######## block 1 ########
**Block 1: wiring by layer**

Scale bar: 200 microns.
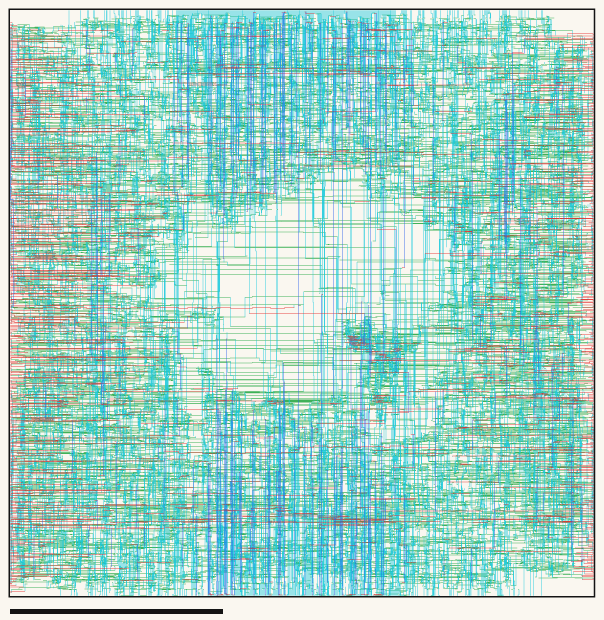

**src/rtl/keccak_pkg.sv**
```systemverilog
// Shared keccak sponge parameters, pad constants and front-end state encoding.
// The size helpers let each instance derive its own rate from l and d.
package keccak_pkg;

    localparam int L_DEF = 6;
    localparam int D_DEF = 112;

    function automatic int b_of(input int l);
        return 25 << l;
    endfunction

    function automatic int c_of(input int d);
        return 2 * d;
    endfunction

    function automatic int r_bytes_of(input int l, input int d);
        return (b_of(l) - c_of(d)) / 8;
    endfunction

    localparam int B       = b_of(L_DEF);
    localparam int C       = c_of(D_DEF);
    localparam int R_BYTES = r_bytes_of(L_DEF, D_DEF);
    localparam int R       = 8 * R_BYTES;

    localparam logic [7:0] PAD_FINAL = 8'h80;
    localparam logic [7:0] DS_SHA3   = 8'h06;
    localparam logic [7:0] DS_SHAKE  = 8'h1F;

    typedef enum logic [1:0] {
        FILL = 2'd0,
        FULL = 2'd1,
        PAD  = 2'd2
    } state_e;

endpackage

```
**src/rtl/keccak_pad_lane.sv**
```systemverilog
// One byte lane of the rate accumulator: optional write of the incoming
// byte, then optional XOR of the domain byte and of the final pad bit.
module keccak_pad_lane
    import keccak_pkg::*;
(
    input  logic [7:0] cur_i,
    input  logic [7:0] data_i,
    input  logic [7:0] ds_i,
    input  logic       wr_en_i,
    input  logic       ds_en_i,
    input  logic       fin_en_i,
    output logic [7:0] nxt_o
);

    always_comb begin
        nxt_o = wr_en_i ? data_i : cur_i;
        if (ds_en_i) begin
            nxt_o = nxt_o ^ ds_i;
        end
        if (fin_en_i) begin
            nxt_o = nxt_o ^ PAD_FINAL;
        end
    end

endmodule

```
**src/rtl/keccak_pad.sv**
```systemverilog
// Byte-stream packer for the keccak sponge: fills r-bit rate blocks,
// applies pad10*1 with a domain byte and flags the final block.
module keccak_pad
    import keccak_pkg::*;
#(
    parameter int         l       = 6,
    parameter int         d       = 112,
    parameter int         R_BYTES = r_bytes_of(l, d),
    parameter logic [7:0] DS_BYTE = DS_SHA3
) (
    input  logic                 clk,
    input  logic                 reset_n,
    input  logic                 in_valid,
    output logic                 in_ready,
    input  logic [7:0]           in_data,
    input  logic                 in_keep,
    input  logic                 in_last,
    output logic                 blk_valid,
    input  logic                 blk_ready,
    output logic [8*R_BYTES-1:0] blk_data,
    output logic                 blk_last
);

    localparam int RW = 8 * R_BYTES;
    localparam int CW = $clog2(R_BYTES + 1);

    localparam logic [CW-1:0] CNT_FULL = CW'(R_BYTES);
    localparam logic [RW-1:0] PAD_BLK  =
        {PAD_FINAL, {(RW - 16){1'b0}}, DS_BYTE};

    state_e          state_q;
    logic [CW-1:0]   cnt_q;
    logic [RW-1:0]   acc_q;
    logic [RW-1:0]   acc_d;
    logic            last_q;
    logic            pend_q;
    logic            in_ready_q;
    logic            blk_valid_q;

    logic            fire;
    logic            wr;
    logic [CW-1:0]   m;
    logic            pad_now;

    assign fire    = in_valid & in_ready_q & (state_q == FILL);
    assign wr      = fire & in_keep;
    assign m       = cnt_q + CW'(wr);
    // Pad lands in this block only if the tail left room for it.
    assign pad_now = fire & in_last & (m < CNT_FULL);

    for (genvar k = 0; k < R_BYTES; k++) begin : g_lane
        keccak_pad_lane u_lane (
            .cur_i    (acc_q[8*k +: 8]),
            .data_i   (in_data),
            .ds_i     (DS_BYTE),
            .wr_en_i  (wr && (cnt_q == CW'(k))),
            .ds_en_i  (pad_now && (m == CW'(k))),
            .fin_en_i (pad_now && (k == R_BYTES - 1)),
            .nxt_o    (acc_d[8*k +: 8])
        );
    end

    always_ff @(posedge clk or negedge reset_n) begin
        if (!reset_n) begin
            state_q     <= FILL;
            cnt_q       <= '0;
            acc_q       <= '0;
            last_q      <= 1'b0;
            pend_q      <= 1'b0;
            in_ready_q  <= 1'b0;
            blk_valid_q <= 1'b0;
        end else begin
            case (state_q)
                FILL: begin
                    in_ready_q  <= 1'b1;
                    blk_valid_q <= 1'b0;
                    if (fire) begin
                        acc_q <= acc_d;
                        if (in_last) begin
                            cnt_q       <= '0;
                            last_q      <= pad_now;
                            pend_q      <= ~pad_now;
                            state_q     <= FULL;
                            in_ready_q  <= 1'b0;
                            blk_valid_q <= 1'b1;
                        end else if (m == CNT_FULL) begin
                            cnt_q       <= '0;
                            last_q      <= 1'b0;
                            state_q     <= FULL;
                            in_ready_q  <= 1'b0;
                            blk_valid_q <= 1'b1;
                        end else begin
                            cnt_q <= m;
                        end
                    end
                end
                FULL: begin
                    if (blk_ready) begin
                        acc_q       <= '0;
                        cnt_q       <= '0;
                        last_q      <= 1'b0;
                        blk_valid_q <= 1'b0;
                        in_ready_q  <= ~pend_q;
                        state_q     <= pend_q ? PAD : FILL;
                    end
                end
                PAD: begin
                    acc_q       <= PAD_BLK;
                    last_q      <= 1'b1;
                    pend_q      <= 1'b0;
                    in_ready_q  <= 1'b0;
                    blk_valid_q <= 1'b1;
                    state_q     <= FULL;
                end
                default: begin
                    state_q     <= FILL;
                    in_ready_q  <= 1'b0;
                    blk_valid_q <= 1'b0;
                end
            endcase
        end
    end

    assign in_ready  = in_ready_q;
    assign blk_valid = blk_valid_q;
    assign blk_data  = acc_q;
    assign blk_last  = last_q;

endmodule

```
**config.mk**
```make
export PLATFORM = sky130hd
export DESIGN_NAME = keccak_pad
export DESIGN_NICKNAME = d
export VERILOG_FILES = /design/src/rtl/keccak_pkg.sv /design/src/rtl/keccak_pad_lane.sv /design/src/rtl/keccak_pad.sv
export SDC_FILE = /design/constraint.sdc
export NUM_CORES = 2
export LEC_CHECK = 0
export CAP_MARGIN = 30
export CORE_AREA = 2 2 547 549
export DETAILED_ROUTE_END_ITERATION = 8
export DIE_AREA = 0 0 549 551
export PLACE_DENSITY_LB_ADDON = 0.1
export SLEW_MARGIN = 20
export SYNTH_ARGS = -nofsm -noshare
export SYNTH_HDL_FRONTEND = slang
export SYNTH_HIERARCHICAL = 1
export SYNTH_SLANG_ARGS = --single-unit
export TNS_END_PERCENT = 50
```
**constraint.sdc**
```tcl
create_clock -name clk -period 4.88 [get_ports clk]
set_input_delay 0.732 -clock clk [delete_from_list [all_inputs] [get_ports clk]]
set_output_delay 0.732 -clock clk [all_outputs]
set_load 0.005 [all_outputs]
```
######## block 2 ########
--- src/rtl/frac_prod_normalizer.sv ---
// Normalizer for the fractional product of a sequential multiplier.
// It captures the 13-bit product on a rising edge of done. It then shifts left until the MSB
// is set, one bit per cycle, and registers a 7-bit mantissa. The result is held until the
// downstream side accepts it.
// Optional feature: define ROUND_NEAREST_EN for round-to-nearest-even; default is truncation.
module frac_prod_normalizer (
  input  logic        clk,
  input  logic        rst_n,
  input  logic        done,
  input  logic [12:0] product,
  input  logic        out_ready,
  output logic        out_valid,
  output logic [6:0]  mant,
  output logic [3:0]  shift_cnt,
  output logic        zero,
  output logic        busy,
  output logic        ovr
);

  typedef enum logic [1:0] {
    StIdle,
    StShift,
    StRound,
    StHold
  } state_e;

  state_e      state_q, state_d;
  logic        done_q;
  logic [12:0] work_q, work_d;
  logic [3:0]  cnt_q, cnt_d;
  logic        valid_q, valid_d;
  logic [6:0]  mant_q, mant_d;
  logic [3:0]  shift_q, shift_d;
  logic        zero_q, zero_d;
  logic        ovr_q, ovr_d;

  logic        capture;
  logic        work_zero;
  logic        work_norm;
  logic [6:0]  trunc_m;
  logic [6:0]  rounded_m;

  // A capture is the first cycle done is seen high after being low.
  assign capture   = done & ~done_q;
  assign work_zero = (work_q == 13'd0);
  assign work_norm = work_q[12];
  assign trunc_m   = work_q[12:6];

`ifdef ROUND_NEAREST_EN
  logic guard;
  logic sticky;

  assign guard  = work_q[5];
  assign sticky = |work_q[4:0];

  // Round to nearest even; an all-ones mantissa saturates instead of wrapping.
  always_comb begin
    rounded_m = trunc_m;
    if (guard && (sticky || trunc_m[0]) && (trunc_m != 7'h7F)) begin
      rounded_m = trunc_m + 7'd1;
    end
  end
`else
  logic unused_work_lsbs;

  // Truncation: the bits below the mantissa do not contribute.
  assign unused_work_lsbs = ^work_q[5:0];
  assign rounded_m        = trunc_m;
`endif

  // Next-state and datapath decisions for the normalize sequence.
  always_comb begin
    state_d = state_q;
    work_d  = work_q;
    cnt_d   = cnt_q;
    valid_d = valid_q;
    mant_d  = mant_q;
    shift_d = shift_q;
    zero_d  = zero_q;
    ovr_d   = ovr_q;

    unique case (state_q)
      StIdle: begin
        if (capture) begin
          work_d  = product;
          cnt_d   = 4'd0;
          state_d = StShift;
        end
      end

      StShift: begin
        if (capture) begin
          ovr_d = 1'b1;
        end
        if (work_norm || work_zero) begin
          state_d = StRound;
        end else begin
          work_d = {work_q[11:0], 1'b0};
          cnt_d  = cnt_q + 4'd1;
        end
      end

      StRound: begin
        if (capture) begin
          ovr_d = 1'b1;
        end
        mant_d  = work_zero ? 7'd0 : rounded_m;
        shift_d = cnt_q;
        zero_d  = work_zero;
        valid_d = 1'b1;
        state_d = StHold;
      end

      StHold: begin
        // A capture here is dropped even on the cycle the result is accepted.
        if (capture) begin
          ovr_d = 1'b1;
        end
        if (out_ready) begin
          valid_d = 1'b0;
          state_d = StIdle;
        end
      end

      default: begin
        state_d = StIdle;
      end
    endcase
  end

  // State and result registers with synchronous active-low reset.
  always_ff @(posedge clk) begin
    if (!rst_n) begin
      state_q <= StIdle;
      // Preset high so a done already asserted at reset release is not a capture.
      done_q  <= 1'b1;
      work_q  <= 13'd0;
      cnt_q   <= 4'd0;
      valid_q <= 1'b0;
      mant_q  <= 7'd0;
      shift_q <= 4'd0;
      zero_q  <= 1'b0;
      ovr_q   <= 1'b0;
    end else begin
      state_q <= state_d;
      done_q  <= done;
      work_q  <= work_d;
      cnt_q   <= cnt_d;
      valid_q <= valid_d;
      mant_q  <= mant_d;
      shift_q <= shift_d;
      zero_q  <= zero_d;
      ovr_q   <= ovr_d;
    end
  end

  assign out_valid = valid_q;
  assign mant      = mant_q;
  assign shift_cnt = shift_q;
  assign zero      = zero_q;
  assign ovr       = ovr_q;
  assign busy      = (state_q != StIdle);

endmodule

--- config.mk ---
export PLATFORM = sky130hd
export DESIGN_NAME = frac_prod_normalizer
export DESIGN_NICKNAME = d
export VERILOG_FILES = /design/src/rtl/frac_prod_normalizer.sv
export SDC_FILE = /design/constraint.sdc
export NUM_CORES = 1
export LEC_CHECK = 0
export CAP_MARGIN = 40
export CELL_PAD_IN_SITES_DETAIL_PLACEMENT = 0
export CELL_PAD_IN_SITES_GLOBAL_PLACEMENT = 1
export CORE_AREA = 2 2 48 95
export DETAILED_ROUTE_END_ITERATION = 12
export DIE_AREA = 0 0 50 97
export GPL_TIMING_DRIVEN = 0
export PLACE_DENSITY = 0.85
export SYNTH_ARGS = -nofsm -noshare
export SYNTH_HDL_FRONTEND = slang
export SYNTH_SLANG_ARGS = --single-unit
--- constraint.sdc ---
create_clock -name clk -period 4.73 [get_ports clk]
set_input_delay 1.1825 -clock clk [delete_from_list [all_inputs] [get_ports clk]]
set_output_delay 1.1825 -clock clk [all_outputs]
set_load 0.05 [all_outputs]
**Block 1: clock distribution**

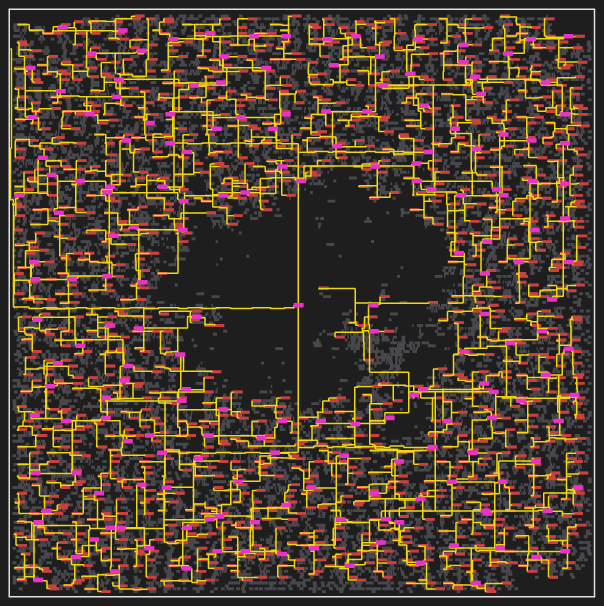
Key: magenta = cells driving clock nets [count 187]; red = flip-flops [count 1,390]; yellow = clock wires [length 26.6 mm]
There are 188 routed clock nets. Position of the flops: widely spread.

About 'wiring by layer' of block 1:
Key: red = met3 [wire length 33.7 mm]; green = met1 [wire length 183 mm]; blue = met4 [wire length 21.7 mm]; cyan = met2 [wire length 191 mm]

==> results.ini, block 1 <==
[timing]
finalSetupViolations=0
rsz0062_at_grt=true
max_slew_margin_pct=22.33

[floorplanning]
n_tap_cell=3939
rows=200
ios=1393

[setup_path]
cp-end-kind=flip-flop
reg2reg_slack_ps=270
worstPathRequired_ps=5650
critPathLaunchType=flip-flop
crit_buf_inv=3
cpMostUsedCell=nand2_1
r2r-start=state_q[0]$_DFFE_PN0P_

[drt]
wl_per_cell_microns=23.95
drc=0
drt_iter0_drc=6097
dr.pass1.iters=6
via_count=82040

[cells_and_area]
largest_reg_flops=1376
top_area_cell_class=logic gates
nClkBuffers=303
inv_count=8
fin_nets=13820
comb_share_pct=48.18
seqCellArea_sq_um=34780

[yosys]
ys_cells=11060
synth_cells=11060
topCellsByArea=dfrtp_1 37%, nand2_1 17%, mux2i_1 13%
yosysUniqueCellTypes=49
ys_seq_share_pct=37.10
ys_sh_simple_pct=18.70

[global_routing]
antenna_found_initial=25
grt_pass1_vias=79490
grtUsageTotal_pct=27.56

[hold_path]
min_to=blk_data[333]$_DFFE_PN0P_
min_from=blk_data[333]$_DFFE_PN0P_
holdPathStages=2

[placement]
globalplace.congestion=0.8808
pre_cts_ws_ps=-233.2
dpl_cell_area_sq_um=118100

[clock_network]
htreeDepth=4
post-cts-setup-buffers=0

[pwr]
p_total_w=0.04141

[run_status]
outcome=complete, no violations

==> block 1: where the power goes <==
part | internal, W | switching, W | total (W)
combinational | 0.00441 | 0.0100 | 0.0144
sequential | 0.0121 | 0.000565 | 0.0127
clock | 0.00830 | 0.00597 | 0.0143
total | 0.0249 | 0.0166 | 0.0414
==> block 1: layer usage <==
layer,GRT usage [%],vias to the layer above,wire length (microns)
met5,0,-,0
met2,43.16,2466,190600
met3,7.677,552,33700
met1,35.31,39230,182800
li1,-,39790,-
met4,12.36,0,21710
**Block 2: wiring by layer**

Scale bar: 20 microns.
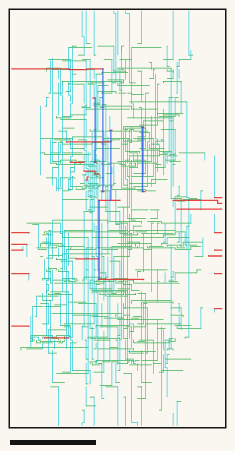
Key: blue = met4 [wire length 93.2 microns]; red = met3 [wire length 119 microns]; green = met1 [wire length 1,430 microns]; cyan = met2 [wire length 2,050 microns]

==> results.ini, block 2 <==
[yosys]
top_area_cell=dfxtp_1
compound_area_share_pct=15.93
ys_sh_simple_pct=19.08
synthAdderAreaFrac_pct=4.508
avgSynthCellArea_sq_um=9.739
ys_seq_share_pct=40.87

[setup_path]
worstPathArrival_ps=1910
path_class=flip-flop to output pin
path_max_fanout=5
critPathSlowestCell=clkdlybuf4s50_1

[timing]
finalSetupViolations=0
fin_tns_setup_ps=0
layout_min_cycle_time_ps=3091
rsz0062_at_grt=false

[clock_network]
path_clk_slew_ps=60
clock_path_buffers=2
cts-hold-fix-buffers=0

[hold_path]
hp-class=flip-flop to flip-flop

[drt]
via_count=1372
wirelength_microns=3687

[run_status]
outcome=complete, no violations

[placement]
globalplace.congestion=0.8597

[pwr]
power_density_nw_per_um2=505.7
leakage_nw=0.7953

[cells_and_area]
ff_count=34
n_antenna_cell=0
sh_seq_area_pct=32.02
buffers=41

[global_routing]
top_usage_layer=met2

==> block 2: layout by cell type, fill, tap and decap left out, drive strengths merged, types with 5 or more instances in the layout <==
cell type / n
buf: 5
ha: 6
nand4: 5
mux2i: 24
dfxtp: 34
inv: 7
clkdlybuf4s50: 30
nor2: 19
o221a: 12
clkbuf: 12
nand2: 20
==> block 2: power by group <==
group          leakage (nW)  total (W)  switching [W]  internal, W
registers             0.277   0.000389      0.0000522     0.000336
logic                 0.471   0.000465       0.000266     0.000199
clock network        0.0472   0.000221       0.000104     0.000117
total                 0.795    0.00108       0.000423     0.000653

==> gallery <==
Track usage over the die.
shot_01.png
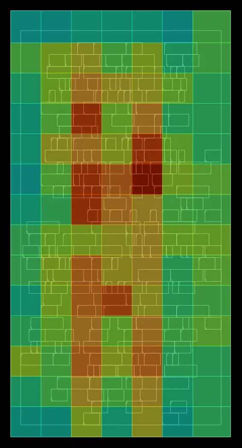
shot_02.png
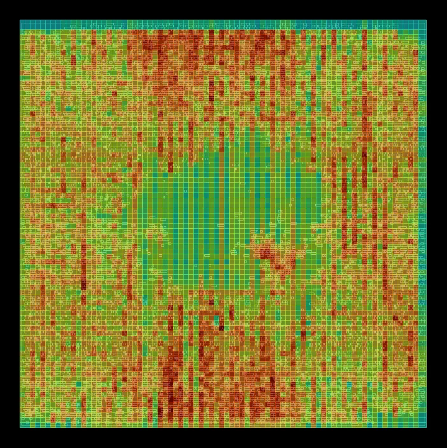
shot_02.png is block 1.
shot_01.png is block 2.
Of these, highest utilization: shot_01.png
Of these, highest track usage: shot_02.png


######## block 3 ########
**Block 3: floorplan with the power grid**

Scale bar: 50 microns. Pins as bars on the die edge.
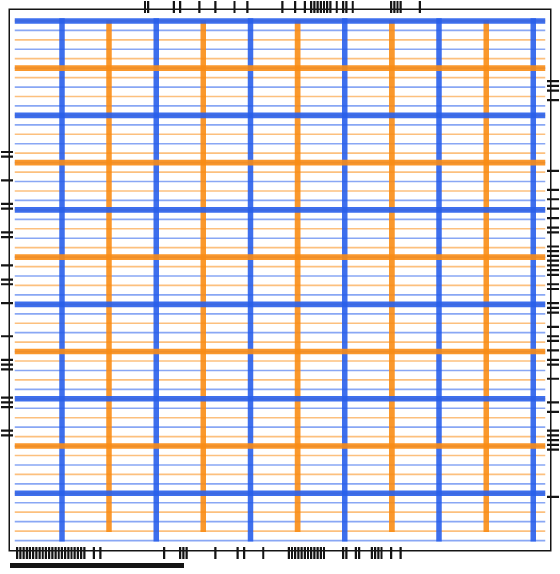

[src/rtl/alu_exec_unit.sv]
// alu_exec_unit: decodes alu_op / funct3 / instruction bit 30 into an RV32I-style
// operation set, executes it and returns a registered result over valid/ready.
// Shifts run one bit per cycle, so their latency is hidden behind the handshake.
//
// Optional feature macro: ALU_MUL_EN. When it is defined, R-type funct7=0000001 /
// funct3=000 is MUL, computed by a shift-add over WIDTH cycles. When it is not
// defined, that encoding is illegal and no multiplier logic exists.
//
// Ports:
//   clk, rst                  clock (rising edge), asynchronous active-high reset
//   in_valid / in_ready       operation handshake
//   instruccion               instruction word; [14:12] funct3, [30], [31:25] funct7
//   alu_op                    00 add, 01 sub, 10 R-type, 11 I-type
//   op_a, op_b                operands (op_b may carry an immediate)
//   out_valid / out_ready     result handshake
//   result, zero, illegal     registered result, result==0, undecodable operation
//   busy                      a multi-cycle operation is in progress
module alu_exec_unit #(
  parameter int unsigned WIDTH       = 32,
  parameter int unsigned INSTR_WIDTH = 32
) (
  input  logic                   clk,
  input  logic                   rst,
  input  logic                   in_valid,
  output logic                   in_ready,
  input  logic [INSTR_WIDTH-1:0] instruccion,
  input  logic [1:0]             alu_op,
  input  logic [WIDTH-1:0]       op_a,
  input  logic [WIDTH-1:0]       op_b,
  output logic                   out_valid,
  input  logic                   out_ready,
  output logic [WIDTH-1:0]       result,
  output logic                   zero,
  output logic                   illegal,
  output logic                   busy
);

  localparam int unsigned SHAMT_W = $clog2(WIDTH);
  // One extra bit so the counter can hold WIDTH for the multiplier.
  localparam int unsigned CntW    = SHAMT_W + 1;

  typedef enum logic [3:0] {
    OpAdd, OpSub, OpSll, OpSlt, OpSltu, OpXor, OpSrl, OpSra, OpOr, OpAnd, OpMul, OpIll
  } op_e;

  typedef enum logic [1:0] {
    StIdle,
    StShift
`ifdef ALU_MUL_EN
    , StMul
`endif
  } state_e;

  state_e             state_q;
  logic               out_valid_q;
  logic [WIDTH-1:0]   result_q;
  logic               zero_q;
  logic               illegal_q;
  logic [WIDTH-1:0]   sh_q;        // shift operand, or multiplicand when multiplying
  logic [CntW-1:0]    cnt_q;
  logic               sh_left_q;
  logic               sh_arith_q;
`ifdef ALU_MUL_EN
  logic [WIDTH-1:0]   acc_q;
  logic [WIDTH-1:0]   mplier_q;
  logic [WIDTH-1:0]   acc_next;
`endif

  // Fixed 32-bit view so funct7 decodes even when INSTR_WIDTH is 31.
  logic [31:0]        instr32;
  logic [2:0]         funct3;
  logic               bit30;
  logic [6:0]         funct7;
  logic [SHAMT_W-1:0] shamt;
  op_e                op;
  logic               is_shift;
  logic               start_shift;
  logic               accept;
  logic [WIDTH-1:0]   alu_res;
  logic [WIDTH-1:0]   sh_next;
  logic               unused_instr;

  assign unused_instr = ^instruccion;

  // Shared R/I table; itype makes funct3 000 always ADD.
  function automatic op_e decode_tbl(input logic [2:0] f3, input logic b30, input logic itype);
    op_e res;
    case (f3)
      3'b000:  res = (b30 && !itype) ? OpSub : OpAdd;
      3'b001:  res = b30 ? OpIll : OpSll;
      3'b010:  res = b30 ? OpIll : OpSlt;
      3'b011:  res = b30 ? OpIll : OpSltu;
      3'b100:  res = b30 ? OpIll : OpXor;
      3'b101:  res = b30 ? OpSra : OpSrl;
      3'b110:  res = b30 ? OpIll : OpOr;
      default: res = b30 ? OpIll : OpAnd;
    endcase
    return res;
  endfunction

  always_comb begin
    instr32 = 32'(instruccion);
    funct3  = instr32[14:12];
    bit30   = instr32[30];
    funct7  = instr32[31:25];
    shamt   = op_b[SHAMT_W-1:0];
    op      = OpIll;
    case (alu_op)
      2'b00: op = OpAdd;
      2'b01: op = OpSub;
      2'b10: begin
        if (funct7 == 7'b0000001) begin
`ifdef ALU_MUL_EN
          op = (funct3 == 3'b000) ? OpMul : OpIll;
`else
          op = OpIll;
`endif
        end else begin
          op = decode_tbl(funct3, bit30, 1'b0);
        end
      end
      default: op = decode_tbl(funct3, bit30, 1'b1);
    endcase
  end

  assign is_shift    = (op == OpSll) || (op == OpSrl) || (op == OpSra);
  assign start_shift = is_shift && (shamt != '0);
  assign in_ready    = (state_q == StIdle) && (!out_valid_q || out_ready);
  assign accept      = in_valid && in_ready;

  // Single-cycle results; a shift by zero passes op_a through.
  always_comb begin
    alu_res = '0;
    case (op)
      OpAdd:                alu_res = op_a + op_b;
      OpSub:                alu_res = op_a - op_b;
      OpSll, OpSrl, OpSra:  alu_res = op_a;
      OpSlt:                alu_res = {{(WIDTH-1){1'b0}}, $signed(op_a) < $signed(op_b)};
      OpSltu:               alu_res = {{(WIDTH-1){1'b0}}, op_a < op_b};
      OpXor:                alu_res = op_a ^ op_b;
      OpOr:                 alu_res = op_a | op_b;
      OpAnd:                alu_res = op_a & op_b;
      default:              alu_res = '0;
    endcase
  end

  always_comb begin
    sh_next = '0;
    if (sh_left_q) begin
      sh_next = {sh_q[WIDTH-2:0], 1'b0};
    end else begin
      sh_next = {sh_arith_q & sh_q[WIDTH-1], sh_q[WIDTH-1:1]};
    end
  end

`ifdef ALU_MUL_EN
  assign acc_next = acc_q + (mplier_q[0] ? sh_q : '0);
`endif

  always_ff @(posedge clk or posedge rst) begin
    if (rst) begin
      state_q     <= StIdle;
      out_valid_q <= 1'b0;
      result_q    <= '0;
      zero_q      <= 1'b0;
      illegal_q   <= 1'b0;
      sh_q        <= '0;
      cnt_q       <= '0;
      sh_left_q   <= 1'b0;
      sh_arith_q  <= 1'b0;
`ifdef ALU_MUL_EN
      acc_q       <= '0;
      mplier_q    <= '0;
`endif
    end else begin
      case (state_q)
        StIdle: begin
          if (accept) begin
            if (start_shift) begin
              state_q     <= StShift;
              out_valid_q <= 1'b0;
              sh_q        <= op_a;
              cnt_q       <= {1'b0, shamt};
              sh_left_q   <= (op == OpSll);
              sh_arith_q  <= (op == OpSra);
            end
`ifdef ALU_MUL_EN
            else if (op == OpMul) begin
              state_q     <= StMul;
              out_valid_q <= 1'b0;
              sh_q        <= op_a;
              mplier_q    <= op_b;
              acc_q       <= '0;
              cnt_q       <= CntW'(WIDTH);
            end
`endif
            else begin
              out_valid_q <= 1'b1;
              result_q    <= alu_res;
              zero_q      <= (alu_res == '0);
              illegal_q   <= (op == OpIll);
            end
          end else if (out_ready) begin
            out_valid_q <= 1'b0;
          end
        end
        StShift: begin
          sh_q  <= sh_next;
          cnt_q <= cnt_q - CntW'(1);
          if (cnt_q == CntW'(1)) begin
            state_q     <= StIdle;
            out_valid_q <= 1'b1;
            result_q    <= sh_next;
            zero_q      <= (sh_next == '0);
            illegal_q   <= 1'b0;
          end
        end
`ifdef ALU_MUL_EN
        StMul: begin
          acc_q    <= acc_next;
          sh_q     <= {sh_q[WIDTH-2:0], 1'b0};
          mplier_q <= {1'b0, mplier_q[WIDTH-1:1]};
          cnt_q    <= cnt_q - CntW'(1);
          if (cnt_q == CntW'(1)) begin
            state_q     <= StIdle;
            out_valid_q <= 1'b1;
            result_q    <= acc_next;
            zero_q      <= (acc_next == '0);
            illegal_q   <= 1'b0;
          end
        end
`endif
        default: state_q <= StIdle;
      endcase
    end
  end

  assign out_valid = out_valid_q;
  assign result    = result_q;
  assign zero      = zero_q;
  assign illegal   = illegal_q;
  assign busy      = (state_q != StIdle);

endmodule
[config.mk]
export PLATFORM = sky130hd
export DESIGN_NAME = alu_exec_unit
export DESIGN_NICKNAME = d
export VERILOG_FILES = /design/src/rtl/alu_exec_unit.sv
export SDC_FILE = /design/constraint.sdc
export NUM_CORES = 1
export LEC_CHECK = 0
export ABC_AREA = 1
export CAP_MARGIN = 20
export CORE_UTILIZATION = 46
export CTS_CLUSTER_SIZE = 30
export DETAILED_ROUTE_END_ITERATION = 6
export PLACE_DENSITY = 0.68
export SLEW_MARGIN = 10
export SYNTH_ARGS = -nofsm -noshare
export SYNTH_HDL_FRONTEND = slang
export SYNTH_SLANG_ARGS = --single-unit
export TNS_END_PERCENT = 1
[constraint.sdc]
create_clock -name clk -period 2.48 [get_ports clk]
set_input_delay 0.248 -clock clk [delete_from_list [all_inputs] [get_ports clk]]
set_output_delay 0.248 -clock clk [all_outputs]
set_load 0.03 [all_outputs]
######## block 4 ########
--- config.mk ---
export PLATFORM = sky130hd
export DESIGN_NAME = aes_key_expander
export DESIGN_NICKNAME = d
export VERILOG_FILES = /design/src/rtl/aes_key_expander.sv
export SDC_FILE = /design/constraint.sdc
export NUM_CORES = 2
export LEC_CHECK = 0
export ABC_AREA = 1
export ABC_CLOCK_PERIOD_IN_PS = 13900
export CAP_MARGIN = 0
export CORE_UTILIZATION = 30
export CTS_CLUSTER_SIZE = 8
export DETAILED_ROUTE_END_ITERATION = 10
export HOLD_SLACK_MARGIN = 0.15
export PLACE_DENSITY = 0.47
export SLEW_MARGIN = 30
export SYNTH_ARGS = -nofsm -noshare
export SYNTH_HDL_FRONTEND = slang
export SYNTH_HIERARCHICAL = 1
export SYNTH_SLANG_ARGS = --single-unit
--- constraint.sdc ---
create_clock -name clk -period 13.9 [get_ports clk]
set_input_delay 1.39 -clock clk [delete_from_list [all_inputs] [get_ports clk]]
set_output_delay 1.39 -clock clk [all_outputs]
set_load 0.005 [all_outputs]
--- src/rtl/aes_key_expander.sv ---
// Word-serial AES-128/192/256 key schedule: one 32-bit word per cycle, 128-bit round keys over valid/ready.
// Optional KEY_STORE_EN keeps every released round key for random read-back via rd_rndNo/rd_key.

module aes_sbox (
  input  logic [7:0] a,
  output logic [7:0] s
);
  // Forward AES S-box; byte 8'h00 sits in the most significant byte.
  localparam logic [2047:0] TABLE = {
    256'h637c777bf26b6fc53001672bfed7ab76ca82c97dfa5947f0add4a2af9ca472c0,
    256'hb7fd9326363ff7cc34a5e5f171d8311504c723c31896059a071280e2eb27b275,
    256'h09832c1a1b6e5aa0523bd6b329e32f8453d100ed20fcb15b6acbbe394a4c58cf,
    256'hd0efaafb434d338545f9027f503c9fa851a3408f929d38f5bcb6da2110fff3d2,
    256'hcd0c13ec5f974417c4a77e3d645d197360814fdc222a908846eeb814de5e0bdb,
    256'he0323a0a4906245cc2d3ac629195e479e7c8376d8dd54ea96c56f4ea657aae08,
    256'hba78252e1ca6b4c6e8dd741f4bbd8b8a703eb5664803f60e613557b986c11d9e,
    256'he1f8981169d98e949b1e87e9ce5528df8ca1890dbfe6426841992d0fb054bb16
  };

  assign s = TABLE[{~a, 3'b000} +: 8];
endmodule

module aes_key_expander #(
  parameter int unsigned KEY_BITS = 128
) (
  input  logic                clk,
  input  logic                rst_n,
  input  logic                start,
  input  logic [KEY_BITS-1:0] ip_key,
  output logic [127:0]        op_key,
  output logic                op_valid,
  input  logic                op_ready,
  output logic [3:0]          op_rndNo,
  output logic                busy,
  output logic                done
`ifdef KEY_STORE_EN
  ,
  input  logic [3:0]          rd_rndNo,
  output logic [127:0]        rd_key
`endif
);
  localparam int unsigned NK = KEY_BITS / 32;
  localparam int unsigned NR = NK + 6;
  localparam int unsigned NW = 4 * (NR + 1);

  generate
    if (!(KEY_BITS == 128 || KEY_BITS == 192 || KEY_BITS == 256)) begin : g_bad_key_bits
      $error("aes_key_expander: KEY_BITS must be 128, 192 or 256");
    end
  endgenerate

  typedef enum logic [1:0] {IDLE, GEN, DRAIN} state_t;

  state_t      state;
  logic [31:0] win [NK];   // win[0] = w[i-Nk], win[NK-1] = w[i-1]
  logic [31:0] acc [3];
  logic [5:0]  idx;
  logic [2:0]  phase;      // idx mod Nk
  logic [7:0]  rcon;

  logic [31:0]  last;
  logic [31:0]  sub_in;
  logic [31:0]  sub_out;
  logic [31:0]  word;
  logic [127:0] key_next;
  logic         accept;
  logic         adv;
  logic         rel;

  assign last   = win[NK-1];
  assign sub_in = (phase == 3'd0) ? {last[23:0], last[31:24]} : last;

  for (genvar b = 0; b < 4; b++) begin : g_sbox
    aes_sbox u_sbox (
      .a (sub_in[8*b +: 8]),
      .s (sub_out[8*b +: 8])
    );
  end

  // Next schedule word; the first Nk words simply recirculate the key through the window.
  always_comb begin
    word = win[0];
    if (idx >= 6'(NK)) begin
      if (phase == 3'd0) begin
        word = win[0] ^ sub_out ^ {rcon, 24'h0};
      end else if (NK == 8 && phase == 3'd4) begin
        word = win[0] ^ sub_out;
      end else begin
        word = win[0] ^ last;
      end
    end
  end

  assign key_next = {acc[0], acc[1], acc[2], word};
  assign accept   = op_valid & op_ready;
  // Only the word that completes a round key can be blocked by an unconsumed key.
  assign adv      = (state == GEN) && !(idx[1:0] == 2'd3 && op_valid && !op_ready);
  assign rel      = adv && (idx[1:0] == 2'd3);

  always_ff @(posedge clk or negedge rst_n) begin
    if (!rst_n) begin
      state    <= IDLE;
      for (int unsigned j = 0; j < NK; j++) win[j] <= '0;
      for (int unsigned j = 0; j < 3; j++) acc[j] <= '0;
      idx      <= '0;
      phase    <= '0;
      rcon     <= 8'h01;
      op_key   <= '0;
      op_valid <= 1'b0;
      op_rndNo <= '0;
      busy     <= 1'b0;
      done     <= 1'b0;
    end else begin
      done <= 1'b0;
      if (accept) op_valid <= 1'b0;
      case (state)
        IDLE: begin
          if (start) begin
            for (int unsigned j = 0; j < NK; j++) win[j] <= ip_key[KEY_BITS-1-32*j -: 32];
            idx   <= '0;
            phase <= '0;
            rcon  <= 8'h01;
            busy  <= 1'b1;
            state <= GEN;
          end
        end
        GEN: begin
          if (adv) begin
            for (int unsigned j = 0; j + 1 < NK; j++) win[j] <= win[j+1];
            win[NK-1] <= word;
            case (idx[1:0])
              2'd0:    acc[0] <= word;
              2'd1:    acc[1] <= word;
              2'd2:    acc[2] <= word;
              default: ;
            endcase
            if (rel) begin
              op_key   <= key_next;
              op_rndNo <= idx[5:2];
              op_valid <= 1'b1;
            end
            phase <= (phase == 3'(NK-1)) ? 3'd0 : phase + 3'd1;
            if (idx >= 6'(NK) && phase == 3'd0) begin
              rcon <= {rcon[6:0], 1'b0} ^ (rcon[7] ? 8'h1b : 8'h00);
            end
            if (idx == 6'(NW-1)) begin
              state <= DRAIN;
            end else begin
              idx <= idx + 6'd1;
            end
          end
        end
        DRAIN: begin
          if (accept) begin
            done  <= 1'b1;
            busy  <= 1'b0;
            state <= IDLE;
          end
        end
        default: state <= IDLE;
      endcase
    end
  end

`ifdef KEY_STORE_EN
  logic [127:0] store [NR+1];

  // Round-key archive for decryption; wiped on reset and on each accepted start.
  always_ff @(posedge clk or negedge rst_n) begin
    if (!rst_n) begin
      for (int unsigned k = 0; k <= NR; k++) store[k] <= '0;
    end else if (state == IDLE && start) begin
      for (int unsigned k = 0; k <= NR; k++) store[k] <= '0;
    end else if (rel) begin
      for (int unsigned k = 0; k <= NR; k++) begin
        if (idx[5:2] == 4'(k)) store[k] <= key_next;
      end
    end
  end

  always_comb begin
    rd_key = '0;
    for (int unsigned k = 0; k <= NR; k++) begin
      if (rd_rndNo == 4'(k)) rd_key = store[k];
    end
  end
`endif

endmodule

######## block 5 ########
**src/rtl/id_ex_stage_pkg.sv**
```systemverilog
// Shared definitions for the ID/EX stage: default widths, ALU opcodes,
// forward-select encoding and the registered control bundle.
package id_ex_stage_pkg;

    localparam int DATA_W  = 32;
    localparam int RADDR_W = 5;

    localparam logic [3:0] ALU_ADD = 4'b0000;
    localparam logic [3:0] ALU_SUB = 4'b0110;
    localparam logic [3:0] ALU_OR  = 4'b0001;
    localparam logic [3:0] ALU_AND = 4'b0010;
    localparam logic [3:0] ALU_XOR = 4'b1100;

    typedef enum logic [1:0] {
        FWD_REG = 2'b00,
        FWD_WB  = 2'b01,
        FWD_MEM = 2'b10
    } fwd_sel_e;

    typedef struct packed {
        logic       valid;
        logic       reg_write;
        logic       mem_read;
        logic       mem_write;
        logic       memto_reg;
        logic       branch;
        logic       alu_src;
        logic [3:0] alu_control;
    } ctrl_t;

    localparam ctrl_t CTRL_BUBBLE = '0;

endpackage

```
**src/rtl/id_ex_stage_forward_select.sv**
```systemverilog
// Picks the forwarding source for one ALU operand; EX/MEM beats MEM/WB and x0 never forwards.
module forward_select
    import id_ex_stage_pkg::*;
#(
    parameter int RADDR_W = id_ex_stage_pkg::RADDR_W
) (
    input  logic [RADDR_W-1:0] src_i,
    input  logic               ex_mem_reg_write_i,
    input  logic [RADDR_W-1:0] ex_mem_rd_i,
    input  logic               mem_wb_reg_write_i,
    input  logic [RADDR_W-1:0] mem_wb_rd_i,
    output fwd_sel_e           sel_o
);

    always_comb begin
        sel_o = FWD_REG;
        if (ex_mem_reg_write_i && (ex_mem_rd_i != '0) && (ex_mem_rd_i == src_i)) begin
            sel_o = FWD_MEM;
        end else if (mem_wb_reg_write_i && (mem_wb_rd_i != '0) && (mem_wb_rd_i == src_i)) begin
            sel_o = FWD_WB;
        end
    end

endmodule

```
**src/rtl/id_ex_stage.sv**
```systemverilog
// ID/EX pipeline register with stall/flush/bubble control, operand forwarding
// into the ALU inputs, and load-use hazard detection for the decode stage.
module id_ex_stage #(
    parameter int DATA_W  = id_ex_stage_pkg::DATA_W,
    parameter int RADDR_W = id_ex_stage_pkg::RADDR_W
) (
    input  logic               clk,
    input  logic               reset,
    input  logic               IdValid,
    input  logic [DATA_W-1:0]  IdRegData1,
    input  logic [DATA_W-1:0]  IdRegData2,
    input  logic [DATA_W-1:0]  IdImm,
    input  logic [RADDR_W-1:0] IdRs1,
    input  logic [RADDR_W-1:0] IdRs2,
    input  logic [RADDR_W-1:0] IdRd,
    input  logic [3:0]         IdALUControl,
    input  logic               IdALUSrc,
    input  logic               IdRegWrite,
    input  logic               IdMemRead,
    input  logic               IdMemWrite,
    input  logic               IdMemtoReg,
    input  logic               IdBranch,
    input  logic               Stall,
    input  logic               Flush,
    input  logic               ExMemRegWrite,
    input  logic [RADDR_W-1:0] ExMemRd,
    input  logic [DATA_W-1:0]  ExMemALUResult,
    input  logic               MemWbRegWrite,
    input  logic [RADDR_W-1:0] MemWbRd,
    input  logic [DATA_W-1:0]  MemWbData,
    output logic [DATA_W-1:0]  Mux1Out,
    output logic [DATA_W-1:0]  Mux2Out,
    output logic [3:0]         ALUControl,
    output logic [DATA_W-1:0]  StoreData,
    output logic [RADDR_W-1:0] ExRd,
    output logic               ExRegWrite,
    output logic               ExMemRead,
    output logic               ExMemWrite,
    output logic               ExMemtoReg,
    output logic               ExBranch,
    output logic               ExValid,
    output logic               LoadUseHazard
);

    import id_ex_stage_pkg::*;

    ctrl_t              ctrl_q, ctrl_d;
    logic [DATA_W-1:0]  data1_q, data1_d, data2_q, data2_d, imm_q, imm_d;
    logic [RADDR_W-1:0] rs1_q, rs1_d, rs2_q, rs2_d, rd_q, rd_d;
    fwd_sel_e           sel_a, sel_b;
    logic [DATA_W-1:0]  fwd_b;

    always_comb begin
        // NOTE: every next-state gets a default (hold) first, so no path can infer a latch.
        ctrl_d  = ctrl_q;
        data1_d = data1_q;
        data2_d = data2_q;
        imm_d   = imm_q;
        rs1_d   = rs1_q;
        rs2_d   = rs2_q;
        rd_d    = rd_q;
        // Flush outranks Stall; an invalid decode slot becomes a bubble.
        if (Flush || (!Stall && !IdValid)) begin
            ctrl_d  = CTRL_BUBBLE;
            data1_d = '0;
            data2_d = '0;
            imm_d   = '0;
            rs1_d   = '0;
            rs2_d   = '0;
            rd_d    = '0;
        end else if (!Stall) begin
            ctrl_d = '{valid:       1'b1,
                       reg_write:   IdRegWrite,
                       mem_read:    IdMemRead,
                       mem_write:   IdMemWrite,
                       memto_reg:   IdMemtoReg,
                       branch:      IdBranch,
                       alu_src:     IdALUSrc,
                       alu_control: IdALUControl};
            data1_d = IdRegData1;
            data2_d = IdRegData2;
            imm_d   = IdImm;
            rs1_d   = IdRs1;
            rs2_d   = IdRs2;
            rd_d    = IdRd;
        end
    end

    // NOTE: sequential state uses non-blocking assignments only; blocking here would race readers.
    always_ff @(posedge clk or posedge reset) begin
        if (reset) begin
            ctrl_q  <= CTRL_BUBBLE;
            data1_q <= '0;
            data2_q <= '0;
            imm_q   <= '0;
            rs1_q   <= '0;
            rs2_q   <= '0;
            rd_q    <= '0;
        end else begin
            ctrl_q  <= ctrl_d;
            data1_q <= data1_d;
            data2_q <= data2_d;
            imm_q   <= imm_d;
            rs1_q   <= rs1_d;
            rs2_q   <= rs2_d;
            rd_q    <= rd_d;
        end
    end

    forward_select #(.RADDR_W(RADDR_W)) u_fwd_a (
        .src_i              (rs1_q),
        .ex_mem_reg_write_i (ExMemRegWrite),
        .ex_mem_rd_i        (ExMemRd),
        .mem_wb_reg_write_i (MemWbRegWrite),
        .mem_wb_rd_i        (MemWbRd),
        .sel_o              (sel_a)
    );

    forward_select #(.RADDR_W(RADDR_W)) u_fwd_b (
        .src_i              (rs2_q),
        .ex_mem_reg_write_i (ExMemRegWrite),
        .ex_mem_rd_i        (ExMemRd),
        .mem_wb_reg_write_i (MemWbRegWrite),
        .mem_wb_rd_i        (MemWbRd),
        .sel_o              (sel_b)
    );

    always_comb begin
        Mux1Out = data1_q;
        fwd_b   = data2_q;
        case (sel_a)
            FWD_MEM: Mux1Out = ExMemALUResult;
            FWD_WB:  Mux1Out = MemWbData;
            default: Mux1Out = data1_q;
        endcase
        case (sel_b)
            FWD_MEM: fwd_b = ExMemALUResult;
            FWD_WB:  fwd_b = MemWbData;
            default: fwd_b = data2_q;
        endcase
    end

    assign Mux2Out    = ctrl_q.alu_src ? imm_q : fwd_b;
    assign StoreData  = fwd_b;
    assign ALUControl = ctrl_q.alu_control;
    assign ExRd       = rd_q;
    assign ExRegWrite = ctrl_q.reg_write;
    assign ExMemRead  = ctrl_q.mem_read;
    assign ExMemWrite = ctrl_q.mem_write;
    assign ExMemtoReg = ctrl_q.memto_reg;
    assign ExBranch   = ctrl_q.branch;
    assign ExValid    = ctrl_q.valid;

    assign LoadUseHazard = ctrl_q.valid && ctrl_q.mem_read && (rd_q != '0)
                           && ((rd_q == IdRs1) || (rd_q == IdRs2)) && IdValid;

endmodule

```
**config.mk**
```make
export PLATFORM = sky130hd
export DESIGN_NAME = id_ex_stage
export DESIGN_NICKNAME = d
export VERILOG_FILES = /design/src/rtl/id_ex_stage_pkg.sv /design/src/rtl/id_ex_stage_forward_select.sv /design/src/rtl/id_ex_stage.sv
export SDC_FILE = /design/constraint.sdc
export NUM_CORES = 1
export LEC_CHECK = 0
export CAP_MARGIN = 20
export CORE_MARGIN = 2
export CORE_UTILIZATION = 40
export CTS_CLUSTER_DIAMETER = 50
export CTS_CLUSTER_SIZE = 24
export DETAILED_ROUTE_END_ITERATION = 10
export PLACE_DENSITY = 0.8
export SLEW_MARGIN = 20
export SYNTH_ARGS = -nofsm -noshare
export SYNTH_HDL_FRONTEND = slang
export SYNTH_SLANG_ARGS = --single-unit
```
**constraint.sdc**
```tcl
create_clock -name clk -period 5.55 [get_ports clk]
set_input_delay 0.8325 -clock clk [delete_from_list [all_inputs] [get_ports clk]]
set_output_delay 0.8325 -clock clk [all_outputs]
set_load 0.005 [all_outputs]
```

==> notes/layouts.md <==
Pictures saved along the way, in no particular order.

Track usage over the die.
picture 1
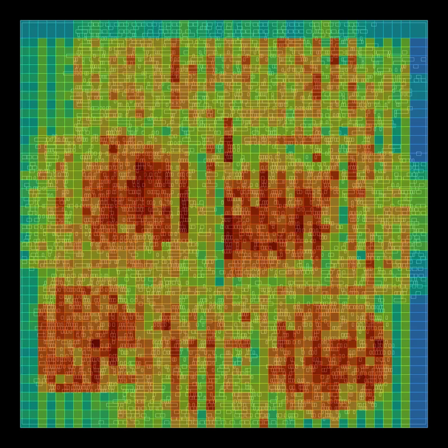
picture 2
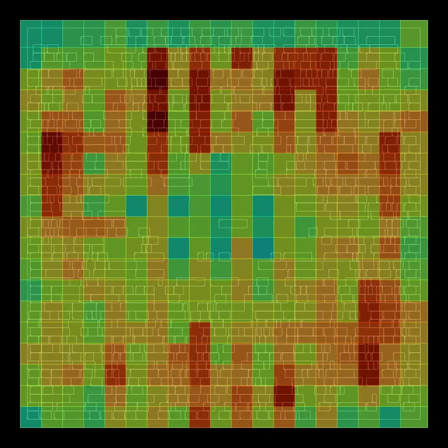
picture 3
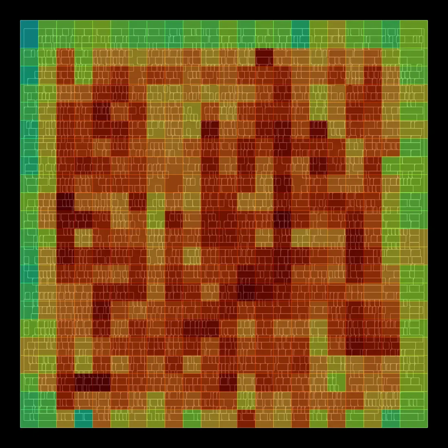
picture 1: block 4
picture 2: block 5
picture 3: block 3
Of these, highest track usage: picture 3
Of these, highest utilization: picture 3

**Block 5: placement by cell class**

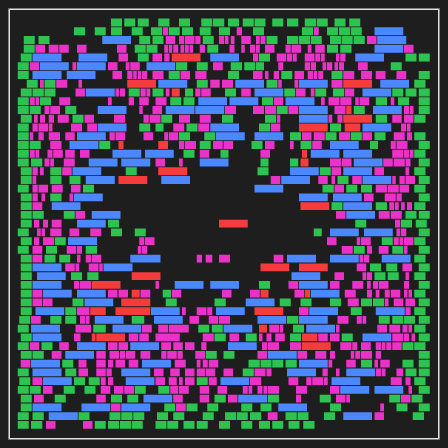
Key: blue = flip-flops [cells 122]; magenta = all other logic [cells 468]; red = clock drivers and dummy loads [cells 32]; green = other buffers and delay cells [cells 324]

**Block 5: wiring by layer**

Scale bar: 50 microns.
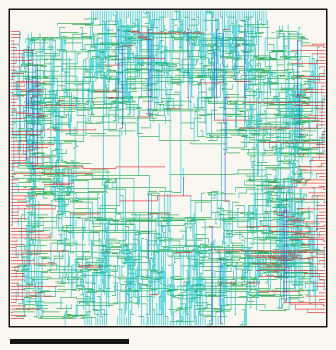
Key: red = met3 [wire length 1,940 microns]; cyan = met2 [wire length 11,500 microns]; blue = met4 [wire length 713 microns]; green = met1 [wire length 9,320 microns]

==> results.ini, block 5 <==
[run_status]
outcome=complete, no violations

[cells_and_area]
buffers=324
fin_nets=1135
lay_top_count=clkdlybuf4s50_1
finalNonFillerCells=1166
seqCellArea_sq_um=3054
comb_cells=435
layout-drive-gt1-share_pct=5.285
comb_share_pct=30.46
area_growth_pct=56.37
final_cell_mix=313 x clkdlybuf4s50_1, 121 x dfrtp_1, 121 x a22o_1, 64 x mux2i_1, 38 x nor3_1
top_area_cell_class=non-clock buffers

[yosys]
yosysMostFrequentCell=dfrtp_1
edf_count=0
ys_seq_share_pct=45.82
top_cells_by_count=122 x dfrtp_1, 121 x a22o_1, 64 x mux2i_1, 38 x nor3_1, 36 x clkbuf_1
top_area_cell=dfrtp_1
synth_cells=655
synth-main-ff-cell=dfrtp_1
synth_area_sq_um=6663
yosysUniqueCellTypes=30
ys_sh_simple_pct=7.962
syn-num-nets=857
ys_area_sq_um=6663
xor_share_pct=3.944

[drt]
drc=0

[setup_path]
worstPathRequired_ps=4720
crit_start=ExMemRd[2]
cpMostUsedCell=clkdlybuf4s50_1
timing.rr.end=ctrl_q[4]$_DFFE_PP0P_
crit_end=Mux2Out[3]

[global_routing]
grt_max_degree=106
top_usage_layer=met2
grt_pass1_wl_microns=36360
grt_overflow=0
grtUsageTotal_pct=26.45
grt_util_met3_pct=6.935
grt_use_met2_pct=43.35

[placement]
placed_cells=1134
io_buffer_count=313
globalplace.congestion=0.9033

[floorplanning]
die_h_microns=133.1
n_tap_cell=220
die_area_sq_um=17710
die_w_microns=133.1

[timing]
slew_viol_final=0
skew_ps=0
fin_tns_setup_ps=0
max_slew_margin_pct=35.12
setup_ws_ps=849.0
finalSetupViolations=0
rsz0062_at_grt=false

[clock_network]
clk_latency_ps=410
cts_buffers=17

[hold_path]
holdPathStages=1
hp-class=flip-flop to flip-flop
min_to=imm_q[4]$_DFFE_PP0P_

[run]
drv_cap=0

## block 5: per-layer routing
| layer | up-vias | routed length, microns |
|---|---|---|
| met5 | - | 0 |
| met4 | 0 | 713 |
| met3 | 50 | 1939 |
| met2 | 331 | 11520 |
| met1 | 3122 | 9323 |
| li1 | 2996 | - |
## block 5: cell families after synthesis
logic type / Yosys count
AOI/OAI and AO/OA: 223
DFF: 122
and+or+nand+nor: 118
buffers and inverters: 98
muxes: 64
xor gates and xnor gates: 30
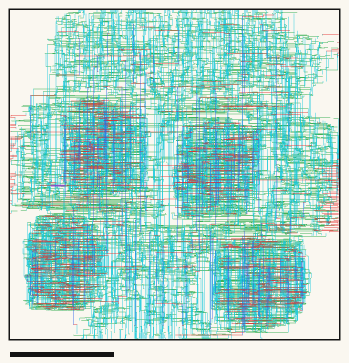
**Above:** block 4 (wiring by layer).
Scale bar: 100 microns.
Key: red = met3 [wire length 11,700 microns]; blue = met4 [wire length 6,520 microns]; green = met1 [wire length 60.4 mm]; purple = met5 [wire length 12.0 microns]; cyan = met2 [wire length 63.9 mm]

**Block 4: floorplan with the power grid**

Scale bar: 100 microns. Pins as bars on the die edge.
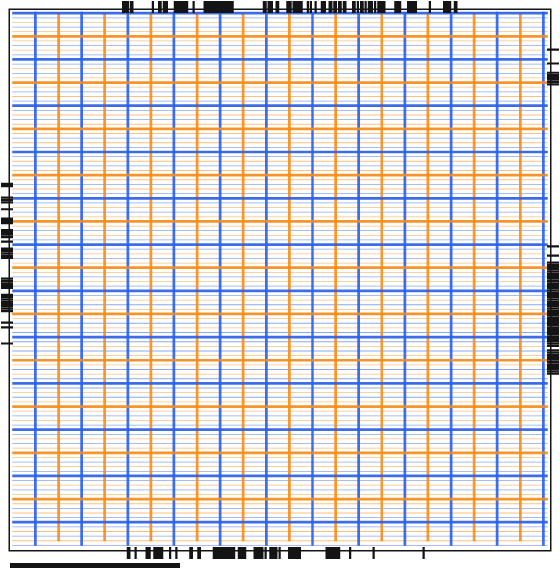
Key: orange = VDD; blue = VSS
23 straps on met5. The core has 115 rows. 267 signal pins sit on the boundary. 116 met1 rails follow the rows. 23 straps on met4.

==> results.ini, block 4 <==
[drt]
wirelength_microns=142500
wl_met1_microns=60360

[placement]
dp_hpwl_microns=100900

[clock_network]
cts_root_buffer=clkbuf_16
htreeDepth=2

[timing]
layout_min_cycle_time_ps=5594
max_clock_freq_mhz=178.8
setup_ws_ps=8306

[run_status]
outcome=complete, no violations

[setup_path]
crit_buf_inv=5
slowest_delay_ps=650
ff2ff_path_depth=24
crit_end=acc[26]$_DFFE_PN0P_

[yosys]
ys_seq_share_pct=31.70
edf_count=0
synth_area_sq_um=29840

[global_routing]
grt_util_met3_pct=3.881
grt_overflow=0

[hold_path]
holdPathStages=2

block 4: state kept, by name, summed over array words and instances (netlist names):
| signal | count |
|---|---|
| idx | 6 |
| rcon | 8 |
| state | 2 |
| done | 1 |
| op_rndNo | 4 |
| op_key | 128 |
| busy | 1 |
| op_valid | 1 |
| acc | 96 |
| win | 96 |
| phase | 3 |
| last | 32 |
**Block 3: wiring by layer**

Scale bar: 50 microns.
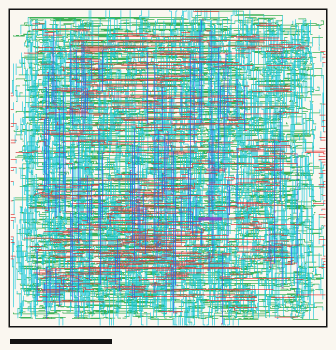
Key: purple = met5 [wire length 10.1 microns]; cyan = met2 [wire length 24.2 mm]; blue = met4 [wire length 2,930 microns]; green = met1 [wire length 21.6 mm]; red = met3 [wire length 6,470 microns]

**Block 3: placement by cell class**

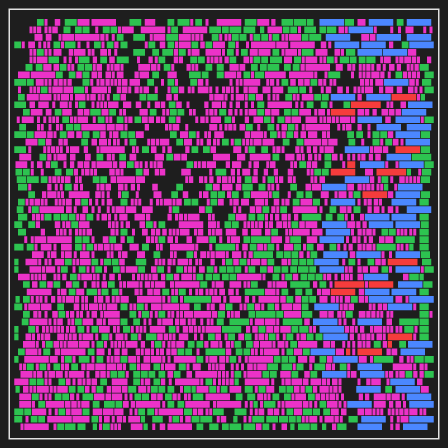
Key: red = clock drivers and dummy loads [cells 16]; magenta = all other logic [cells 1,742]; green = other buffers and delay cells [cells 613]; blue = flip-flops [cells 76]

Notes on 'floorplan with the power grid' of block 3 above:
Key: blue = VSS; orange = VDD
11 straps on met5. 56 met1 rails follow the rows. The core has 55 rows. 139 signal pins sit on the boundary.

==> results.ini, block 3 <==
[clock_network]
htreeDepth=3
cts_root_buffer=clkbuf_16
cts-hold-fix-buffers=0
cts_num_sinks=76
path_clk_slew_ps=60

[drt]
wl_met1_microns=21580
wirelength_microns=55200
dr.pass1.iters=6
drt_iter0_drc=1859

[cells_and_area]
lay_top_count=buf_4
final_core_util_pct=80.40
design_area_sq_um=18370
area_growth_pct=69.57
nClkBuffers=9
finalNonFillerCells=2762
ff_count=76
inv_count=305

[timing]
hold_viol=0
max_slew_margin_pct=51.57
layout_min_cycle_time_ps=2453
skew_ps=6.780
hold_slack_ps=321.1

[floorplanning]
rows=55
die_w_microns=155.5

[placement]
dp_hpwl_microns=41890
io_buffer_count=116
dpl_cell_area_sq_um=15430

[yosys]
synthAdderAreaFrac_pct=11.69
ys_ff=76
async_reset_ff_share_pct=100.0
synth-main-ff-cell=dfrtp_1

[run]
tool_warnings=114
drv_cap=0

[global_routing]
grt_use_met2_pct=68.44
use_met1_pct=58.76
grt_util_met3_pct=6.769
grt_pass1_vias=14260
grtUsageTotal_pct=43.25

[run_status]
outcome=complete, no violations

[setup_path]
r2r-start=state_q[0]$_DFFE_PP0P_

[block 3: logic make-up after synthesis]
group           Yosys count
simple gates           1055
buf+inv                 375
compound gates          274
fa+ha+maj               100
flops                    76
xor+xnor                  8
[block 3: worst max-delay path: stages]
cell,delay (ps)
buf_4,130
inv_4,60
ha_4,150
inv_4,50
fa_2,350
nand2_2,100
nand2_2,60
buf_4,140
and2_4,150
xor2_1,150
nand2_1,60
nand2_1,60
nor2_1,100
nand2_1,100
nor2_1,130
nand2_1,70
nor2_1,110
buf_4,150
nand3_2,60
nor2_2,90
nand2_1,70
a21oi_2,120

######## block 6 ########
$ cat src/rtl/twos_addsub_pkg.sv
// Shared definitions for the pipelined two's-complement adder/subtractor.
package twos_addsub_pkg;

  typedef enum logic {
    OP_ADD = 1'b0,
    OP_SUB = 1'b1
  } op_e;

  // Saturation constants for widths up to 64 bits; callers truncate to their width.
  function automatic logic [63:0] smax(input int unsigned width);
    smax = (64'd1 << (width - 1)) - 64'd1;
  endfunction

  function automatic logic [63:0] smin(input int unsigned width);
    smin = 64'd1 << (width - 1);
  endfunction

endpackage

$ cat src/rtl/addsub_slice.sv
// One registered SW-bit slice of the carry-chained adder; forwards operands and partial sum.
module addsub_slice #(
  parameter int unsigned SW = 8,
  parameter int unsigned W  = 16,
  parameter int unsigned K  = 0
) (
  input  logic         clk,
  input  logic         rst_n,
  input  logic         en,
  input  logic         v_in,
  input  logic         sat_in,
  input  logic         c_in,
  input  logic [W-1:0] a_in,
  input  logic [W-1:0] b_in,
  input  logic [W-1:0] r_in,
  output logic         v_out,
  output logic         sat_out,
  output logic         c_out,
  output logic [W-1:0] a_out,
  output logic [W-1:0] b_out,
  output logic [W-1:0] r_out
);

  localparam int unsigned LO = K * SW;

  logic [SW:0]  sum;
  logic [W-1:0] r_next;

  always_comb begin
    sum = {1'b0, a_in[LO +: SW]} + {1'b0, b_in[LO +: SW]} + {{SW{1'b0}}, c_in};
  end

  // Bits of this slice are still zero in r_in, so OR-ing merges the new slice in.
  always_comb begin
    r_next = r_in | (W'(sum[SW-1:0]) << LO);
  end

  always_ff @(posedge clk or negedge rst_n) begin
    if (!rst_n) begin
      v_out   <= 1'b0;
      sat_out <= 1'b0;
      c_out   <= 1'b0;
      a_out   <= '0;
      b_out   <= '0;
      r_out   <= '0;
    end else if (en) begin
      v_out   <= v_in;
      sat_out <= sat_in;
      c_out   <= sum[SW];
      a_out   <= a_in;
      b_out   <= b_in;
      r_out   <= r_next;
    end
  end

endmodule

$ cat src/rtl/twos_addsub_pipe.sv
// Pipelined two's-complement add/sub with valid/ready handshake, flags and optional saturation.
module twos_addsub_pipe
  import twos_addsub_pkg::*;
#(
  parameter int unsigned WIDTH  = 16,
  parameter int unsigned STAGES = 2
) (
  input  logic             clk,
  input  logic             rst_n,
  input  logic             in_valid,
  output logic             in_ready,
  input  logic [WIDTH-1:0] a,
  input  logic [WIDTH-1:0] b,
  input  logic             cin,
  input  logic             m,
  input  logic             sat,
  output logic             out_valid,
  input  logic             out_ready,
  output logic [WIDTH-1:0] s,
  output logic             cout,
  output logic             ovf,
  output logic             zero,
  output logic             neg
);

  localparam int unsigned SW  = WIDTH / STAGES;
  localparam int unsigned MSB = WIDTH - 1;
  localparam logic [WIDTH-1:0] SMAX = WIDTH'(smax(WIDTH));
  localparam logic [WIDTH-1:0] SMIN = WIDTH'(smin(WIDTH));

  logic             adv;
  logic             v_p   [STAGES];
  logic             sat_p [STAGES];
  logic             c_p   [STAGES];
  logic [WIDTH-1:0] a_p   [STAGES];
  logic [WIDTH-1:0] b_p   [STAGES];
  logic [WIDTH-1:0] r_p   [STAGES];

  logic             sub;
  logic [WIDTH-1:0] beff;
  logic             ceff;

  assign adv      = out_ready || !out_valid;
  assign in_ready = adv;

  assign sub  = (m == OP_SUB);
  assign beff = sub ? ~b : b;
  assign ceff = sub ? ~cin : cin;

  for (genvar k = 0; k < STAGES; k++) begin : g_stage
    logic             v_i, sat_i, c_i;
    logic [WIDTH-1:0] a_i, b_i, r_i;

    if (k == 0) begin : g_first
      assign v_i   = in_valid;
      assign sat_i = sat;
      assign c_i   = ceff;
      assign a_i   = a;
      assign b_i   = beff;
      assign r_i   = '0;
    end else begin : g_next
      assign v_i   = v_p[k-1];
      assign sat_i = sat_p[k-1];
      assign c_i   = c_p[k-1];
      assign a_i   = a_p[k-1];
      assign b_i   = b_p[k-1];
      assign r_i   = r_p[k-1];
    end

    addsub_slice #(
      .SW (SW),
      .W  (WIDTH),
      .K  (k)
    ) u_slice (
      .clk     (clk),
      .rst_n   (rst_n),
      .en      (adv),
      .v_in    (v_i),
      .sat_in  (sat_i),
      .c_in    (c_i),
      .a_in    (a_i),
      .b_in    (b_i),
      .r_in    (r_i),
      .v_out   (v_p[k]),
      .sat_out (sat_p[k]),
      .c_out   (c_p[k]),
      .a_out   (a_p[k]),
      .b_out   (b_p[k]),
      .r_out   (r_p[k])
    );
  end

  logic [WIDTH-1:0] raw;
  logic [WIDTH-1:0] a_last;
  logic [WIDTH-1:0] b_last;

  assign raw       = r_p[STAGES-1];
  assign a_last    = a_p[STAGES-1];
  assign b_last    = b_p[STAGES-1];
  assign out_valid = v_p[STAGES-1];
  assign cout      = c_p[STAGES-1];

  always_comb begin
    ovf = (a_last[MSB] == b_last[MSB]) && (raw[MSB] != a_last[MSB]);
    s   = raw;
    if (sat_p[STAGES-1] && ovf) begin
      s = a_last[MSB] ? SMIN : SMAX;
    end
    // Gated by valid so the cleared pipeline reports zero=0 out of reset.
    zero = out_valid && (s == '0);
    neg  = s[MSB];
  end

endmodule
$ cat config.mk
export PLATFORM = sky130hd
export DESIGN_NAME = twos_addsub_pipe
export DESIGN_NICKNAME = d
export VERILOG_FILES = /design/src/rtl/twos_addsub_pkg.sv /design/src/rtl/addsub_slice.sv /design/src/rtl/twos_addsub_pipe.sv
export SDC_FILE = /design/constraint.sdc
export NUM_CORES = 1
export LEC_CHECK = 0
export CORE_MARGIN = 4
export CORE_UTILIZATION = 31
export DETAILED_ROUTE_END_ITERATION = 10
export PLACE_DENSITY = 0.56
export SKIP_CTS_REPAIR_TIMING = 1
export SKIP_LAST_GASP = 1
export SYNTH_ARGS = -nofsm -noshare
export SYNTH_HDL_FRONTEND = slang
export SYNTH_SLANG_ARGS = --single-unit
$ cat constraint.sdc
create_clock -name clk -period 7.1 [get_ports clk]
set_input_delay 2.13 -clock clk [delete_from_list [all_inputs] [get_ports clk]]
set_output_delay 2.13 -clock clk [all_outputs]
set_load 0.02 [all_outputs]
######## block 7 ########
### config.mk
export PLATFORM = sky130hd
export DESIGN_NAME = fetch_pc_predictor
export DESIGN_NICKNAME = d
export VERILOG_FILES = /design/src/rtl/fetch_pc_predictor.sv
export SDC_FILE = /design/constraint.sdc
export NUM_CORES = 1
export LEC_CHECK = 0
export CORE_AREA = 5 5 351 353
export DETAILED_ROUTE_END_ITERATION = 6
export DIE_AREA = 0 0 356 358
export PLACE_DENSITY_LB_ADDON = 0.25
export SKIP_CTS_REPAIR_TIMING = 1
export SYNTH_ARGS = -nofsm -noshare
export SYNTH_HDL_FRONTEND = slang
export SYNTH_SLANG_ARGS = --single-unit
### constraint.sdc
create_clock -name clk -period 5.7 [get_ports clk]
set_input_delay 1.425 -clock clk [delete_from_list [all_inputs] [get_ports clk]]
set_output_delay 1.425 -clock clk [all_outputs]
set_load 0.01 [all_outputs]
### src/rtl/fetch_pc_predictor.sv
// Fetch-stage PC register with a direct-mapped branch target buffer.
// Predicts the next fetch PC; execute-stage redirects and BTB updates come back from resolution.
module fetch_pc_predictor #(
    parameter int unsigned      WIDTH     = 32,
    parameter int unsigned      BTB_DEPTH = 16,
    parameter logic [WIDTH-1:0] RESET_PC  = '0
) (
    input  logic             clk,
    input  logic             rst,
    input  logic             stall_i,
    input  logic             redirect_i,
    input  logic [WIDTH-1:0] redirect_pc_i,
    input  logic             update_i,
    input  logic             update_taken_i,
    input  logic [WIDTH-1:0] update_pc_i,
    input  logic [WIDTH-1:0] update_target_i,
    output logic [WIDTH-1:0] pc_o,
    output logic [WIDTH-1:0] pc_plus4_o,
    output logic             pred_taken_o,
    output logic [WIDTH-1:0] pred_target_o
);

    localparam int unsigned IW = $clog2(BTB_DEPTH);
    localparam int unsigned TW = WIDTH - IW - 2;

    logic [WIDTH-1:0]     pc_q, pc_d;
    logic [BTB_DEPTH-1:0] valid_q, valid_d;
    logic [TW-1:0]        tag_q [BTB_DEPTH];
    logic [WIDTH-3:0]     tgt_q [BTB_DEPTH];

    logic [IW-1:0] rd_idx, wr_idx;
    logic [TW-1:0] rd_tag, wr_tag;
    logic          hit;
    logic          unused_low;

    assign rd_idx = pc_q[IW+1:2];
    assign rd_tag = pc_q[WIDTH-1:IW+2];
    assign wr_idx = update_pc_i[IW+1:2];
    assign wr_tag = update_pc_i[WIDTH-1:IW+2];

    // Address bits [1:0] never take part in lookup or storage.
    assign unused_low = ^{redirect_pc_i[1:0], update_pc_i[1:0], update_target_i[1:0]};

    assign hit           = valid_q[rd_idx] && (tag_q[rd_idx] == rd_tag);
    assign pc_o          = pc_q;
    assign pc_plus4_o    = pc_q + WIDTH'(4);
    assign pred_taken_o  = hit;
    assign pred_target_o = hit ? {tgt_q[rd_idx], 2'b00} : '0;

    always_comb begin
        if (redirect_i) begin
            pc_d = {redirect_pc_i[WIDTH-1:2], 2'b00};
        end else if (stall_i) begin
            pc_d = pc_q;
        end else if (hit) begin
            pc_d = pred_target_o;
        end else begin
            pc_d = pc_plus4_o;
        end
    end

    // A not-taken resolution only kills the entry if it actually belongs to that PC.
    always_comb begin
        valid_d = valid_q;
        if (update_i) begin
            if (update_taken_i) begin
                valid_d[wr_idx] = 1'b1;
            end else if (tag_q[wr_idx] == wr_tag) begin
                valid_d[wr_idx] = 1'b0;
            end
        end
    end

    always_ff @(posedge clk or posedge rst) begin
        if (rst) begin
            pc_q    <= RESET_PC;
            valid_q <= '0;
        end else begin
            pc_q    <= pc_d;
            valid_q <= valid_d;
        end
    end

    // Tag/target storage is left unreset; the valid bits gate every use.
    always_ff @(posedge clk) begin
        if (!rst && update_i && update_taken_i) begin
            tag_q[wr_idx] <= wr_tag;
            tgt_q[wr_idx] <= update_target_i[WIDTH-1:2];
        end
    end

endmodule

######## block 8 ########
### config.mk
export PLATFORM = sky130hd
export DESIGN_NAME = mips_multicycle_hs
export DESIGN_NICKNAME = d
export VERILOG_FILES = /design/src/rtl/mips_multicycle_hs.sv
export SDC_FILE = /design/constraint.sdc
export NUM_CORES = 2
export LEC_CHECK = 0
export CORE_ASPECT_RATIO = 1.75
export CORE_MARGIN = 8
export CORE_UTILIZATION = 27
export CTS_BUF_LIST = sky130_fd_sc_hd__clkbuf_2 sky130_fd_sc_hd__clkbuf_4 sky130_fd_sc_hd__clkbuf_8
export DETAILED_ROUTE_END_ITERATION = 7
export PLACE_DENSITY = 0.46
export SLEW_MARGIN = 20
export SYNTH_ARGS = -nofsm -noshare
export SYNTH_HDL_FRONTEND = slang
export SYNTH_SLANG_ARGS = --single-unit
### constraint.sdc
create_clock -name clk -period 14.8 [get_ports clk]
set_input_delay 2.96 -clock clk [delete_from_list [all_inputs] [get_ports clk]]
set_output_delay 2.96 -clock clk [all_outputs]
set_load 0.03 [all_outputs]
### src/rtl/mips_multicycle_hs.sv
// Multicycle (non-pipelined) MIPS core with valid/ready memory handshakes.
// Stages: INIT_RA -> FETCH -> DECODE -> EXECUTE -> MEMORY -> WRITEBACK, one-hot.
// Optional retire/stall counters are built when MIPS_RETIRE_CNT_EN is defined.
module mips_multicycle_hs #(
  parameter logic [31:0] PC_INIT      = 32'h0000_0000,
  parameter logic [31:0] SP_INIT      = 32'h0000_0000,
  parameter logic [31:0] RA_INIT      = 32'h0000_0000,
  parameter int unsigned DATA_TIMEOUT = 16
) (
  input  logic        clk,
  input  logic        reset,
  output logic        instr_req,
  output logic [31:0] instr_addr,
  input  logic        instr_valid,
  input  logic [31:0] instr_in,
  output logic        data_req,
  output logic        data_rd_wr,
  output logic [31:0] data_addr,
  output logic [31:0] data_out,
  input  logic        data_ready,
  input  logic [31:0] data_in,
  output logic        retire,
  output logic        illegal_instr,
  output logic        bus_error
`ifdef MIPS_RETIRE_CNT_EN
  ,
  output logic [31:0] retire_count,
  output logic [31:0] stall_count
`endif
);

  typedef enum logic [5:0] {
    StInitRa    = 6'b000001,
    StFetch     = 6'b000010,
    StDecode    = 6'b000100,
    StExecute   = 6'b001000,
    StMemory    = 6'b010000,
    StWriteback = 6'b100000
  } state_e;

  typedef enum logic [3:0] {
    OpNop, OpAddu, OpSubu, OpAnd, OpOr, OpSlt, OpJr, OpJ, OpJal,
    OpBeq, OpBne, OpAddiu, OpSlti, OpLw, OpSw
  } op_e;

  state_e      state_q, state_d;
  logic [31:0] pc_q, pc_d, ir_q, ir_d, a_q, a_d, b_q, b_d;
  logic [31:0] alu_q, alu_d, npc_q, npc_d, mdr_q, mdr_d, wait_q, wait_d;
  logic        bus_error_q, bus_error_d;

  logic [31:0] rf_q [32];
  logic        rf_we;
  logic [4:0]  rf_waddr;
  logic [31:0] rf_wdata;

  op_e         op;
  logic        illegal;
  logic [4:0]  rs_idx, rt_idx, rd_idx;
  logic [31:0] imm_sext, rs_rdata, rt_rdata, pc_plus4, br_target, alu_res, next_pc;
  logic        is_mem, timeout_hit, wb_en;
  logic [4:0]  wb_addr;
  logic [31:0] wb_data;

  assign rs_idx    = ir_q[25:21];
  assign rt_idx    = ir_q[20:16];
  assign rd_idx    = ir_q[15:11];
  assign imm_sext  = {{16{ir_q[15]}}, ir_q[15:0]};
  assign rs_rdata  = (rs_idx == 5'd0) ? 32'd0 : rf_q[rs_idx];
  assign rt_rdata  = (rt_idx == 5'd0) ? 32'd0 : rf_q[rt_idx];
  assign pc_plus4  = pc_q + 32'd4;
  assign br_target = pc_plus4 + {imm_sext[29:0], 2'b00};
  assign is_mem    = (op == OpLw) || (op == OpSw);
  // Counter equals the limit only after DATA_TIMEOUT cycles without data_ready.
  assign timeout_hit = (DATA_TIMEOUT != 0) && (wait_q == 32'(DATA_TIMEOUT));

  assign instr_addr = pc_q;
  assign data_addr  = alu_q;
  assign data_out   = b_q;
  assign bus_error  = bus_error_q;

  // Instruction decode from the latched IR; unsupported encodings become NOP.
  always_comb begin
    op      = OpNop;
    illegal = 1'b0;
    if (ir_q[31:26] == 6'h00) begin
      case (ir_q[5:0])
        6'h00:   illegal = (ir_q != 32'h0);  // only the all-zero SLL is a NOP
        6'h08:   op = OpJr;
        6'h21:   op = OpAddu;
        6'h23:   op = OpSubu;
        6'h24:   op = OpAnd;
        6'h25:   op = OpOr;
        6'h2a:   op = OpSlt;
        default: illegal = 1'b1;
      endcase
    end else begin
      case (ir_q[31:26])
        6'h02:   op = OpJ;
        6'h03:   op = OpJal;
        6'h04:   op = OpBeq;
        6'h05:   op = OpBne;
        6'h09:   op = OpAddiu;
        6'h0a:   op = OpSlti;
        6'h23:   op = OpLw;
        6'h2b:   op = OpSw;
        default: illegal = 1'b1;
      endcase
    end
  end

  // ALU result and next-PC selection, evaluated on the DECODE-latched operands.
  always_comb begin
    alu_res = 32'd0;
    next_pc = pc_plus4;
    case (op)
      OpAddu:        alu_res = a_q + b_q;
      OpSubu:        alu_res = a_q - b_q;
      OpAnd:         alu_res = a_q & b_q;
      OpOr:          alu_res = a_q | b_q;
      OpSlt:         alu_res = ($signed(a_q) < $signed(b_q)) ? 32'd1 : 32'd0;
      OpAddiu:       alu_res = a_q + imm_sext;
      OpSlti:        alu_res = ($signed(a_q) < $signed(imm_sext)) ? 32'd1 : 32'd0;
      OpLw, OpSw:    alu_res = a_q + imm_sext;
      OpJr:          next_pc = a_q;
      OpJ:           next_pc = {pc_plus4[31:28], ir_q[25:0], 2'b00};
      OpJal: begin
        alu_res = pc_plus4;  // link value
        next_pc = {pc_plus4[31:28], ir_q[25:0], 2'b00};
      end
      OpBeq:         next_pc = (a_q == b_q) ? br_target : pc_plus4;
      OpBne:         next_pc = (a_q != b_q) ? br_target : pc_plus4;
      default:       alu_res = 32'd0;
    endcase
  end

  // Writeback destination select.
  always_comb begin
    wb_en   = 1'b0;
    wb_addr = 5'd0;
    wb_data = alu_q;
    case (op)
      OpAddu, OpSubu, OpAnd, OpOr, OpSlt: begin wb_en = 1'b1; wb_addr = rd_idx; end
      OpAddiu, OpSlti:                    begin wb_en = 1'b1; wb_addr = rt_idx; end
      OpLw:    begin wb_en = 1'b1; wb_addr = rt_idx; wb_data = mdr_q; end
      OpJal:   begin wb_en = 1'b1; wb_addr = 5'd31; end
      default: wb_en = 1'b0;
    endcase
  end

  // Stage sequencing, handshakes, regfile write port; synchronous reset overrides all.
  always_comb begin
    state_d       = state_q;
    pc_d          = pc_q;
    ir_d          = ir_q;
    a_d           = a_q;
    b_d           = b_q;
    alu_d         = alu_q;
    npc_d         = npc_q;
    mdr_d         = mdr_q;
    wait_d        = wait_q;
    bus_error_d   = bus_error_q;
    rf_we         = 1'b0;
    rf_waddr      = 5'd0;
    rf_wdata      = 32'd0;
    instr_req     = 1'b0;
    data_req      = 1'b0;
    data_rd_wr    = 1'b1;
    retire        = 1'b0;
    illegal_instr = 1'b0;
    unique case (state_q)
      StInitRa: begin
        rf_we    = 1'b1;
        rf_waddr = 5'd31;
        rf_wdata = RA_INIT;
        state_d  = StFetch;
      end
      StFetch: begin
        instr_req = 1'b1;
        if (instr_valid) begin
          ir_d    = instr_in;
          state_d = StDecode;
        end
      end
      StDecode: begin
        illegal_instr = illegal;
        a_d           = rs_rdata;
        b_d           = rt_rdata;
        state_d       = StExecute;
      end
      StExecute: begin
        alu_d   = alu_res;
        npc_d   = next_pc;
        wait_d  = 32'd0;
        state_d = StMemory;
      end
      StMemory: begin
        if (is_mem) begin
          data_rd_wr = (op != OpSw);
          if (timeout_hit) begin
            bus_error_d = 1'b1;
            mdr_d       = 32'd0;
            state_d     = StWriteback;
          end else begin
            data_req = 1'b1;
            if (data_ready) begin
              mdr_d   = data_in;
              state_d = StWriteback;
            end else begin
              wait_d = wait_q + 32'd1;
            end
          end
        end else begin
          state_d = StWriteback;
        end
      end
      StWriteback: begin
        retire   = 1'b1;
        pc_d     = npc_q;
        rf_we    = wb_en && (wb_addr != 5'd0);
        rf_waddr = wb_addr;
        rf_wdata = wb_data;
        state_d  = StFetch;
      end
      default: state_d = StInitRa;
    endcase
    if (reset) begin
      state_d       = StInitRa;
      pc_d          = PC_INIT;
      wait_d        = 32'd0;
      bus_error_d   = 1'b0;
      instr_req     = 1'b0;
      data_req      = 1'b0;
      data_rd_wr    = 1'b1;
      retire        = 1'b0;
      illegal_instr = 1'b0;
      rf_we         = 1'b1;
      rf_waddr      = 5'd29;
      rf_wdata      = SP_INIT;
    end
  end

  // Pipeline-free state registers.
  always_ff @(posedge clk) begin
    state_q     <= state_d;
    pc_q        <= pc_d;
    ir_q        <= ir_d;
    a_q         <= a_d;
    b_q         <= b_d;
    alu_q       <= alu_d;
    npc_q       <= npc_d;
    mdr_q       <= mdr_d;
    wait_q      <= wait_d;
    bus_error_q <= bus_error_d;
  end

  // Register file single write port; r0 is never written and reads as zero.
  always_ff @(posedge clk) begin
    if (rf_we) rf_q[rf_waddr] <= rf_wdata;
  end

`ifdef MIPS_RETIRE_CNT_EN
  logic [31:0] retire_count_q, retire_count_d, stall_count_q, stall_count_d;
  logic        stall;

  // Retire counter wraps; stall counter saturates at all-ones.
  always_comb begin
    stall          = ((state_q == StFetch) && !instr_valid) || (data_req && !data_ready);
    retire_count_d = retire_count_q + (retire ? 32'd1 : 32'd0);
    stall_count_d  = stall_count_q;
    if (stall && (stall_count_q != 32'hFFFF_FFFF)) stall_count_d = stall_count_q + 32'd1;
    if (reset) begin
      retire_count_d = 32'd0;
      stall_count_d  = 32'd0;
    end
  end

  // Counter registers.
  always_ff @(posedge clk) begin
    retire_count_q <= retire_count_d;
    stall_count_q  <= stall_count_d;
  end

  assign retire_count = retire_count_q;
  assign stall_count  = stall_count_q;
`endif

endmodule

######## block 9 ########
$ cat src/rtl/eval_arbiter_pkg.sv
// Shared board width, state encodings and helpers for the evaluator arbiter.
// Optional watchdog in eval_arbiter is enabled by EVAL_ARB_TIMEOUT_EN.
`ifndef BOARD_WIDTH
`define BOARD_WIDTH 256
`endif

package eval_arbiter_pkg;

    localparam int BOARD_W = `BOARD_WIDTH;

    typedef enum logic [1:0] {
        IDLE      = 2'd0,
        ISSUE     = 2'd1,
        WAIT_EVAL = 2'd2,
        DRAIN     = 2'd3
    } arb_state_t;

endpackage

$ cat src/rtl/rr_arbiter_pick.sv
// Combinational round-robin pick: first set request at or after rr, wrapping.
module rr_arbiter_pick #(
    parameter int NUM_REQ = 4,
    localparam int IDX_W  = $clog2(NUM_REQ)
) (
    input  logic [NUM_REQ-1:0] req,
    input  logic [IDX_W-1:0]   rr,
    output logic [IDX_W-1:0]   gnt_idx,
    output logic               any_req
);

    logic [NUM_REQ-1:0] rot;

    function automatic logic [IDX_W-1:0] wrap_add(input logic [IDX_W-1:0] base, input int off);
        logic [IDX_W:0] s;
        s = {1'b0, base} + (IDX_W+1)'(off);
        if (s >= (IDX_W+1)'(NUM_REQ))
            s = s - (IDX_W+1)'(NUM_REQ);
        return s[IDX_W-1:0];
    endfunction

    // Rotate so bit 0 is the requester at rr; descending scan leaves the nearest hit.
    always_comb begin
        rot     = NUM_REQ'({req, req} >> rr);
        gnt_idx = '0;
        any_req = 1'b0;
        for (int i = NUM_REQ - 1; i >= 0; i--) begin
            if (rot[i]) begin
                gnt_idx = wrap_add(rr, i);
                any_req = 1'b1;
            end
        end
    end

endmodule

$ cat src/rtl/eval_arbiter.sv
// Round-robin sharing of one evaluator among NUM_REQ requesters.
// Define EVAL_ARB_TIMEOUT_EN to add a WAIT_EVAL watchdog of TIMEOUT_CYCLES.
//
// state     | meaning
// IDLE      | no evaluation in flight; arbitrate and latch the winning board
// ISSUE     | board stable on ev_board; raise ev_board_valid next
// WAIT_EVAL | ev_board_valid high, waiting for ev_eval_valid (or watchdog)
// DRAIN     | result returned; wait for ev_eval_valid low before next issue
module eval_arbiter
    import eval_arbiter_pkg::*;
#(
    parameter int NUM_REQ        = 4,
    parameter int EVAL_WIDTH     = 24,
    parameter int TIMEOUT_CYCLES = 1023
) (
    input  logic                         clk,
    input  logic                         reset_n,
    input  logic [NUM_REQ-1:0]           req,
    input  logic [NUM_REQ*BOARD_W-1:0]   req_board,
    input  logic [NUM_REQ-1:0]           req_white_to_move,
    output logic [NUM_REQ-1:0]           rsp_valid,
    output logic signed [EVAL_WIDTH-1:0] rsp_eval,
    output logic signed [31:0]           rsp_material,
    output logic                         rsp_insufficient,
    output logic                         rsp_timeout,
    output logic [BOARD_W-1:0]           ev_board,
    output logic                         ev_white_to_move,
    output logic                         ev_board_valid,
    output logic                         ev_clear_eval,
    input  logic                         ev_eval_valid,
    input  logic signed [EVAL_WIDTH-1:0] ev_eval,
    input  logic signed [31:0]           ev_material,
    input  logic                         ev_insufficient,
    output logic                         busy
);

    localparam int IDX_W = $clog2(NUM_REQ);

    if (NUM_REQ < 2 || NUM_REQ > 8 || TIMEOUT_CYCLES < 1) begin : g_param_check
        $error("eval_arbiter: NUM_REQ must be 2..8 and TIMEOUT_CYCLES at least 1");
    end

    arb_state_t       state, state_nxt;
    logic [IDX_W-1:0] rr, g, pick_idx;
    logic             any_req, grant, finish, timed_out;

    rr_arbiter_pick #(.NUM_REQ(NUM_REQ)) u_pick (
        .req     (req),
        .rr      (rr),
        .gnt_idx (pick_idx),
        .any_req (any_req)
    );

`ifdef EVAL_ARB_TIMEOUT_EN
    localparam int TO_W = $clog2(TIMEOUT_CYCLES + 1);
    logic [TO_W-1:0] to_cnt;

    // Loaded in ISSUE so the terminal count lands on the TIMEOUT_CYCLES-th WAIT_EVAL cycle.
    always_ff @(posedge clk or negedge reset_n) begin
        if (!reset_n)
            to_cnt <= '0;
        else if (state == ISSUE)
            to_cnt <= TO_W'(TIMEOUT_CYCLES - 1);
        else if (state == WAIT_EVAL && to_cnt != '0)
            to_cnt <= to_cnt - 1'b1;
    end

    assign timed_out = (state == WAIT_EVAL) && !ev_eval_valid && (to_cnt == '0);
`else
    assign timed_out = 1'b0;
`endif

    always_ff @(posedge clk or negedge reset_n) begin
        if (!reset_n)
            state <= IDLE;
        else
            state <= state_nxt;
    end

    always_comb begin
        state_nxt = state;
        grant     = 1'b0;
        finish    = 1'b0;
        case (state)
            IDLE: begin
                if (any_req) begin
                    grant     = 1'b1;
                    state_nxt = ISSUE;
                end
            end
            ISSUE:     state_nxt = WAIT_EVAL;
            WAIT_EVAL: begin
                if (ev_eval_valid || timed_out) begin
                    finish    = 1'b1;
                    state_nxt = DRAIN;
                end
            end
            DRAIN: begin
                if (!ev_eval_valid)
                    state_nxt = IDLE;
            end
            default:   state_nxt = IDLE;
        endcase
    end

    always_ff @(posedge clk or negedge reset_n) begin
        if (!reset_n) begin
            rr               <= '0;
            g                <= '0;
            ev_board         <= '0;
            ev_white_to_move <= 1'b0;
            rsp_valid        <= '0;
            ev_clear_eval    <= 1'b0;
            rsp_eval         <= '0;
            rsp_material     <= '0;
            rsp_insufficient <= 1'b0;
            rsp_timeout      <= 1'b0;
        end else begin
            rsp_valid     <= '0;
            ev_clear_eval <= 1'b0;
            if (grant) begin
                g                <= pick_idx;
                rr               <= (pick_idx == IDX_W'(NUM_REQ - 1)) ? '0 : pick_idx + 1'b1;
                ev_board         <= req_board[pick_idx*BOARD_W +: BOARD_W];
                ev_white_to_move <= req_white_to_move[pick_idx];
            end
            if (finish) begin
                rsp_valid     <= NUM_REQ'(1) << g;
                ev_clear_eval <= 1'b1;
                rsp_timeout   <= timed_out;
                rsp_eval      <= timed_out ? '0 : ev_eval;
                if (!timed_out) begin
                    rsp_material     <= ev_material;
                    rsp_insufficient <= ev_insufficient;
                end
            end
        end
    end

    assign ev_board_valid = (state == WAIT_EVAL);
    assign busy           = (state != IDLE);

endmodule

$ cat config.mk
export PLATFORM = sky130hd
export DESIGN_NAME = eval_arbiter
export DESIGN_NICKNAME = d
export VERILOG_FILES = /design/src/rtl/eval_arbiter_pkg.sv /design/src/rtl/rr_arbiter_pick.sv /design/src/rtl/eval_arbiter.sv
export SDC_FILE = /design/constraint.sdc
export NUM_CORES = 1
export LEC_CHECK = 0
export CORE_AREA = 2 2 556 558
export CTS_BUF_LIST = sky130_fd_sc_hd__clkbuf_2
export DETAILED_ROUTE_END_ITERATION = 6
export DIE_AREA = 0 0 558 560
export GPL_TIMING_DRIVEN = 0
export PLACE_DENSITY_LB_ADDON = 0.3
export SYNTH_ARGS = -nofsm -noshare
export SYNTH_HDL_FRONTEND = slang
export SYNTH_SLANG_ARGS = --single-unit
$ cat constraint.sdc
create_clock -name clk -period 6.04 [get_ports clk]
set_input_delay 1.208 -clock clk [delete_from_list [all_inputs] [get_ports clk]]
set_output_delay 1.208 -clock clk [all_outputs]
set_load 0.05 [all_outputs]
**Block 9: track usage over the die**

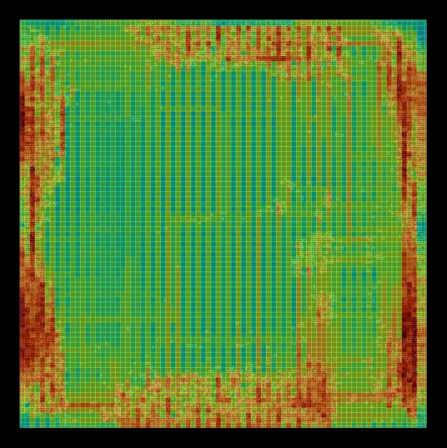
met1 usage: 16.90%
Tot GR Track Use: 15.32%
busiest layer in global routing: met2
GR Layer Usage met3: 6.507%
grt met2 use: 24.87%

==> results.ini, block 9 <==
[placement]
dpl_cell_area_sq_um=39420
dp_hpwl_microns=219100
globalplace.congestion=0.9678

[yosys]
avgSynthCellArea_sq_um=8.977
edf_count=0
syn-num-nets=3302
ys_cells=2206
top_area_share_pct=41.07
yosysUniqueCellTypes=32
top_area_cell=dfrtp_1

[timing]
hold_slack_ps=393.1
setup_ws_ps=1224
rsz0062_at_grt=false
max_slew_margin_pct=-7.804
fin_tns_setup_ps=0
slew_viol_final=8
hold_viol=0
tightest_slew_ps=1607

[cells_and_area]
largest_reg_flops=256
comb_cells=1640
buffer_area_share_pct=40.57
top_register=ev_board
area_growth_pct=114.2
design_area_sq_um=42410
final_core_util_pct=13.81
sh_seq_area_pct=19.18
fin_nets=5015
buffers=1832
inv_count=5
finalNonFillerCells=8237
seqCellArea_sq_um=8133
nClkBuffers=153
reg.largest.list=ev_board (256), rsp_material (32), rsp_eval (24)

[clock_network]
clock_path_buffers=4
cts-hold-fix-buffers=168
cts_tree=built
htreeDepth=3
clk_latency_ps=1660

[run_status]
violations=max-capacitance violations, max-slew violations
outcome=complete, but fails checks

[pwr]
p_total_w=0.02057
peakVddDrop_mv=0.2430

[drt]
drc=0
wl_met1_microns=94130
via_count=27280
dr.pass1.iters=7
wl_per_cell_microns=30.37
viasPerCell=3.312
wl_met3_microns=26470

[run]
tool_warnings=30
drv_cap=7

[global_routing]
grt_overflow=0
grt_pass1_vias=27920
antenna_found_initial=215

[setup_path]
path_cells=buf_2, mux2i_1, nor2_1, or3b_1, buf_2, buf_2, buf_4, mux2i_1, dlygate4sd3_1, a211oi_1, dlygate4sd3_1
path_max_fanout=10
crit_end=ev_board[236]$_DFFE_PN0P_
crit_start=rr[1]$_DFFE_PN0P_
r2r-start=rr[1]$_DFFE_PN0P_
worstPathArrival_ps=6360
ff2ff_path_depth=11
path_class=flip-flop to flip-flop
reg2reg_slack_ps=1220
critPathSlowestCell=nor2_1
timing.rr.end=ev_board[236]$_DFFE_PN0P_

[floorplanning]
die_w_microns=558
initCoreUtil_pct=6.450
rows=204

[hold_path]
min_to=ev_board[6]$_DFFE_PN0P_
min_from=req_board[6]

==> block 9: where the power goes <==
part | total (W) | internal [W] | switching [W]
Combinational | 0.0144 | 0.00460 | 0.00981
Sequential | 0.00402 | 0.00329 | 0.000726
Clock | 0.00214 | 0.000788 | 0.00135
Total | 0.0206 | 0.00867 | 0.0119
==> block 9: cells by family after synthesis <==
group           Yosys count  synth area share (%)
flops                   325                 41.07
compound gates          526                 19.87
simple gates            793                 16.86
other cells               1               0.01894
mux                     315                 16.28
fa+ha+maj                 4                0.2527
xor+xnor                  1               0.04423
buf+inv                 241                 5.604
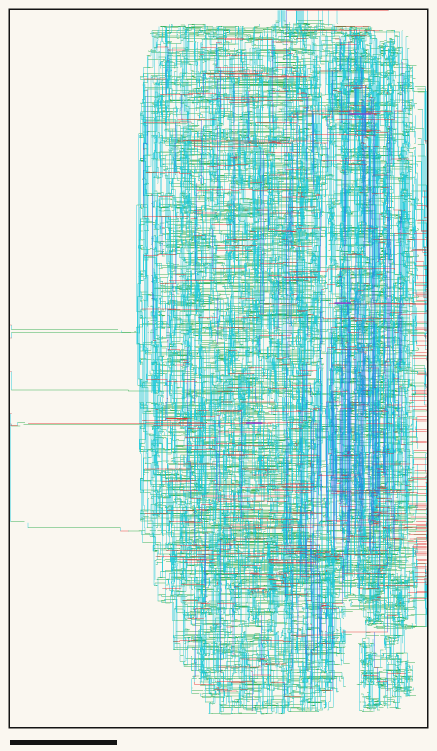
**Above:** block 8 (wiring by layer).
Scale bar: 100 microns.
Key: blue = met4 [wire length 14,600 microns]; purple = met5 [wire length 46.0 microns]; red = met3 [wire length 10,000 microns]; green = met1 [wire length 85.3 mm]; cyan = met2 [wire length 131 mm]

==> results.ini, block 8 <==
[run_status]
outcome=complete, no violations

[cells_and_area]
buffer_area_share_pct=3.670
combGateArea_sq_um=27150
nFillCells=23940
comb_cells=2637
n_antenna_cell=4
lay_top_count=edfxtp_1
finalNonFillerCells=7990
seqCellArea_sq_um=37940
final_core_util_pct=31.39
buffers=313
fin_nets=4836
design_area_sq_um=76440
top_area_cell_class=flip-flops and latches

[floorplanning]
n_tap_cell=3267
rows=240
die_area_sq_um=261200
initCoreUtil_pct=27.10

[clock_network]
cts_num_sinks=1287
htreeDepth=4
cts_tree=built
cts_buffers=194

[setup_path]
critPathSlowestCell=clkdlybuf4s50_1
worstPathArrival_ps=4890
worstPathRequired_ps=11840
slowest_delay_ps=660
r2r-start=ir_q[31]$_DFFE_PP_
crit_start=reset

[pwr]
peakVddDrop_mv=0.05820
leakage_nw=23.19
powerClk_w=0.00312

[yosys]
async_reset_ff_share_pct=0
avgSynthCellArea_sq_um=15.39
synthAdderAreaFrac_pct=3.768
top_cells_by_count=1,216 x edfxtp_1, 574 x mux4_2, 286 x nand2_1, 248 x nor2_1, 221 x a21oi_1
ys_cells=4288
compound_area_share_pct=6.744

[drt]
drc=0
dr.pass1.iters=7
viasPerCell=5.242
wl_per_cell_microns=30.12

[global_routing]
grtUsageTotal_pct=17.86
grt_use_met2_pct=34.05
use_met1_pct=19.07

[timing]
skew_ps=83.31
hold_viol=0

[placement]
placed_cells=7642
globalplace.congestion=0.9754
dp_hpwl_microns=157100

[run]
tool_warnings=96

block 8: worst register-to-register path, stage by stage (launching register included):
cell and delay [ps]:
edfxtp_1 610, nand2b_1 270, or2_2 350, a21oi_4 120, buf_4 340, o21ai_0 170
ha_1 230, inv_1 80, fa_1 190, nand2b_1 190, a21oi_1 140, or4_1 540
a311oi_1 680, o21ai_1 110, buf_4 210, a31oi_1 540, mux2i_1 280, o22ai_1 90
or3_1 320
**Block 7: wiring by layer**

Scale bar: 100 microns.
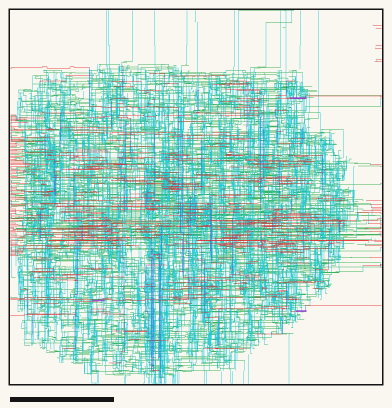
Key: cyan = met2 [wire length 60.2 mm]; green = met1 [wire length 55.1 mm]; purple = met5 [wire length 32.2 microns]; red = met3 [wire length 12,300 microns]; blue = met4 [wire length 2,870 microns]

**Block 7: placement by cell class**

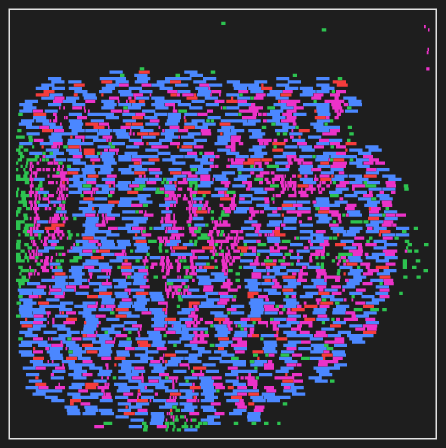
Key: green = other buffers and delay cells [cells 386]; magenta = all other logic [cells 1,243]; red = clock drivers and dummy loads [cells 190]; blue = flip-flops [cells 942]

==> results.ini, block 7 <==
[run_status]
outcome=complete, but fails checks
violations=negative setup slack

[cells_and_area]
buffer_area_share_pct=7.161
clk_share_pct=6.984
n_antenna_cell=1
area_growth_pct=20.73
comb_cells=1211

[clock_network]
cts_root_buffer=clkbuf_16
cts_tree=built

[timing]
finalSetupViolations=31
fin_tns_setup_ps=-8217
layout_min_cycle_time_ps=6108
setup_ws_ps=-407.6
tightest_slew_ps=1121
max_clock_freq_mhz=163.7

[global_routing]
grt_use_met2_pct=31.23
grt_max_degree=76
grt_util_met3_pct=4.496

[drt]
topRoutingLayerUsed=met5
wirelength_microns=130400
drc=0
via_count=24700
ant_nets=0

[floorplanning]
coreArea_sq_um=119500
ios=199
initCoreUtil_pct=34.84

[pwr]
intPower_w=0.01275
pg_seq_w=0.00777
powerClk_w=0.00687
p_comb_w=0.00229

[setup_path]
crit_end=pred_target_o[12]
crit_buf_inv=5
path_cells=buf_16, buf_4, mux4_2, nor2_1, o22ai_2, xnor2_1, nand4_1, or4_4, or3_4, buf_4, a311oi_2, buf_4, buf_6
critPathTopFamily=simple AND/OR/NAND/NOR gates
critPathSlowestCell=dfrtp_4

[yosys]
avgSynthCellArea_sq_um=17.79
edf_count=896
ys_sh_simple_pct=4.210
ys_area_sq_um=41630
logic_family=multiplexers

[placement]
globalplace.congestion=0.8488

[hold_path]
hp-class=flip-flop to flip-flop

## block 7: metrics by stage
| step | instance area, sq um | total power [W] | hold slack (ps) | utilization, % |
|---|---|---|---|---|
| floorplan | 41680 | 0.009100 | 455.4 | - |
| global placement | 46510 | 0.01012 | 470.6 | 38.92 |
| detailed placement | 46510 | 0.01013 | 483.7 | 38.92 |
| CTS | 50020 | 0.01698 | 497.0 | 41.86 |
| global route | 50260 | 0.01747 | 525.8 | 42.06 |
| finish | 50270 | 0.01694 | 508.5 | 42.07 |
**Block 6: placement by cell class**

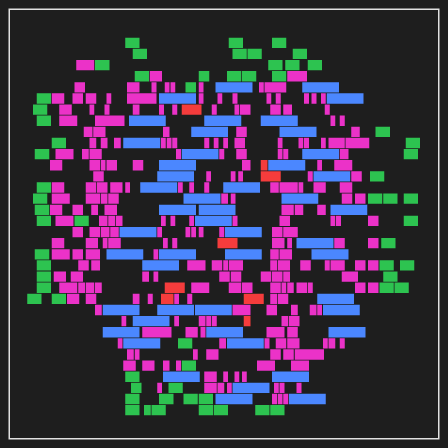
Key: blue = flip-flops [cells 48]; magenta = all other logic [cells 249]; green = other buffers and delay cells [cells 63]; red = clock drivers and dummy loads [cells 8]

==> results.ini, block 6 <==
[run_status]
outcome=complete, no violations

[cells_and_area]
reg.largest.list=g_stage.u_slice.r_out (24), g_stage.u_slice.a_out (9), g_stage.u_slice.b_out (9)
design_area_sq_um=3664
buffer_area_share_pct=16.87
sh_seq_area_pct=32.79

[pwr]
comb_power_share_pct=47.0
p_sw_w=0.0004135

[floorplanning]
die_area_sq_um=10940

[setup_path]
cp-end-kind=output pin
crit_end=in_ready

[timing]
slew_viol_final=0
max_slew_margin_pct=29.23
tightest_slew_ps=1062

[clock_network]
path_clk_slew_ps=90
cts_num_sinks=48
cts_root_buffer=clkbuf_8

[yosys]
ys_sh_simple_pct=21.59
avgSynthCellArea_sq_um=9.238
yosysMostFrequentCell=nand2_1
async_reset_ff_share_pct=100.0
yosysUniqueCellTypes=45
ys_cells=313
mux_share_pct=1.428
top_area_cell=dfrtp_1
synth_cells=313
top_area_share_pct=41.54
ys_area_sq_um=2892
top_cells_by_count=88 x nand2_1, 48 x dfrtp_1, 19 x a21o_1, 19 x o21ai_0, 14 x ha_1

[placement]
io_buffer_count=60
dpl_cell_area_sq_um=3576

[global_routing]
use_met1_pct=16.26
grt_util_met3_pct=2.404

[block 6: power groups by stage]
| stage | logic [W] | clock network, W | registers, W |
|---|---|---|---|
| floorplan | 0.000327 | 0 | 0.000397 |
| global placement | 0.000505 | 0 | 0.000412 |
| detailed placement | 0.000512 | 0 | 0.000414 |
| CTS | 0.000514 | 0.000169 | 0.000409 |
| global route | 0.000559 | 0.000181 | 0.000421 |
| finish | 0.000508 | 0.000163 | 0.000409 |
[block 6: worst min-delay path, delay by kind of cell, from the launching register on]
kind	cells	cell delay (ps)
and+or+nand+nor	2	100
DFF	1	350

## Gallery

Floorplan with the power grid.
panel A
Scale bar: 100 microns. Pins as bars on the die edge.
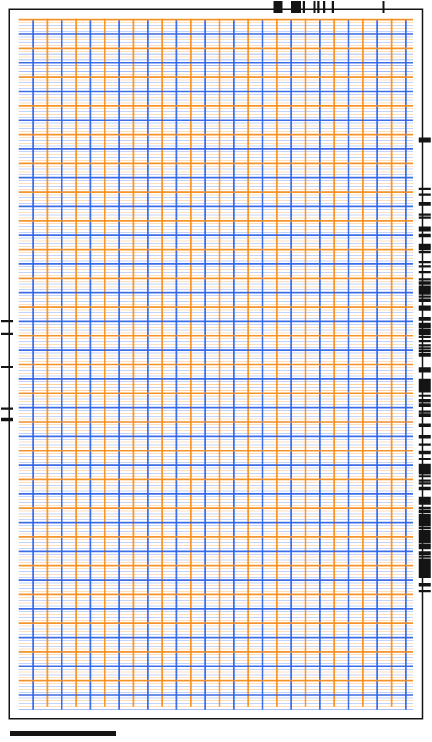
panel B
Scale bar: 200 microns. Pins as bars on the die edge.
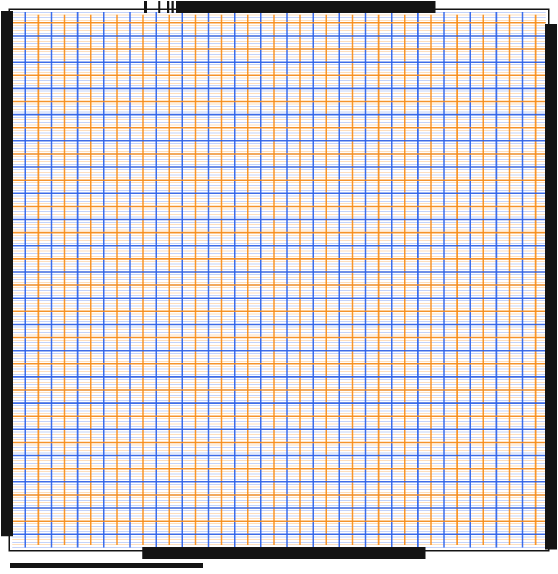
panel C
Scale bar: 100 microns. Pins as bars on the die edge.
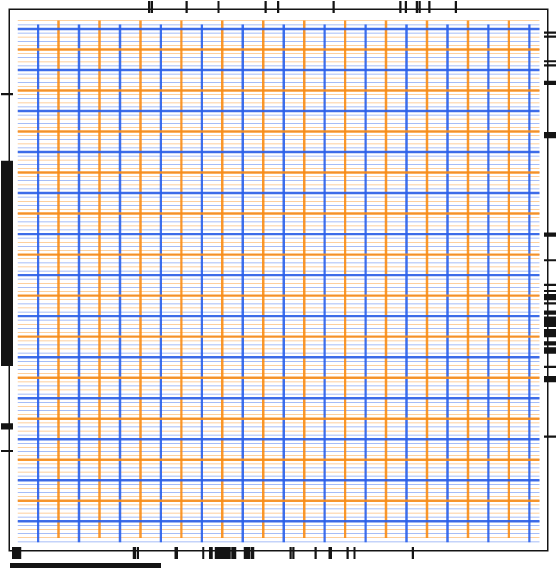
panel D
Scale bar: 20 microns. Pins as bars on the die edge.
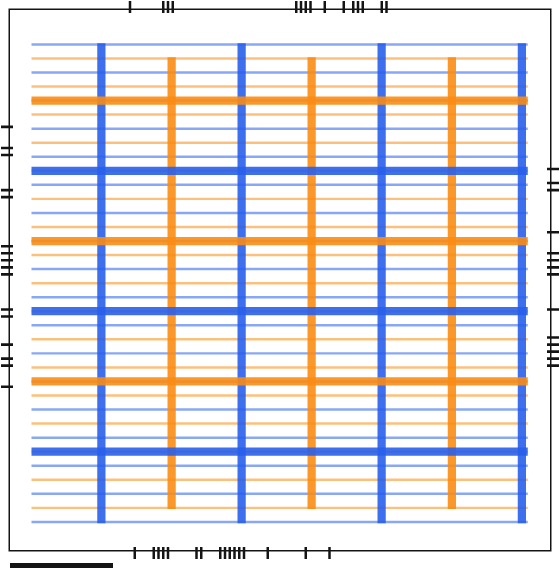
panel C -> block 7
panel D -> block 6
panel A -> block 8
panel B -> block 9
The one with the most pins is panel B.
The one with the smallest die is panel D.


######## block 10 ########
**Block 10: clock distribution**

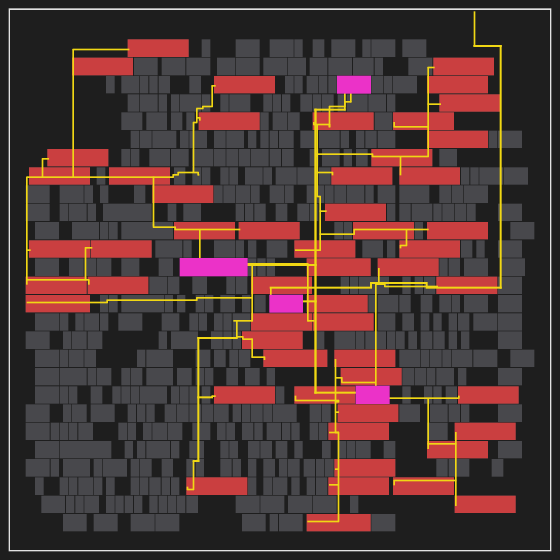

`src/rtl/mips_control_monitor.sv`:
```
// Passive monitor for the multicycle MIPS control FSM: decodes each control word
// back to its FSM state, checks the transition against the opcode, and counts work.
module mips_control_monitor #(
  parameter int CNT_W = 16
) (
  input  logic             clk,
  input  logic             rst,
  input  logic             MemWrite,
  input  logic             IRWrite,
  input  logic             MemtoReg,
  input  logic             RegDst,
  input  logic             RegWrite,
  input  logic             ALUSrcA,
  input  logic [2:0]       ALUSrcB,
  input  logic [1:0]       ALUOp,
  input  logic [1:0]       PCSource,
  input  logic             PCWriteCond,
  input  logic             PCWrite,
  input  logic             IorD,
  input  logic [5:0]       Op_code,
  output logic [3:0]       state_id,
  output logic             state_valid,
  output logic             instr_done,
  output logic [CNT_W-1:0] retire_cnt,
  output logic [CNT_W-1:0] cycle_cnt,
  output logic             err,
  output logic [1:0]       err_code
);

  localparam logic [5:0] OP_RTYPE = 6'h00;
  localparam logic [5:0] OP_J     = 6'h02;
  localparam logic [5:0] OP_BEQ   = 6'h04;
  localparam logic [5:0] OP_LW    = 6'h23;
  localparam logic [5:0] OP_SW    = 6'h2B;
  localparam logic [3:0] NO_STATE = 4'hF;

  // TRACK: check against exp_state; WAIT_S0: resync after a garbage word;
  // ANY_NEXT: follow whatever comes after an unknown opcode.
  typedef enum logic [1:0] {TRACK, WAIT_S0, ANY_NEXT} mode_t;

  mode_t       mode, mode_nxt;
  logic [3:0]  exp_state, exp_nxt;
  logic [5:0]  op_latch, op_nxt;
  logic [4:0]  en;
  logic [9:0]  row;
  logic        hit;
  logic [3:0]  hit_id;
  logic        err_illegal, err_trans, err_op, err_now, done_now;
  logic [1:0]  code_now;

  function automatic logic [CNT_W-1:0] sat_inc(input logic [CNT_W-1:0] v);
    return (v == {CNT_W{1'b1}}) ? v : v + 1'b1;
  endfunction

  assign en = {MemWrite, IRWrite, RegWrite, PCWrite, PCWriteCond};

  always_comb begin
    row[0] = (en == 5'b01010) && !IorD && !ALUSrcA && (ALUSrcB == 3'b001) &&
             (ALUOp == 2'b00) && (PCSource == 2'b00);
    row[1] = (en == 5'b00000) && !ALUSrcA && (ALUSrcB == 3'b011) && (ALUOp == 2'b00);
    row[2] = (en == 5'b00000) && ALUSrcA && (ALUSrcB == 3'b010) && (ALUOp == 2'b00);
    row[3] = (en == 5'b00000) && IorD;
    row[4] = (en == 5'b00100) && !RegDst && MemtoReg;
    row[5] = (en == 5'b10000) && IorD;
    row[6] = (en == 5'b00000) && ALUSrcA && (ALUSrcB == 3'b000) && (ALUOp == 2'b10);
    row[7] = (en == 5'b00100) && RegDst && !MemtoReg;
    row[8] = (en == 5'b00001) && ALUSrcA && (ALUSrcB == 3'b000) && (ALUOp == 2'b01) &&
             (PCSource == 2'b01);
    row[9] = (en == 5'b00010) && (PCSource == 2'b10);
  end

  // S3 only needs IorD, so it ranks below the ALU-setup states it can overlap.
  always_comb begin
    hit    = 1'b1;
    hit_id = NO_STATE;
    if      (row[0]) hit_id = 4'd0;
    else if (row[1]) hit_id = 4'd1;
    else if (row[2]) hit_id = 4'd2;
    else if (row[6]) hit_id = 4'd6;
    else if (row[3]) hit_id = 4'd3;
    else if (row[4]) hit_id = 4'd4;
    else if (row[5]) hit_id = 4'd5;
    else if (row[7]) hit_id = 4'd7;
    else if (row[8]) hit_id = 4'd8;
    else if (row[9]) hit_id = 4'd9;
    else             hit    = 1'b0;
  end

  always_comb begin
    mode_nxt    = mode;
    exp_nxt     = exp_state;
    op_nxt      = op_latch;
    err_illegal = 1'b0;
    err_trans   = 1'b0;
    err_op      = 1'b0;
    if (!hit) begin
      err_illegal = 1'b1;
      mode_nxt    = WAIT_S0;
    end else begin
      if (hit_id == 4'd1) op_nxt = Op_code;
      if (mode == TRACK && hit_id != exp_state) err_trans = 1'b1;
      if (mode != WAIT_S0 || hit_id == 4'd0) begin
        mode_nxt = TRACK;
        case (hit_id)
          4'd0: exp_nxt = 4'd1;
          4'd1: begin
            case (Op_code)
              OP_LW, OP_SW: exp_nxt = 4'd2;
              OP_RTYPE:     exp_nxt = 4'd6;
              OP_BEQ:       exp_nxt = 4'd8;
              OP_J:         exp_nxt = 4'd9;
              default: begin
                err_op   = 1'b1;
                mode_nxt = ANY_NEXT;
              end
            endcase
          end
          4'd2: begin
            case (op_latch)
              OP_LW:   exp_nxt = 4'd3;
              OP_SW:   exp_nxt = 4'd5;
              default: mode_nxt = ANY_NEXT;
            endcase
          end
          4'd3:    exp_nxt = 4'd4;
          4'd6:    exp_nxt = 4'd7;
          default: exp_nxt = 4'd0;
        endcase
      end
    end
  end

  always_comb begin
    err_now  = err_illegal || err_trans || err_op;
    code_now = err_illegal ? 2'b01 : (err_trans ? 2'b10 : (err_op ? 2'b11 : 2'b00));
    done_now = hit && !err_now &&
               (hit_id == 4'd4 || hit_id == 4'd5 || hit_id == 4'd7 ||
                hit_id == 4'd8 || hit_id == 4'd9);
  end

  // Single register stage: every output reflects the word from the previous cycle.
  always_ff @(posedge clk or negedge rst) begin
    if (!rst) begin
      mode        <= TRACK;
      exp_state   <= 4'd0;
      op_latch    <= 6'd0;
      state_id    <= NO_STATE;
      state_valid <= 1'b0;
      instr_done  <= 1'b0;
      retire_cnt  <= '0;
      cycle_cnt   <= '0;
      err         <= 1'b0;
      err_code    <= 2'b00;
    end else begin
      mode        <= mode_nxt;
      exp_state   <= exp_nxt;
      op_latch    <= op_nxt;
      state_id    <= hit_id;
      state_valid <= hit;
      instr_done  <= done_now;
      cycle_cnt   <= sat_inc(cycle_cnt);
      if (done_now) retire_cnt <= sat_inc(retire_cnt);
      if (err_now && !err) begin
        err      <= 1'b1;
        err_code <= code_now;
      end
    end
  end

endmodule

```
`config.mk`:
```
export PLATFORM = sky130hd
export DESIGN_NAME = mips_control_monitor
export DESIGN_NICKNAME = d
export VERILOG_FILES = /design/src/rtl/mips_control_monitor.sv
export SDC_FILE = /design/constraint.sdc
export NUM_CORES = 1
export LEC_CHECK = 0
export ABC_AREA = 1
export CAP_MARGIN = 20
export CORE_MARGIN = 2
export CORE_UTILIZATION = 56
export CTS_CLUSTER_SIZE = 16
export DETAILED_ROUTE_END_ITERATION = 8
export MAX_ROUTING_LAYER = met4
export PLACE_DENSITY = 0.93
export SETUP_SLACK_MARGIN = 0.15
export SLEW_MARGIN = 25
export SYNTH_ARGS = -nofsm -noshare
export SYNTH_HDL_FRONTEND = slang
export SYNTH_SLANG_ARGS = --single-unit
```
`constraint.sdc`:
```
create_clock -name clk -period 3.17 [get_ports clk]
set_input_delay 0.317 -clock clk [delete_from_list [all_inputs] [get_ports clk]]
set_output_delay 0.317 -clock clk [all_outputs]
set_load 0.01 [all_outputs]
```
######## block 11 ########
File: config.mk
export PLATFORM = sky130hd
export DESIGN_NAME = dm_arbiter_flat
export DESIGN_NICKNAME = d
export VERILOG_FILES = /design/src/rtl/dm_arb_pkg.sv /design/src/rtl/dm_arbiter_if.sv /design/src/rtl/dm_arb_mux.sv /design/src/rtl/dm_arbiter.sv /design/src/flat_wrapper.sv
export SDC_FILE = /design/constraint.sdc
export NUM_CORES = 1
export LEC_CHECK = 0
export ABC_AREA = 1
export CAP_MARGIN = 20
export CELL_PAD_IN_SITES_DETAIL_PLACEMENT = 0
export CELL_PAD_IN_SITES_GLOBAL_PLACEMENT = 2
export CORE_MARGIN = 2
export CORE_UTILIZATION = 10
export DETAILED_ROUTE_END_ITERATION = 6
export HOLD_SLACK_MARGIN = 0.12
export PLACE_DENSITY_LB_ADDON = 0.1
export SYNTH_ARGS = -nofsm -noshare
export SYNTH_HDL_FRONTEND = slang
export SYNTH_SLANG_ARGS = --single-unit
File: constraint.sdc
create_clock -name clk_i -period 1.9 [get_ports clk_i]
set_input_delay 0.38 -clock clk_i [delete_from_list [all_inputs] [get_ports clk_i]]
set_output_delay 0.38 -clock clk_i [all_outputs]
set_load 0.05 [all_outputs]
File: src/rtl/dm_arb_pkg.sv
`default_nettype none
// ============================================================================
// Module   : dm_arb_pkg
// Purpose  : Shared encodings for the data-memory arbiter: FSM states,
//            memory access width codes and requester port identifiers.
// Revision : 1.0 - initial release
// ============================================================================
package dm_arb_pkg;

  // Arbiter ownership states
  typedef enum logic [1:0] {
    ST_IDLE  = 2'd0,
    ST_OWN_A = 2'd1,
    ST_OWN_B = 2'd2
  } state_e;

  // Access width codes as understood by the data memory
  localparam logic [1:0] WORD = 2'b00;
  localparam logic [1:0] HALF = 2'b01;
  localparam logic [1:0] BYTE = 2'b10;

  // Requester identifiers used for the round-robin history
  localparam logic PORT_A = 1'b0;
  localparam logic PORT_B = 1'b1;

endpackage : dm_arb_pkg
`default_nettype wire

File: src/rtl/dm_arbiter_if.sv
`default_nettype none
// ============================================================================
// Module   : dm_arbiter_if
// Purpose  : Bundle of the two requester ports (pipeline memory stage and
//            DMA/debug master) plus the single-ported data memory bus.
//            'slave' is the arbiter's view, 'master' the environment's view.
// Revision : 1.0 - initial release
// ============================================================================
interface dm_arbiter_if;

  // Port A: pipeline memory stage
  logic        a_req;
  logic [31:0] a_addr;
  logic [31:0] a_wd;
  logic        a_we;
  logic [1:0]  a_width;
  logic        a_signed;
  logic [31:0] a_pc;
  logic        a_ack;
  logic [31:0] a_rd;

  // Port B: DMA / debug master
  logic        b_req;
  logic [31:0] b_addr;
  logic [31:0] b_wd;
  logic        b_we;
  logic [1:0]  b_width;
  logic        b_signed;
  logic        b_last;
  logic        b_ack;
  logic [31:0] b_rd;

  // Data memory side
  logic [31:0] dm_addr;
  logic [31:0] dm_wd;
  logic        dm_we;
  logic [1:0]  dm_width;
  logic        dm_signed;
  logic [31:0] dm_wpc;
  logic [31:0] dm_rd;

  modport slave (
    input  a_req, a_addr, a_wd, a_we, a_width, a_signed, a_pc,
    output a_ack, a_rd,
    input  b_req, b_addr, b_wd, b_we, b_width, b_signed, b_last,
    output b_ack, b_rd,
    output dm_addr, dm_wd, dm_we, dm_width, dm_signed, dm_wpc,
    input  dm_rd
  );

  modport master (
    output a_req, a_addr, a_wd, a_we, a_width, a_signed, a_pc,
    input  a_ack, a_rd,
    output b_req, b_addr, b_wd, b_we, b_width, b_signed, b_last,
    input  b_ack, b_rd,
    input  dm_addr, dm_wd, dm_we, dm_width, dm_signed, dm_wpc,
    output dm_rd
  );

endinterface : dm_arbiter_if
`default_nettype wire

File: src/rtl/dm_arb_mux.sv
`default_nettype none
// ============================================================================
// Module   : dm_arb_mux
// Purpose  : Combinational owner select. Routes the owning port's fields onto
//            the memory bus, and gates acknowledge, write enable and read data
//            so nothing leaks out while idle or while reset is asserted.
// Revision : 1.0 - initial release
// ============================================================================
module dm_arb_mux
  import dm_arb_pkg::*;
(
  input  logic        en_i,        // low during reset: forces every output to 0
  input  state_e      state_i,

  input  logic        a_req_i,
  input  logic [31:0] a_addr_i,
  input  logic [31:0] a_wd_i,
  input  logic        a_we_i,
  input  logic [1:0]  a_width_i,
  input  logic        a_signed_i,
  input  logic [31:0] a_pc_i,
  output logic        a_ack_o,
  output logic [31:0] a_rd_o,

  input  logic        b_req_i,
  input  logic [31:0] b_addr_i,
  input  logic [31:0] b_wd_i,
  input  logic        b_we_i,
  input  logic [1:0]  b_width_i,
  input  logic        b_signed_i,
  output logic        b_ack_o,
  output logic [31:0] b_rd_o,

  output logic [31:0] dm_addr_o,
  output logic [31:0] dm_wd_o,
  output logic        dm_we_o,
  output logic [1:0]  dm_width_o,
  output logic        dm_signed_o,
  output logic [31:0] dm_wpc_o,
  input  logic [31:0] dm_rd_i
);

  // Select the owner's fields; a write only reaches memory on an acked beat
  always_comb begin
    a_ack_o     = 1'b0;
    b_ack_o     = 1'b0;
    a_rd_o      = '0;
    b_rd_o      = '0;
    dm_addr_o   = '0;
    dm_wd_o     = '0;
    dm_we_o     = 1'b0;
    dm_width_o  = WORD;
    dm_signed_o = 1'b0;
    dm_wpc_o    = '0;
    if (en_i) begin
      case (state_i)
        ST_OWN_A: begin
          a_ack_o     = a_req_i;
          dm_addr_o   = a_addr_i;
          dm_wd_o     = a_wd_i;
          dm_we_o     = a_req_i & a_we_i;
          dm_width_o  = a_width_i;
          dm_signed_o = a_signed_i;
          dm_wpc_o    = a_pc_i;
          a_rd_o      = (a_req_i & ~a_we_i) ? dm_rd_i : '0;
        end
        ST_OWN_B: begin
          b_ack_o     = b_req_i;
          dm_addr_o   = b_addr_i;
          dm_wd_o     = b_wd_i;
          dm_we_o     = b_req_i & b_we_i;
          dm_width_o  = b_width_i;
          dm_signed_o = b_signed_i;
          dm_wpc_o    = '0;           // DMA writes carry no instruction PC
          b_rd_o      = (b_req_i & ~b_we_i) ? dm_rd_i : '0;
        end
        default: ;
      endcase
    end
  end

endmodule : dm_arb_mux
`default_nettype wire

File: src/rtl/dm_arbiter.sv
`default_nettype none
// ============================================================================
// Module   : dm_arbiter
// Purpose  : Two-requester arbiter for the single-ported data memory.
//            Port A (pipeline) gets single-beat grants, Port B (DMA/debug)
//            gets bursts of up to MAX_BURST beats; ties are resolved
//            round-robin. Handover between owners costs no idle cycle.
// Revision : 1.0 - initial release
// ============================================================================
module dm_arbiter
  import dm_arb_pkg::*;
#(
  parameter int MAX_BURST = 8
) (
  input  logic         clk_i,
  input  logic         rst_ni,
  dm_arbiter_if.slave  bus_if
);

  // One extra bit of headroom; the burst limit ends a grant before a wrap
  localparam int                CNT_W     = $clog2(MAX_BURST) + 1;
  localparam logic [CNT_W-1:0]  LAST_BEAT = CNT_W'(MAX_BURST - 1);

  state_e            state_q;
  logic [CNT_W-1:0]  beat_cnt_q;
  logic              last_owner_q;
  logic              burst_end;

  // A B beat closes the burst either on b_last or on the beat-count limit
  assign burst_end = bus_if.b_last | (beat_cnt_q == LAST_BEAT);

  // Ownership FSM with beat counter and round-robin history
  always_ff @(posedge clk_i) begin
    if (!rst_ni) begin
      state_q      <= ST_IDLE;
      beat_cnt_q   <= '0;
      last_owner_q <= PORT_B;         // so A wins the very first tie
    end else begin
      case (state_q)
        ST_IDLE: begin
          if (bus_if.a_req && (!bus_if.b_req || last_owner_q == PORT_B)) begin
            state_q      <= ST_OWN_A;
            beat_cnt_q   <= '0;
            last_owner_q <= PORT_A;
          end else if (bus_if.b_req) begin
            state_q      <= ST_OWN_B;
            beat_cnt_q   <= '0;
            last_owner_q <= PORT_B;
          end
        end

        // A holds the memory for one beat at a time; a waiting B goes next
        ST_OWN_A: begin
          if (bus_if.b_req) begin
            state_q      <= ST_OWN_B;
            beat_cnt_q   <= '0;
            last_owner_q <= PORT_B;
          end else if (!bus_if.a_req) begin
            state_q <= ST_IDLE;
          end
        end

        ST_OWN_B: begin
          if (!bus_if.b_req) begin
            // B went quiet mid-burst: treat it as the end of the burst
            if (bus_if.a_req) begin
              state_q      <= ST_OWN_A;
              beat_cnt_q   <= '0;
              last_owner_q <= PORT_A;
            end else begin
              state_q    <= ST_IDLE;
              beat_cnt_q <= '0;
            end
          end else if (burst_end) begin
            if (bus_if.a_req) begin
              state_q      <= ST_OWN_A;
              beat_cnt_q   <= '0;
              last_owner_q <= PORT_A;
            end else begin
              // Nobody else waiting: re-grant B straight away with a fresh count
              beat_cnt_q   <= '0;
              last_owner_q <= PORT_B;
            end
          end else begin
            beat_cnt_q <= beat_cnt_q + CNT_W'(1);
          end
        end

        default: begin
          state_q    <= ST_IDLE;
          beat_cnt_q <= '0;
        end
      endcase
    end
  end

  dm_arb_mux u_mux (
    .en_i        (rst_ni),
    .state_i     (state_q),
    .a_req_i     (bus_if.a_req),
    .a_addr_i    (bus_if.a_addr),
    .a_wd_i      (bus_if.a_wd),
    .a_we_i      (bus_if.a_we),
    .a_width_i   (bus_if.a_width),
    .a_signed_i  (bus_if.a_signed),
    .a_pc_i      (bus_if.a_pc),
    .a_ack_o     (bus_if.a_ack),
    .a_rd_o      (bus_if.a_rd),
    .b_req_i     (bus_if.b_req),
    .b_addr_i    (bus_if.b_addr),
    .b_wd_i      (bus_if.b_wd),
    .b_we_i      (bus_if.b_we),
    .b_width_i   (bus_if.b_width),
    .b_signed_i  (bus_if.b_signed),
    .b_ack_o     (bus_if.b_ack),
    .b_rd_o      (bus_if.b_rd),
    .dm_addr_o   (bus_if.dm_addr),
    .dm_wd_o     (bus_if.dm_wd),
    .dm_we_o     (bus_if.dm_we),
    .dm_width_o  (bus_if.dm_width),
    .dm_signed_o (bus_if.dm_signed),
    .dm_wpc_o    (bus_if.dm_wpc),
    .dm_rd_i     (bus_if.dm_rd)
  );

endmodule : dm_arbiter
`default_nettype wire

File: src/flat_wrapper.sv
// flat-port wrapper written by rule: the top's interface ports become plain ports
module dm_arbiter_flat import dm_arb_pkg::*;
#(
  parameter int MAX_BURST = 8
)
  (clk_i, rst_ni, bus_if_a_req, bus_if_a_addr, bus_if_a_wd, bus_if_a_we, bus_if_a_width, bus_if_a_signed, bus_if_a_pc, bus_if_a_ack, bus_if_a_rd, bus_if_b_req, bus_if_b_addr, bus_if_b_wd, bus_if_b_we, bus_if_b_width, bus_if_b_signed, bus_if_b_last, bus_if_b_ack, bus_if_b_rd, bus_if_dm_addr, bus_if_dm_wd, bus_if_dm_we, bus_if_dm_width, bus_if_dm_signed, bus_if_dm_wpc, bus_if_dm_rd);
  dm_arbiter_if bus_if_i ();
  input  logic clk_i;
  input  logic rst_ni;
  input wire logic [$bits(bus_if_i.a_req)-1:0] bus_if_a_req;
  input wire logic [$bits(bus_if_i.a_addr)-1:0] bus_if_a_addr;
  input wire logic [$bits(bus_if_i.a_wd)-1:0] bus_if_a_wd;
  input wire logic [$bits(bus_if_i.a_we)-1:0] bus_if_a_we;
  input wire logic [$bits(bus_if_i.a_width)-1:0] bus_if_a_width;
  input wire logic [$bits(bus_if_i.a_signed)-1:0] bus_if_a_signed;
  input wire logic [$bits(bus_if_i.a_pc)-1:0] bus_if_a_pc;
  output wire logic [$bits(bus_if_i.a_ack)-1:0] bus_if_a_ack;
  output wire logic [$bits(bus_if_i.a_rd)-1:0] bus_if_a_rd;
  input wire logic [$bits(bus_if_i.b_req)-1:0] bus_if_b_req;
  input wire logic [$bits(bus_if_i.b_addr)-1:0] bus_if_b_addr;
  input wire logic [$bits(bus_if_i.b_wd)-1:0] bus_if_b_wd;
  input wire logic [$bits(bus_if_i.b_we)-1:0] bus_if_b_we;
  input wire logic [$bits(bus_if_i.b_width)-1:0] bus_if_b_width;
  input wire logic [$bits(bus_if_i.b_signed)-1:0] bus_if_b_signed;
  input wire logic [$bits(bus_if_i.b_last)-1:0] bus_if_b_last;
  output wire logic [$bits(bus_if_i.b_ack)-1:0] bus_if_b_ack;
  output wire logic [$bits(bus_if_i.b_rd)-1:0] bus_if_b_rd;
  output wire logic [$bits(bus_if_i.dm_addr)-1:0] bus_if_dm_addr;
  output wire logic [$bits(bus_if_i.dm_wd)-1:0] bus_if_dm_wd;
  output wire logic [$bits(bus_if_i.dm_we)-1:0] bus_if_dm_we;
  output wire logic [$bits(bus_if_i.dm_width)-1:0] bus_if_dm_width;
  output wire logic [$bits(bus_if_i.dm_signed)-1:0] bus_if_dm_signed;
  output wire logic [$bits(bus_if_i.dm_wpc)-1:0] bus_if_dm_wpc;
  input wire logic [$bits(bus_if_i.dm_rd)-1:0] bus_if_dm_rd;
  assign bus_if_i.a_req = bus_if_a_req;
  assign bus_if_i.a_addr = bus_if_a_addr;
  assign bus_if_i.a_wd = bus_if_a_wd;
  assign bus_if_i.a_we = bus_if_a_we;
  assign bus_if_i.a_width = bus_if_a_width;
  assign bus_if_i.a_signed = bus_if_a_signed;
  assign bus_if_i.a_pc = bus_if_a_pc;
  assign bus_if_a_ack = bus_if_i.a_ack;
  assign bus_if_a_rd = bus_if_i.a_rd;
  assign bus_if_i.b_req = bus_if_b_req;
  assign bus_if_i.b_addr = bus_if_b_addr;
  assign bus_if_i.b_wd = bus_if_b_wd;
  assign bus_if_i.b_we = bus_if_b_we;
  assign bus_if_i.b_width = bus_if_b_width;
  assign bus_if_i.b_signed = bus_if_b_signed;
  assign bus_if_i.b_last = bus_if_b_last;
  assign bus_if_b_ack = bus_if_i.b_ack;
  assign bus_if_b_rd = bus_if_i.b_rd;
  assign bus_if_dm_addr = bus_if_i.dm_addr;
  assign bus_if_dm_wd = bus_if_i.dm_wd;
  assign bus_if_dm_we = bus_if_i.dm_we;
  assign bus_if_dm_width = bus_if_i.dm_width;
  assign bus_if_dm_signed = bus_if_i.dm_signed;
  assign bus_if_dm_wpc = bus_if_i.dm_wpc;
  assign bus_if_i.dm_rd = bus_if_dm_rd;
  dm_arbiter #(.MAX_BURST(MAX_BURST)) u_core (.clk_i(clk_i), .rst_ni(rst_ni), .bus_if(bus_if_i));
endmodule
######## block 12 ########
<file path="config.mk">
export PLATFORM = sky130hd
export DESIGN_NAME = bcd_display_scan_controller
export DESIGN_NICKNAME = d
export VERILOG_FILES = /design/src/rtl/bcd_display_scan_controller.sv
export SDC_FILE = /design/constraint.sdc
export NUM_CORES = 1
export LEC_CHECK = 0
export CAP_MARGIN = 20
export CORE_ASPECT_RATIO = 0.5
export CORE_MARGIN = 2
export CORE_UTILIZATION = 57
export CTS_BUF_LIST = sky130_fd_sc_hd__clkbuf_8 sky130_fd_sc_hd__clkbuf_16
export DETAILED_ROUTE_END_ITERATION = 12
export GPL_TIMING_DRIVEN = 0
export PLACE_DENSITY = 0.88
export SYNTH_ARGS = -nofsm -noshare
export SYNTH_HDL_FRONTEND = slang
export SYNTH_SLANG_ARGS = --single-unit
export TNS_END_PERCENT = 1
</file>
<file path="constraint.sdc">
create_clock -name Clk -period 3.3 [get_ports Clk]
set_clock_uncertainty 0.15 [all_clocks]
set_input_delay 0.33 -clock Clk [delete_from_list [all_inputs] [get_ports Clk]]
set_output_delay 0.33 -clock Clk [all_outputs]
set_load 0.03 [all_outputs]
</file>
<file path="src/rtl/bcd_display_scan_controller.sv">
// Two-digit seven-segment scan controller: one shared BCD decoder alternates between
// the ones and tens digits, with blanking gaps and frame-aligned loading of new values.
module bcd_display_scan_controller #(
    parameter int unsigned REFRESH_CYCLES = 50000,
    parameter int unsigned BLANK_CYCLES   = 16,
    parameter int unsigned CNT_W          = 16
) (
    input  logic       Clk,
    input  logic       Reset_N,
    input  logic [7:0] BCD_Number,
    input  logic       Load,
    input  logic       Enable,
    input  logic       Zero_Blank,
    output logic [6:0] Segments,
    output logic [1:0] Digit_Enable,
    output logic       Load_Ack,
    output logic       Invalid
);

    localparam logic [2:0] S_OFF     = 3'd0;
    localparam logic [2:0] S_ONES    = 3'd1;
    localparam logic [2:0] S_BLANK_A = 3'd2;
    localparam logic [2:0] S_TENS    = 3'd3;
    localparam logic [2:0] S_BLANK_B = 3'd4;

    localparam logic [CNT_W-1:0] REFRESH_LAST = CNT_W'(REFRESH_CYCLES - 1);
    localparam logic [CNT_W-1:0] BLANK_LAST   = CNT_W'(BLANK_CYCLES - 1);

    logic [2:0]       r_state;
    logic [CNT_W-1:0] r_cnt;
    logic [7:0]       r_disp;
    logic [7:0]       r_pend;
    logic             r_pend_v;
    logic [6:0]       r_seg;
    logic [1:0]       r_dig;
    logic             r_ack;

    logic [2:0]       w_nstate;
    logic             w_show_done;
    logic             w_blank_done;
    logic             w_apply;
    logic             w_ack;
    logic [7:0]       w_ndisp;
    logic [6:0]       w_nseg;
    logic [1:0]       w_ndig;

    function automatic logic [6:0] f_decode(input logic [3:0] d);
        logic [6:0] s;
        case (d)
            4'd0:    s = 7'b1111110;
            4'd1:    s = 7'b0110000;
            4'd2:    s = 7'b1101101;
            4'd3:    s = 7'b1111001;
            4'd4:    s = 7'b0110011;
            4'd5:    s = 7'b1011011;
            4'd6:    s = 7'b1011111;
            4'd7:    s = 7'b1110000;
            4'd8:    s = 7'b1111111;
            4'd9:    s = 7'b1111011;
            default: s = 7'b0000001;
        endcase
        return s;
    endfunction

    assign w_show_done  = (r_cnt == REFRESH_LAST);
    assign w_blank_done = (r_cnt == BLANK_LAST);

    always_comb begin
        w_nstate = r_state;
        if (!Enable) begin
            w_nstate = S_OFF;
        end else begin
            case (r_state)
                S_OFF:     w_nstate = S_ONES;
                S_ONES:    if (w_show_done)  w_nstate = S_BLANK_A;
                S_BLANK_A: if (w_blank_done) w_nstate = S_TENS;
                S_TENS:    if (w_show_done)  w_nstate = S_BLANK_B;
                S_BLANK_B: if (w_blank_done) w_nstate = S_ONES;
                default:   w_nstate = S_OFF;
            endcase
        end
    end

    // Frame boundary: any edge entering SHOW_ONES; a Load on that same edge bypasses the pending register.
    assign w_apply = (w_nstate == S_ONES) && (r_state != S_ONES);
    assign w_ack   = w_apply && (Load || r_pend_v);

    always_comb begin
        w_ndisp = r_disp;
        if (w_apply) begin
            if (Load)
                w_ndisp = BCD_Number;
            else if (r_pend_v)
                w_ndisp = r_pend;
        end
    end

    always_comb begin
        w_nseg = '0;
        w_ndig = '0;
        case (w_nstate)
            S_ONES: begin
                w_ndig = 2'b01;
                w_nseg = f_decode(w_ndisp[3:0]);
            end
            S_TENS: begin
                w_ndig = 2'b10;
                if (!(Zero_Blank && (w_ndisp[7:4] == 4'd0)))
                    w_nseg = f_decode(w_ndisp[7:4]);
            end
            default: begin
                w_ndig = '0;
                w_nseg = '0;
            end
        endcase
    end

    always_ff @(posedge Clk or negedge Reset_N) begin
        if (!Reset_N) begin
            r_state  <= S_OFF;
            r_cnt    <= '0;
            r_disp   <= '0;
            r_pend   <= '0;
            r_pend_v <= 1'b0;
            r_seg    <= '0;
            r_dig    <= '0;
            r_ack    <= 1'b0;
        end else begin
            r_state <= w_nstate;
            if ((w_nstate != r_state) || (w_nstate == S_OFF))
                r_cnt <= '0;
            else
                r_cnt <= r_cnt + 1'b1;
            r_disp <= w_ndisp;
            if (w_apply) begin
                r_pend_v <= 1'b0;
            end else if (Load) begin
                r_pend_v <= 1'b1;
                r_pend   <= BCD_Number;
            end
            r_seg <= w_nseg;
            r_dig <= w_ndig;
            r_ack <= w_ack;
        end
    end

    assign Segments     = r_seg;
    assign Digit_Enable = r_dig;
    assign Load_Ack     = r_ack;
    assign Invalid      = (r_disp[7:4] > 4'd9) || (r_disp[3:0] > 4'd9);

endmodule

</file>
######## block 13 ########
## src/rtl/sm_acc_pkg.sv

```systemverilog
// Shared types, default widths and sign-magnitude helpers for the accumulation sequencer.
package sm_acc_pkg;

    typedef enum logic [1:0] {
        IDLE  = 2'd0,
        ACCUM = 2'd1,
        DONE  = 2'd2
    } state_t;

    localparam int WIDTH_DEF     = 32;
    localparam int ACC_WIDTH_DEF = 34;
    localparam int MAX_TERMS_DEF = 1024;

    localparam int                       SIGN_POS_ACC = ACC_WIDTH_DEF - 1;
    localparam logic [ACC_WIDTH_DEF-2:0] MAG_MAX_ACC  = '1;

    // Helpers take a value right-aligned in 64 bits plus its true width w.
    function automatic logic [63:0] sm_mag(input logic [63:0] v, input int w);
        return v & ((64'd1 << (w - 1)) - 64'd1);
    endfunction

    // A zero magnitude is always positive, so -0 never reads as negative.
    function automatic logic sm_neg(input logic [63:0] v, input int w);
        return (((v >> (w - 1)) & 64'd1) != 64'd0) && (sm_mag(v, w) != 64'd0);
    endfunction

endpackage

```

## src/rtl/sm_acc_add.sv

```systemverilog
// Combinational sign-magnitude add of a narrow term into a wider accumulator.
// Saturates the magnitude on carry-out and never produces -0.
module sm_acc_add
    import sm_acc_pkg::*;
#(
    parameter int WIDTH     = WIDTH_DEF,
    parameter int ACC_WIDTH = ACC_WIDTH_DEF
) (
    input  logic [ACC_WIDTH-1:0] acc,
    input  logic [WIDTH-1:0]     term,
    output logic [ACC_WIDTH-1:0] sum,
    output logic                 sat
);

    localparam int MW = ACC_WIDTH - 1;

    logic [MW-1:0] a_mag;
    logic [MW-1:0] b_mag;
    logic [MW-1:0] r_mag;
    logic [MW:0]   mag_sum;
    logic          a_neg;
    logic          b_neg;
    logic          r_neg;

    assign a_mag   = MW'(sm_mag(64'(acc), ACC_WIDTH));
    assign b_mag   = MW'(sm_mag(64'(term), WIDTH));
    assign a_neg   = sm_neg(64'(acc), ACC_WIDTH);
    assign b_neg   = sm_neg(64'(term), WIDTH);
    assign mag_sum = {1'b0, a_mag} + {1'b0, b_mag};

    always_comb begin
        sat   = 1'b0;
        r_neg = a_neg;
        r_mag = '0;
        if (a_neg == b_neg) begin
            if (mag_sum[MW]) begin
                r_mag = '1;
                sat   = 1'b1;
            end else begin
                r_mag = mag_sum[MW-1:0];
            end
        end else if (a_mag >= b_mag) begin
            r_mag = a_mag - b_mag;
        end else begin
            r_mag = b_mag - a_mag;
            r_neg = b_neg;
        end
    end

    assign sum = {r_neg && (r_mag != '0), r_mag};

endmodule

```

## src/rtl/sm_acc_sequencer.sv

```systemverilog
// Accumulates len sign-magnitude terms from a valid/ready stream into one result per job.
// Result valid the cycle after the last accepted beat; held stable until out_ready.
module sm_acc_sequencer
    import sm_acc_pkg::*;
#(
    parameter int WIDTH     = WIDTH_DEF,
    parameter int ACC_WIDTH = ACC_WIDTH_DEF,
    parameter int MAX_TERMS = MAX_TERMS_DEF,
    parameter int CNT_W     = $clog2(MAX_TERMS + 1)
) (
    input  logic                 clk,
    input  logic                 rst,
    input  logic                 start,
    input  logic [CNT_W-1:0]     len,
    input  logic                 clear,
    input  logic                 in_valid,
    output logic                 in_ready,
    input  logic [WIDTH-1:0]     in_data,
    output logic                 out_valid,
    input  logic                 out_ready,
    output logic [ACC_WIDTH-1:0] out_sum,
    output logic                 out_ovf,
    output logic                 busy
);

    state_t               state;
    state_t               state_nxt;
    logic [ACC_WIDTH-1:0] acc;
    logic [ACC_WIDTH-1:0] add_sum;
    logic                 add_sat;
    logic [CNT_W-1:0]     cnt;
    logic [CNT_W-1:0]     len_q;
    logic                 ovf_q;
    logic                 beat;

    sm_acc_add #(
        .WIDTH     (WIDTH),
        .ACC_WIDTH (ACC_WIDTH)
    ) u_add (
        .acc  (acc),
        .term (in_data),
        .sum  (add_sum),
        .sat  (add_sat)
    );

    assign beat = in_valid && in_ready;

    always_ff @(posedge clk or posedge rst) begin
        if (rst) begin
            state <= IDLE;
        end else begin
            state <= state_nxt;
        end
    end

    always_comb begin
        state_nxt = state;
        in_ready  = 1'b0;
        out_valid = 1'b0;
        busy      = (state != IDLE);
        case (state)
            IDLE: begin
                if (start) begin
                    state_nxt = (len == '0) ? DONE : ACCUM;
                end
            end
            ACCUM: begin
                in_ready = 1'b1;
                if (in_valid && (cnt + CNT_W'(1) == len_q)) begin
                    state_nxt = DONE;
                end
            end
            DONE: begin
                out_valid = 1'b1;
                if (out_ready) begin
                    state_nxt = IDLE;
                end
            end
            default: state_nxt = IDLE;
        endcase
        if (clear) begin
            state_nxt = IDLE;
        end
    end

    always_ff @(posedge clk or posedge rst) begin
        if (rst) begin
            acc   <= '0;
            cnt   <= '0;
            len_q <= '0;
            ovf_q <= 1'b0;
        end else if (clear) begin
            acc   <= '0;
            cnt   <= '0;
            ovf_q <= 1'b0;
        end else if (state == IDLE) begin
            if (start) begin
                acc   <= '0;
                cnt   <= '0;
                ovf_q <= 1'b0;
                len_q <= (len > CNT_W'(MAX_TERMS)) ? CNT_W'(MAX_TERMS) : len;
            end
        end else if (beat) begin
            acc <= add_sum;
            cnt <= cnt + CNT_W'(1);
            if (add_sat) begin
                ovf_q <= 1'b1;
            end
        end
    end

    // Result is exposed only while valid so the bus reads zero otherwise.
    assign out_sum = out_valid ? acc : '0;
    assign out_ovf = out_valid && ovf_q;

endmodule

```

## config.mk

```make
export PLATFORM = sky130hd
export DESIGN_NAME = sm_acc_sequencer
export DESIGN_NICKNAME = d
export VERILOG_FILES = /design/src/rtl/sm_acc_pkg.sv /design/src/rtl/sm_acc_add.sv /design/src/rtl/sm_acc_sequencer.sv
export SDC_FILE = /design/constraint.sdc
export NUM_CORES = 1
export LEC_CHECK = 0
export ABC_CLOCK_PERIOD_IN_PS = 6400
export CAP_MARGIN = 20
export CELL_PAD_IN_SITES_DETAIL_PLACEMENT = 0
export CELL_PAD_IN_SITES_GLOBAL_PLACEMENT = 2
export CORE_MARGIN = 8
export CORE_UTILIZATION = 37
export DETAILED_ROUTE_END_ITERATION = 10
export MAX_ROUTING_LAYER = met4
export PLACE_DENSITY = 0.93
export SETUP_SLACK_MARGIN = 0.3
export SLEW_MARGIN = 20
export SYNTH_ARGS = -nofsm -noshare
export SYNTH_HDL_FRONTEND = slang
export SYNTH_SLANG_ARGS = --single-unit
```

## constraint.sdc

```tcl
create_clock -name clk -period 6.4 [get_ports clk]
set_input_delay 1.92 -clock clk [delete_from_list [all_inputs] [get_ports clk]]
set_output_delay 1.92 -clock clk [all_outputs]
set_load 0.02 [all_outputs]
```


## Gallery

Wiring by layer.
(a)
Scale bar: 50 microns.
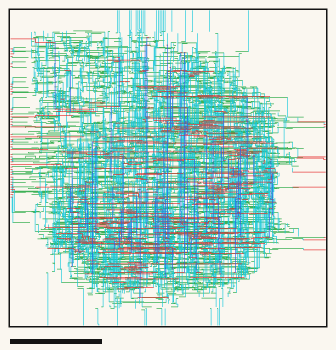
(b)
Scale bar: 20 microns.
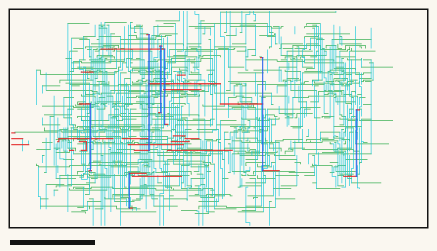
(c)
Scale bar: 50 microns.
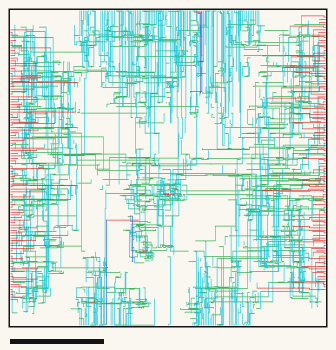
(d)
Scale bar: 20 microns.
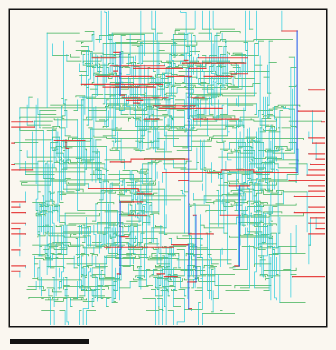
(b) comes from block 12.
(c) comes from block 11.
(a) comes from block 13.
(d) comes from block 10.

Key to (b):
Key: green = met1 [wire length 2,500 microns]; red = met3 [wire length 157 microns]; cyan = met2 [wire length 2,880 microns]; blue = met4 [wire length 127 microns]

**Block 12: placement by cell class**

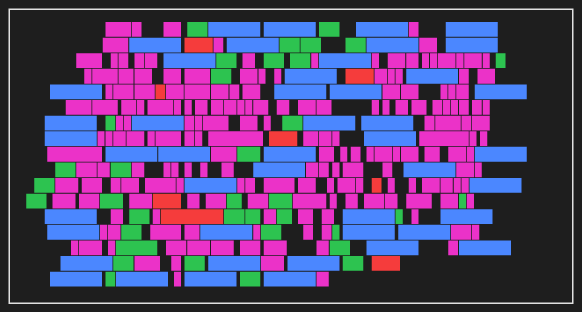
Key: magenta = all other logic [cells 192]; green = other buffers and delay cells [cells 36]; blue = flip-flops [cells 46]; red = clock drivers and dummy loads [cells 8]

==> results.ini, block 12 <==
[global_routing]
grt_max_degree=41
grt_pass1_wl_microns=9177
grt_util_met3_pct=5.062
grtUsageTotal_pct=23.55
top_usage_layer=met2

[cells_and_area]
lay_top_count=dfrtp_1
reg.largest.list=r_cnt (16), r_disp (8), r_pend (8)
n_antenna_cell=0
design_area_sq_um=3029

[yosys]
top_area_share_pct=45.73
avgSynthCellArea_sq_um=10.23
ys_warn_count=0
synthAdderAreaFrac_pct=6.859
logic_family=simple AND/OR/NAND/NOR gates
synth_cells=246
top_cells_by_count=46 x dfrtp_1, 38 x nor2_1, 15 x nand2_1, 13 x ha_1, 9 x inv_1
ys_ff=46
async_reset_ff_share_pct=100.0
top_area_cell=dfrtp_1
yosysUniqueCellTypes=52

[drt]
dr.pass1.iters=4
drt_iter0_drc=80
ant_nets=0

[pwr]
power_density_nw_per_um2=545.2
sw_frac_of_total_pct=34.23
peakVddDrop_mv=0.3472
pg_seq_w=0.000674
top_power_group=sequential cells
powerClk_w=0.000423

[timing]
rsz0062_at_grt=true
max_slew_margin_pct=57.64
tightest_slew_ps=631.1
hold_slack_ps=231.9

[setup_path]
crit_buf_inv=2
cp-end-kind=flip-flop
timing.rr.end=Segments[2]$_DFF_PN0_
path_max_fanout=9
slowest_delay_ps=550
path_depth=10
ff2ff_path_depth=10

[placement]
globalplace.congestion=0.8374
pre_cts_ws_ps=-191.1

[floorplanning]
initCoreUtil_pct=58.30
die_w_microns=97.99
ios=24

[clock_network]
clock_path_buffers=2
cts-hold-fix-buffers=1
cts_root_buffer=clkbuf_8
cts_num_sinks=46

[run_status]
outcome=complete, no violations

[run]
tool_warnings=37
drv_cap=0

[hold_path]
hp-class=primary input to asynchronous set/reset pin

## block 12: logic make-up after synthesis
group / Yosys count
buffers and inverters: 19
AND/OR/NAND/NOR: 95
multiplexers: 11
XOR/XNOR: 16
AND-OR/OR-AND: 45
flip-flops: 46
adder cells (fa/ha/maj): 14
## block 12: area by class of cell
class                           count  area, sq um
Sequential cell                    46         1151
Timing Repair Buffer               28        277.8
Clock inverter                      3        40.04
Multi-Input combinational cell    181         1324
Inverter                           11        41.29
Fill cell                         291         1289
Clock buffer                        5        68.82
Tap cell                           57        71.32
Buffer                              8        55.05
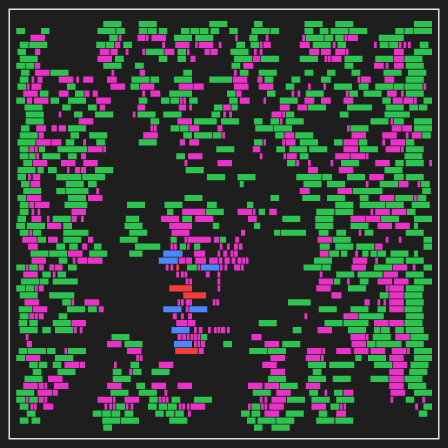
**Above:** block 11 (placement by cell class).
Key: red = clock drivers and dummy loads [cells 4]; blue = flip-flops [cells 7]; magenta = all other logic [cells 446]; green = other buffers and delay cells [cells 462]

**Block 11: clock distribution**

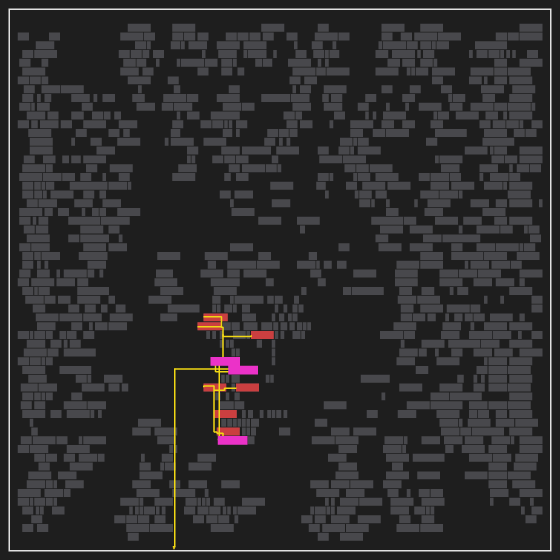
Key: red = flip-flops [count 7]; magenta = cells driving clock nets [count 3]; yellow = clock wires [length 189 microns]
There are 4 routed clock nets.

==> results.ini, block 11 <==
[yosys]
synth-main-ff-cell=dfxtp_1
synth_cells=494
logic_family=simple AND/OR/NAND/NOR gates
yosysUniqueCellTypes=24
compound_area_share_pct=14.92
synth_area_sq_um=2668
top_area_share_pct=22.65
synthAdderAreaFrac_pct=2.814
top_area_cell=nand2_1
top_cells_by_count=161 x nand2_1, 73 x a21oi_1, 72 x inv_1, 60 x nor3_2, 43 x nor2_1

[cells_and_area]
final_core_util_pct=44.24
combGateArea_sq_um=3660
comb_cells=372
layout-drive-gt1-share_pct=54.84
area_growth_pct=333.3
top_area_cell_class=non-clock buffers
inv_count=74
nFillCells=2437
lay_top_count=clkdlybuf4s50_1
finalNonFillerCells=1255
clk_share_pct=0.6819

[timing]
setup_ws_ps=-155.7
finalClockPeriodUsage_pct=108.2
finalSetupViolations=144
max_clock_freq_mhz=486.5
rsz0062_at_grt=true
fin_tns_setup_ps=-11130
layout_min_cycle_time_ps=2056

[run]
tool_warnings=33
drv_cap=0

[global_routing]
grt_max_degree=43
grt_use_met2_pct=27.08
grt_pass1_vias=5157

[floorplanning]
die_area_sq_um=28000
die_w_microns=167.3
ios=371
die_h_microns=167.3
n_tap_cell=335

[run_status]
outcome=complete, but fails checks
violations=design-rule violations, negative setup slack

[clock_network]
clk_latency_ps=230
cts_tree=built
post-cts-setup-buffers=13
cts-hold-fix-buffers=0
cts_num_sinks=7
htreeDepth=1

[setup_path]
critPathTopFamily=buffers and inverters
cp-end-kind=output pin
worstPathArrival_ps=1680
reg2reg_slack_ps=120
r2r-start=u_core.state_q[0]$_SDFFE_PN0P_
path_cells=inv_2, buf_6, ha_4, buf_12, clkbuf_16, nand2_1, a21oi_2, buf_12
crit_start=u_core.state_q[0]$_SDFFE_PN0P_
cpMostUsedCell=buf_12
crit_buf_inv=5

[drt]
ant_nets=0
drc=27
wl_met2_microns=11770
wl_met3_microns=1803
topRoutingLayerUsed=met4
drt_iter0_drc=124

[placement]
globalplace.congestion=0.8003
placed_cells=1209

[pwr]
leakage_nw=4.524

[hold_path]
min_from=u_core.beat_cnt_q[1]$_SDFF_PN0_
min_to=u_core.beat_cnt_q[1]$_SDFF_PN0_

block 11: where the power goes:
part	leakage (nW)	switching, W	internal, W
logic	4.43	0.00518	0.00452
clock network	0.0382	0.0000802	0.000279
registers	0.0578	0.0000273	0.000188
total	4.52	0.00529	0.00499
block 11: flip-flops by register name, summed over array words and instances, names as in the netlist:
register,cells
u_core.beat_cnt_q,4
u_core.state_q,2
u_core.last_owner_q,1
block 11: logic make-up (layout without fill, tap and decap cells):
group	after synthesis	after routing
fa+ha+maj	6	6
simple gates	286	287
buf+inv	116	540
xor+xnor	1	1
compound gates	78	78
other cells	0	1
flops	7	7
**Block 13: track usage over the die**

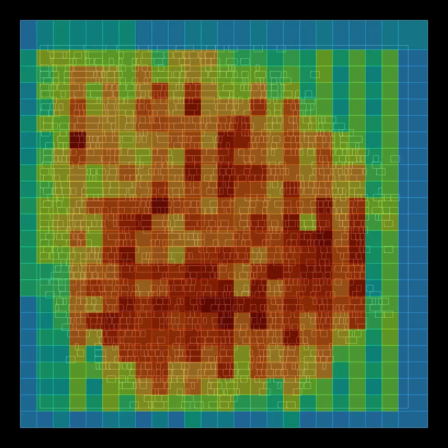
met1 usage: 34.43%
Tot GR Track Use: 26.90%

==> results.ini, block 13 <==
[yosys]
topCellsByArea=dfrtp_1 17%, ha_1 13%, a21oi_1 7.2%
edf_count=0
xor_share_pct=2.956
ys_sh_simple_pct=23.20
syn-num-nets=1383

[floorplanning]
coreArea_sq_um=23540
ios=87
rows=56

[global_routing]
grt_util_met3_pct=6.223

[drt]
dr.pass1.iters=7
wirelength_microns=38970

[cells_and_area]
seqCellArea_sq_um=1476
final_core_util_pct=48.71
layout-drive-gt1-share_pct=14.80
nClkBuffers=11
inv_count=95
comb_share_pct=60.39

[timing]
finalSetupViolations=0
finalClockPeriodUsage_pct=94.08
max_clock_freq_mhz=166.1
slew_viol_final=0

[setup_path]
critPathLaunchType=primary input
path_class=primary input to flip-flop
reg2reg_slack_ps=1790
crit_end=acc[33]$_DFFE_PP0P_

[placement]
globalplace.congestion=1.059

[clock_network]
cts-hold-fix-buffers=0
cts_buffers=9
cts_tree=built

[pwr]
p_total_w=0.003126
peakVddDrop_mv=0.2797

[run_status]
outcome=complete, no violations

block 13: where the power goes:
part | internal, W | total (W) | switching [W]
clock network | 0.000339 | 0.000509 | 0.000169
registers | 0.000439 | 0.000565 | 0.000126
logic | 0.000840 | 0.00205 | 0.00121
block 13: per-layer routing:
metal,up-vias,part of all wire (%)
met5,-,0
met4,0,5.0
met3,140,10
met2,676,43
met1,5087,42
li1,4898,-
block 13: sequential cells by signal, indices dropped and copies added, names as in the netlist:
| name | flops |
|---|---|
| cnt | 11 |
| state | 2 |
| acc | 34 |
| len_q | 11 |
| ovf_q | 1 |
**Block 10: placement by cell class**

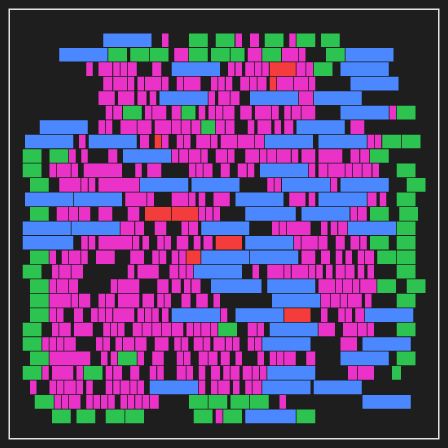
Key: blue = flip-flops [cells 53]; red = clock drivers and dummy loads [cells 8]; magenta = all other logic [cells 369]; green = other buffers and delay cells [cells 67]

**Block 10: track usage over the die**

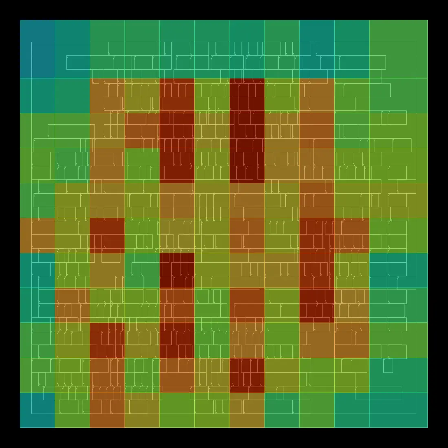
Layout Utilization: 73.20%
grt met2 use: 44.92%
busiest layer in global routing: met2

About 'clock distribution' of block 10:
Key: red = flip-flops [count 53]; magenta = cells driving clock nets [count 5]; yellow = clock wires [length 629 microns]
There are 6 routed clock nets.

==> results.ini, block 10 <==
[run_status]
outcome=complete, no violations

[pwr]
p_clk_share_pct=27.8
comb_power_share_pct=20.7

[yosys]
ys_area_sq_um=3277
top_cells_by_count=81 x nand2_1, 64 x inv_1, 49 x dfrtp_1, 47 x nor2_1, 46 x nand3_1
ys_seq_share_pct=40.63
yosysUniqueCellTypes=35
top_area_share_pct=37.42
topCellsByArea=dfrtp_1 37%, nand2_1 9.3%, inv_1 7.3%

[global_routing]
grt_overflow=0
grtUsageTotal_pct=25.91
antenna_found_initial=0
grt_pass1_wl_microns=12820
grt_pass1_vias=3000

[clock_network]
clock_path_buffers=2
post-cts-setup-buffers=0
htreeDepth=2
cts_buffers=5

[setup_path]
worstPathArrival_ps=2690
cpMostUsedCell=nand3_1
critPathLaunchType=flip-flop
path_depth=11
slowest_delay_ps=470
path_cells=ha_1, nand2_1, nor2_1, buf_4, inv_1, nor3_1, nand3_1, nor2_1, nand3_1, nand3_1, nand2_1

[drt]
wl_met1_microns=3127
via_count=3057
wirelength_microns=7571
topRoutingLayerUsed=met4
drt_iter0_drc=270
drc=0
wl_met2_microns=3795

[timing]
skew_ps=4.696
finalSetupViolations=0
slew_viol_final=0
fin_tns_setup_ps=0
hold_viol=0
tightest_slew_ps=680.5

[floorplanning]
coreArea_sq_um=5574
initCoreUtil_pct=58.79

[cells_and_area]
n_antenna_cell=0
finalNonFillerCells=569

[hold_path]
hp-class=primary input to asynchronous set/reset pin

[run]
drv_cap=0

[placement]
dpl_cell_area_sq_um=3996
placed_cells=561

## block 10: final cells by class
class / instances / area, sq um
timing repair buffer: 67 / 658.1
sequential: 53 / 1331
fill: 442 / 1494
clock buffer: 7 / 76.32
multi-input combinational: 299 / 1654
clock inverter: 1 / 7.507
inverter: 70 / 262.8
tap: 72 / 90.09
## block 10: cell families after synthesis
logic type,count (synthesis),synth area share (%)
flops,53,40.63
simple gates,234,36.04
fa+ha+maj,2,0.7635
xor+xnor,23,6.148
compound gates,40,7.522
buf+inv,75,8.897

######## block 14 ########
**Block 14: wiring by layer**

Scale bar: 50 microns.
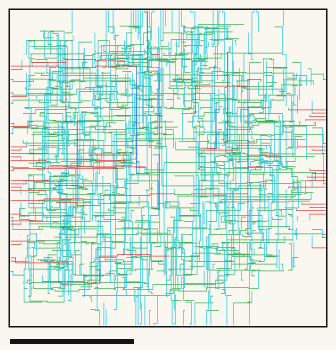

<file path="src/rtl/fp_result_buf.sv">
// Commit FIFO behind the rounding stage: buffers rounded results with their tags
// and accumulates sticky exception flags on commit. Option: FP_RESULT_BUF_CANON_NAN_EN.
package fp_result_buf_pkg;
    typedef enum logic [1:0] {FP16, FP32, FP64} fp_format_e;

    function automatic int fp_width(fp_format_e fmt);
        case (fmt)
            FP16:    return 16;
            FP64:    return 64;
            default: return 32;
        endcase
    endfunction

    function automatic int fp_exp_bits(fp_format_e fmt);
        case (fmt)
            FP16:    return 5;
            FP64:    return 11;
            default: return 8;
        endcase
    endfunction
endpackage

module fp_result_buf
    import fp_result_buf_pkg::*;
#(
    parameter fp_format_e FP_FORMAT = FP32,
    parameter int DEPTH = 4,
    parameter int TAG_WIDTH = 5,
    localparam int FP_WIDTH = fp_width(FP_FORMAT),
    localparam int CW = $clog2(DEPTH + 1)
) (
    input  logic                 clk_i,
    input  logic                 reset_i,
    input  logic                 in_valid_i,
    output logic                 in_ready_o,
    input  logic [FP_WIDTH-1:0]  result_i,
    input  logic [4:0]           flags_i,
    input  logic [TAG_WIDTH-1:0] tag_i,
    output logic                 out_valid_o,
    input  logic                 out_ready_i,
    output logic [FP_WIDTH-1:0]  result_o,
    output logic [4:0]           flags_o,
    output logic [TAG_WIDTH-1:0] tag_o,
    output logic [4:0]           fflags_o,
    input  logic                 fflags_clr_i,
    output logic [CW-1:0]        count_o
);
    localparam int PW = $clog2(DEPTH);

    typedef struct packed {
        logic [FP_WIDTH-1:0]  result;
        logic [4:0]           flags;
        logic [TAG_WIDTH-1:0] tag;
    } entry_t;

    entry_t              mem [DEPTH];
    entry_t              head;
    logic [PW-1:0]       wr_ptr, rd_ptr;
    logic [CW-1:0]       count;
    logic [4:0]          fflags;
    logic                enq, deq;
    logic [FP_WIDTH-1:0] wr_result;

`ifdef FP_RESULT_BUF_CANON_NAN_EN
    localparam int EW = fp_exp_bits(FP_FORMAT);
    localparam int MW = FP_WIDTH - 1 - EW;
    localparam logic [FP_WIDTH-1:0] CANON_NAN = {1'b0, {EW{1'b1}}, 1'b1, {(MW-1){1'b0}}};

    // Any NaN (quiet or signalling, any sign/payload) collapses to the canonical qNaN.
    always_comb begin
        wr_result = result_i;
        if (&result_i[FP_WIDTH-2 -: EW] && |result_i[MW-1:0])
            wr_result = CANON_NAN;
    end
`else
    assign wr_result = result_i;
`endif

    // Ready is held low while reset is asserted, otherwise only registered state.
    assign in_ready_o  = reset_i && (count != CW'(DEPTH));
    assign out_valid_o = (count != '0);
    assign enq         = in_valid_i && in_ready_o;
    assign deq         = out_valid_o && out_ready_i;

    assign head     = mem[rd_ptr];
    assign result_o = out_valid_o ? head.result : '0;
    assign flags_o  = out_valid_o ? head.flags  : '0;
    assign tag_o    = out_valid_o ? head.tag    : '0;
    assign fflags_o = fflags;
    assign count_o  = count;

    always_ff @(posedge clk_i) begin
        if (enq)
            mem[wr_ptr] <= '{result: wr_result, flags: flags_i, tag: tag_i};
    end

    always_ff @(posedge clk_i) begin
        if (!reset_i) begin
            wr_ptr <= '0;
            rd_ptr <= '0;
            count  <= '0;
            fflags <= '0;
        end else begin
            if (enq)
                wr_ptr <= wr_ptr + PW'(1);
            if (deq)
                rd_ptr <= rd_ptr + PW'(1);
            count <= count + CW'(enq) - CW'(deq);
            // Clear takes effect before the committing entry's flags are merged.
            fflags <= (fflags_clr_i ? 5'b0 : fflags) | (deq ? head.flags : 5'b0);
        end
    end
endmodule

</file>
<file path="config.mk">
export PLATFORM = sky130hd
export DESIGN_NAME = fp_result_buf
export DESIGN_NICKNAME = d
export VERILOG_FILES = /design/src/rtl/fp_result_buf.sv
export SDC_FILE = /design/constraint.sdc
export NUM_CORES = 1
export LEC_CHECK = 0
export CORE_MARGIN = 4
export CORE_UTILIZATION = 49
export CTS_CLUSTER_DIAMETER = 100
export CTS_CLUSTER_SIZE = 30
export DETAILED_ROUTE_END_ITERATION = 8
export PLACE_DENSITY = 0.76
export SLEW_MARGIN = 20
export SYNTH_ARGS = -nofsm -noshare
export SYNTH_HDL_FRONTEND = slang
export SYNTH_SLANG_ARGS = --single-unit
</file>
<file path="constraint.sdc">
create_clock -name clk_i -period 1.98 [get_ports clk_i]
set_input_delay 0.396 -clock clk_i [delete_from_list [all_inputs] [get_ports clk_i]]
set_output_delay 0.396 -clock clk_i [all_outputs]
set_load 0.1 [all_outputs]
</file>
######## block 15 ########
===== config.mk =====
export PLATFORM = sky130hd
export DESIGN_NAME = i2s_receiver
export DESIGN_NICKNAME = d
export VERILOG_FILES = /design/src/rtl/i2s_receiver.sv
export SDC_FILE = /design/constraint.sdc
export NUM_CORES = 1
export LEC_CHECK = 0
export CORE_MARGIN = 5
export CORE_UTILIZATION = 50
export DETAILED_ROUTE_END_ITERATION = 12
export MAX_ROUTING_LAYER = met4
export PLACE_DENSITY_LB_ADDON = 0.08
export SYNTH_ARGS = -nofsm -noshare
export SYNTH_HDL_FRONTEND = slang
export SYNTH_SLANG_ARGS = --single-unit

===== constraint.sdc =====
create_clock -name clk_i -period 7.8 [get_ports clk_i]
set_clock_uncertainty 0.2 [all_clocks]
set_input_delay 1.56 -clock clk_i [delete_from_list [all_inputs] [get_ports clk_i]]
set_output_delay 1.56 -clock clk_i [all_outputs]
set_load 0.02 [all_outputs]

===== src/rtl/i2s_receiver.sv =====
// ---------------------------------------------------------------------------
// i2s_receiver
//   Philips-format I2S slave receiver for a single channel. The bit clock,
//   word select and serial data arrive asynchronously and are oversampled in
//   the clk_i domain. One slot (left or right, chosen by CHANNEL) is captured
//   MSB first and presented as a DWIDTH-bit two's-complement sample.
//
// Parameters
//   DWIDTH  : output sample width in bits (>= 2)
//   CHANNEL : captured slot, 0 = left (ws low), 1 = right (ws high)
//
// Ports
//   clk_i         : system clock
//   rst_ni        : asynchronous active-low reset
//   sck_i         : I2S bit clock (asynchronous, period >= 8 clk_i)
//   ws_i          : I2S word select (asynchronous)
//   sd_i          : I2S serial data, MSB first (asynchronous)
//   data_o        : last complete sample, held between ticks
//   sample_tick_o : one-cycle pulse when data_o takes a new value
//   short_err_o   : one-cycle pulse (with the tick) when the slot was short
// ---------------------------------------------------------------------------
module i2s_receiver #(
    parameter int DWIDTH  = 16,
    parameter bit CHANNEL = 1'b0
) (
    input  logic              clk_i,
    input  logic              rst_ni,
    input  logic              sck_i,
    input  logic              ws_i,
    input  logic              sd_i,
    output logic [DWIDTH-1:0] data_o,
    output logic              sample_tick_o,
    output logic              short_err_o
);

    localparam int CW = $clog2(DWIDTH + 1);

    typedef enum logic [1:0] {
        SYNC,
        WAIT_SLOT,
        CAPTURE,
        SKIP
    } state_e;

    // [0],[1] form the synchronizer; sck gets a third stage for edge detection
    logic [2:0]        sck_sync_q;
    logic [1:0]        ws_sync_q;
    logic [1:0]        sd_sync_q;

    logic              ws_prev_q;
    logic              ws_seen_q;
    state_e            state_q, state_d;
    logic [CW-1:0]     cnt_q, cnt_d;
    logic [DWIDTH-1:0] shreg_q, shreg_d;
    logic              emit_q, emit_d;
    logic              short_q, short_d;
    logic [DWIDTH-1:0] word_q, word_d;

    logic              bit_ev;
    logic              ws_now;
    logic              sd_now;
    logic              ws_chg;
    logic [DWIDTH-1:0] shifted;
    logic [CW-1:0]     cnt_inc;

    assign bit_ev  = sck_sync_q[1] & ~sck_sync_q[2];
    assign ws_now  = ws_sync_q[1];
    assign sd_now  = sd_sync_q[1];
    // The very first bit event after reset only records ws; it cannot be a change.
    assign ws_chg  = bit_ev & ws_seen_q & (ws_now != ws_prev_q);
    assign shifted = {shreg_q[DWIDTH-2:0], sd_now};
    assign cnt_inc = (cnt_q == CW'(DWIDTH)) ? cnt_q : cnt_q + CW'(1);

    always_ff @(posedge clk_i or negedge rst_ni) begin
        if (!rst_ni) begin
            sck_sync_q    <= '0;
            ws_sync_q     <= '0;
            sd_sync_q     <= '0;
            ws_prev_q     <= 1'b0;
            ws_seen_q     <= 1'b0;
            state_q       <= SYNC;
            cnt_q         <= '0;
            shreg_q       <= '0;
            emit_q        <= 1'b0;
            short_q       <= 1'b0;
            word_q        <= '0;
            data_o        <= '0;
            sample_tick_o <= 1'b0;
            short_err_o   <= 1'b0;
        end else begin
            sck_sync_q <= {sck_sync_q[1:0], sck_i};
            ws_sync_q  <= {ws_sync_q[0], ws_i};
            sd_sync_q  <= {sd_sync_q[0], sd_i};
            if (bit_ev) begin
                ws_prev_q <= ws_now;
                ws_seen_q <= 1'b1;
            end
            state_q <= state_d;
            cnt_q   <= cnt_d;
            shreg_q <= shreg_d;
            emit_q  <= emit_d;
            short_q <= short_d;
            word_q  <= word_d;
            // Second register stage: outputs appear two cycles after the event.
            sample_tick_o <= emit_q;
            short_err_o   <= emit_q & short_q;
            if (emit_q) begin
                data_o <= word_q;
            end
        end
    end

    always_comb begin
        state_d = state_q;
        cnt_d   = cnt_q;
        shreg_d = shreg_q;
        emit_d  = 1'b0;
        short_d = 1'b0;
        word_d  = word_q;
        case (state_q)
            SYNC: begin
                if (ws_chg) begin
                    state_d = WAIT_SLOT;
                end
            end
            WAIT_SLOT: begin
                // ws change marks the previous slot's LSB; our MSB follows.
                if (ws_chg && (ws_now == CHANNEL)) begin
                    cnt_d   = '0;
                    shreg_d = '0;
                    state_d = CAPTURE;
                end
            end
            CAPTURE: begin
                if (bit_ev) begin
                    // The bit carried by the ws-change event is this slot's LSB.
                    shreg_d = shifted;
                    cnt_d   = cnt_inc;
                    if (ws_chg) begin
                        emit_d  = 1'b1;
                        short_d = (cnt_inc < CW'(DWIDTH));
                        word_d  = shifted << (CW'(DWIDTH) - cnt_inc);
                        state_d = WAIT_SLOT;
                    end else if (cnt_inc == CW'(DWIDTH)) begin
                        state_d = SKIP;
                    end
                end
            end
            SKIP: begin
                if (ws_chg) begin
                    emit_d  = 1'b1;
                    word_d  = shreg_q;
                    state_d = WAIT_SLOT;
                end
            end
            default: state_d = SYNC;
        endcase
    end

endmodule


######## block 16 ########
<file path="config.mk">
export PLATFORM = sky130hd
export DESIGN_NAME = mega_mul_seq_flat
export DESIGN_NICKNAME = d
export VERILOG_FILES = /design/src/rtl/mega_mul_seq_pkg.sv /design/src/rtl/mega_mul_seq_if.sv /design/src/rtl/mega_mul_seq_step.sv /design/src/rtl/mega_mul_seq.sv /design/src/flat_wrapper.sv
export SDC_FILE = /design/constraint.sdc
export NUM_CORES = 1
export LEC_CHECK = 0
export CORE_ASPECT_RATIO = 1.5
export CORE_MARGIN = 3
export CORE_UTILIZATION = 55
export DETAILED_ROUTE_END_ITERATION = 16
export PLACE_DENSITY = 0.77
export SYNTH_ARGS = -nofsm -noshare
export SYNTH_HDL_FRONTEND = slang
export SYNTH_SLANG_ARGS = --single-unit
</file>
<file path="constraint.sdc">
create_clock -name clk -period 4.97 [get_ports clk]
set_clock_uncertainty 0.05 [all_clocks]
set_input_delay 0.7455 -clock clk [delete_from_list [all_inputs] [get_ports clk]]
set_output_delay 0.7455 -clock clk [all_outputs]
set_load 0.02 [all_outputs]
</file>
<file path="src/rtl/mega_mul_seq_pkg.sv">
`default_nettype none
// +----------------------------------------------------------------------------+
// | Module   : mega_mul_seq_pkg                                                |
// | Purpose  : Shared op codes, SREG flag positions and op-decode helpers for  |
// |            the iterative MEGA/XMEGA multiply sequencer.                    |
// | Ports    : none (package)                                                  |
// | Revision : 1.0 - initial release                                           |
// +----------------------------------------------------------------------------+
package mega_mul_seq_pkg;

  typedef logic [2:0] mul_op_t;

  localparam mul_op_t MEGA_MUL_OP_MUL    = 3'd0;
  localparam mul_op_t MEGA_MUL_OP_MULS   = 3'd1;
  localparam mul_op_t MEGA_MUL_OP_MULSU  = 3'd2;
  localparam mul_op_t MEGA_MUL_OP_FMUL   = 3'd4;
  localparam mul_op_t MEGA_MUL_OP_FMULS  = 3'd5;
  localparam mul_op_t MEGA_MUL_OP_FMULSU = 3'd6;

  localparam int XMEGA_FLAG_C = 0;
  localparam int XMEGA_FLAG_Z = 1;

  // Rd is signed for every op except the plain unsigned ones.
  function automatic logic op_a_signed(input mul_op_t op);
    return (op == MEGA_MUL_OP_MULS)  || (op == MEGA_MUL_OP_MULSU) ||
           (op == MEGA_MUL_OP_FMULS) || (op == MEGA_MUL_OP_FMULSU);
  endfunction

  // Rr is signed only for the fully signed ops.
  function automatic logic op_b_signed(input mul_op_t op);
    return (op == MEGA_MUL_OP_MULS) || (op == MEGA_MUL_OP_FMULS);
  endfunction

  function automatic logic op_is_frac(input mul_op_t op);
    return (op == MEGA_MUL_OP_FMUL) || (op == MEGA_MUL_OP_FMULS) ||
           (op == MEGA_MUL_OP_FMULSU);
  endfunction

  function automatic logic op_is_reserved(input mul_op_t op);
    return !((op == MEGA_MUL_OP_MUL)  || (op == MEGA_MUL_OP_MULS)  ||
             (op == MEGA_MUL_OP_MULSU) || op_is_frac(op));
  endfunction

endpackage
`default_nettype wire

</file>
<file path="src/rtl/mega_mul_seq_if.sv">
`default_nettype none
// +----------------------------------------------------------------------------+
// | Module   : mega_mul_seq_if                                                 |
// | Purpose  : Issue/complete bus between the execute stage and the multiply   |
// |            sequencer.                                                      |
// | Ports    : master drives req/op/rd/rr/sreg_in and observes status/results; |
// |            slave (the sequencer) is the mirror image.                      |
// | Revision : 1.0 - initial release                                           |
// +----------------------------------------------------------------------------+
interface mega_mul_seq_if;

  logic        req;
  logic [2:0]  op;
  logic [7:0]  rd;
  logic [7:0]  rr;
  logic [7:0]  sreg_in;
  logic        ready;
  logic        busy;
  logic        done;
  logic [15:0] R;
  logic [7:0]  sreg_out;

  modport master (
    output req, op, rd, rr, sreg_in,
    input  ready, busy, done, R, sreg_out
  );

  modport slave (
    input  req, op, rd, rr, sreg_in,
    output ready, busy, done, R, sreg_out
  );

endinterface
`default_nettype wire

</file>
<file path="src/rtl/mega_mul_seq_step.sv">
`default_nettype none
// +----------------------------------------------------------------------------+
// | Module   : mega_mul_step                                                   |
// | Purpose  : One combinational shift-add iteration: adds the pre-aligned     |
// |            multiplicand, shifted by j, for every set multiplier bit j.     |
// | Ports    : i_acc   - running 16-bit accumulator                            |
// |            i_bits  - BITS_PER_CYCLE multiplier bits retired this cycle     |
// |            i_mcand - multiplicand already aligned to the current bit pos.  |
// |            o_acc   - next accumulator value                                |
// | Revision : 1.0 - initial release                                           |
// +----------------------------------------------------------------------------+
module mega_mul_step #(
  parameter int BITS_PER_CYCLE = 1
) (
  input  wire logic [15:0]               i_acc,
  input  wire logic [BITS_PER_CYCLE-1:0] i_bits,
  input  wire logic [15:0]               i_mcand,
  output logic      [15:0]               o_acc
);

  logic [15:0] w_pp [BITS_PER_CYCLE];

  for (genvar j = 0; j < BITS_PER_CYCLE; j++) begin : g_pp
    assign w_pp[j] = i_bits[j] ? (i_mcand << j) : 16'h0000;
  end

  // 8x8 magnitudes never exceed 0xFE01, so 16 bits cannot overflow.
  always_comb begin
    o_acc = i_acc;
    for (int k = 0; k < BITS_PER_CYCLE; k++) begin
      o_acc = o_acc + w_pp[k];
    end
  end

endmodule
`default_nettype wire

</file>
<file path="src/rtl/mega_mul_seq.sv">
`default_nettype none
// +----------------------------------------------------------------------------+
// | Module   : mega_mul_seq                                                    |
// | Purpose  : Iterative sign-magnitude multiply sequencer for MUL/MULS/MULSU/ |
// |            FMUL/FMULS/FMULSU on cores without a hardware multiplier.       |
// | Ports    : clk - core clock, rst - asynchronous active-high reset          |
// |            bus - slave side of mega_mul_seq_if (req/op/rd/rr/sreg_in in,   |
// |                  ready/busy/done/R/sreg_out out)                           |
// | Revision : 1.0 - initial release                                           |
// +----------------------------------------------------------------------------+
module mega_mul_seq
  import mega_mul_seq_pkg::*;
#(
  parameter int    BITS_PER_CYCLE = 1,
  parameter string PLATFORM       = "XILINX"
) (
  input wire logic      clk,
  input wire logic      rst,
  mega_mul_seq_if.slave bus
);

  localparam int         c_STEPS = 8 / BITS_PER_CYCLE;
  localparam logic [2:0] c_LAST  = 3'(c_STEPS - 1);

  if (!(BITS_PER_CYCLE == 1 || BITS_PER_CYCLE == 2 || BITS_PER_CYCLE == 4) ||
      (PLATFORM == "")) begin : g_param_check
    $error("mega_mul_seq: BITS_PER_CYCLE must be 1, 2 or 4 and PLATFORM non-empty");
  end

  typedef enum logic [1:0] {
    S_IDLE = 2'd0,
    S_CALC = 2'd1,
    S_FIX  = 2'd2,
    S_DONE = 2'd3
  } state_t;

  state_t      r_state;
  state_t      w_next;
  logic        w_accept;
  logic        w_last;
  logic        w_ready;
  logic        w_busy;
  logic        w_done;

  mul_op_t     r_op;
  logic [7:0]  r_sreg;
  logic        r_neg;
  logic [15:0] r_acc;
  logic [15:0] r_mcand;
  logic [7:0]  r_mplier;
  logic [2:0]  r_cnt;
  logic [15:0] r_R;
  logic [7:0]  r_sreg_out;

  logic        w_a_neg;
  logic        w_b_neg;
  logic [7:0]  w_a_mag;
  logic [7:0]  w_b_mag;
  logic [15:0] w_step_acc;
  logic [15:0] w_p;
  logic [15:0] w_res;
  logic [7:0]  w_sreg_res;

  // ---------------------------------------------------------------- FSM
  always_ff @(posedge clk or posedge rst) begin
    if (rst) begin
      r_state <= S_IDLE;
    end else begin
      r_state <= w_next;
    end
  end

  assign w_last = (r_cnt == c_LAST);

  always_comb begin
    w_next   = r_state;
    w_accept = 1'b0;
    w_ready  = 1'b0;
    w_busy   = 1'b0;
    w_done   = 1'b0;
    case (r_state)
      S_IDLE: begin
        w_ready = 1'b1;
        if (bus.req) begin
          w_accept = 1'b1;
          w_next   = S_CALC;
        end
      end
      S_CALC: begin
        w_busy = 1'b1;
        if (w_last) begin
          w_next = S_FIX;
        end
      end
      S_FIX: begin
        w_busy = 1'b1;
        w_next = S_DONE;
      end
      S_DONE: begin
        w_ready = 1'b1;
        w_done  = 1'b1;
        if (bus.req) begin
          w_accept = 1'b1;
          w_next   = S_CALC;
        end else begin
          w_next = S_IDLE;
        end
      end
      default: w_next = S_IDLE;
    endcase
  end

  // ------------------------------------------------------ operand decode
  // Magnitudes are taken in 8 bits: 0 - 0x80 wraps back to 0x80, which is
  // exactly |-128|, so no ninth bit is needed.
  assign w_a_neg = op_a_signed(bus.op) & bus.rd[7];
  assign w_b_neg = op_b_signed(bus.op) & bus.rr[7];
  assign w_a_mag = w_a_neg ? (8'h00 - bus.rd) : bus.rd;
  assign w_b_mag = w_b_neg ? (8'h00 - bus.rr) : bus.rr;

  mega_mul_step #(
    .BITS_PER_CYCLE (BITS_PER_CYCLE)
  ) u_step (
    .i_acc   (r_acc),
    .i_bits  (r_mplier[BITS_PER_CYCLE-1:0]),
    .i_mcand (r_mcand),
    .o_acc   (w_step_acc)
  );

  // ------------------------------------------------------ result shaping
  assign w_p = r_neg ? (16'h0000 - r_acc) : r_acc;

  always_comb begin
    w_res      = 16'h0000;
    w_sreg_res = r_sreg;
    if (!op_is_reserved(r_op)) begin
      w_res                    = op_is_frac(r_op) ? {w_p[14:0], 1'b0} : w_p;
      // C always reflects the unshifted product's MSB, Z the written value.
      w_sreg_res[XMEGA_FLAG_C] = w_p[15];
      w_sreg_res[XMEGA_FLAG_Z] = (w_res == 16'h0000);
    end
  end

  // ------------------------------------------------------------ datapath
  always_ff @(posedge clk or posedge rst) begin
    if (rst) begin
      r_op       <= '0;
      r_sreg     <= '0;
      r_neg      <= 1'b0;
      r_acc      <= '0;
      r_mcand    <= '0;
      r_mplier   <= '0;
      r_cnt      <= '0;
      r_R        <= '0;
      r_sreg_out <= '0;
    end else if (w_accept) begin
      r_op     <= bus.op;
      r_sreg   <= bus.sreg_in;
      r_neg    <= w_a_neg ^ w_b_neg;
      r_acc    <= '0;
      r_mcand  <= {8'h00, w_a_mag};
      r_mplier <= w_b_mag;
      r_cnt    <= '0;
    end else if (r_state == S_CALC) begin
      r_acc    <= w_step_acc;
      r_mcand  <= r_mcand << BITS_PER_CYCLE;
      r_mplier <= r_mplier >> BITS_PER_CYCLE;
      r_cnt    <= r_cnt + 3'd1;
    end else if (r_state == S_FIX) begin
      r_R        <= w_res;
      r_sreg_out <= w_sreg_res;
    end
  end

  assign bus.ready    = w_ready;
  assign bus.busy     = w_busy;
  assign bus.done     = w_done;
  assign bus.R        = r_R;
  assign bus.sreg_out = r_sreg_out;

endmodule
`default_nettype wire
</file>
<file path="src/flat_wrapper.sv">
// flat-port wrapper written by rule: the top's interface ports become plain ports
module mega_mul_seq_flat import mega_mul_seq_pkg::*;
#(
  parameter int    BITS_PER_CYCLE = 1,
  parameter string PLATFORM       = "      "
)
  (clk, rst, bus_req, bus_op, bus_rd, bus_rr, bus_sreg_in, bus_ready, bus_busy, bus_done, bus_R, bus_sreg_out);
  mega_mul_seq_if bus_i ();
  input wire logic clk;
  input wire logic rst;
  input wire logic [$bits(bus_i.req)-1:0] bus_req;
  input wire logic [$bits(bus_i.op)-1:0] bus_op;
  input wire logic [$bits(bus_i.rd)-1:0] bus_rd;
  input wire logic [$bits(bus_i.rr)-1:0] bus_rr;
  input wire logic [$bits(bus_i.sreg_in)-1:0] bus_sreg_in;
  output wire logic [$bits(bus_i.ready)-1:0] bus_ready;
  output wire logic [$bits(bus_i.busy)-1:0] bus_busy;
  output wire logic [$bits(bus_i.done)-1:0] bus_done;
  output wire logic [$bits(bus_i.R)-1:0] bus_R;
  output wire logic [$bits(bus_i.sreg_out)-1:0] bus_sreg_out;
  assign bus_i.req = bus_req;
  assign bus_i.op = bus_op;
  assign bus_i.rd = bus_rd;
  assign bus_i.rr = bus_rr;
  assign bus_i.sreg_in = bus_sreg_in;
  assign bus_ready = bus_i.ready;
  assign bus_busy = bus_i.busy;
  assign bus_done = bus_i.done;
  assign bus_R = bus_i.R;
  assign bus_sreg_out = bus_i.sreg_out;
  mega_mul_seq #(.BITS_PER_CYCLE(BITS_PER_CYCLE), .PLATFORM(PLATFORM)) u_core (.clk(clk), .rst(rst), .bus(bus_i));
endmodule
</file>
######## block 17 ########
<file path="config.mk">
export PLATFORM = sky130hd
export DESIGN_NAME = delay_line_ctrl_flat
export DESIGN_NICKNAME = d
export VERILOG_FILES = /design/src/rtl/delay_line_ctrl_if.sv /design/src/rtl/delay_line_ctrl.sv /design/src/flat_wrapper.sv
export SDC_FILE = /design/constraint.sdc
export NUM_CORES = 1
export LEC_CHECK = 0
export ABC_AREA = 1
export CORE_MARGIN = 2
export CORE_UTILIZATION = 42
export DETAILED_ROUTE_END_ITERATION = 8
export PLACE_DENSITY = 0.89
export REMOVE_ABC_BUFFERS = 1
export SYNTH_ARGS = -nofsm -noshare
export SYNTH_HDL_FRONTEND = slang
export SYNTH_SLANG_ARGS = --single-unit
export TNS_END_PERCENT = 50
</file>
<file path="constraint.sdc">
create_clock -name clk -period 4.8 [get_ports clk]
set_input_delay 0.96 -clock clk [delete_from_list [all_inputs] [get_ports clk]]
set_output_delay 0.96 -clock clk [all_outputs]
set_load 0.05 [all_outputs]
</file>
<file path="src/rtl/delay_line_ctrl_if.sv">
// Controller <-> FIFO bus. The master (delay_line_ctrl) owns data_in, wr_en
// and rd_en. The slave (the FIFO) returns data_out, empty and full.
//   fifo_data_in   master->slave  write data
//   fifo_wr_en     master->slave  write enable
//   fifo_rd_en     master->slave  read enable
//   fifo_data_out  slave->master  read data, valid the cycle after fifo_rd_en
//   fifo_empty     slave->master  FIFO empty
//   fifo_full      slave->master  FIFO full
interface delay_line_ctrl_if #(
    parameter int unsigned WIDTH = 8
);
    logic [WIDTH-1:0] fifo_data_in;
    logic             fifo_wr_en;
    logic             fifo_rd_en;
    logic [WIDTH-1:0] fifo_data_out;
    logic             fifo_empty;
    logic             fifo_full;

    modport master (
        output fifo_data_in, fifo_wr_en, fifo_rd_en,
        input  fifo_data_out, fifo_empty, fifo_full
    );

    modport slave (
        input  fifo_data_in, fifo_wr_en, fifo_rd_en,
        output fifo_data_out, fifo_empty, fifo_full
    );
endinterface

</file>
<file path="src/rtl/delay_line_ctrl.sv">
// Programmable sample delay built around one external synchronous FIFO.
// The controller tracks FIFO occupancy itself. It pads the output with zeros
// while the line fills, and it discards the oldest samples when the delay
// shrinks.
//   clk, n_reset        clock, synchronous active-low reset (shared with FIFO)
//   delay               requested delay in samples (clamped to 1..DEPTH-1)
//   sample_in(_valid)   input sample and its one-cycle strobe
//   sample_out(_valid)  delayed sample, valid exactly one cycle after strobe
//   fifo                master side of the FIFO bus
//   level               tracked FIFO occupancy
//   state               0 FILL, 1 RUN, 2 TRIM
//   error               sticky occupancy-mismatch flag
module delay_line_ctrl #(
    parameter  int unsigned WIDTH     = 8,
    parameter  int unsigned DEPTH     = 10,
    localparam int unsigned CTR_WIDTH = $clog2(DEPTH + 1)
) (
    input  logic                    clk,
    input  logic                    n_reset,
    input  logic [CTR_WIDTH-1:0]    delay,
    input  logic [WIDTH-1:0]        sample_in,
    input  logic                    sample_in_valid,
    output logic [WIDTH-1:0]        sample_out,
    output logic                    sample_out_valid,
    delay_line_ctrl_if.master       fifo,
    output logic [CTR_WIDTH-1:0]    level,
    output logic [1:0]              state,
    output logic                    error
);

    typedef enum logic [1:0] {
        ST_FILL = 2'd0,
        ST_RUN  = 2'd1,
        ST_TRIM = 2'd2
    } state_t;

    // A full FIFO drops writes even on a simultaneous read, so cap one short of DEPTH.
    localparam logic [CTR_WIDTH-1:0] MAX_DELAY = CTR_WIDTH'(DEPTH - 1);
    localparam logic [CTR_WIDTH-1:0] FULL_LVL  = CTR_WIDTH'(DEPTH);

    state_t               state_q, state_nxt;
    logic [CTR_WIDTH-1:0] level_q, level_nxt;
    logic [CTR_WIDTH-1:0] d_eff;
    logic                 wr_c, rd_c;
    logic                 valid_q;
    logic                 rd_flag_q;
    logic [WIDTH-1:0]     hold_q;
    logic                 error_q;

    // Effective delay clamp.
    always_comb begin
        d_eff = delay;
        if (delay == '0) begin
            d_eff = CTR_WIDTH'(1);
        end else if (delay > MAX_DELAY) begin
            d_eff = MAX_DELAY;
        end
    end

    // State register.
    always_ff @(posedge clk) begin
        if (!n_reset) begin
            state_q <= ST_FILL;
        end else begin
            state_q <= state_nxt;
        end
    end

    // Next state from post-update occupancy against the current effective delay.
    always_comb begin
        state_nxt = state_q;
        if (level_nxt < d_eff) begin
            state_nxt = ST_FILL;
        end else if (level_nxt == d_eff) begin
            state_nxt = ST_RUN;
        end else begin
            state_nxt = ST_TRIM;
        end
    end

    // FIFO strobes. A strobe in TRIM behaves as in RUN and takes the place of a trim step.
    always_comb begin
        wr_c = 1'b0;
        rd_c = 1'b0;
        if (n_reset) begin
            case (state_q)
                ST_FILL: begin
                    wr_c = sample_in_valid;
                end
                ST_RUN, ST_TRIM: begin
                    if (sample_in_valid) begin
                        wr_c = 1'b1;
                        rd_c = 1'b1;
                    end else if (state_q == ST_TRIM && level_q > d_eff) begin
                        rd_c = 1'b1;
                    end
                end
                default: begin
                    wr_c = 1'b0;
                    rd_c = 1'b0;
                end
            endcase
        end
        wr_c = wr_c & ~fifo.fifo_full;
        rd_c = rd_c & ~fifo.fifo_empty;
    end

    // Occupancy update.
    always_comb begin
        level_nxt = level_q;
        case ({wr_c, rd_c})
            2'b10:   level_nxt = level_q + CTR_WIDTH'(1);
            2'b01:   level_nxt = level_q - CTR_WIDTH'(1);
            default: level_nxt = level_q;
        endcase
    end

    // Occupancy, output bookkeeping and the sticky error flag.
    always_ff @(posedge clk) begin
        if (!n_reset) begin
            level_q   <= '0;
            valid_q   <= 1'b0;
            rd_flag_q <= 1'b0;
            hold_q    <= '0;
            error_q   <= 1'b0;
        end else begin
            level_q   <= level_nxt;
            valid_q   <= sample_in_valid;
            rd_flag_q <= rd_c;
            hold_q    <= sample_out;
            if ((fifo.fifo_empty && level_q != '0) ||
                (fifo.fifo_full && level_q != FULL_LVL)) begin
                error_q <= 1'b1;
            end
        end
    end

    // FIFO read data arrives the cycle after the strobe; a fill strobe yields zero.
    // Between strobes the last output is held.
    always_comb begin
        sample_out = hold_q;
        if (valid_q) begin
            sample_out = rd_flag_q ? fifo.fifo_data_out : '0;
        end
    end

    assign fifo.fifo_data_in = sample_in;
    assign fifo.fifo_wr_en   = wr_c;
    assign fifo.fifo_rd_en   = rd_c;
    assign sample_out_valid  = valid_q;
    assign level             = level_q;
    assign state             = state_q;
    assign error             = error_q;

endmodule

</file>
<file path="src/flat_wrapper.sv">
// flat-port wrapper written by rule: the top's interface ports become plain ports
module delay_line_ctrl_flat 
#(
    parameter  int unsigned WIDTH     = 8,
    parameter  int unsigned DEPTH     = 10,
    localparam int unsigned CTR_WIDTH = $clog2(DEPTH + 1)
)
  (clk, n_reset, delay, sample_in, sample_in_valid, sample_out, sample_out_valid, level, state, error, fifo_fifo_data_in, fifo_fifo_wr_en, fifo_fifo_rd_en, fifo_fifo_data_out, fifo_fifo_empty, fifo_fifo_full);
  delay_line_ctrl_if #(.WIDTH(WIDTH)) fifo_i ();
  input  logic clk;
  input  logic n_reset;
  input  logic [CTR_WIDTH-1:0] delay;
  input  logic [WIDTH-1:0] sample_in;
  input  logic sample_in_valid;
  output logic [WIDTH-1:0] sample_out;
  output logic sample_out_valid;
  output logic [CTR_WIDTH-1:0] level;
  output logic [1:0] state;
  output logic error;
  output wire logic [$bits(fifo_i.fifo_data_in)-1:0] fifo_fifo_data_in;
  output wire logic [$bits(fifo_i.fifo_wr_en)-1:0] fifo_fifo_wr_en;
  output wire logic [$bits(fifo_i.fifo_rd_en)-1:0] fifo_fifo_rd_en;
  input wire logic [$bits(fifo_i.fifo_data_out)-1:0] fifo_fifo_data_out;
  input wire logic [$bits(fifo_i.fifo_empty)-1:0] fifo_fifo_empty;
  input wire logic [$bits(fifo_i.fifo_full)-1:0] fifo_fifo_full;
  assign fifo_fifo_data_in = fifo_i.fifo_data_in;
  assign fifo_fifo_wr_en = fifo_i.fifo_wr_en;
  assign fifo_fifo_rd_en = fifo_i.fifo_rd_en;
  assign fifo_i.fifo_data_out = fifo_fifo_data_out;
  assign fifo_i.fifo_empty = fifo_fifo_empty;
  assign fifo_i.fifo_full = fifo_fifo_full;
  delay_line_ctrl #(.WIDTH(WIDTH), .DEPTH(DEPTH)) u_core (.clk(clk), .n_reset(n_reset), .delay(delay), .sample_in(sample_in), .sample_in_valid(sample_in_valid), .sample_out(sample_out), .sample_out_valid(sample_out_valid), .fifo(fifo_i), .level(level), .state(state), .error(error));
endmodule
</file>
**Block 16: placement by cell class**

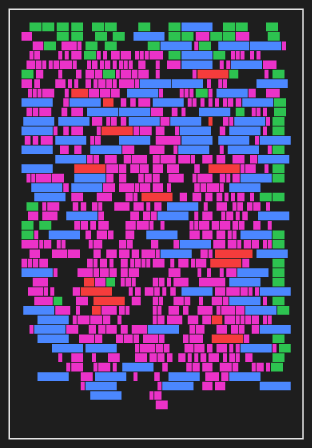
Key: magenta = all other logic [cells 464]; green = other buffers and delay cells [cells 60]; blue = flip-flops [cells 81]; red = clock drivers and dummy loads [cells 16]

**Block 16: clock distribution**

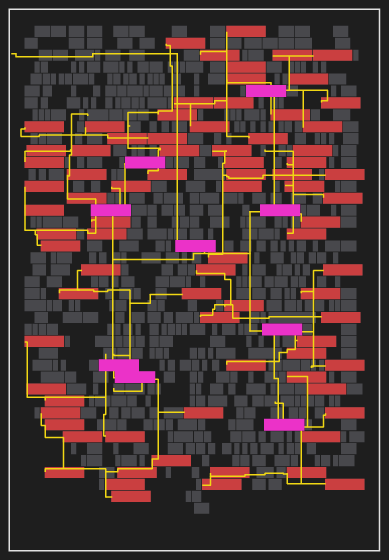
Key: red = flip-flops [count 81]; magenta = cells driving clock nets [count 9]; yellow = clock wires [length 1,060 microns]
There are 10 routed clock nets. Position of the flops: widely spread.

==> results.ini, block 16 <==
[run_status]
outcome=complete, no violations

[drt]
drt_iter0_drc=189
dr.pass1.iters=4

[yosys]
syn-num-nets=626
yosysMostFrequentCell=nand2_1
ys_warn_count=0
mux_share_pct=9.168
yosysUniqueCellTypes=53
edf_count=0
topCellsByArea=dfrtp_1 40%, mux2i_1 7.2%, nand2_1 6.6%
top_area_cell=dfrtp_1

[clock_network]
path_clk_slew_ps=60
cts_tree=built
cts-hold-fix-buffers=0
post-cts-setup-buffers=0

[timing]
layout_min_cycle_time_ps=3091
rsz0062_at_grt=false

[cells_and_area]
comb_share_pct=46.73
area_growth_pct=18.88
comb_cells=430
lay_top_count=nand2_1
final_cell_mix=89 x nand2_1, 81 x dfrtp_1, 56 x clkdlybuf4s50_1, 45 x nor2_1, 36 x mux2i_1

[placement]
globalplace.congestion=0.9086
dpl_cell_area_sq_um=5680
pre_cts_ws_ps=1893

[setup_path]
crit_end=u_core.r_acc[8]$_DFFE_PP0P_
timing.rr.end=u_core.r_acc[8]$_DFFE_PP0P_
worstPathArrival_ps=3300

[floorplanning]
die_h_microns=123.2
rows=42

[hold_path]
hp-class=flip-flop to flip-flop

[global_routing]
antenna_found_initial=0

[block 16: worst max-delay path: stages, from the launching register on]
cell and delay [ps]:
dfrtp_1 540, and2_1 250, ha_1 220, fa_1 420
a21o_1 190, a21oi_1 280, o21bai_1 150, a2111oi_0 420
nor3_1 130, and3_1 200, nor3_1 170
[block 16: through the flow]
step | hold WS (ps) | utilization, %
2_1_floorplan | 390.1 | -
3_3_place_gp | 402.9 | 63.96
3_5_place_dp | 413.8 | 63.96
4_1_cts | 428.9 | 67.41
5_1_grt | 452.1 | 67.41
6_report | 425.6 | 67.41
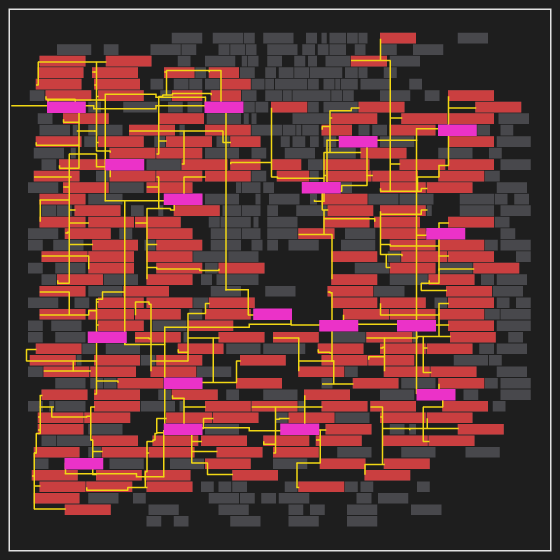
**Above:** block 14 (clock distribution).
Key: red = flip-flops [count 182]; magenta = cells driving clock nets [count 17]; yellow = clock wires [length 1,850 microns]
Position of the flops: widely spread.

About 'wiring by layer' of block 14:
Key: red = met3 [wire length 790 microns]; cyan = met2 [wire length 7,090 microns]; green = met1 [wire length 5,650 microns]; blue = met4 [wire length 326 microns]

==> results.ini, block 14 <==
[run_status]
outcome=complete, but fails checks
violations=negative setup slack

[yosys]
syn-num-nets=381
synth_cells=327
topCellsByArea=edfxtp_1 72%, mux4_2 12%, and2_1 4.5%
yosysUniqueCellTypes=23
synth-main-ff-cell=edfxtp_1
edf_count=168

[cells_and_area]
final_cell_mix=168 x edfxtp_1, 62 x buf_12, 46 x clkdlybuf4s50_1, 42 x mux4_2, 42 x and2_4
fin_nets=522
lay_top_count=edfxtp_1
nFillCells=857

[drt]
drt_iter0_drc=232
wl_met2_microns=7094
wl_met1_microns=5645
wl_per_cell_microns=20.96

[timing]
finalSetupViolations=44
setup_ws_ps=-381.8
skew_ps=7.075

[clock_network]
cts_resized=45
cts_tree=built
post-cts-setup-buffers=8
clock_path_buffers=2
path_clk_slew_ps=60
clk_latency_ps=420

[global_routing]
grtUsageTotal_pct=17.84
grt_use_met2_pct=28.31
grt_overflow=0

[setup_path]
crit_end=flags_o[0]
reg2reg_slack_ps=-160
critPathSlowestCell=mux4_2
path_cells=buf_12, mux4_2, and2_4, buf_12

[placement]
globalplace.congestion=0.7507
dpl_cell_area_sq_um=9050
io_buffer_count=98

[floorplanning]
die_area_sq_um=16310
die_w_microns=127.7

[hold_path]
hp-class=flip-flop to flip-flop

==> block 14: final cells by class <==
cell class	instances	area share, %
repair buffers	138	20.39
multi-input cells	120	17.41
inverters	9	0.3956
clock inverters	7	0.3828
well taps	180	2.297
clock buffers	25	4.645
flip-flops and latches	182	54.48
==> block 14: sequential cells by signal (all words and copies together) (netlist names), named ones only <==
name      cells
count_o       3
wr_ptr        2
rd_ptr        2
mem         168
fflags_o      5
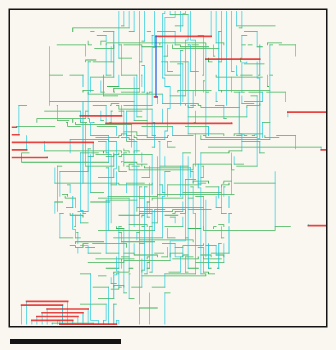
**Above:** block 17 (wiring by layer).
Scale bar: 20 microns.
Key: blue = met4 [wire length 10.9 microns]; cyan = met2 [wire length 1,150 microns]; green = met1 [wire length 1,010 microns]; red = met3 [wire length 139 microns]

==> results.ini, block 17 <==
[run_status]
outcome=complete, no violations

[drt]
drc=0
drt_iter0_drc=18

[yosys]
ys_area_sq_um=1169
synth-main-ff-cell=dfxtp_1
yosysMostFrequentCell=inv_1
synth_area_sq_um=1169
top_area_cell=dfxtp_1
avgSynthCellArea_sq_um=7.350
ys_seq_share_pct=29.12

[cells_and_area]
n_antenna_cell=0
inv_count=40
fin_nets=227
finalNonFillerCells=218
nClkBuffers=3
lay_top_count=clkdlybuf4s50_1
buffer_area_share_pct=22.63
layout-drive-gt1-share_pct=12.83
sh_seq_area_pct=22.63
buffers=34

[floorplanning]
initCoreUtil_pct=43.12
n_tap_cell=31
rows=19
ios=51

[timing]
skew_ps=3.503
rsz0062_at_grt=false
finalClockPeriodUsage_pct=91.68

[setup_path]
crit_start=delay[2]
path_cells=clkdlybuf4s50_1, o21ai_0, nand2_1, ha_1, a21oi_1, o21ai_0, nand2_1, a21oi_1, clkdlybuf4s50_1
worstPathRequired_ps=3840
crit_buf_inv=2
path_max_fanout=3
slowest_delay_ps=850
r2r-start=u_core.level[0]$_SDFF_PN0_
cp-end-kind=output pin

[hold_path]
holdPathStages=2
hp-class=flip-flop to flip-flop

[run]
drv_cap=0
tool_warnings=26

[clock_network]
cts_buffers=3
htreeDepth=1
cts_root_buffer=clkbuf_4
post-cts-setup-buffers=0

[global_routing]
grt_pass1_wl_microns=4119
grt_overflow=0
grt_max_degree=12

[placement]
dp_hpwl_microns=1885

[block 17: per-layer routing]
metal	vias to the layer above	routed length [microns]	global-route usage [%]
met1	431	1006	19.10
met4	0	10	1.993
met5	-	0	0
met2	31	1153	27.24
li1	539	-	-
met3	2	139	5.991
[block 17: cells by family (layout without fill, tap and decap cells)]
kind of cell / count (synthesis) / in the layout / synth area share [%]
flip-flops: 17 / 17 / 29.12
AND/OR/NAND/NOR: 52 / 52 / 18.52
adder cells (fa/ha/maj): 14 / 14 / 15.63
XOR/XNOR: 4 / 4 / 2.998
AND-OR/OR-AND: 22 / 22 / 14.77
buffers and inverters: 50 / 78 / 18.95
**Block 15: floorplan with the power grid**

Scale bar: 20 microns. Pins as bars on the die edge.
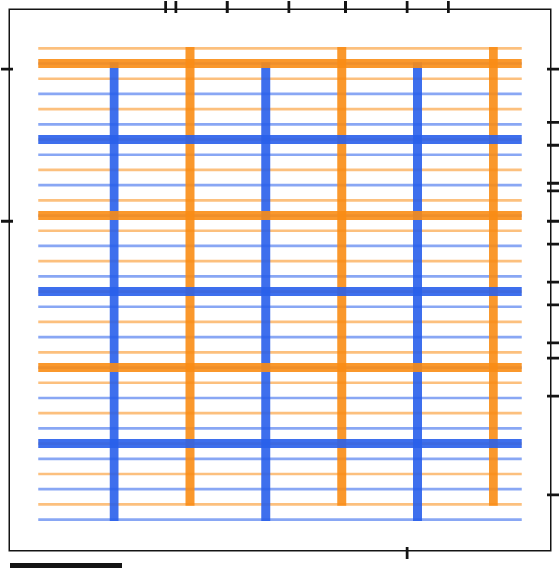
Key: blue = VSS; orange = VDD
6 straps on met5. 32 met1 rails follow the rows. 23 signal pins sit on the boundary. The core has 31 rows. 6 straps on met4.

==> results.ini, block 15 <==
[cells_and_area]
seqCellArea_sq_um=1702
n_antenna_cell=0
finalNonFillerCells=447
final_cell_mix=68 x dfrtp_1, 26 x nor2_1, 21 x clkdlybuf4s50_1, 20 x a22o_1, 19 x mux2_2

[clock_network]
cts_buffers=9

[yosys]
synth-main-ff-cell=dfrtp_1
mux_share_pct=14.34
xor_share_pct=3.569

[drt]
wl_met1_microns=4028
wl_per_cell_microns=19.69

[global_routing]
antenna_found_initial=0
grt_use_met2_pct=29.09

[run]
tool_warnings=29
drv_cap=0

[floorplanning]
die_h_microns=96.62

[run_status]
outcome=complete, no violations

==> block 15: through the flow <==
step / cell area, sq um
after global routing: 4158
after CTS: 4158
after floorplan: 3751
final: 4158
after detailed placement: 3974
after global placement: 3974
==> block 15: layout make-up <==
| cell class | instances | area share (%) |
|---|---|---|
| clock buffers | 11 | 3.160 |
| repair buffers | 25 | 5.718 |
| well taps | 99 | 2.979 |
| multi-input cells | 231 | 45.23 |
| flip-flops and latches | 68 | 40.93 |
| inverters | 8 | 0.7222 |
| clock inverters | 5 | 1.264 |

######## block 18 ########
**Block 18: track usage over the die**

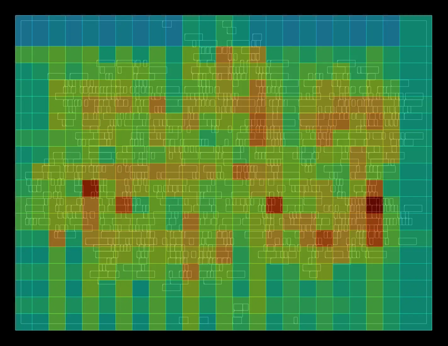

## src/rtl/game_input_ctrl.sv

```systemverilog
// ============================================================================
// Module : game_input_ctrl
// Brief  : Key synchronizer/debouncer and command sequencer (clear / move+dir)
//          for the draw block. Optional auto-repeat: GAME_INPUT_AUTO_REPEAT_EN
// Rev    : 1.0
// ============================================================================
`default_nettype none

module game_input_ctrl #(
    parameter int DEBOUNCE_CYCLES = 250000,
    parameter int CLEAR_CYCLES    = 76800,
    parameter int MOVE_CYCLES     = 1024,
    parameter int REPEAT_CYCLES   = 12500000
) (
    input  logic       clock,
    input  logic       reset,
    input  logic       key_up,
    input  logic       key_down,
    input  logic       key_left,
    input  logic       key_right,
    input  logic       key_clear,
    output logic       clear,
    output logic       move,
    output logic [2:0] dir,
    output logic       busy
);

    localparam int DB_W    = (DEBOUNCE_CYCLES > 1) ? $clog2(DEBOUNCE_CYCLES) : 1;
    localparam int CNT_MAX = (CLEAR_CYCLES > MOVE_CYCLES) ? CLEAR_CYCLES : MOVE_CYCLES;
    localparam int CNT_W   = (CNT_MAX > 1) ? $clog2(CNT_MAX) : 1;

    localparam logic [DB_W-1:0]  c_DB_LAST    = DB_W'(DEBOUNCE_CYCLES - 1);
    localparam logic [CNT_W-1:0] c_CLEAR_LAST = CNT_W'(CLEAR_CYCLES - 1);
    localparam logic [CNT_W-1:0] c_MOVE_LAST  = CNT_W'(MOVE_CYCLES - 1);

    typedef enum logic [1:0] {
        ST_INIT_CLEAR = 2'd0,
        ST_IDLE       = 2'd1,
        ST_CLEAR      = 2'd2,
        ST_MOVE       = 2'd3
    } state_t;

    // Bit order: 0 up, 1 down, 2 left, 3 right, 4 clear (bit index = dir code)
    logic [4:0] w_raw;
    logic [4:0] w_deb;
    logic [4:0] w_press;

    assign w_raw = {key_clear, key_right, key_left, key_down, key_up};

    for (genvar gi = 0; gi < 5; gi++) begin : g_key
        logic            r_sync1;
        logic            r_sync2;
        logic            r_deb;
        logic            r_deb_d;
        logic [DB_W-1:0] r_cnt;

        always_ff @(posedge clock) begin
            if (reset) begin
                r_sync1 <= 1'b0;
                r_sync2 <= 1'b0;
                r_deb   <= 1'b0;
                r_deb_d <= 1'b0;
                r_cnt   <= '0;
            end else begin
                r_sync1 <= w_raw[gi];
                r_sync2 <= r_sync1;
                r_deb_d <= r_deb;
                if (r_sync2 == r_deb) begin
                    r_cnt <= '0;
                end else if (r_cnt == c_DB_LAST) begin
                    r_deb <= ~r_deb;
                    r_cnt <= '0;
                end else begin
                    r_cnt <= r_cnt + 1'b1;
                end
            end
        end

        assign w_deb[gi]   = r_deb;
        assign w_press[gi] = r_deb & ~r_deb_d;
    end

    state_t           r_state;
    state_t           w_state_nxt;
    logic [CNT_W-1:0] r_cnt;
    logic [CNT_W-1:0] w_cnt_nxt;
    logic             r_clear;
    logic             w_clear_nxt;
    logic             r_move;
    logic             w_move_nxt;
    logic [2:0]       r_dir;
    logic [2:0]       w_dir_nxt;

    logic [3:0]       w_rpt_req;
    logic [3:0]       w_dir_req;
    logic             w_accept;
    logic [1:0]       w_accept_idx;

    assign w_dir_req = w_press[3:0] | w_rpt_req;
    assign w_accept  = (r_state == ST_IDLE) && !w_press[4] && (|w_dir_req);

    always_comb begin
        w_accept_idx = 2'd3;
        if (w_dir_req[0]) begin
            w_accept_idx = 2'd0;
        end else if (w_dir_req[1]) begin
            w_accept_idx = 2'd1;
        end else if (w_dir_req[2]) begin
            w_accept_idx = 2'd2;
        end
    end

`ifdef GAME_INPUT_AUTO_REPEAT_EN
    localparam int RPT_W = $clog2(REPEAT_CYCLES + 1);
    localparam logic [RPT_W-1:0] c_RPT_LAST = RPT_W'(REPEAT_CYCLES - 1);

    logic             r_rpt_act;
    logic             r_rpt_pend;
    logic [1:0]       r_rpt_key;
    logic [RPT_W-1:0] r_rpt_cnt;
    logic [3:0]       w_rpt_mask;
    logic             w_rpt_cancel;

    assign w_rpt_mask   = 4'b0001 << r_rpt_key;
    assign w_rpt_cancel = !w_deb[r_rpt_key] || (|(w_press & ~{1'b0, w_rpt_mask}));
    assign w_rpt_req    = r_rpt_pend ? w_rpt_mask : 4'b0000;

    // The accepted press cycle is count 0, so the accept edge loads 1.
    always_ff @(posedge clock) begin
        if (reset) begin
            r_rpt_act  <= 1'b0;
            r_rpt_pend <= 1'b0;
            r_rpt_key  <= 2'd0;
            r_rpt_cnt  <= '0;
        end else if (w_accept) begin
            r_rpt_act  <= 1'b1;
            r_rpt_pend <= 1'b0;
            r_rpt_key  <= w_accept_idx;
            r_rpt_cnt  <= RPT_W'(1);
        end else if (r_rpt_act && w_rpt_cancel) begin
            r_rpt_act  <= 1'b0;
            r_rpt_pend <= 1'b0;
            r_rpt_cnt  <= '0;
        end else if (r_rpt_act && !r_rpt_pend) begin
            if (r_rpt_cnt >= c_RPT_LAST) begin
                r_rpt_pend <= 1'b1;
                r_rpt_cnt  <= '0;
            end else begin
                r_rpt_cnt  <= r_rpt_cnt + 1'b1;
            end
        end
    end
`else
    assign w_rpt_req = 4'b0000;
`endif

    // Outputs are registered; a clear window only starts counting once
    // the registered clear is already high, so the post-reset window is full length.
    always_comb begin
        w_state_nxt = r_state;
        w_cnt_nxt   = r_cnt;
        w_clear_nxt = r_clear;
        w_move_nxt  = r_move;
        w_dir_nxt   = r_dir;
        case (r_state)
            ST_INIT_CLEAR, ST_CLEAR: begin
                w_clear_nxt = 1'b1;
                if (r_clear) begin
                    if (r_cnt == c_CLEAR_LAST) begin
                        w_state_nxt = ST_IDLE;
                        w_cnt_nxt   = '0;
                        w_clear_nxt = 1'b0;
                    end else begin
                        w_cnt_nxt = r_cnt + 1'b1;
                    end
                end
            end
            ST_MOVE: begin
                if (r_cnt == c_MOVE_LAST) begin
                    w_state_nxt = ST_IDLE;
                    w_cnt_nxt   = '0;
                    w_move_nxt  = 1'b0;
                end else begin
                    w_cnt_nxt = r_cnt + 1'b1;
                end
            end
            default: begin
                w_clear_nxt = 1'b0;
                w_move_nxt  = 1'b0;
                w_cnt_nxt   = '0;
                if (w_press[4]) begin
                    w_state_nxt = ST_CLEAR;
                    w_clear_nxt = 1'b1;
                end else if (w_accept) begin
                    w_state_nxt = ST_MOVE;
                    w_move_nxt  = 1'b1;
                    w_dir_nxt   = {1'b0, w_accept_idx};
                end
            end
        endcase
    end

    always_ff @(posedge clock) begin
        if (reset) begin
            r_state <= ST_INIT_CLEAR;
            r_cnt   <= '0;
            r_clear <= 1'b0;
            r_move  <= 1'b0;
            r_dir   <= 3'b000;
        end else begin
            r_state <= w_state_nxt;
            r_cnt   <= w_cnt_nxt;
            r_clear <= w_clear_nxt;
            r_move  <= w_move_nxt;
            r_dir   <= w_dir_nxt;
        end
    end

    assign clear = r_clear;
    assign move  = r_move;
    assign dir   = r_dir;
    assign busy  = r_clear | r_move;

endmodule

`default_nettype wire

```

## config.mk

```make
export PLATFORM = sky130hd
export DESIGN_NAME = game_input_ctrl
export DESIGN_NICKNAME = d
export VERILOG_FILES = /design/src/rtl/game_input_ctrl.sv
export SDC_FILE = /design/constraint.sdc
export NUM_CORES = 1
export LEC_CHECK = 0
export ABC_AREA = 1
export CORE_ASPECT_RATIO = 0.75
export CORE_MARGIN = 2
export CORE_UTILIZATION = 30
export DETAILED_ROUTE_END_ITERATION = 12
export GPL_ROUTABILITY_DRIVEN = 0
export PLACE_DENSITY = 0.55
export SYNTH_ARGS = -nofsm -noshare
export SYNTH_HDL_FRONTEND = slang
export SYNTH_SLANG_ARGS = --single-unit
```

## constraint.sdc

```tcl
create_clock -name clock -period 2.8 [get_ports clock]
set_input_delay 0.42 -clock clock [delete_from_list [all_inputs] [get_ports clock]]
set_output_delay 0.42 -clock clock [all_outputs]
set_load 0.05 [all_outputs]
```

######## block 19 ########
File: config.mk
export PLATFORM = sky130hd
export DESIGN_NAME = pipeline_skid_stage_flat
export DESIGN_NICKNAME = d
export VERILOG_FILES = /design/src/rtl/pipeline_skid_stage_pkg.sv /design/src/rtl/pipeline_skid_stage_if.sv /design/src/rtl/pipeline_skid_stage_pipe_sat_counter.sv /design/src/rtl/pipeline_skid_stage.sv /design/src/flat_wrapper.sv
export SDC_FILE = /design/constraint.sdc
export NUM_CORES = 1
export LEC_CHECK = 0
export ABC_AREA = 1
export CORE_MARGIN = 2
export CORE_UTILIZATION = 47
export DETAILED_ROUTE_END_ITERATION = 8
export GPL_ROUTABILITY_DRIVEN = 0
export PLACE_DENSITY = 0.85
export RECOVER_POWER = 50
export SYNTH_ARGS = -nofsm -noshare
export SYNTH_HDL_FRONTEND = slang
export SYNTH_SLANG_ARGS = --single-unit
export TNS_END_PERCENT = 10
File: constraint.sdc
create_clock -name CLK -period 4.4 [get_ports CLK]
set_clock_uncertainty 0.1 [all_clocks]
set_input_delay 1.1 -clock CLK [delete_from_list [all_inputs] [get_ports CLK]]
set_output_delay 1.1 -clock CLK [all_outputs]
set_load 0.1 [all_outputs]
File: src/rtl/pipeline_skid_stage_pkg.sv
// rtl/pipeline_skid_stage_pkg.sv - shared types for the pipeline boundary stages
package pipeline_skid_stage_pkg;

  // Occupancy of a stage, encoded as {m_valid, s_valid}; 2'b01 is never entered.
  typedef enum logic [1:0] {
    SKID_EMPTY = 2'b00,
    SKID_ONE   = 2'b10,
    SKID_FULL  = 2'b11
  } skid_state_e;

  // Boundary labels, used to tag perf counters when several stages are collected.
  typedef enum logic [1:0] {
    STAGE_IF_ID  = 2'd0,
    STAGE_ID_EX  = 2'd1,
    STAGE_EX_MEM = 2'd2,
    STAGE_MEM_WB = 2'd3
  } pipe_stage_e;

  typedef struct packed {
    logic [31:0] instr;
    logic [31:0] npc;
  } if_id_t;

  typedef struct packed {
    logic        regwrite;
    logic        memread;
    logic        memwrite;
    logic        memtoreg;
    logic        halt;
    logic [3:0]  aluop;
    logic [31:0] rdat1;
    logic [31:0] rdat2;
    logic [31:0] imm;
    logic [31:0] npc;
    logic [4:0]  rd;
  } id_ex_t;

  typedef struct packed {
    logic        regwrite;
    logic        memread;
    logic        memwrite;
    logic        memtoreg;
    logic        halt;
    logic [31:0] aluoutput;
    logic [31:0] storedata;
    logic [4:0]  rd;
  } ex_mem_t;

  typedef struct packed {
    logic        regwrite;
    logic        halt;
    logic        memtoreg;
    logic [31:0] dmemload;
    logic [31:0] aluoutput;
    logic [4:0]  rd;
  } mem_wb_t;

  // Payload widths handed to WIDTH when each boundary is instantiated.
  localparam int IF_ID_W  = $bits(if_id_t);
  localparam int ID_EX_W  = $bits(id_ex_t);
  localparam int EX_MEM_W = $bits(ex_mem_t);
  localparam int MEM_WB_W = $bits(mem_wb_t);

endpackage

File: src/rtl/pipeline_skid_stage_if.sv
// rtl/pipeline_skid_stage_if.sv - valid/ready handshake bundle around one stage
interface pipeline_skid_stage_if #(
  parameter int WIDTH = 32
);
  logic             in_valid;
  logic             in_ready;
  logic [WIDTH-1:0] in_data;
  logic             out_valid;
  logic             out_ready;
  logic [WIDTH-1:0] out_data;

  // Environment side: drives the upstream payload and the downstream ready.
  modport master (
    output in_valid, in_data, out_ready,
    input  in_ready, out_valid, out_data
  );

  // Stage side.
  modport slave (
    input  in_valid, in_data, out_ready,
    output in_ready, out_valid, out_data
  );
endinterface

File: src/rtl/pipeline_skid_stage_pipe_sat_counter.sv
// rtl/pipeline_skid_stage_pipe_sat_counter.sv - saturating event counter with sync clear
module pipe_sat_counter #(
  parameter int CNT_W = 32
) (
  input  logic             CLK,
  input  logic             nRST,
  input  logic             inc,
  input  logic             clr,
  output logic [CNT_W-1:0] cnt
);

  // Clear wins over an increment in the same cycle; the count sticks at all-ones.
  always_ff @(posedge CLK or negedge nRST) begin
    if (!nRST) begin
      cnt <= '0;
    end else if (clr) begin
      cnt <= '0;
    end else if (inc && (cnt != {CNT_W{1'b1}})) begin
      cnt <= cnt + 1'b1;
    end
  end

endmodule

File: src/rtl/pipeline_skid_stage.sv
// rtl/pipeline_skid_stage.sv - elastic 2-entry skid stage; PIPE_STAGE_PERF_EN adds stall/bubble counters
module pipeline_skid_stage
  import pipeline_skid_stage_pkg::*;
#(
  parameter int               WIDTH         = 32,
  parameter logic [WIDTH-1:0] RESET_PAYLOAD = '0,
  parameter int               CNT_W         = 32
) (
  input  logic                 CLK,
  input  logic                 nRST,
  input  logic                 flush,
  pipeline_skid_stage_if.slave bus
`ifdef PIPE_STAGE_PERF_EN
  ,
  input  logic                 cnt_clr,
  output logic [CNT_W-1:0]     stall_cnt,
  output logic [CNT_W-1:0]     bubble_cnt
`endif
);

  if (WIDTH < 1 || CNT_W < 1) begin : g_bad_param
    $error("pipeline_skid_stage: WIDTH and CNT_W must be at least 1");
  end

  skid_state_e      state;
  logic [WIDTH-1:0] m_data;
  logic [WIDTH-1:0] s_data;
  logic             in_ready_q;
  logic             m_valid;
  logic             accept;
  logic             drain;

  // Occupancy bits come straight out of the state encoding.
  assign m_valid = state[1];
  assign accept  = bus.in_valid && in_ready_q;
  assign drain   = m_valid && bus.out_ready;

  // Stage FSM; in_ready is computed alongside the state so it is a flop, not a ready chain.
  always_ff @(posedge CLK or negedge nRST) begin
    if (!nRST) begin
      state      <= SKID_EMPTY;
      m_data     <= RESET_PAYLOAD;
      s_data     <= RESET_PAYLOAD;
      in_ready_q <= 1'b1;
    end else if (flush) begin
      state      <= SKID_EMPTY;
      m_data     <= RESET_PAYLOAD;
      s_data     <= RESET_PAYLOAD;
      in_ready_q <= 1'b1;
    end else begin
      case (state)
        SKID_EMPTY: begin
          if (accept) begin
            m_data <= bus.in_data;
            state  <= SKID_ONE;
          end
        end
        SKID_ONE: begin
          if (accept && drain) begin
            m_data <= bus.in_data;
          end else if (accept) begin
            s_data     <= bus.in_data;
            state      <= SKID_FULL;
            in_ready_q <= 1'b0;
          end else if (drain) begin
            state <= SKID_EMPTY;
          end
        end
        SKID_FULL: begin
          // in_ready is low here, so only the drain side can move.
          if (drain) begin
            m_data     <= s_data;
            state      <= SKID_ONE;
            in_ready_q <= 1'b1;
          end
        end
        default: begin
          state      <= SKID_EMPTY;
          in_ready_q <= 1'b1;
        end
      endcase
    end
  end

  assign bus.in_ready  = in_ready_q;
  assign bus.out_valid = m_valid;
  assign bus.out_data  = m_data;

`ifdef PIPE_STAGE_PERF_EN
  logic stall_inc;
  logic bubble_inc;

  assign stall_inc  = m_valid && !bus.out_ready;
  assign bubble_inc = !m_valid;

  pipe_sat_counter #(.CNT_W(CNT_W)) u_stall_cnt (
    .CLK  (CLK),
    .nRST (nRST),
    .inc  (stall_inc),
    .clr  (cnt_clr),
    .cnt  (stall_cnt)
  );

  pipe_sat_counter #(.CNT_W(CNT_W)) u_bubble_cnt (
    .CLK  (CLK),
    .nRST (nRST),
    .inc  (bubble_inc),
    .clr  (cnt_clr),
    .cnt  (bubble_cnt)
  );
`endif

endmodule

File: src/flat_wrapper.sv
// flat-port wrapper written by rule: the top's interface ports become plain ports
module pipeline_skid_stage_flat import pipeline_skid_stage_pkg::*;
#(
  parameter int               WIDTH         = 32,
  parameter logic [WIDTH-1:0] RESET_PAYLOAD = '0,
  parameter int               CNT_W         = 32
)
  (CLK, nRST, flush, bus_in_valid, bus_in_data, bus_out_ready, bus_in_ready, bus_out_valid, bus_out_data);
  pipeline_skid_stage_if #(.WIDTH(WIDTH)) bus_i ();
  input  logic CLK;
  input  logic nRST;
  input  logic flush;
  input wire logic [$bits(bus_i.in_valid)-1:0] bus_in_valid;
  input wire logic [$bits(bus_i.in_data)-1:0] bus_in_data;
  input wire logic [$bits(bus_i.out_ready)-1:0] bus_out_ready;
  output wire logic [$bits(bus_i.in_ready)-1:0] bus_in_ready;
  output wire logic [$bits(bus_i.out_valid)-1:0] bus_out_valid;
  output wire logic [$bits(bus_i.out_data)-1:0] bus_out_data;
  assign bus_i.in_valid = bus_in_valid;
  assign bus_i.in_data = bus_in_data;
  assign bus_i.out_ready = bus_out_ready;
  assign bus_in_ready = bus_i.in_ready;
  assign bus_out_valid = bus_i.out_valid;
  assign bus_out_data = bus_i.out_data;
  pipeline_skid_stage #(.WIDTH(WIDTH), .RESET_PAYLOAD(RESET_PAYLOAD), .CNT_W(CNT_W)) u_core (.CLK(CLK), .nRST(nRST), .flush(flush), .bus(bus_i));
endmodule
######## block 20 ########
### config.mk
export PLATFORM = sky130hd
export DESIGN_NAME = writeback_arbiter_flat
export DESIGN_NICKNAME = d
export VERILOG_FILES = /design/src/rtl/writeback_arbiter_if.sv /design/src/rtl/writeback_arbiter.sv /design/src/flat_wrapper.sv
export SDC_FILE = /design/constraint.sdc
export NUM_CORES = 1
export LEC_CHECK = 0
export ABC_AREA = 1
export CAP_MARGIN = 20
export CORE_MARGIN = 2
export CORE_UTILIZATION = 55
export CTS_BUF_LIST = sky130_fd_sc_hd__clkbuf_8 sky130_fd_sc_hd__clkbuf_16
export DETAILED_ROUTE_END_ITERATION = 8
export GPL_ROUTABILITY_DRIVEN = 0
export PLACE_DENSITY_LB_ADDON = 0.05
export SKIP_CTS_REPAIR_TIMING = 1
export SLEW_MARGIN = 20
export SYNTH_ARGS = -nofsm -noshare
export SYNTH_HDL_FRONTEND = slang
export SYNTH_SLANG_ARGS = --single-unit
### constraint.sdc
create_clock -name clk -period 6.4 [get_ports clk]
set_input_delay 0.96 -clock clk [delete_from_list [all_inputs] [get_ports clk]]
set_output_delay 0.96 -clock clk [all_outputs]
set_load 0.05 [all_outputs]
### src/rtl/writeback_arbiter_if.sv
// Bundle of the writeback arbiter's producer, register-file and hazard-query signals.
// The slave view belongs to the arbiter; the master view belongs to whatever drives it.
interface writeback_arbiter_if;
  logic        valid_a;
  logic        ready_a;
  logic [5:0]  reg_a;
  logic [31:0] data_a;
  logic        float_a;

  logic        valid_b;
  logic        ready_b;
  logic [5:0]  reg_b;
  logic [31:0] data_b;
  logic        float_b;

  logic [5:0]  write_reg;
  logic [31:0] write_data;
  logic        reg_write;
  logic        write_float;

  logic [5:0]  lookup_reg;
  logic        lookup_float;
  logic        pending_hit;
  logic        err_flag;

  modport master (
    output valid_a, reg_a, data_a, float_a,
    output valid_b, reg_b, data_b, float_b,
    output lookup_reg, lookup_float,
    input  ready_a, ready_b,
    input  write_reg, write_data, reg_write, write_float,
    input  pending_hit, err_flag
  );

  modport slave (
    input  valid_a, reg_a, data_a, float_a,
    input  valid_b, reg_b, data_b, float_b,
    input  lookup_reg, lookup_float,
    output ready_a, ready_b,
    output write_reg, write_data, reg_write, write_float,
    output pending_hit, err_flag
  );
endinterface

### src/rtl/writeback_arbiter.sv
// Two-source writeback queue feeding the register file's single write port.
// Source B (FPU) gets priority after STARVE_LIMIT refusals while the queue is nearly full.
module writeback_arbiter #(
  parameter int DEPTH        = 4,
  parameter int STARVE_LIMIT = 3
) (
  input logic               clk,
  input logic               rst_n,
  writeback_arbiter_if.slave bus
);
  localparam int PW = $clog2(DEPTH);
  localparam int CW = PW + 1;
  localparam int SW = $clog2(STARVE_LIMIT + 1);

  typedef struct packed {
    logic [5:0]  rg;
    logic [31:0] data;
    logic        flt;
  } entry_t;

  entry_t          mem [DEPTH];
  logic [PW-1:0]   rd_ptr, wr_ptr;
  logic [CW-1:0]   count;
  logic [SW-1:0]   starve_cnt;
  logic            err_q;

  logic [CW-1:0]   free;
  logic            starve, pop;
  logic            acc_a, acc_b, keep_a, keep_b;
  logic [PW-1:0]   wr_ptr_b;
  entry_t          head;

  assign free   = CW'(DEPTH) - count;
  assign starve = (starve_cnt >= SW'(STARVE_LIMIT));
  assign pop    = (count != '0);

  // NOTE: every always_comb output gets a default first so no path leaves it unassigned (no latch).
  always_comb begin
    bus.ready_a = 1'b0;
    bus.ready_b = 1'b0;
    if (rst_n) begin
      if (free >= CW'(2)) begin
        bus.ready_a = bus.valid_a;
        bus.ready_b = bus.valid_b;
      end else if (free == CW'(1)) begin
        if (bus.valid_a && bus.valid_b) begin
          bus.ready_a = !starve;
          bus.ready_b = starve;
        end else begin
          bus.ready_a = bus.valid_a;
          bus.ready_b = bus.valid_b;
        end
      end
    end
  end

  // Integer r0 and any index with bit 5 set are handshaken but never stored.
  assign acc_a    = bus.valid_a && bus.ready_a;
  assign acc_b    = bus.valid_b && bus.ready_b;
  assign keep_a   = acc_a && !bus.reg_a[5] && (bus.float_a || bus.reg_a != 6'd0);
  assign keep_b   = acc_b && !bus.reg_b[5] && (bus.float_b || bus.reg_b != 6'd0);
  assign wr_ptr_b = wr_ptr + PW'(keep_a);

  always_ff @(posedge clk) begin
    if (!rst_n) begin
      rd_ptr     <= '0;
      wr_ptr     <= '0;
      count      <= '0;
      starve_cnt <= '0;
      err_q      <= 1'b0;
    end else begin
      rd_ptr <= rd_ptr + PW'(pop);
      wr_ptr <= wr_ptr + PW'(keep_a) + PW'(keep_b);
      count  <= count - CW'(pop) + CW'(keep_a) + CW'(keep_b);
      if (bus.valid_b && !bus.ready_b) begin
        if (!starve) starve_cnt <= starve_cnt + SW'(1);
      end else begin
        starve_cnt <= '0;
      end
      err_q <= err_q | (acc_a && bus.reg_a[5]) | (acc_b && bus.reg_b[5]);
    end
  end

  // NOTE: queue storage is deliberately not reset; count alone decides which entries are live.
  always_ff @(posedge clk) begin
    if (keep_a) mem[wr_ptr]   <= '{rg: bus.reg_a, data: bus.data_a, flt: bus.float_a};
    if (keep_b) mem[wr_ptr_b] <= '{rg: bus.reg_b, data: bus.data_b, flt: bus.float_b};
  end

  assign head            = mem[rd_ptr];
  assign bus.reg_write   = rst_n && pop;
  assign bus.write_reg   = bus.reg_write ? head.rg   : 6'd0;
  assign bus.write_data  = bus.reg_write ? head.data : 32'd0;
  assign bus.write_float = bus.reg_write ? head.flt  : 1'b0;
  assign bus.err_flag    = err_q;

  // Slot i is live when its distance from the head is below count.
  always_comb begin
    logic [PW-1:0] offs;
    offs            = '0;
    bus.pending_hit = 1'b0;
    for (int i = 0; i < DEPTH; i++) begin
      offs = PW'(i) - rd_ptr;
      if (rst_n && (CW'(offs) < count) &&
          mem[i].rg == bus.lookup_reg && mem[i].flt == bus.lookup_float)
        bus.pending_hit = 1'b1;
    end
  end
endmodule

### src/flat_wrapper.sv
// flat-port wrapper written by rule: the top's interface ports become plain ports
module writeback_arbiter_flat 
#(
  parameter int DEPTH        = 4,
  parameter int STARVE_LIMIT = 3
)
  (clk, rst_n, bus_valid_a, bus_reg_a, bus_data_a, bus_float_a, bus_valid_b, bus_reg_b, bus_data_b, bus_float_b, bus_lookup_reg, bus_lookup_float, bus_ready_a, bus_ready_b, bus_write_reg, bus_write_data, bus_reg_write, bus_write_float, bus_pending_hit, bus_err_flag);
  writeback_arbiter_if bus_i ();
  input logic clk;
  input logic rst_n;
  input wire logic [$bits(bus_i.valid_a)-1:0] bus_valid_a;
  input wire logic [$bits(bus_i.reg_a)-1:0] bus_reg_a;
  input wire logic [$bits(bus_i.data_a)-1:0] bus_data_a;
  input wire logic [$bits(bus_i.float_a)-1:0] bus_float_a;
  input wire logic [$bits(bus_i.valid_b)-1:0] bus_valid_b;
  input wire logic [$bits(bus_i.reg_b)-1:0] bus_reg_b;
  input wire logic [$bits(bus_i.data_b)-1:0] bus_data_b;
  input wire logic [$bits(bus_i.float_b)-1:0] bus_float_b;
  input wire logic [$bits(bus_i.lookup_reg)-1:0] bus_lookup_reg;
  input wire logic [$bits(bus_i.lookup_float)-1:0] bus_lookup_float;
  output wire logic [$bits(bus_i.ready_a)-1:0] bus_ready_a;
  output wire logic [$bits(bus_i.ready_b)-1:0] bus_ready_b;
  output wire logic [$bits(bus_i.write_reg)-1:0] bus_write_reg;
  output wire logic [$bits(bus_i.write_data)-1:0] bus_write_data;
  output wire logic [$bits(bus_i.reg_write)-1:0] bus_reg_write;
  output wire logic [$bits(bus_i.write_float)-1:0] bus_write_float;
  output wire logic [$bits(bus_i.pending_hit)-1:0] bus_pending_hit;
  output wire logic [$bits(bus_i.err_flag)-1:0] bus_err_flag;
  assign bus_i.valid_a = bus_valid_a;
  assign bus_i.reg_a = bus_reg_a;
  assign bus_i.data_a = bus_data_a;
  assign bus_i.float_a = bus_float_a;
  assign bus_i.valid_b = bus_valid_b;
  assign bus_i.reg_b = bus_reg_b;
  assign bus_i.data_b = bus_data_b;
  assign bus_i.float_b = bus_float_b;
  assign bus_i.lookup_reg = bus_lookup_reg;
  assign bus_i.lookup_float = bus_lookup_float;
  assign bus_ready_a = bus_i.ready_a;
  assign bus_ready_b = bus_i.ready_b;
  assign bus_write_reg = bus_i.write_reg;
  assign bus_write_data = bus_i.write_data;
  assign bus_reg_write = bus_i.reg_write;
  assign bus_write_float = bus_i.write_float;
  assign bus_pending_hit = bus_i.pending_hit;
  assign bus_err_flag = bus_i.err_flag;
  writeback_arbiter #(.DEPTH(DEPTH), .STARVE_LIMIT(STARVE_LIMIT)) u_core (.clk(clk), .rst_n(rst_n), .bus(bus_i));
endmodule
######## block 21 ########
[src/rtl/ddr_init.sv]
// DDR SDRAM power-up initialisation sequencer: drives the JEDEC init command
// sequence on the command pins, then raises init_done and parks on NOP.
module ddr_init #(
  parameter int BA_BITS   = 2,
  parameter int ROW_BITS  = 13,
  parameter int PWR_CYC   = 20000,
  parameter int T_RP_CYC  = 3,
  parameter int T_MRD_CYC = 2,
  parameter int T_RFC_CYC = 8,
  parameter int DLL_CYC   = 200,
  parameter logic [ROW_BITS-1:0] MR_VAL  = 'h0021,
  parameter logic [ROW_BITS-1:0] EMR_VAL = 'h0000
) (
  input  logic                core_clk,
  input  logic                core_rstn_sync,
  output logic                ddr_cke,
  output logic                ddr_cs_n,
  output logic                ddr_ras_n,
  output logic                ddr_cas_n,
  output logic                ddr_we_n,
  output logic [BA_BITS-1:0]  ddr_ba,
  output logic [ROW_BITS-1:0] ddr_a,
  output logic                init_done
);

  localparam int CW = ($clog2(PWR_CYC + 1) > 16) ? $clog2(PWR_CYC + 1) : 16;
  localparam logic [CW-1:0] PWR_W = CW'(PWR_CYC);
  localparam logic [CW-1:0] RP_W  = CW'(T_RP_CYC);
  localparam logic [CW-1:0] MRD_W = CW'(T_MRD_CYC);
  localparam logic [CW-1:0] RFC_W = CW'(T_RFC_CYC);
  localparam logic [CW-1:0] DLL_W = CW'(DLL_CYC);
  localparam logic [ROW_BITS-1:0] BIT8  = ROW_BITS'(1) << 8;
  localparam logic [ROW_BITS-1:0] BIT10 = ROW_BITS'(1) << 10;

  localparam logic [3:0] CMD_DES = 4'b1111;
  localparam logic [3:0] CMD_NOP = 4'b0111;
  localparam logic [3:0] CMD_PRE = 4'b0010;
  localparam logic [3:0] CMD_REF = 4'b0001;
  localparam logic [3:0] CMD_LMR = 4'b0000;

  typedef enum logic [3:0] {
    S_PWR, S_CKE, S_PRE1, S_EMR, S_MRDLL, S_PRE2, S_REF1, S_REF2, S_MR, S_DONE
  } state_e;

  state_e              state_q, state_d, nxt;
  logic [CW-1:0]       cnt_q, cnt_d;
  logic                ent_d, adv;
  logic                cke_q, cke_d, done_q, done_d;
  logic [3:0]          cmd_q, cmd_d;
  logic [BA_BITS-1:0]  ba_q, ba_d;
  logic [ROW_BITS-1:0] a_q, a_d;

  function automatic logic [CW-1:0] wait_of(input state_e s);
    case (s)
      S_PRE1, S_PRE2: return RP_W;
      S_EMR, S_MR:    return MRD_W;
      S_MRDLL:        return DLL_W;
      S_REF1, S_REF2: return RFC_W;
      default:        return '0;
    endcase
  endfunction

  always_ff @(posedge core_clk or negedge core_rstn_sync) begin
    if (!core_rstn_sync) begin
      state_q <= S_PWR;
      cnt_q   <= PWR_W;
      cke_q   <= 1'b0;
      cmd_q   <= CMD_DES;
      ba_q    <= '0;
      a_q     <= '0;
      done_q  <= 1'b0;
    end else begin
      state_q <= state_d;
      cnt_q   <= cnt_d;
      cke_q   <= cke_d;
      cmd_q   <= cmd_d;
      ba_q    <= ba_d;
      a_q     <= a_d;
      done_q  <= done_d;
    end
  end

  // Command states spend the entry cycle on the command, then count the wait
  // down to 0. The power-up counter instead holds cycles left including this one.
  always_comb begin
    nxt = S_DONE;
    case (state_q)
      S_PWR:   nxt = S_CKE;
      S_CKE:   nxt = S_PRE1;
      S_PRE1:  nxt = S_EMR;
      S_EMR:   nxt = S_MRDLL;
      S_MRDLL: nxt = S_PRE2;
      S_PRE2:  nxt = S_REF1;
      S_REF1:  nxt = S_REF2;
      S_REF2:  nxt = S_MR;
      default: nxt = S_DONE;
    endcase
    if (state_q == S_PWR) adv = (cnt_q <= CW'(1));
    else                  adv = (state_q != S_DONE) && (cnt_q == '0);
    state_d = state_q;
    cnt_d   = (cnt_q != '0) ? cnt_q - CW'(1) : '0;
    ent_d   = 1'b0;
    if (adv) begin
      state_d = nxt;
      cnt_d   = wait_of(nxt);
      ent_d   = 1'b1;
    end
  end

  // Outputs are decoded from the next state so the pins line up with state_q.
  always_comb begin
    cke_d  = 1'b1;
    cmd_d  = CMD_NOP;
    ba_d   = '0;
    a_d    = '0;
    done_d = 1'b0;
    case (state_d)
      S_PWR: begin
        cke_d = 1'b0;
        cmd_d = CMD_DES;
      end
      S_PRE1, S_PRE2: if (ent_d) begin
        cmd_d = CMD_PRE;
        a_d   = BIT10;
      end
      S_EMR: if (ent_d) begin
        cmd_d = CMD_LMR;
        ba_d  = BA_BITS'(1);
        a_d   = EMR_VAL;
      end
      S_MRDLL: if (ent_d) begin
        cmd_d = CMD_LMR;
        a_d   = MR_VAL | BIT8;
      end
      S_REF1, S_REF2: if (ent_d) cmd_d = CMD_REF;
      S_MR: if (ent_d) begin
        cmd_d = CMD_LMR;
        a_d   = MR_VAL & ~BIT8;
      end
      S_DONE: done_d = 1'b1;
      default: ;
    endcase
  end

  assign ddr_cke = cke_q;
  assign {ddr_cs_n, ddr_ras_n, ddr_cas_n, ddr_we_n} = cmd_q;
  assign ddr_ba    = ba_q;
  assign ddr_a     = a_q;
  assign init_done = done_q;

endmodule
[config.mk]
export PLATFORM = sky130hd
export DESIGN_NAME = ddr_init
export DESIGN_NICKNAME = d
export VERILOG_FILES = /design/src/rtl/ddr_init.sv
export SDC_FILE = /design/constraint.sdc
export NUM_CORES = 1
export LEC_CHECK = 0
export CAP_MARGIN = 20
export CORE_UTILIZATION = 55
export CTS_CLUSTER_SIZE = 8
export DETAILED_ROUTE_END_ITERATION = 6
export GPL_TIMING_DRIVEN = 0
export MAX_ROUTING_LAYER = met4
export PLACE_DENSITY = 0.79
export SETUP_SLACK_MARGIN = 0.2
export SLEW_MARGIN = 20
export SYNTH_ARGS = -nofsm -noshare
export SYNTH_HDL_FRONTEND = slang
export SYNTH_SLANG_ARGS = --single-unit
[constraint.sdc]
create_clock -name core_clk -period 3.1 [get_ports core_clk]
set_clock_uncertainty 0.05 [all_clocks]
set_input_delay 0.31 -clock core_clk [delete_from_list [all_inputs] [get_ports core_clk]]
set_output_delay 0.31 -clock core_clk [all_outputs]
set_load 0.03 [all_outputs]
**Block 19: track usage over the die**

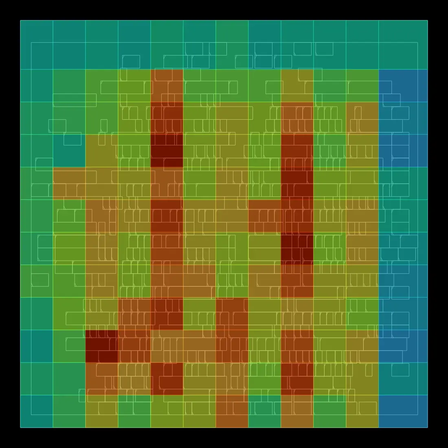
busiest layer in global routing: met2
met1 usage: 28.88%

==> results.ini, block 19 <==
[run_status]
outcome=complete, but fails checks
violations=max-capacitance violations, max-slew violations

[setup_path]
slowest_delay_ps=750
path_cells=dlygate4sd3_1, inv_2, nand2_1, o21ai_0, nand2_1, nand2_1
r2r-start=u_core.state[1]$_DFFE_PN0P_
critPathSlowestCell=nand2_1
path_class=primary input to flip-flop
path_max_fanout=38
reg2reg_slack_ps=2080
crit_buf_inv=2
crit_end=u_core.bus.out_data[9]$_DFFE_PN0P_
worstPathRequired_ps=4580

[yosys]
logic_family=simple AND/OR/NAND/NOR gates
mux_share_pct=0
synth_area_sq_um=3182
async_reset_ff_share_pct=100.0
ys_seq_share_pct=52.73
compound_area_share_pct=10.38
edf_count=0
ys_area_sq_um=3182
yosysMostFrequentCell=nand2_1
top_area_share_pct=51.91

[cells_and_area]
ff_count=67
layout-drive-gt1-share_pct=6.867
inv_count=40
nFillCells=533
sh_seq_area_pct=41.52
nClkBuffers=12
fin_nets=503
buffers=72
combGateArea_sq_um=1230
comb_cells=271

[placement]
pre_cts_ws_ps=782.6
placed_cells=527
dp_hpwl_microns=4743

[clock_network]
path_clk_slew_ps=70
clock_path_buffers=2

[drt]
drc=0
wirelength_microns=7260
ant_nets=0
viasPerCell=5.164
topRoutingLayerUsed=met4
wl_per_cell_microns=13.37

[timing]
slew_viol_final=38
setup_ws_ps=1004
finalClockPeriodUsage_pct=77.19
layout_min_cycle_time_ps=3396
finalSetupViolations=0

[run]
drv_cap=1

[floorplanning]
initCoreUtil_pct=49.26
n_tap_cell=77
ios=71
die_h_microns=86.28

[global_routing]
grt_pass1_vias=2640
grt_max_degree=65
grt_overflow=0
grt_pass1_wl_microns=12330

[pwr]
seqPwrFrac_pct=28.2
power_density_nw_per_um2=786.7
p_comb_w=0.00181
top_power_group=combinational cells
p_total_w=0.003179

[hold_path]
min_to=u_core.bus.out_data[3]$_DFFE_PN0P_
min_from=u_core.bus.out_data[3]$_DFFE_PN0P_

## block 19: cell usage in the layout, fill, tap and decap left out, types with 2 or more instances in the layout
cell type	count
nand2_2	2
clkdlybuf4s50_1	54
dfrtp_1	66
a21oi_1	2
nand3_2	2
ha_1	5
o21ai_0	32
nor2_2	4
nand3_1	37
nand2_1	146
clkbuf_1	2
nor2_1	6
clkbuf_8	11
o21ai_1	32
dlygate4sd3_1	15
clkinv_2	2
inv_1	36
clkinvlp_4	2
inv_2	4
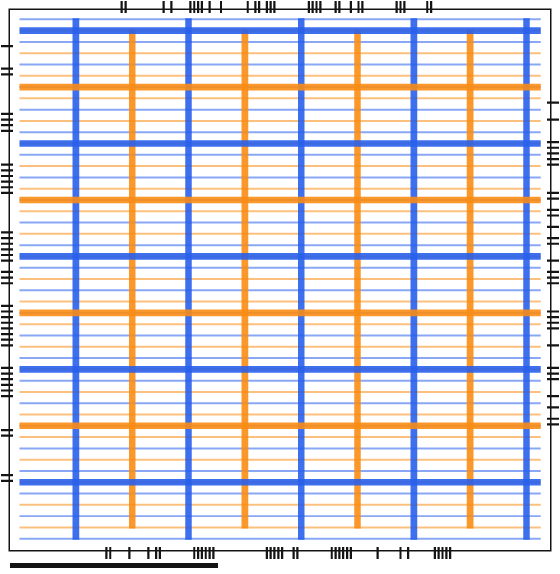
**Above:** block 20 (floorplan with the power grid).
Scale bar: 50 microns. Pins as bars on the die edge.
Key: orange = VDD; blue = VSS
The core has 46 rows. 133 signal pins sit on the boundary. 9 straps on met4.

**Block 20: wiring by layer**

Scale bar: 50 microns.
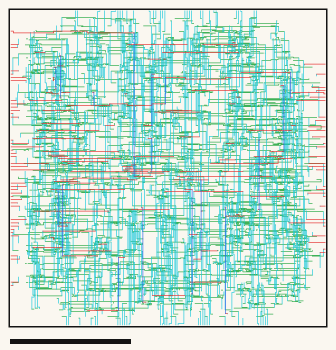
Key: green = met1 [wire length 8,930 microns]; blue = met4 [wire length 425 microns]; red = met3 [wire length 1,390 microns]; cyan = met2 [wire length 10,800 microns]

==> results.ini, block 20 <==
[yosys]
ys_warn_count=0
async_reset_ff_share_pct=0
synthAdderAreaFrac_pct=2.318
ys_ff=166
edf_count=156
top_cells_by_count=249 x nand2_1, 156 x edfxtp_1, 153 x o21ai_1, 71 x inv_1, 45 x nand3_1
top_area_cell=edfxtp_1
ys_seq_share_pct=55.87

[timing]
slew_viol_final=0
skew_ps=21.26
hold_slack_ps=462.0

[pwr]
sw_frac_of_total_pct=38.90
p_total_w=0.003901
comb_power_share_pct=39.5
p_sw_w=0.001517

[cells_and_area]
n_antenna_cell=0
seqCellArea_sq_um=4886
final_cell_mix=245 x nand2_1, 156 x edfxtp_1, 153 x o21ai_1, 132 x clkdlybuf4s50_1, 72 x inv_1
buffer_area_share_pct=12.98

[setup_path]
timing.rr.end=u_core.mem[1][38]$_DFFE_PP_

[clock_network]
htreeDepth=4
cts_root_buffer=clkbuf_16
cts_num_sinks=166
clock_path_buffers=2

[drt]
topRoutingLayerUsed=met4
wl_met1_microns=8934
drt_iter0_drc=750
wl_met3_microns=1393

[run_status]
outcome=complete, no violations

[floorplanning]
die_h_microns=130.1

[placement]
dp_hpwl_microns=13500
placed_cells=1220

[run]
drv_cap=0

[hold_path]
hp-class=flip-flop to flip-flop

[global_routing]
grt_overflow=0

## block 20: power by group through the flow
stage | clock network [W] | logic, W | registers (W)
2_1_floorplan | 0 | 0.00106 | 0.00138
3_3_place_gp | 0 | 0.00153 | 0.00139
3_5_place_dp | 0 | 0.00154 | 0.00140
4_1_cts | 0.000991 | 0.00155 | 0.00138
5_1_grt | 0.00103 | 0.00167 | 0.00138
6_report | 0.000984 | 0.00154 | 0.00138
## block 20: flip-flops by register name, indices dropped and copies added (netlist names)
name and count:
u_core.bus.err_flag 1, u_core.count 3, u_core.mem 156, u_core.rd_ptr 2, u_core.starve_cnt 2, u_core.wr_ptr 2
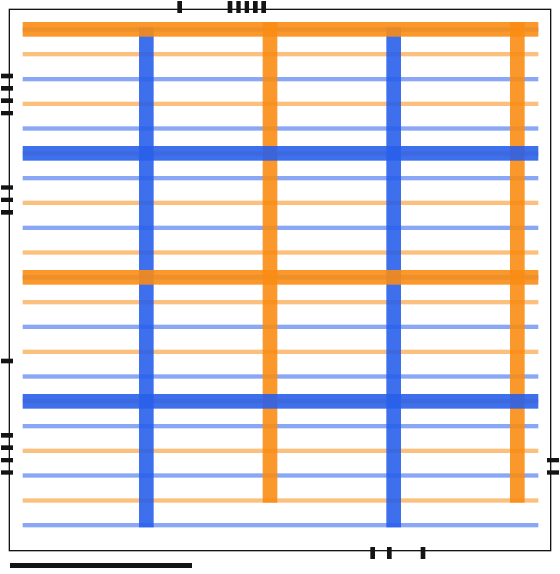
**Above:** block 21 (floorplan with the power grid).
Scale bar: 20 microns. Pins as bars on the die edge.
Key: orange = VDD; blue = VSS
4 straps on met5. 4 straps on met4.

==> results.ini, block 21 <==
[run_status]
outcome=complete, no violations

[placement]
globalplace.congestion=0.9375
placed_cells=249

[setup_path]
slowest_delay_ps=430
crit_end=cmd_q[0]$_DFF_PN1_
cp-end-kind=flip-flop
path_class=flip-flop to flip-flop
crit_start=cnt_q[0]$_DFF_PN0_
worstPathRequired_ps=3320
timing.rr.end=cmd_q[0]$_DFF_PN1_
critPathLaunchType=flip-flop
path_max_fanout=8

[clock_network]
htreeDepth=2
clock_path_buffers=2
cts_root_buffer=clkbuf_4
clk_latency_ps=340

[timing]
rsz0062_at_grt=false
hold_slack_ps=467.2
finalClockPeriodUsage_pct=84.74

[yosys]
mux_share_pct=2.845
yosysUniqueCellTypes=50
synth_cells=184
yosysMostFrequentCell=nor2_1
ys_cells=184
ys_ff=30

[pwr]
comb_power_share_pct=4.7
pg_seq_w=0.000392
peakVddDrop_mv=0.2646
seqPwrFrac_pct=53.1
sw_frac_of_total_pct=22.95

[drt]
ant_nets=0
wl_met1_microns=1515
topRoutingLayerUsed=met4
dr.pass1.iters=5
drt_iter0_drc=66
wl_per_cell_microns=14.09
wl_met3_microns=166

[cells_and_area]
final_core_util_pct=68.05
top_register=cnt_q
fin_nets=222

[global_routing]
use_met1_pct=26.48
antenna_found_initial=0
top_usage_layer=met2

[hold_path]
hp-class=primary input to asynchronous set/reset pin

==> block 21: cells by family after synthesis <==
| group | after synthesis |
|---|---|
| flip-flops | 30 |
| AND/OR/NAND/NOR | 69 |
| adder cells (fa/ha/maj) | 7 |
| multiplexers | 5 |
| XOR/XNOR | 12 |
| AND-OR/OR-AND | 34 |
| buffers and inverters | 26 |
| other | 1 |
==> block 21: area by class of cell <==
class | count | area share (%)
clock inverters | 3 | 1.912
plain buffers | 19 | 6.093
multi-input cells | 137 | 43.97
inverters | 7 | 1.254
repair buffers | 13 | 5.974
flip-flops and latches | 30 | 36.38
well taps | 44 | 2.628
clock buffers | 5 | 1.792
**Block 18: clock distribution**

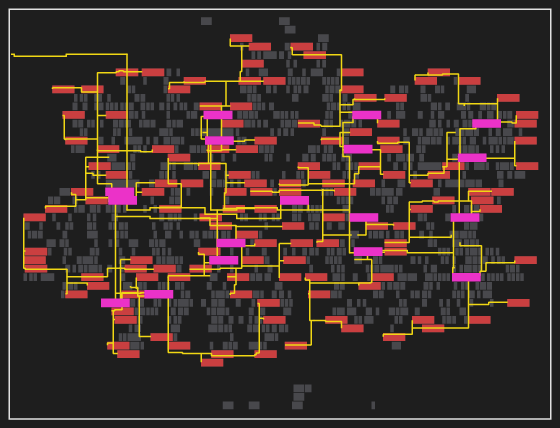
Key: red = flip-flops [count 133]; magenta = cells driving clock nets [count 17]; yellow = clock wires [length 1,870 microns]
There are 18 routed clock nets.

## Picture notes: 'track usage over the die' of block 18
GR Layer Usage met3: 2.972%
grt met2 use: 17.69%
routed len/inst: 10.83 microns
Tot GR Track Use: 12.66%
met1 usage: 18.66%

==> results.ini, block 18 <==
[yosys]
yosysMostFrequentCell=nand2_1
mux_share_pct=0
ys_seq_share_pct=41.93
synth_cells=911
logic_family=simple AND/OR/NAND/NOR gates
syn-num-nets=924
xor_share_pct=3.172

[timing]
max_clock_freq_mhz=463.0
hold_slack_ps=405.6
fin_tns_setup_ps=0

[pwr]
p_clk_share_pct=52.5
pg_seq_w=0.00191
comb_power_share_pct=1.9
top_power_group=clock
leakage_nw=2.515
powerClk_w=0.00220
intPower_w=0.003249
power_density_nw_per_um2=570.7

[setup_path]
r2r-start=g_key[1].r_cnt[0]$_SDFF_PP0_
path_max_fanout=3
critPathSlowestCell=clkdlybuf4s50_1
path_class=flip-flop to output pin
reg2reg_slack_ps=900

[placement]
pre_cts_ws_ps=738.3

[cells_and_area]
finalNonFillerCells=1232
nClkBuffers=18
sh_seq_area_pct=36.28
clk_share_pct=7.944
final_core_util_pct=35.03
area_growth_pct=15.59
buffers=14
inv_count=126

[floorplanning]
die_h_microns=130.0
rows=46
ios=13
die_area_sq_um=22360

[run]
drv_cap=0

[run_status]
outcome=complete, no violations

[clock_network]
clock_path_buffers=2
cts_num_sinks=133
clk_latency_ps=420
cts_resized=0

[drt]
wirelength_microns=13340
ant_nets=0
drc=0

[hold_path]
min_from=g_key[1].r_sync1$_SDFF_PP0_

-- block 18: final timing paths --
path | to | cells after the start
max | busy | 2
min | g_key[1].r_sync2$_SDFF_PP0_ | 2
max reg2reg | g_key[1].r_cnt[14]$_SDFF_PP0_ | 11
min reg2reg | g_key[1].r_sync2$_SDFF_PP0_ | 2
-- block 18: routing by layer --
layer | global-route usage, % | vias up | wire [microns]
met5 | 0 | - | 0
met4 | 4.844 | 0 | 170
met3 | 2.972 | 17 | 518
met2 | 17.69 | 82 | 5206
met1 | 18.66 | 2361 | 7442
li1 | - | 2988 | -

==> screenshots <==
Placement by cell class.
image #1
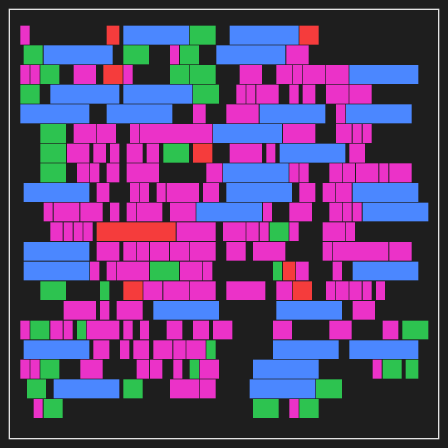
image #2
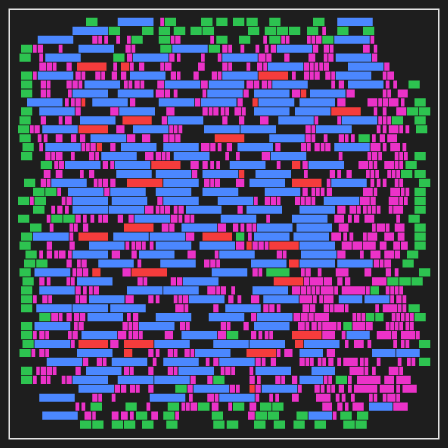
image #3
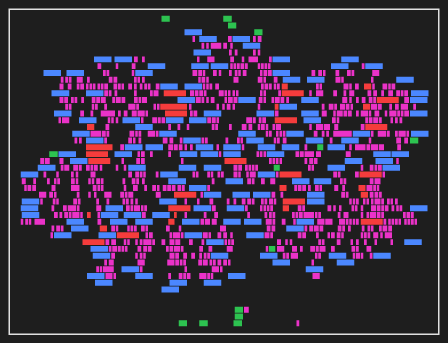
image #4
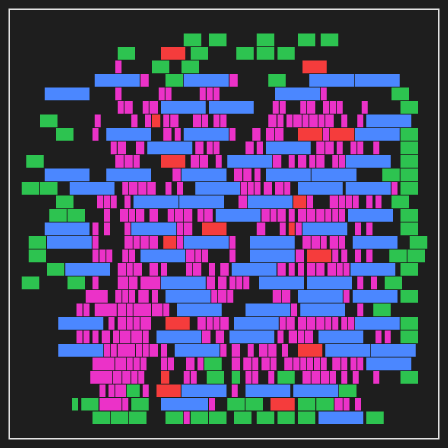
- block 19 = image #4
- block 18 = image #3
- block 21 = image #1
- block 20 = image #2
Of these, most sequential cells: image #2
Of these, fewest sequential cells: image #1



## Gallery

Track usage over the die.
Plate I
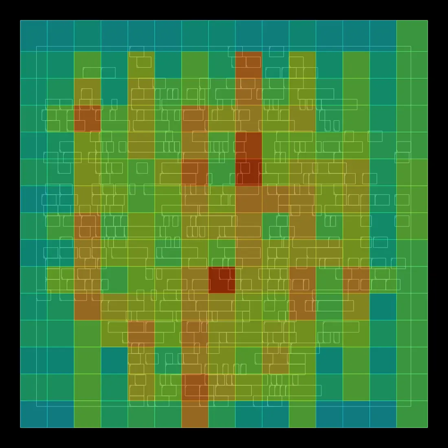
Plate II
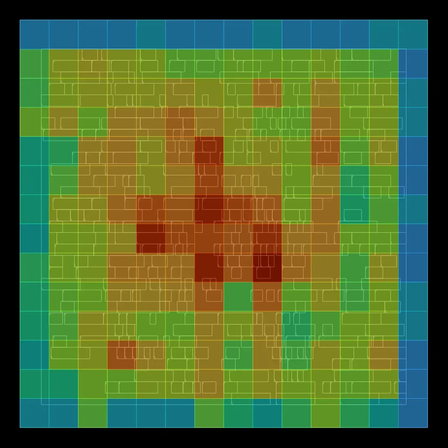
Plate III
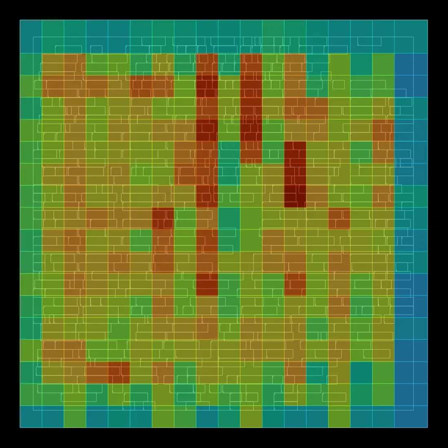
Plate IV
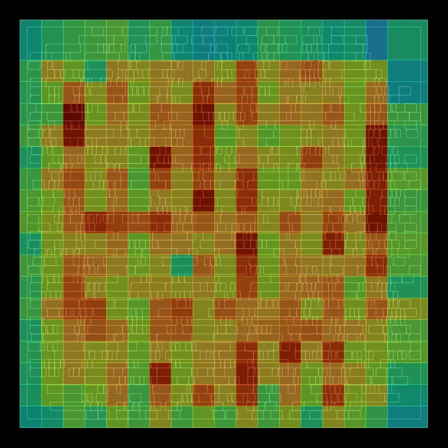
Plate V
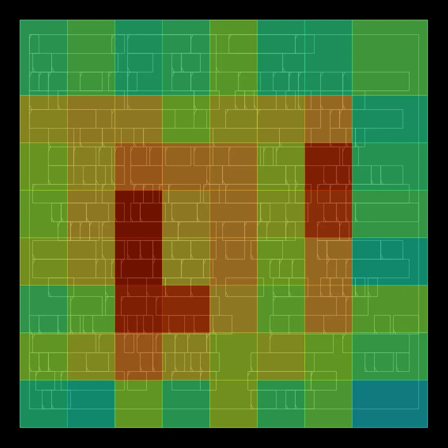
Plate VI
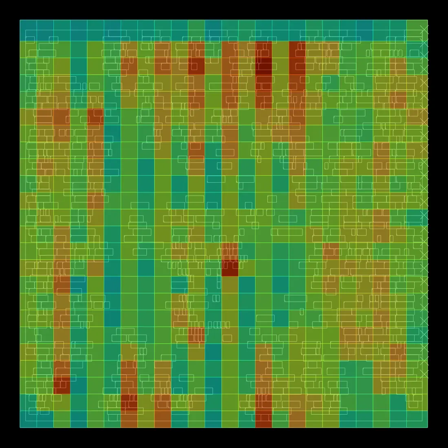
- block 6 = Plate I
- block 15 = Plate II
- block 21 = Plate V
- block 14 = Plate III
- block 11 = Plate VI
- block 20 = Plate IV


==> screenshots <==
Placement by cell class.
picture 1
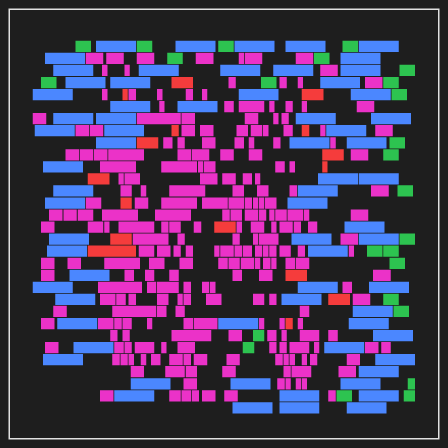
picture 2
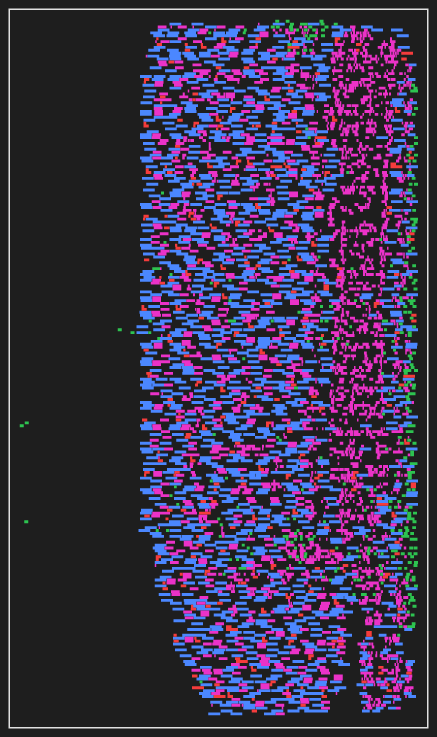
picture 3
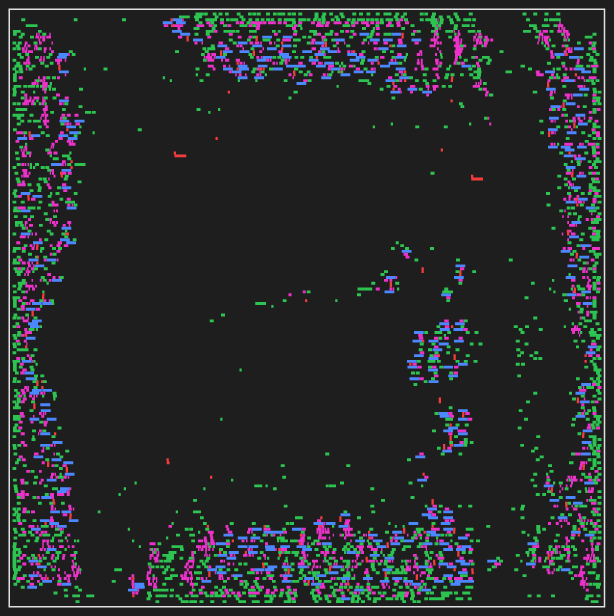
picture 4
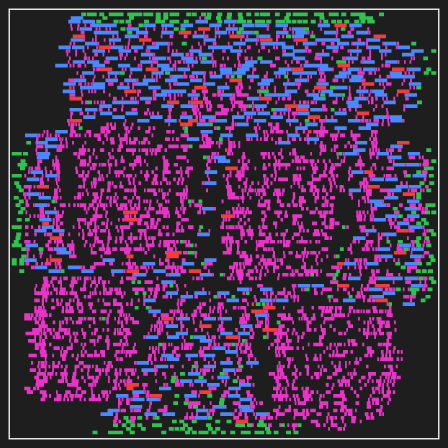
picture 5
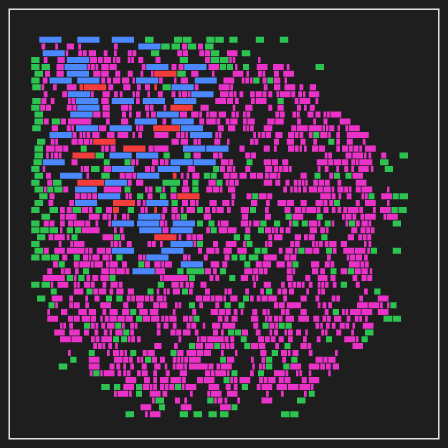
picture 6
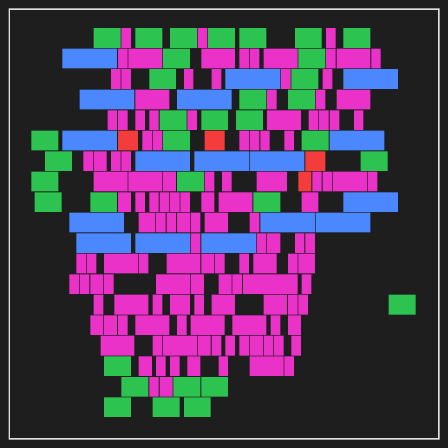
| picture | from |
|---|---|
| picture 2 | block 8 |
| picture 4 | block 4 |
| picture 5 | block 13 |
| picture 1 | block 15 |
| picture 3 | block 9 |
| picture 6 | block 17 |
The one with the fewest sequential cells is picture 6.
The one with the fewest cells is picture 6.

Power and IR drop assume default switching activity.
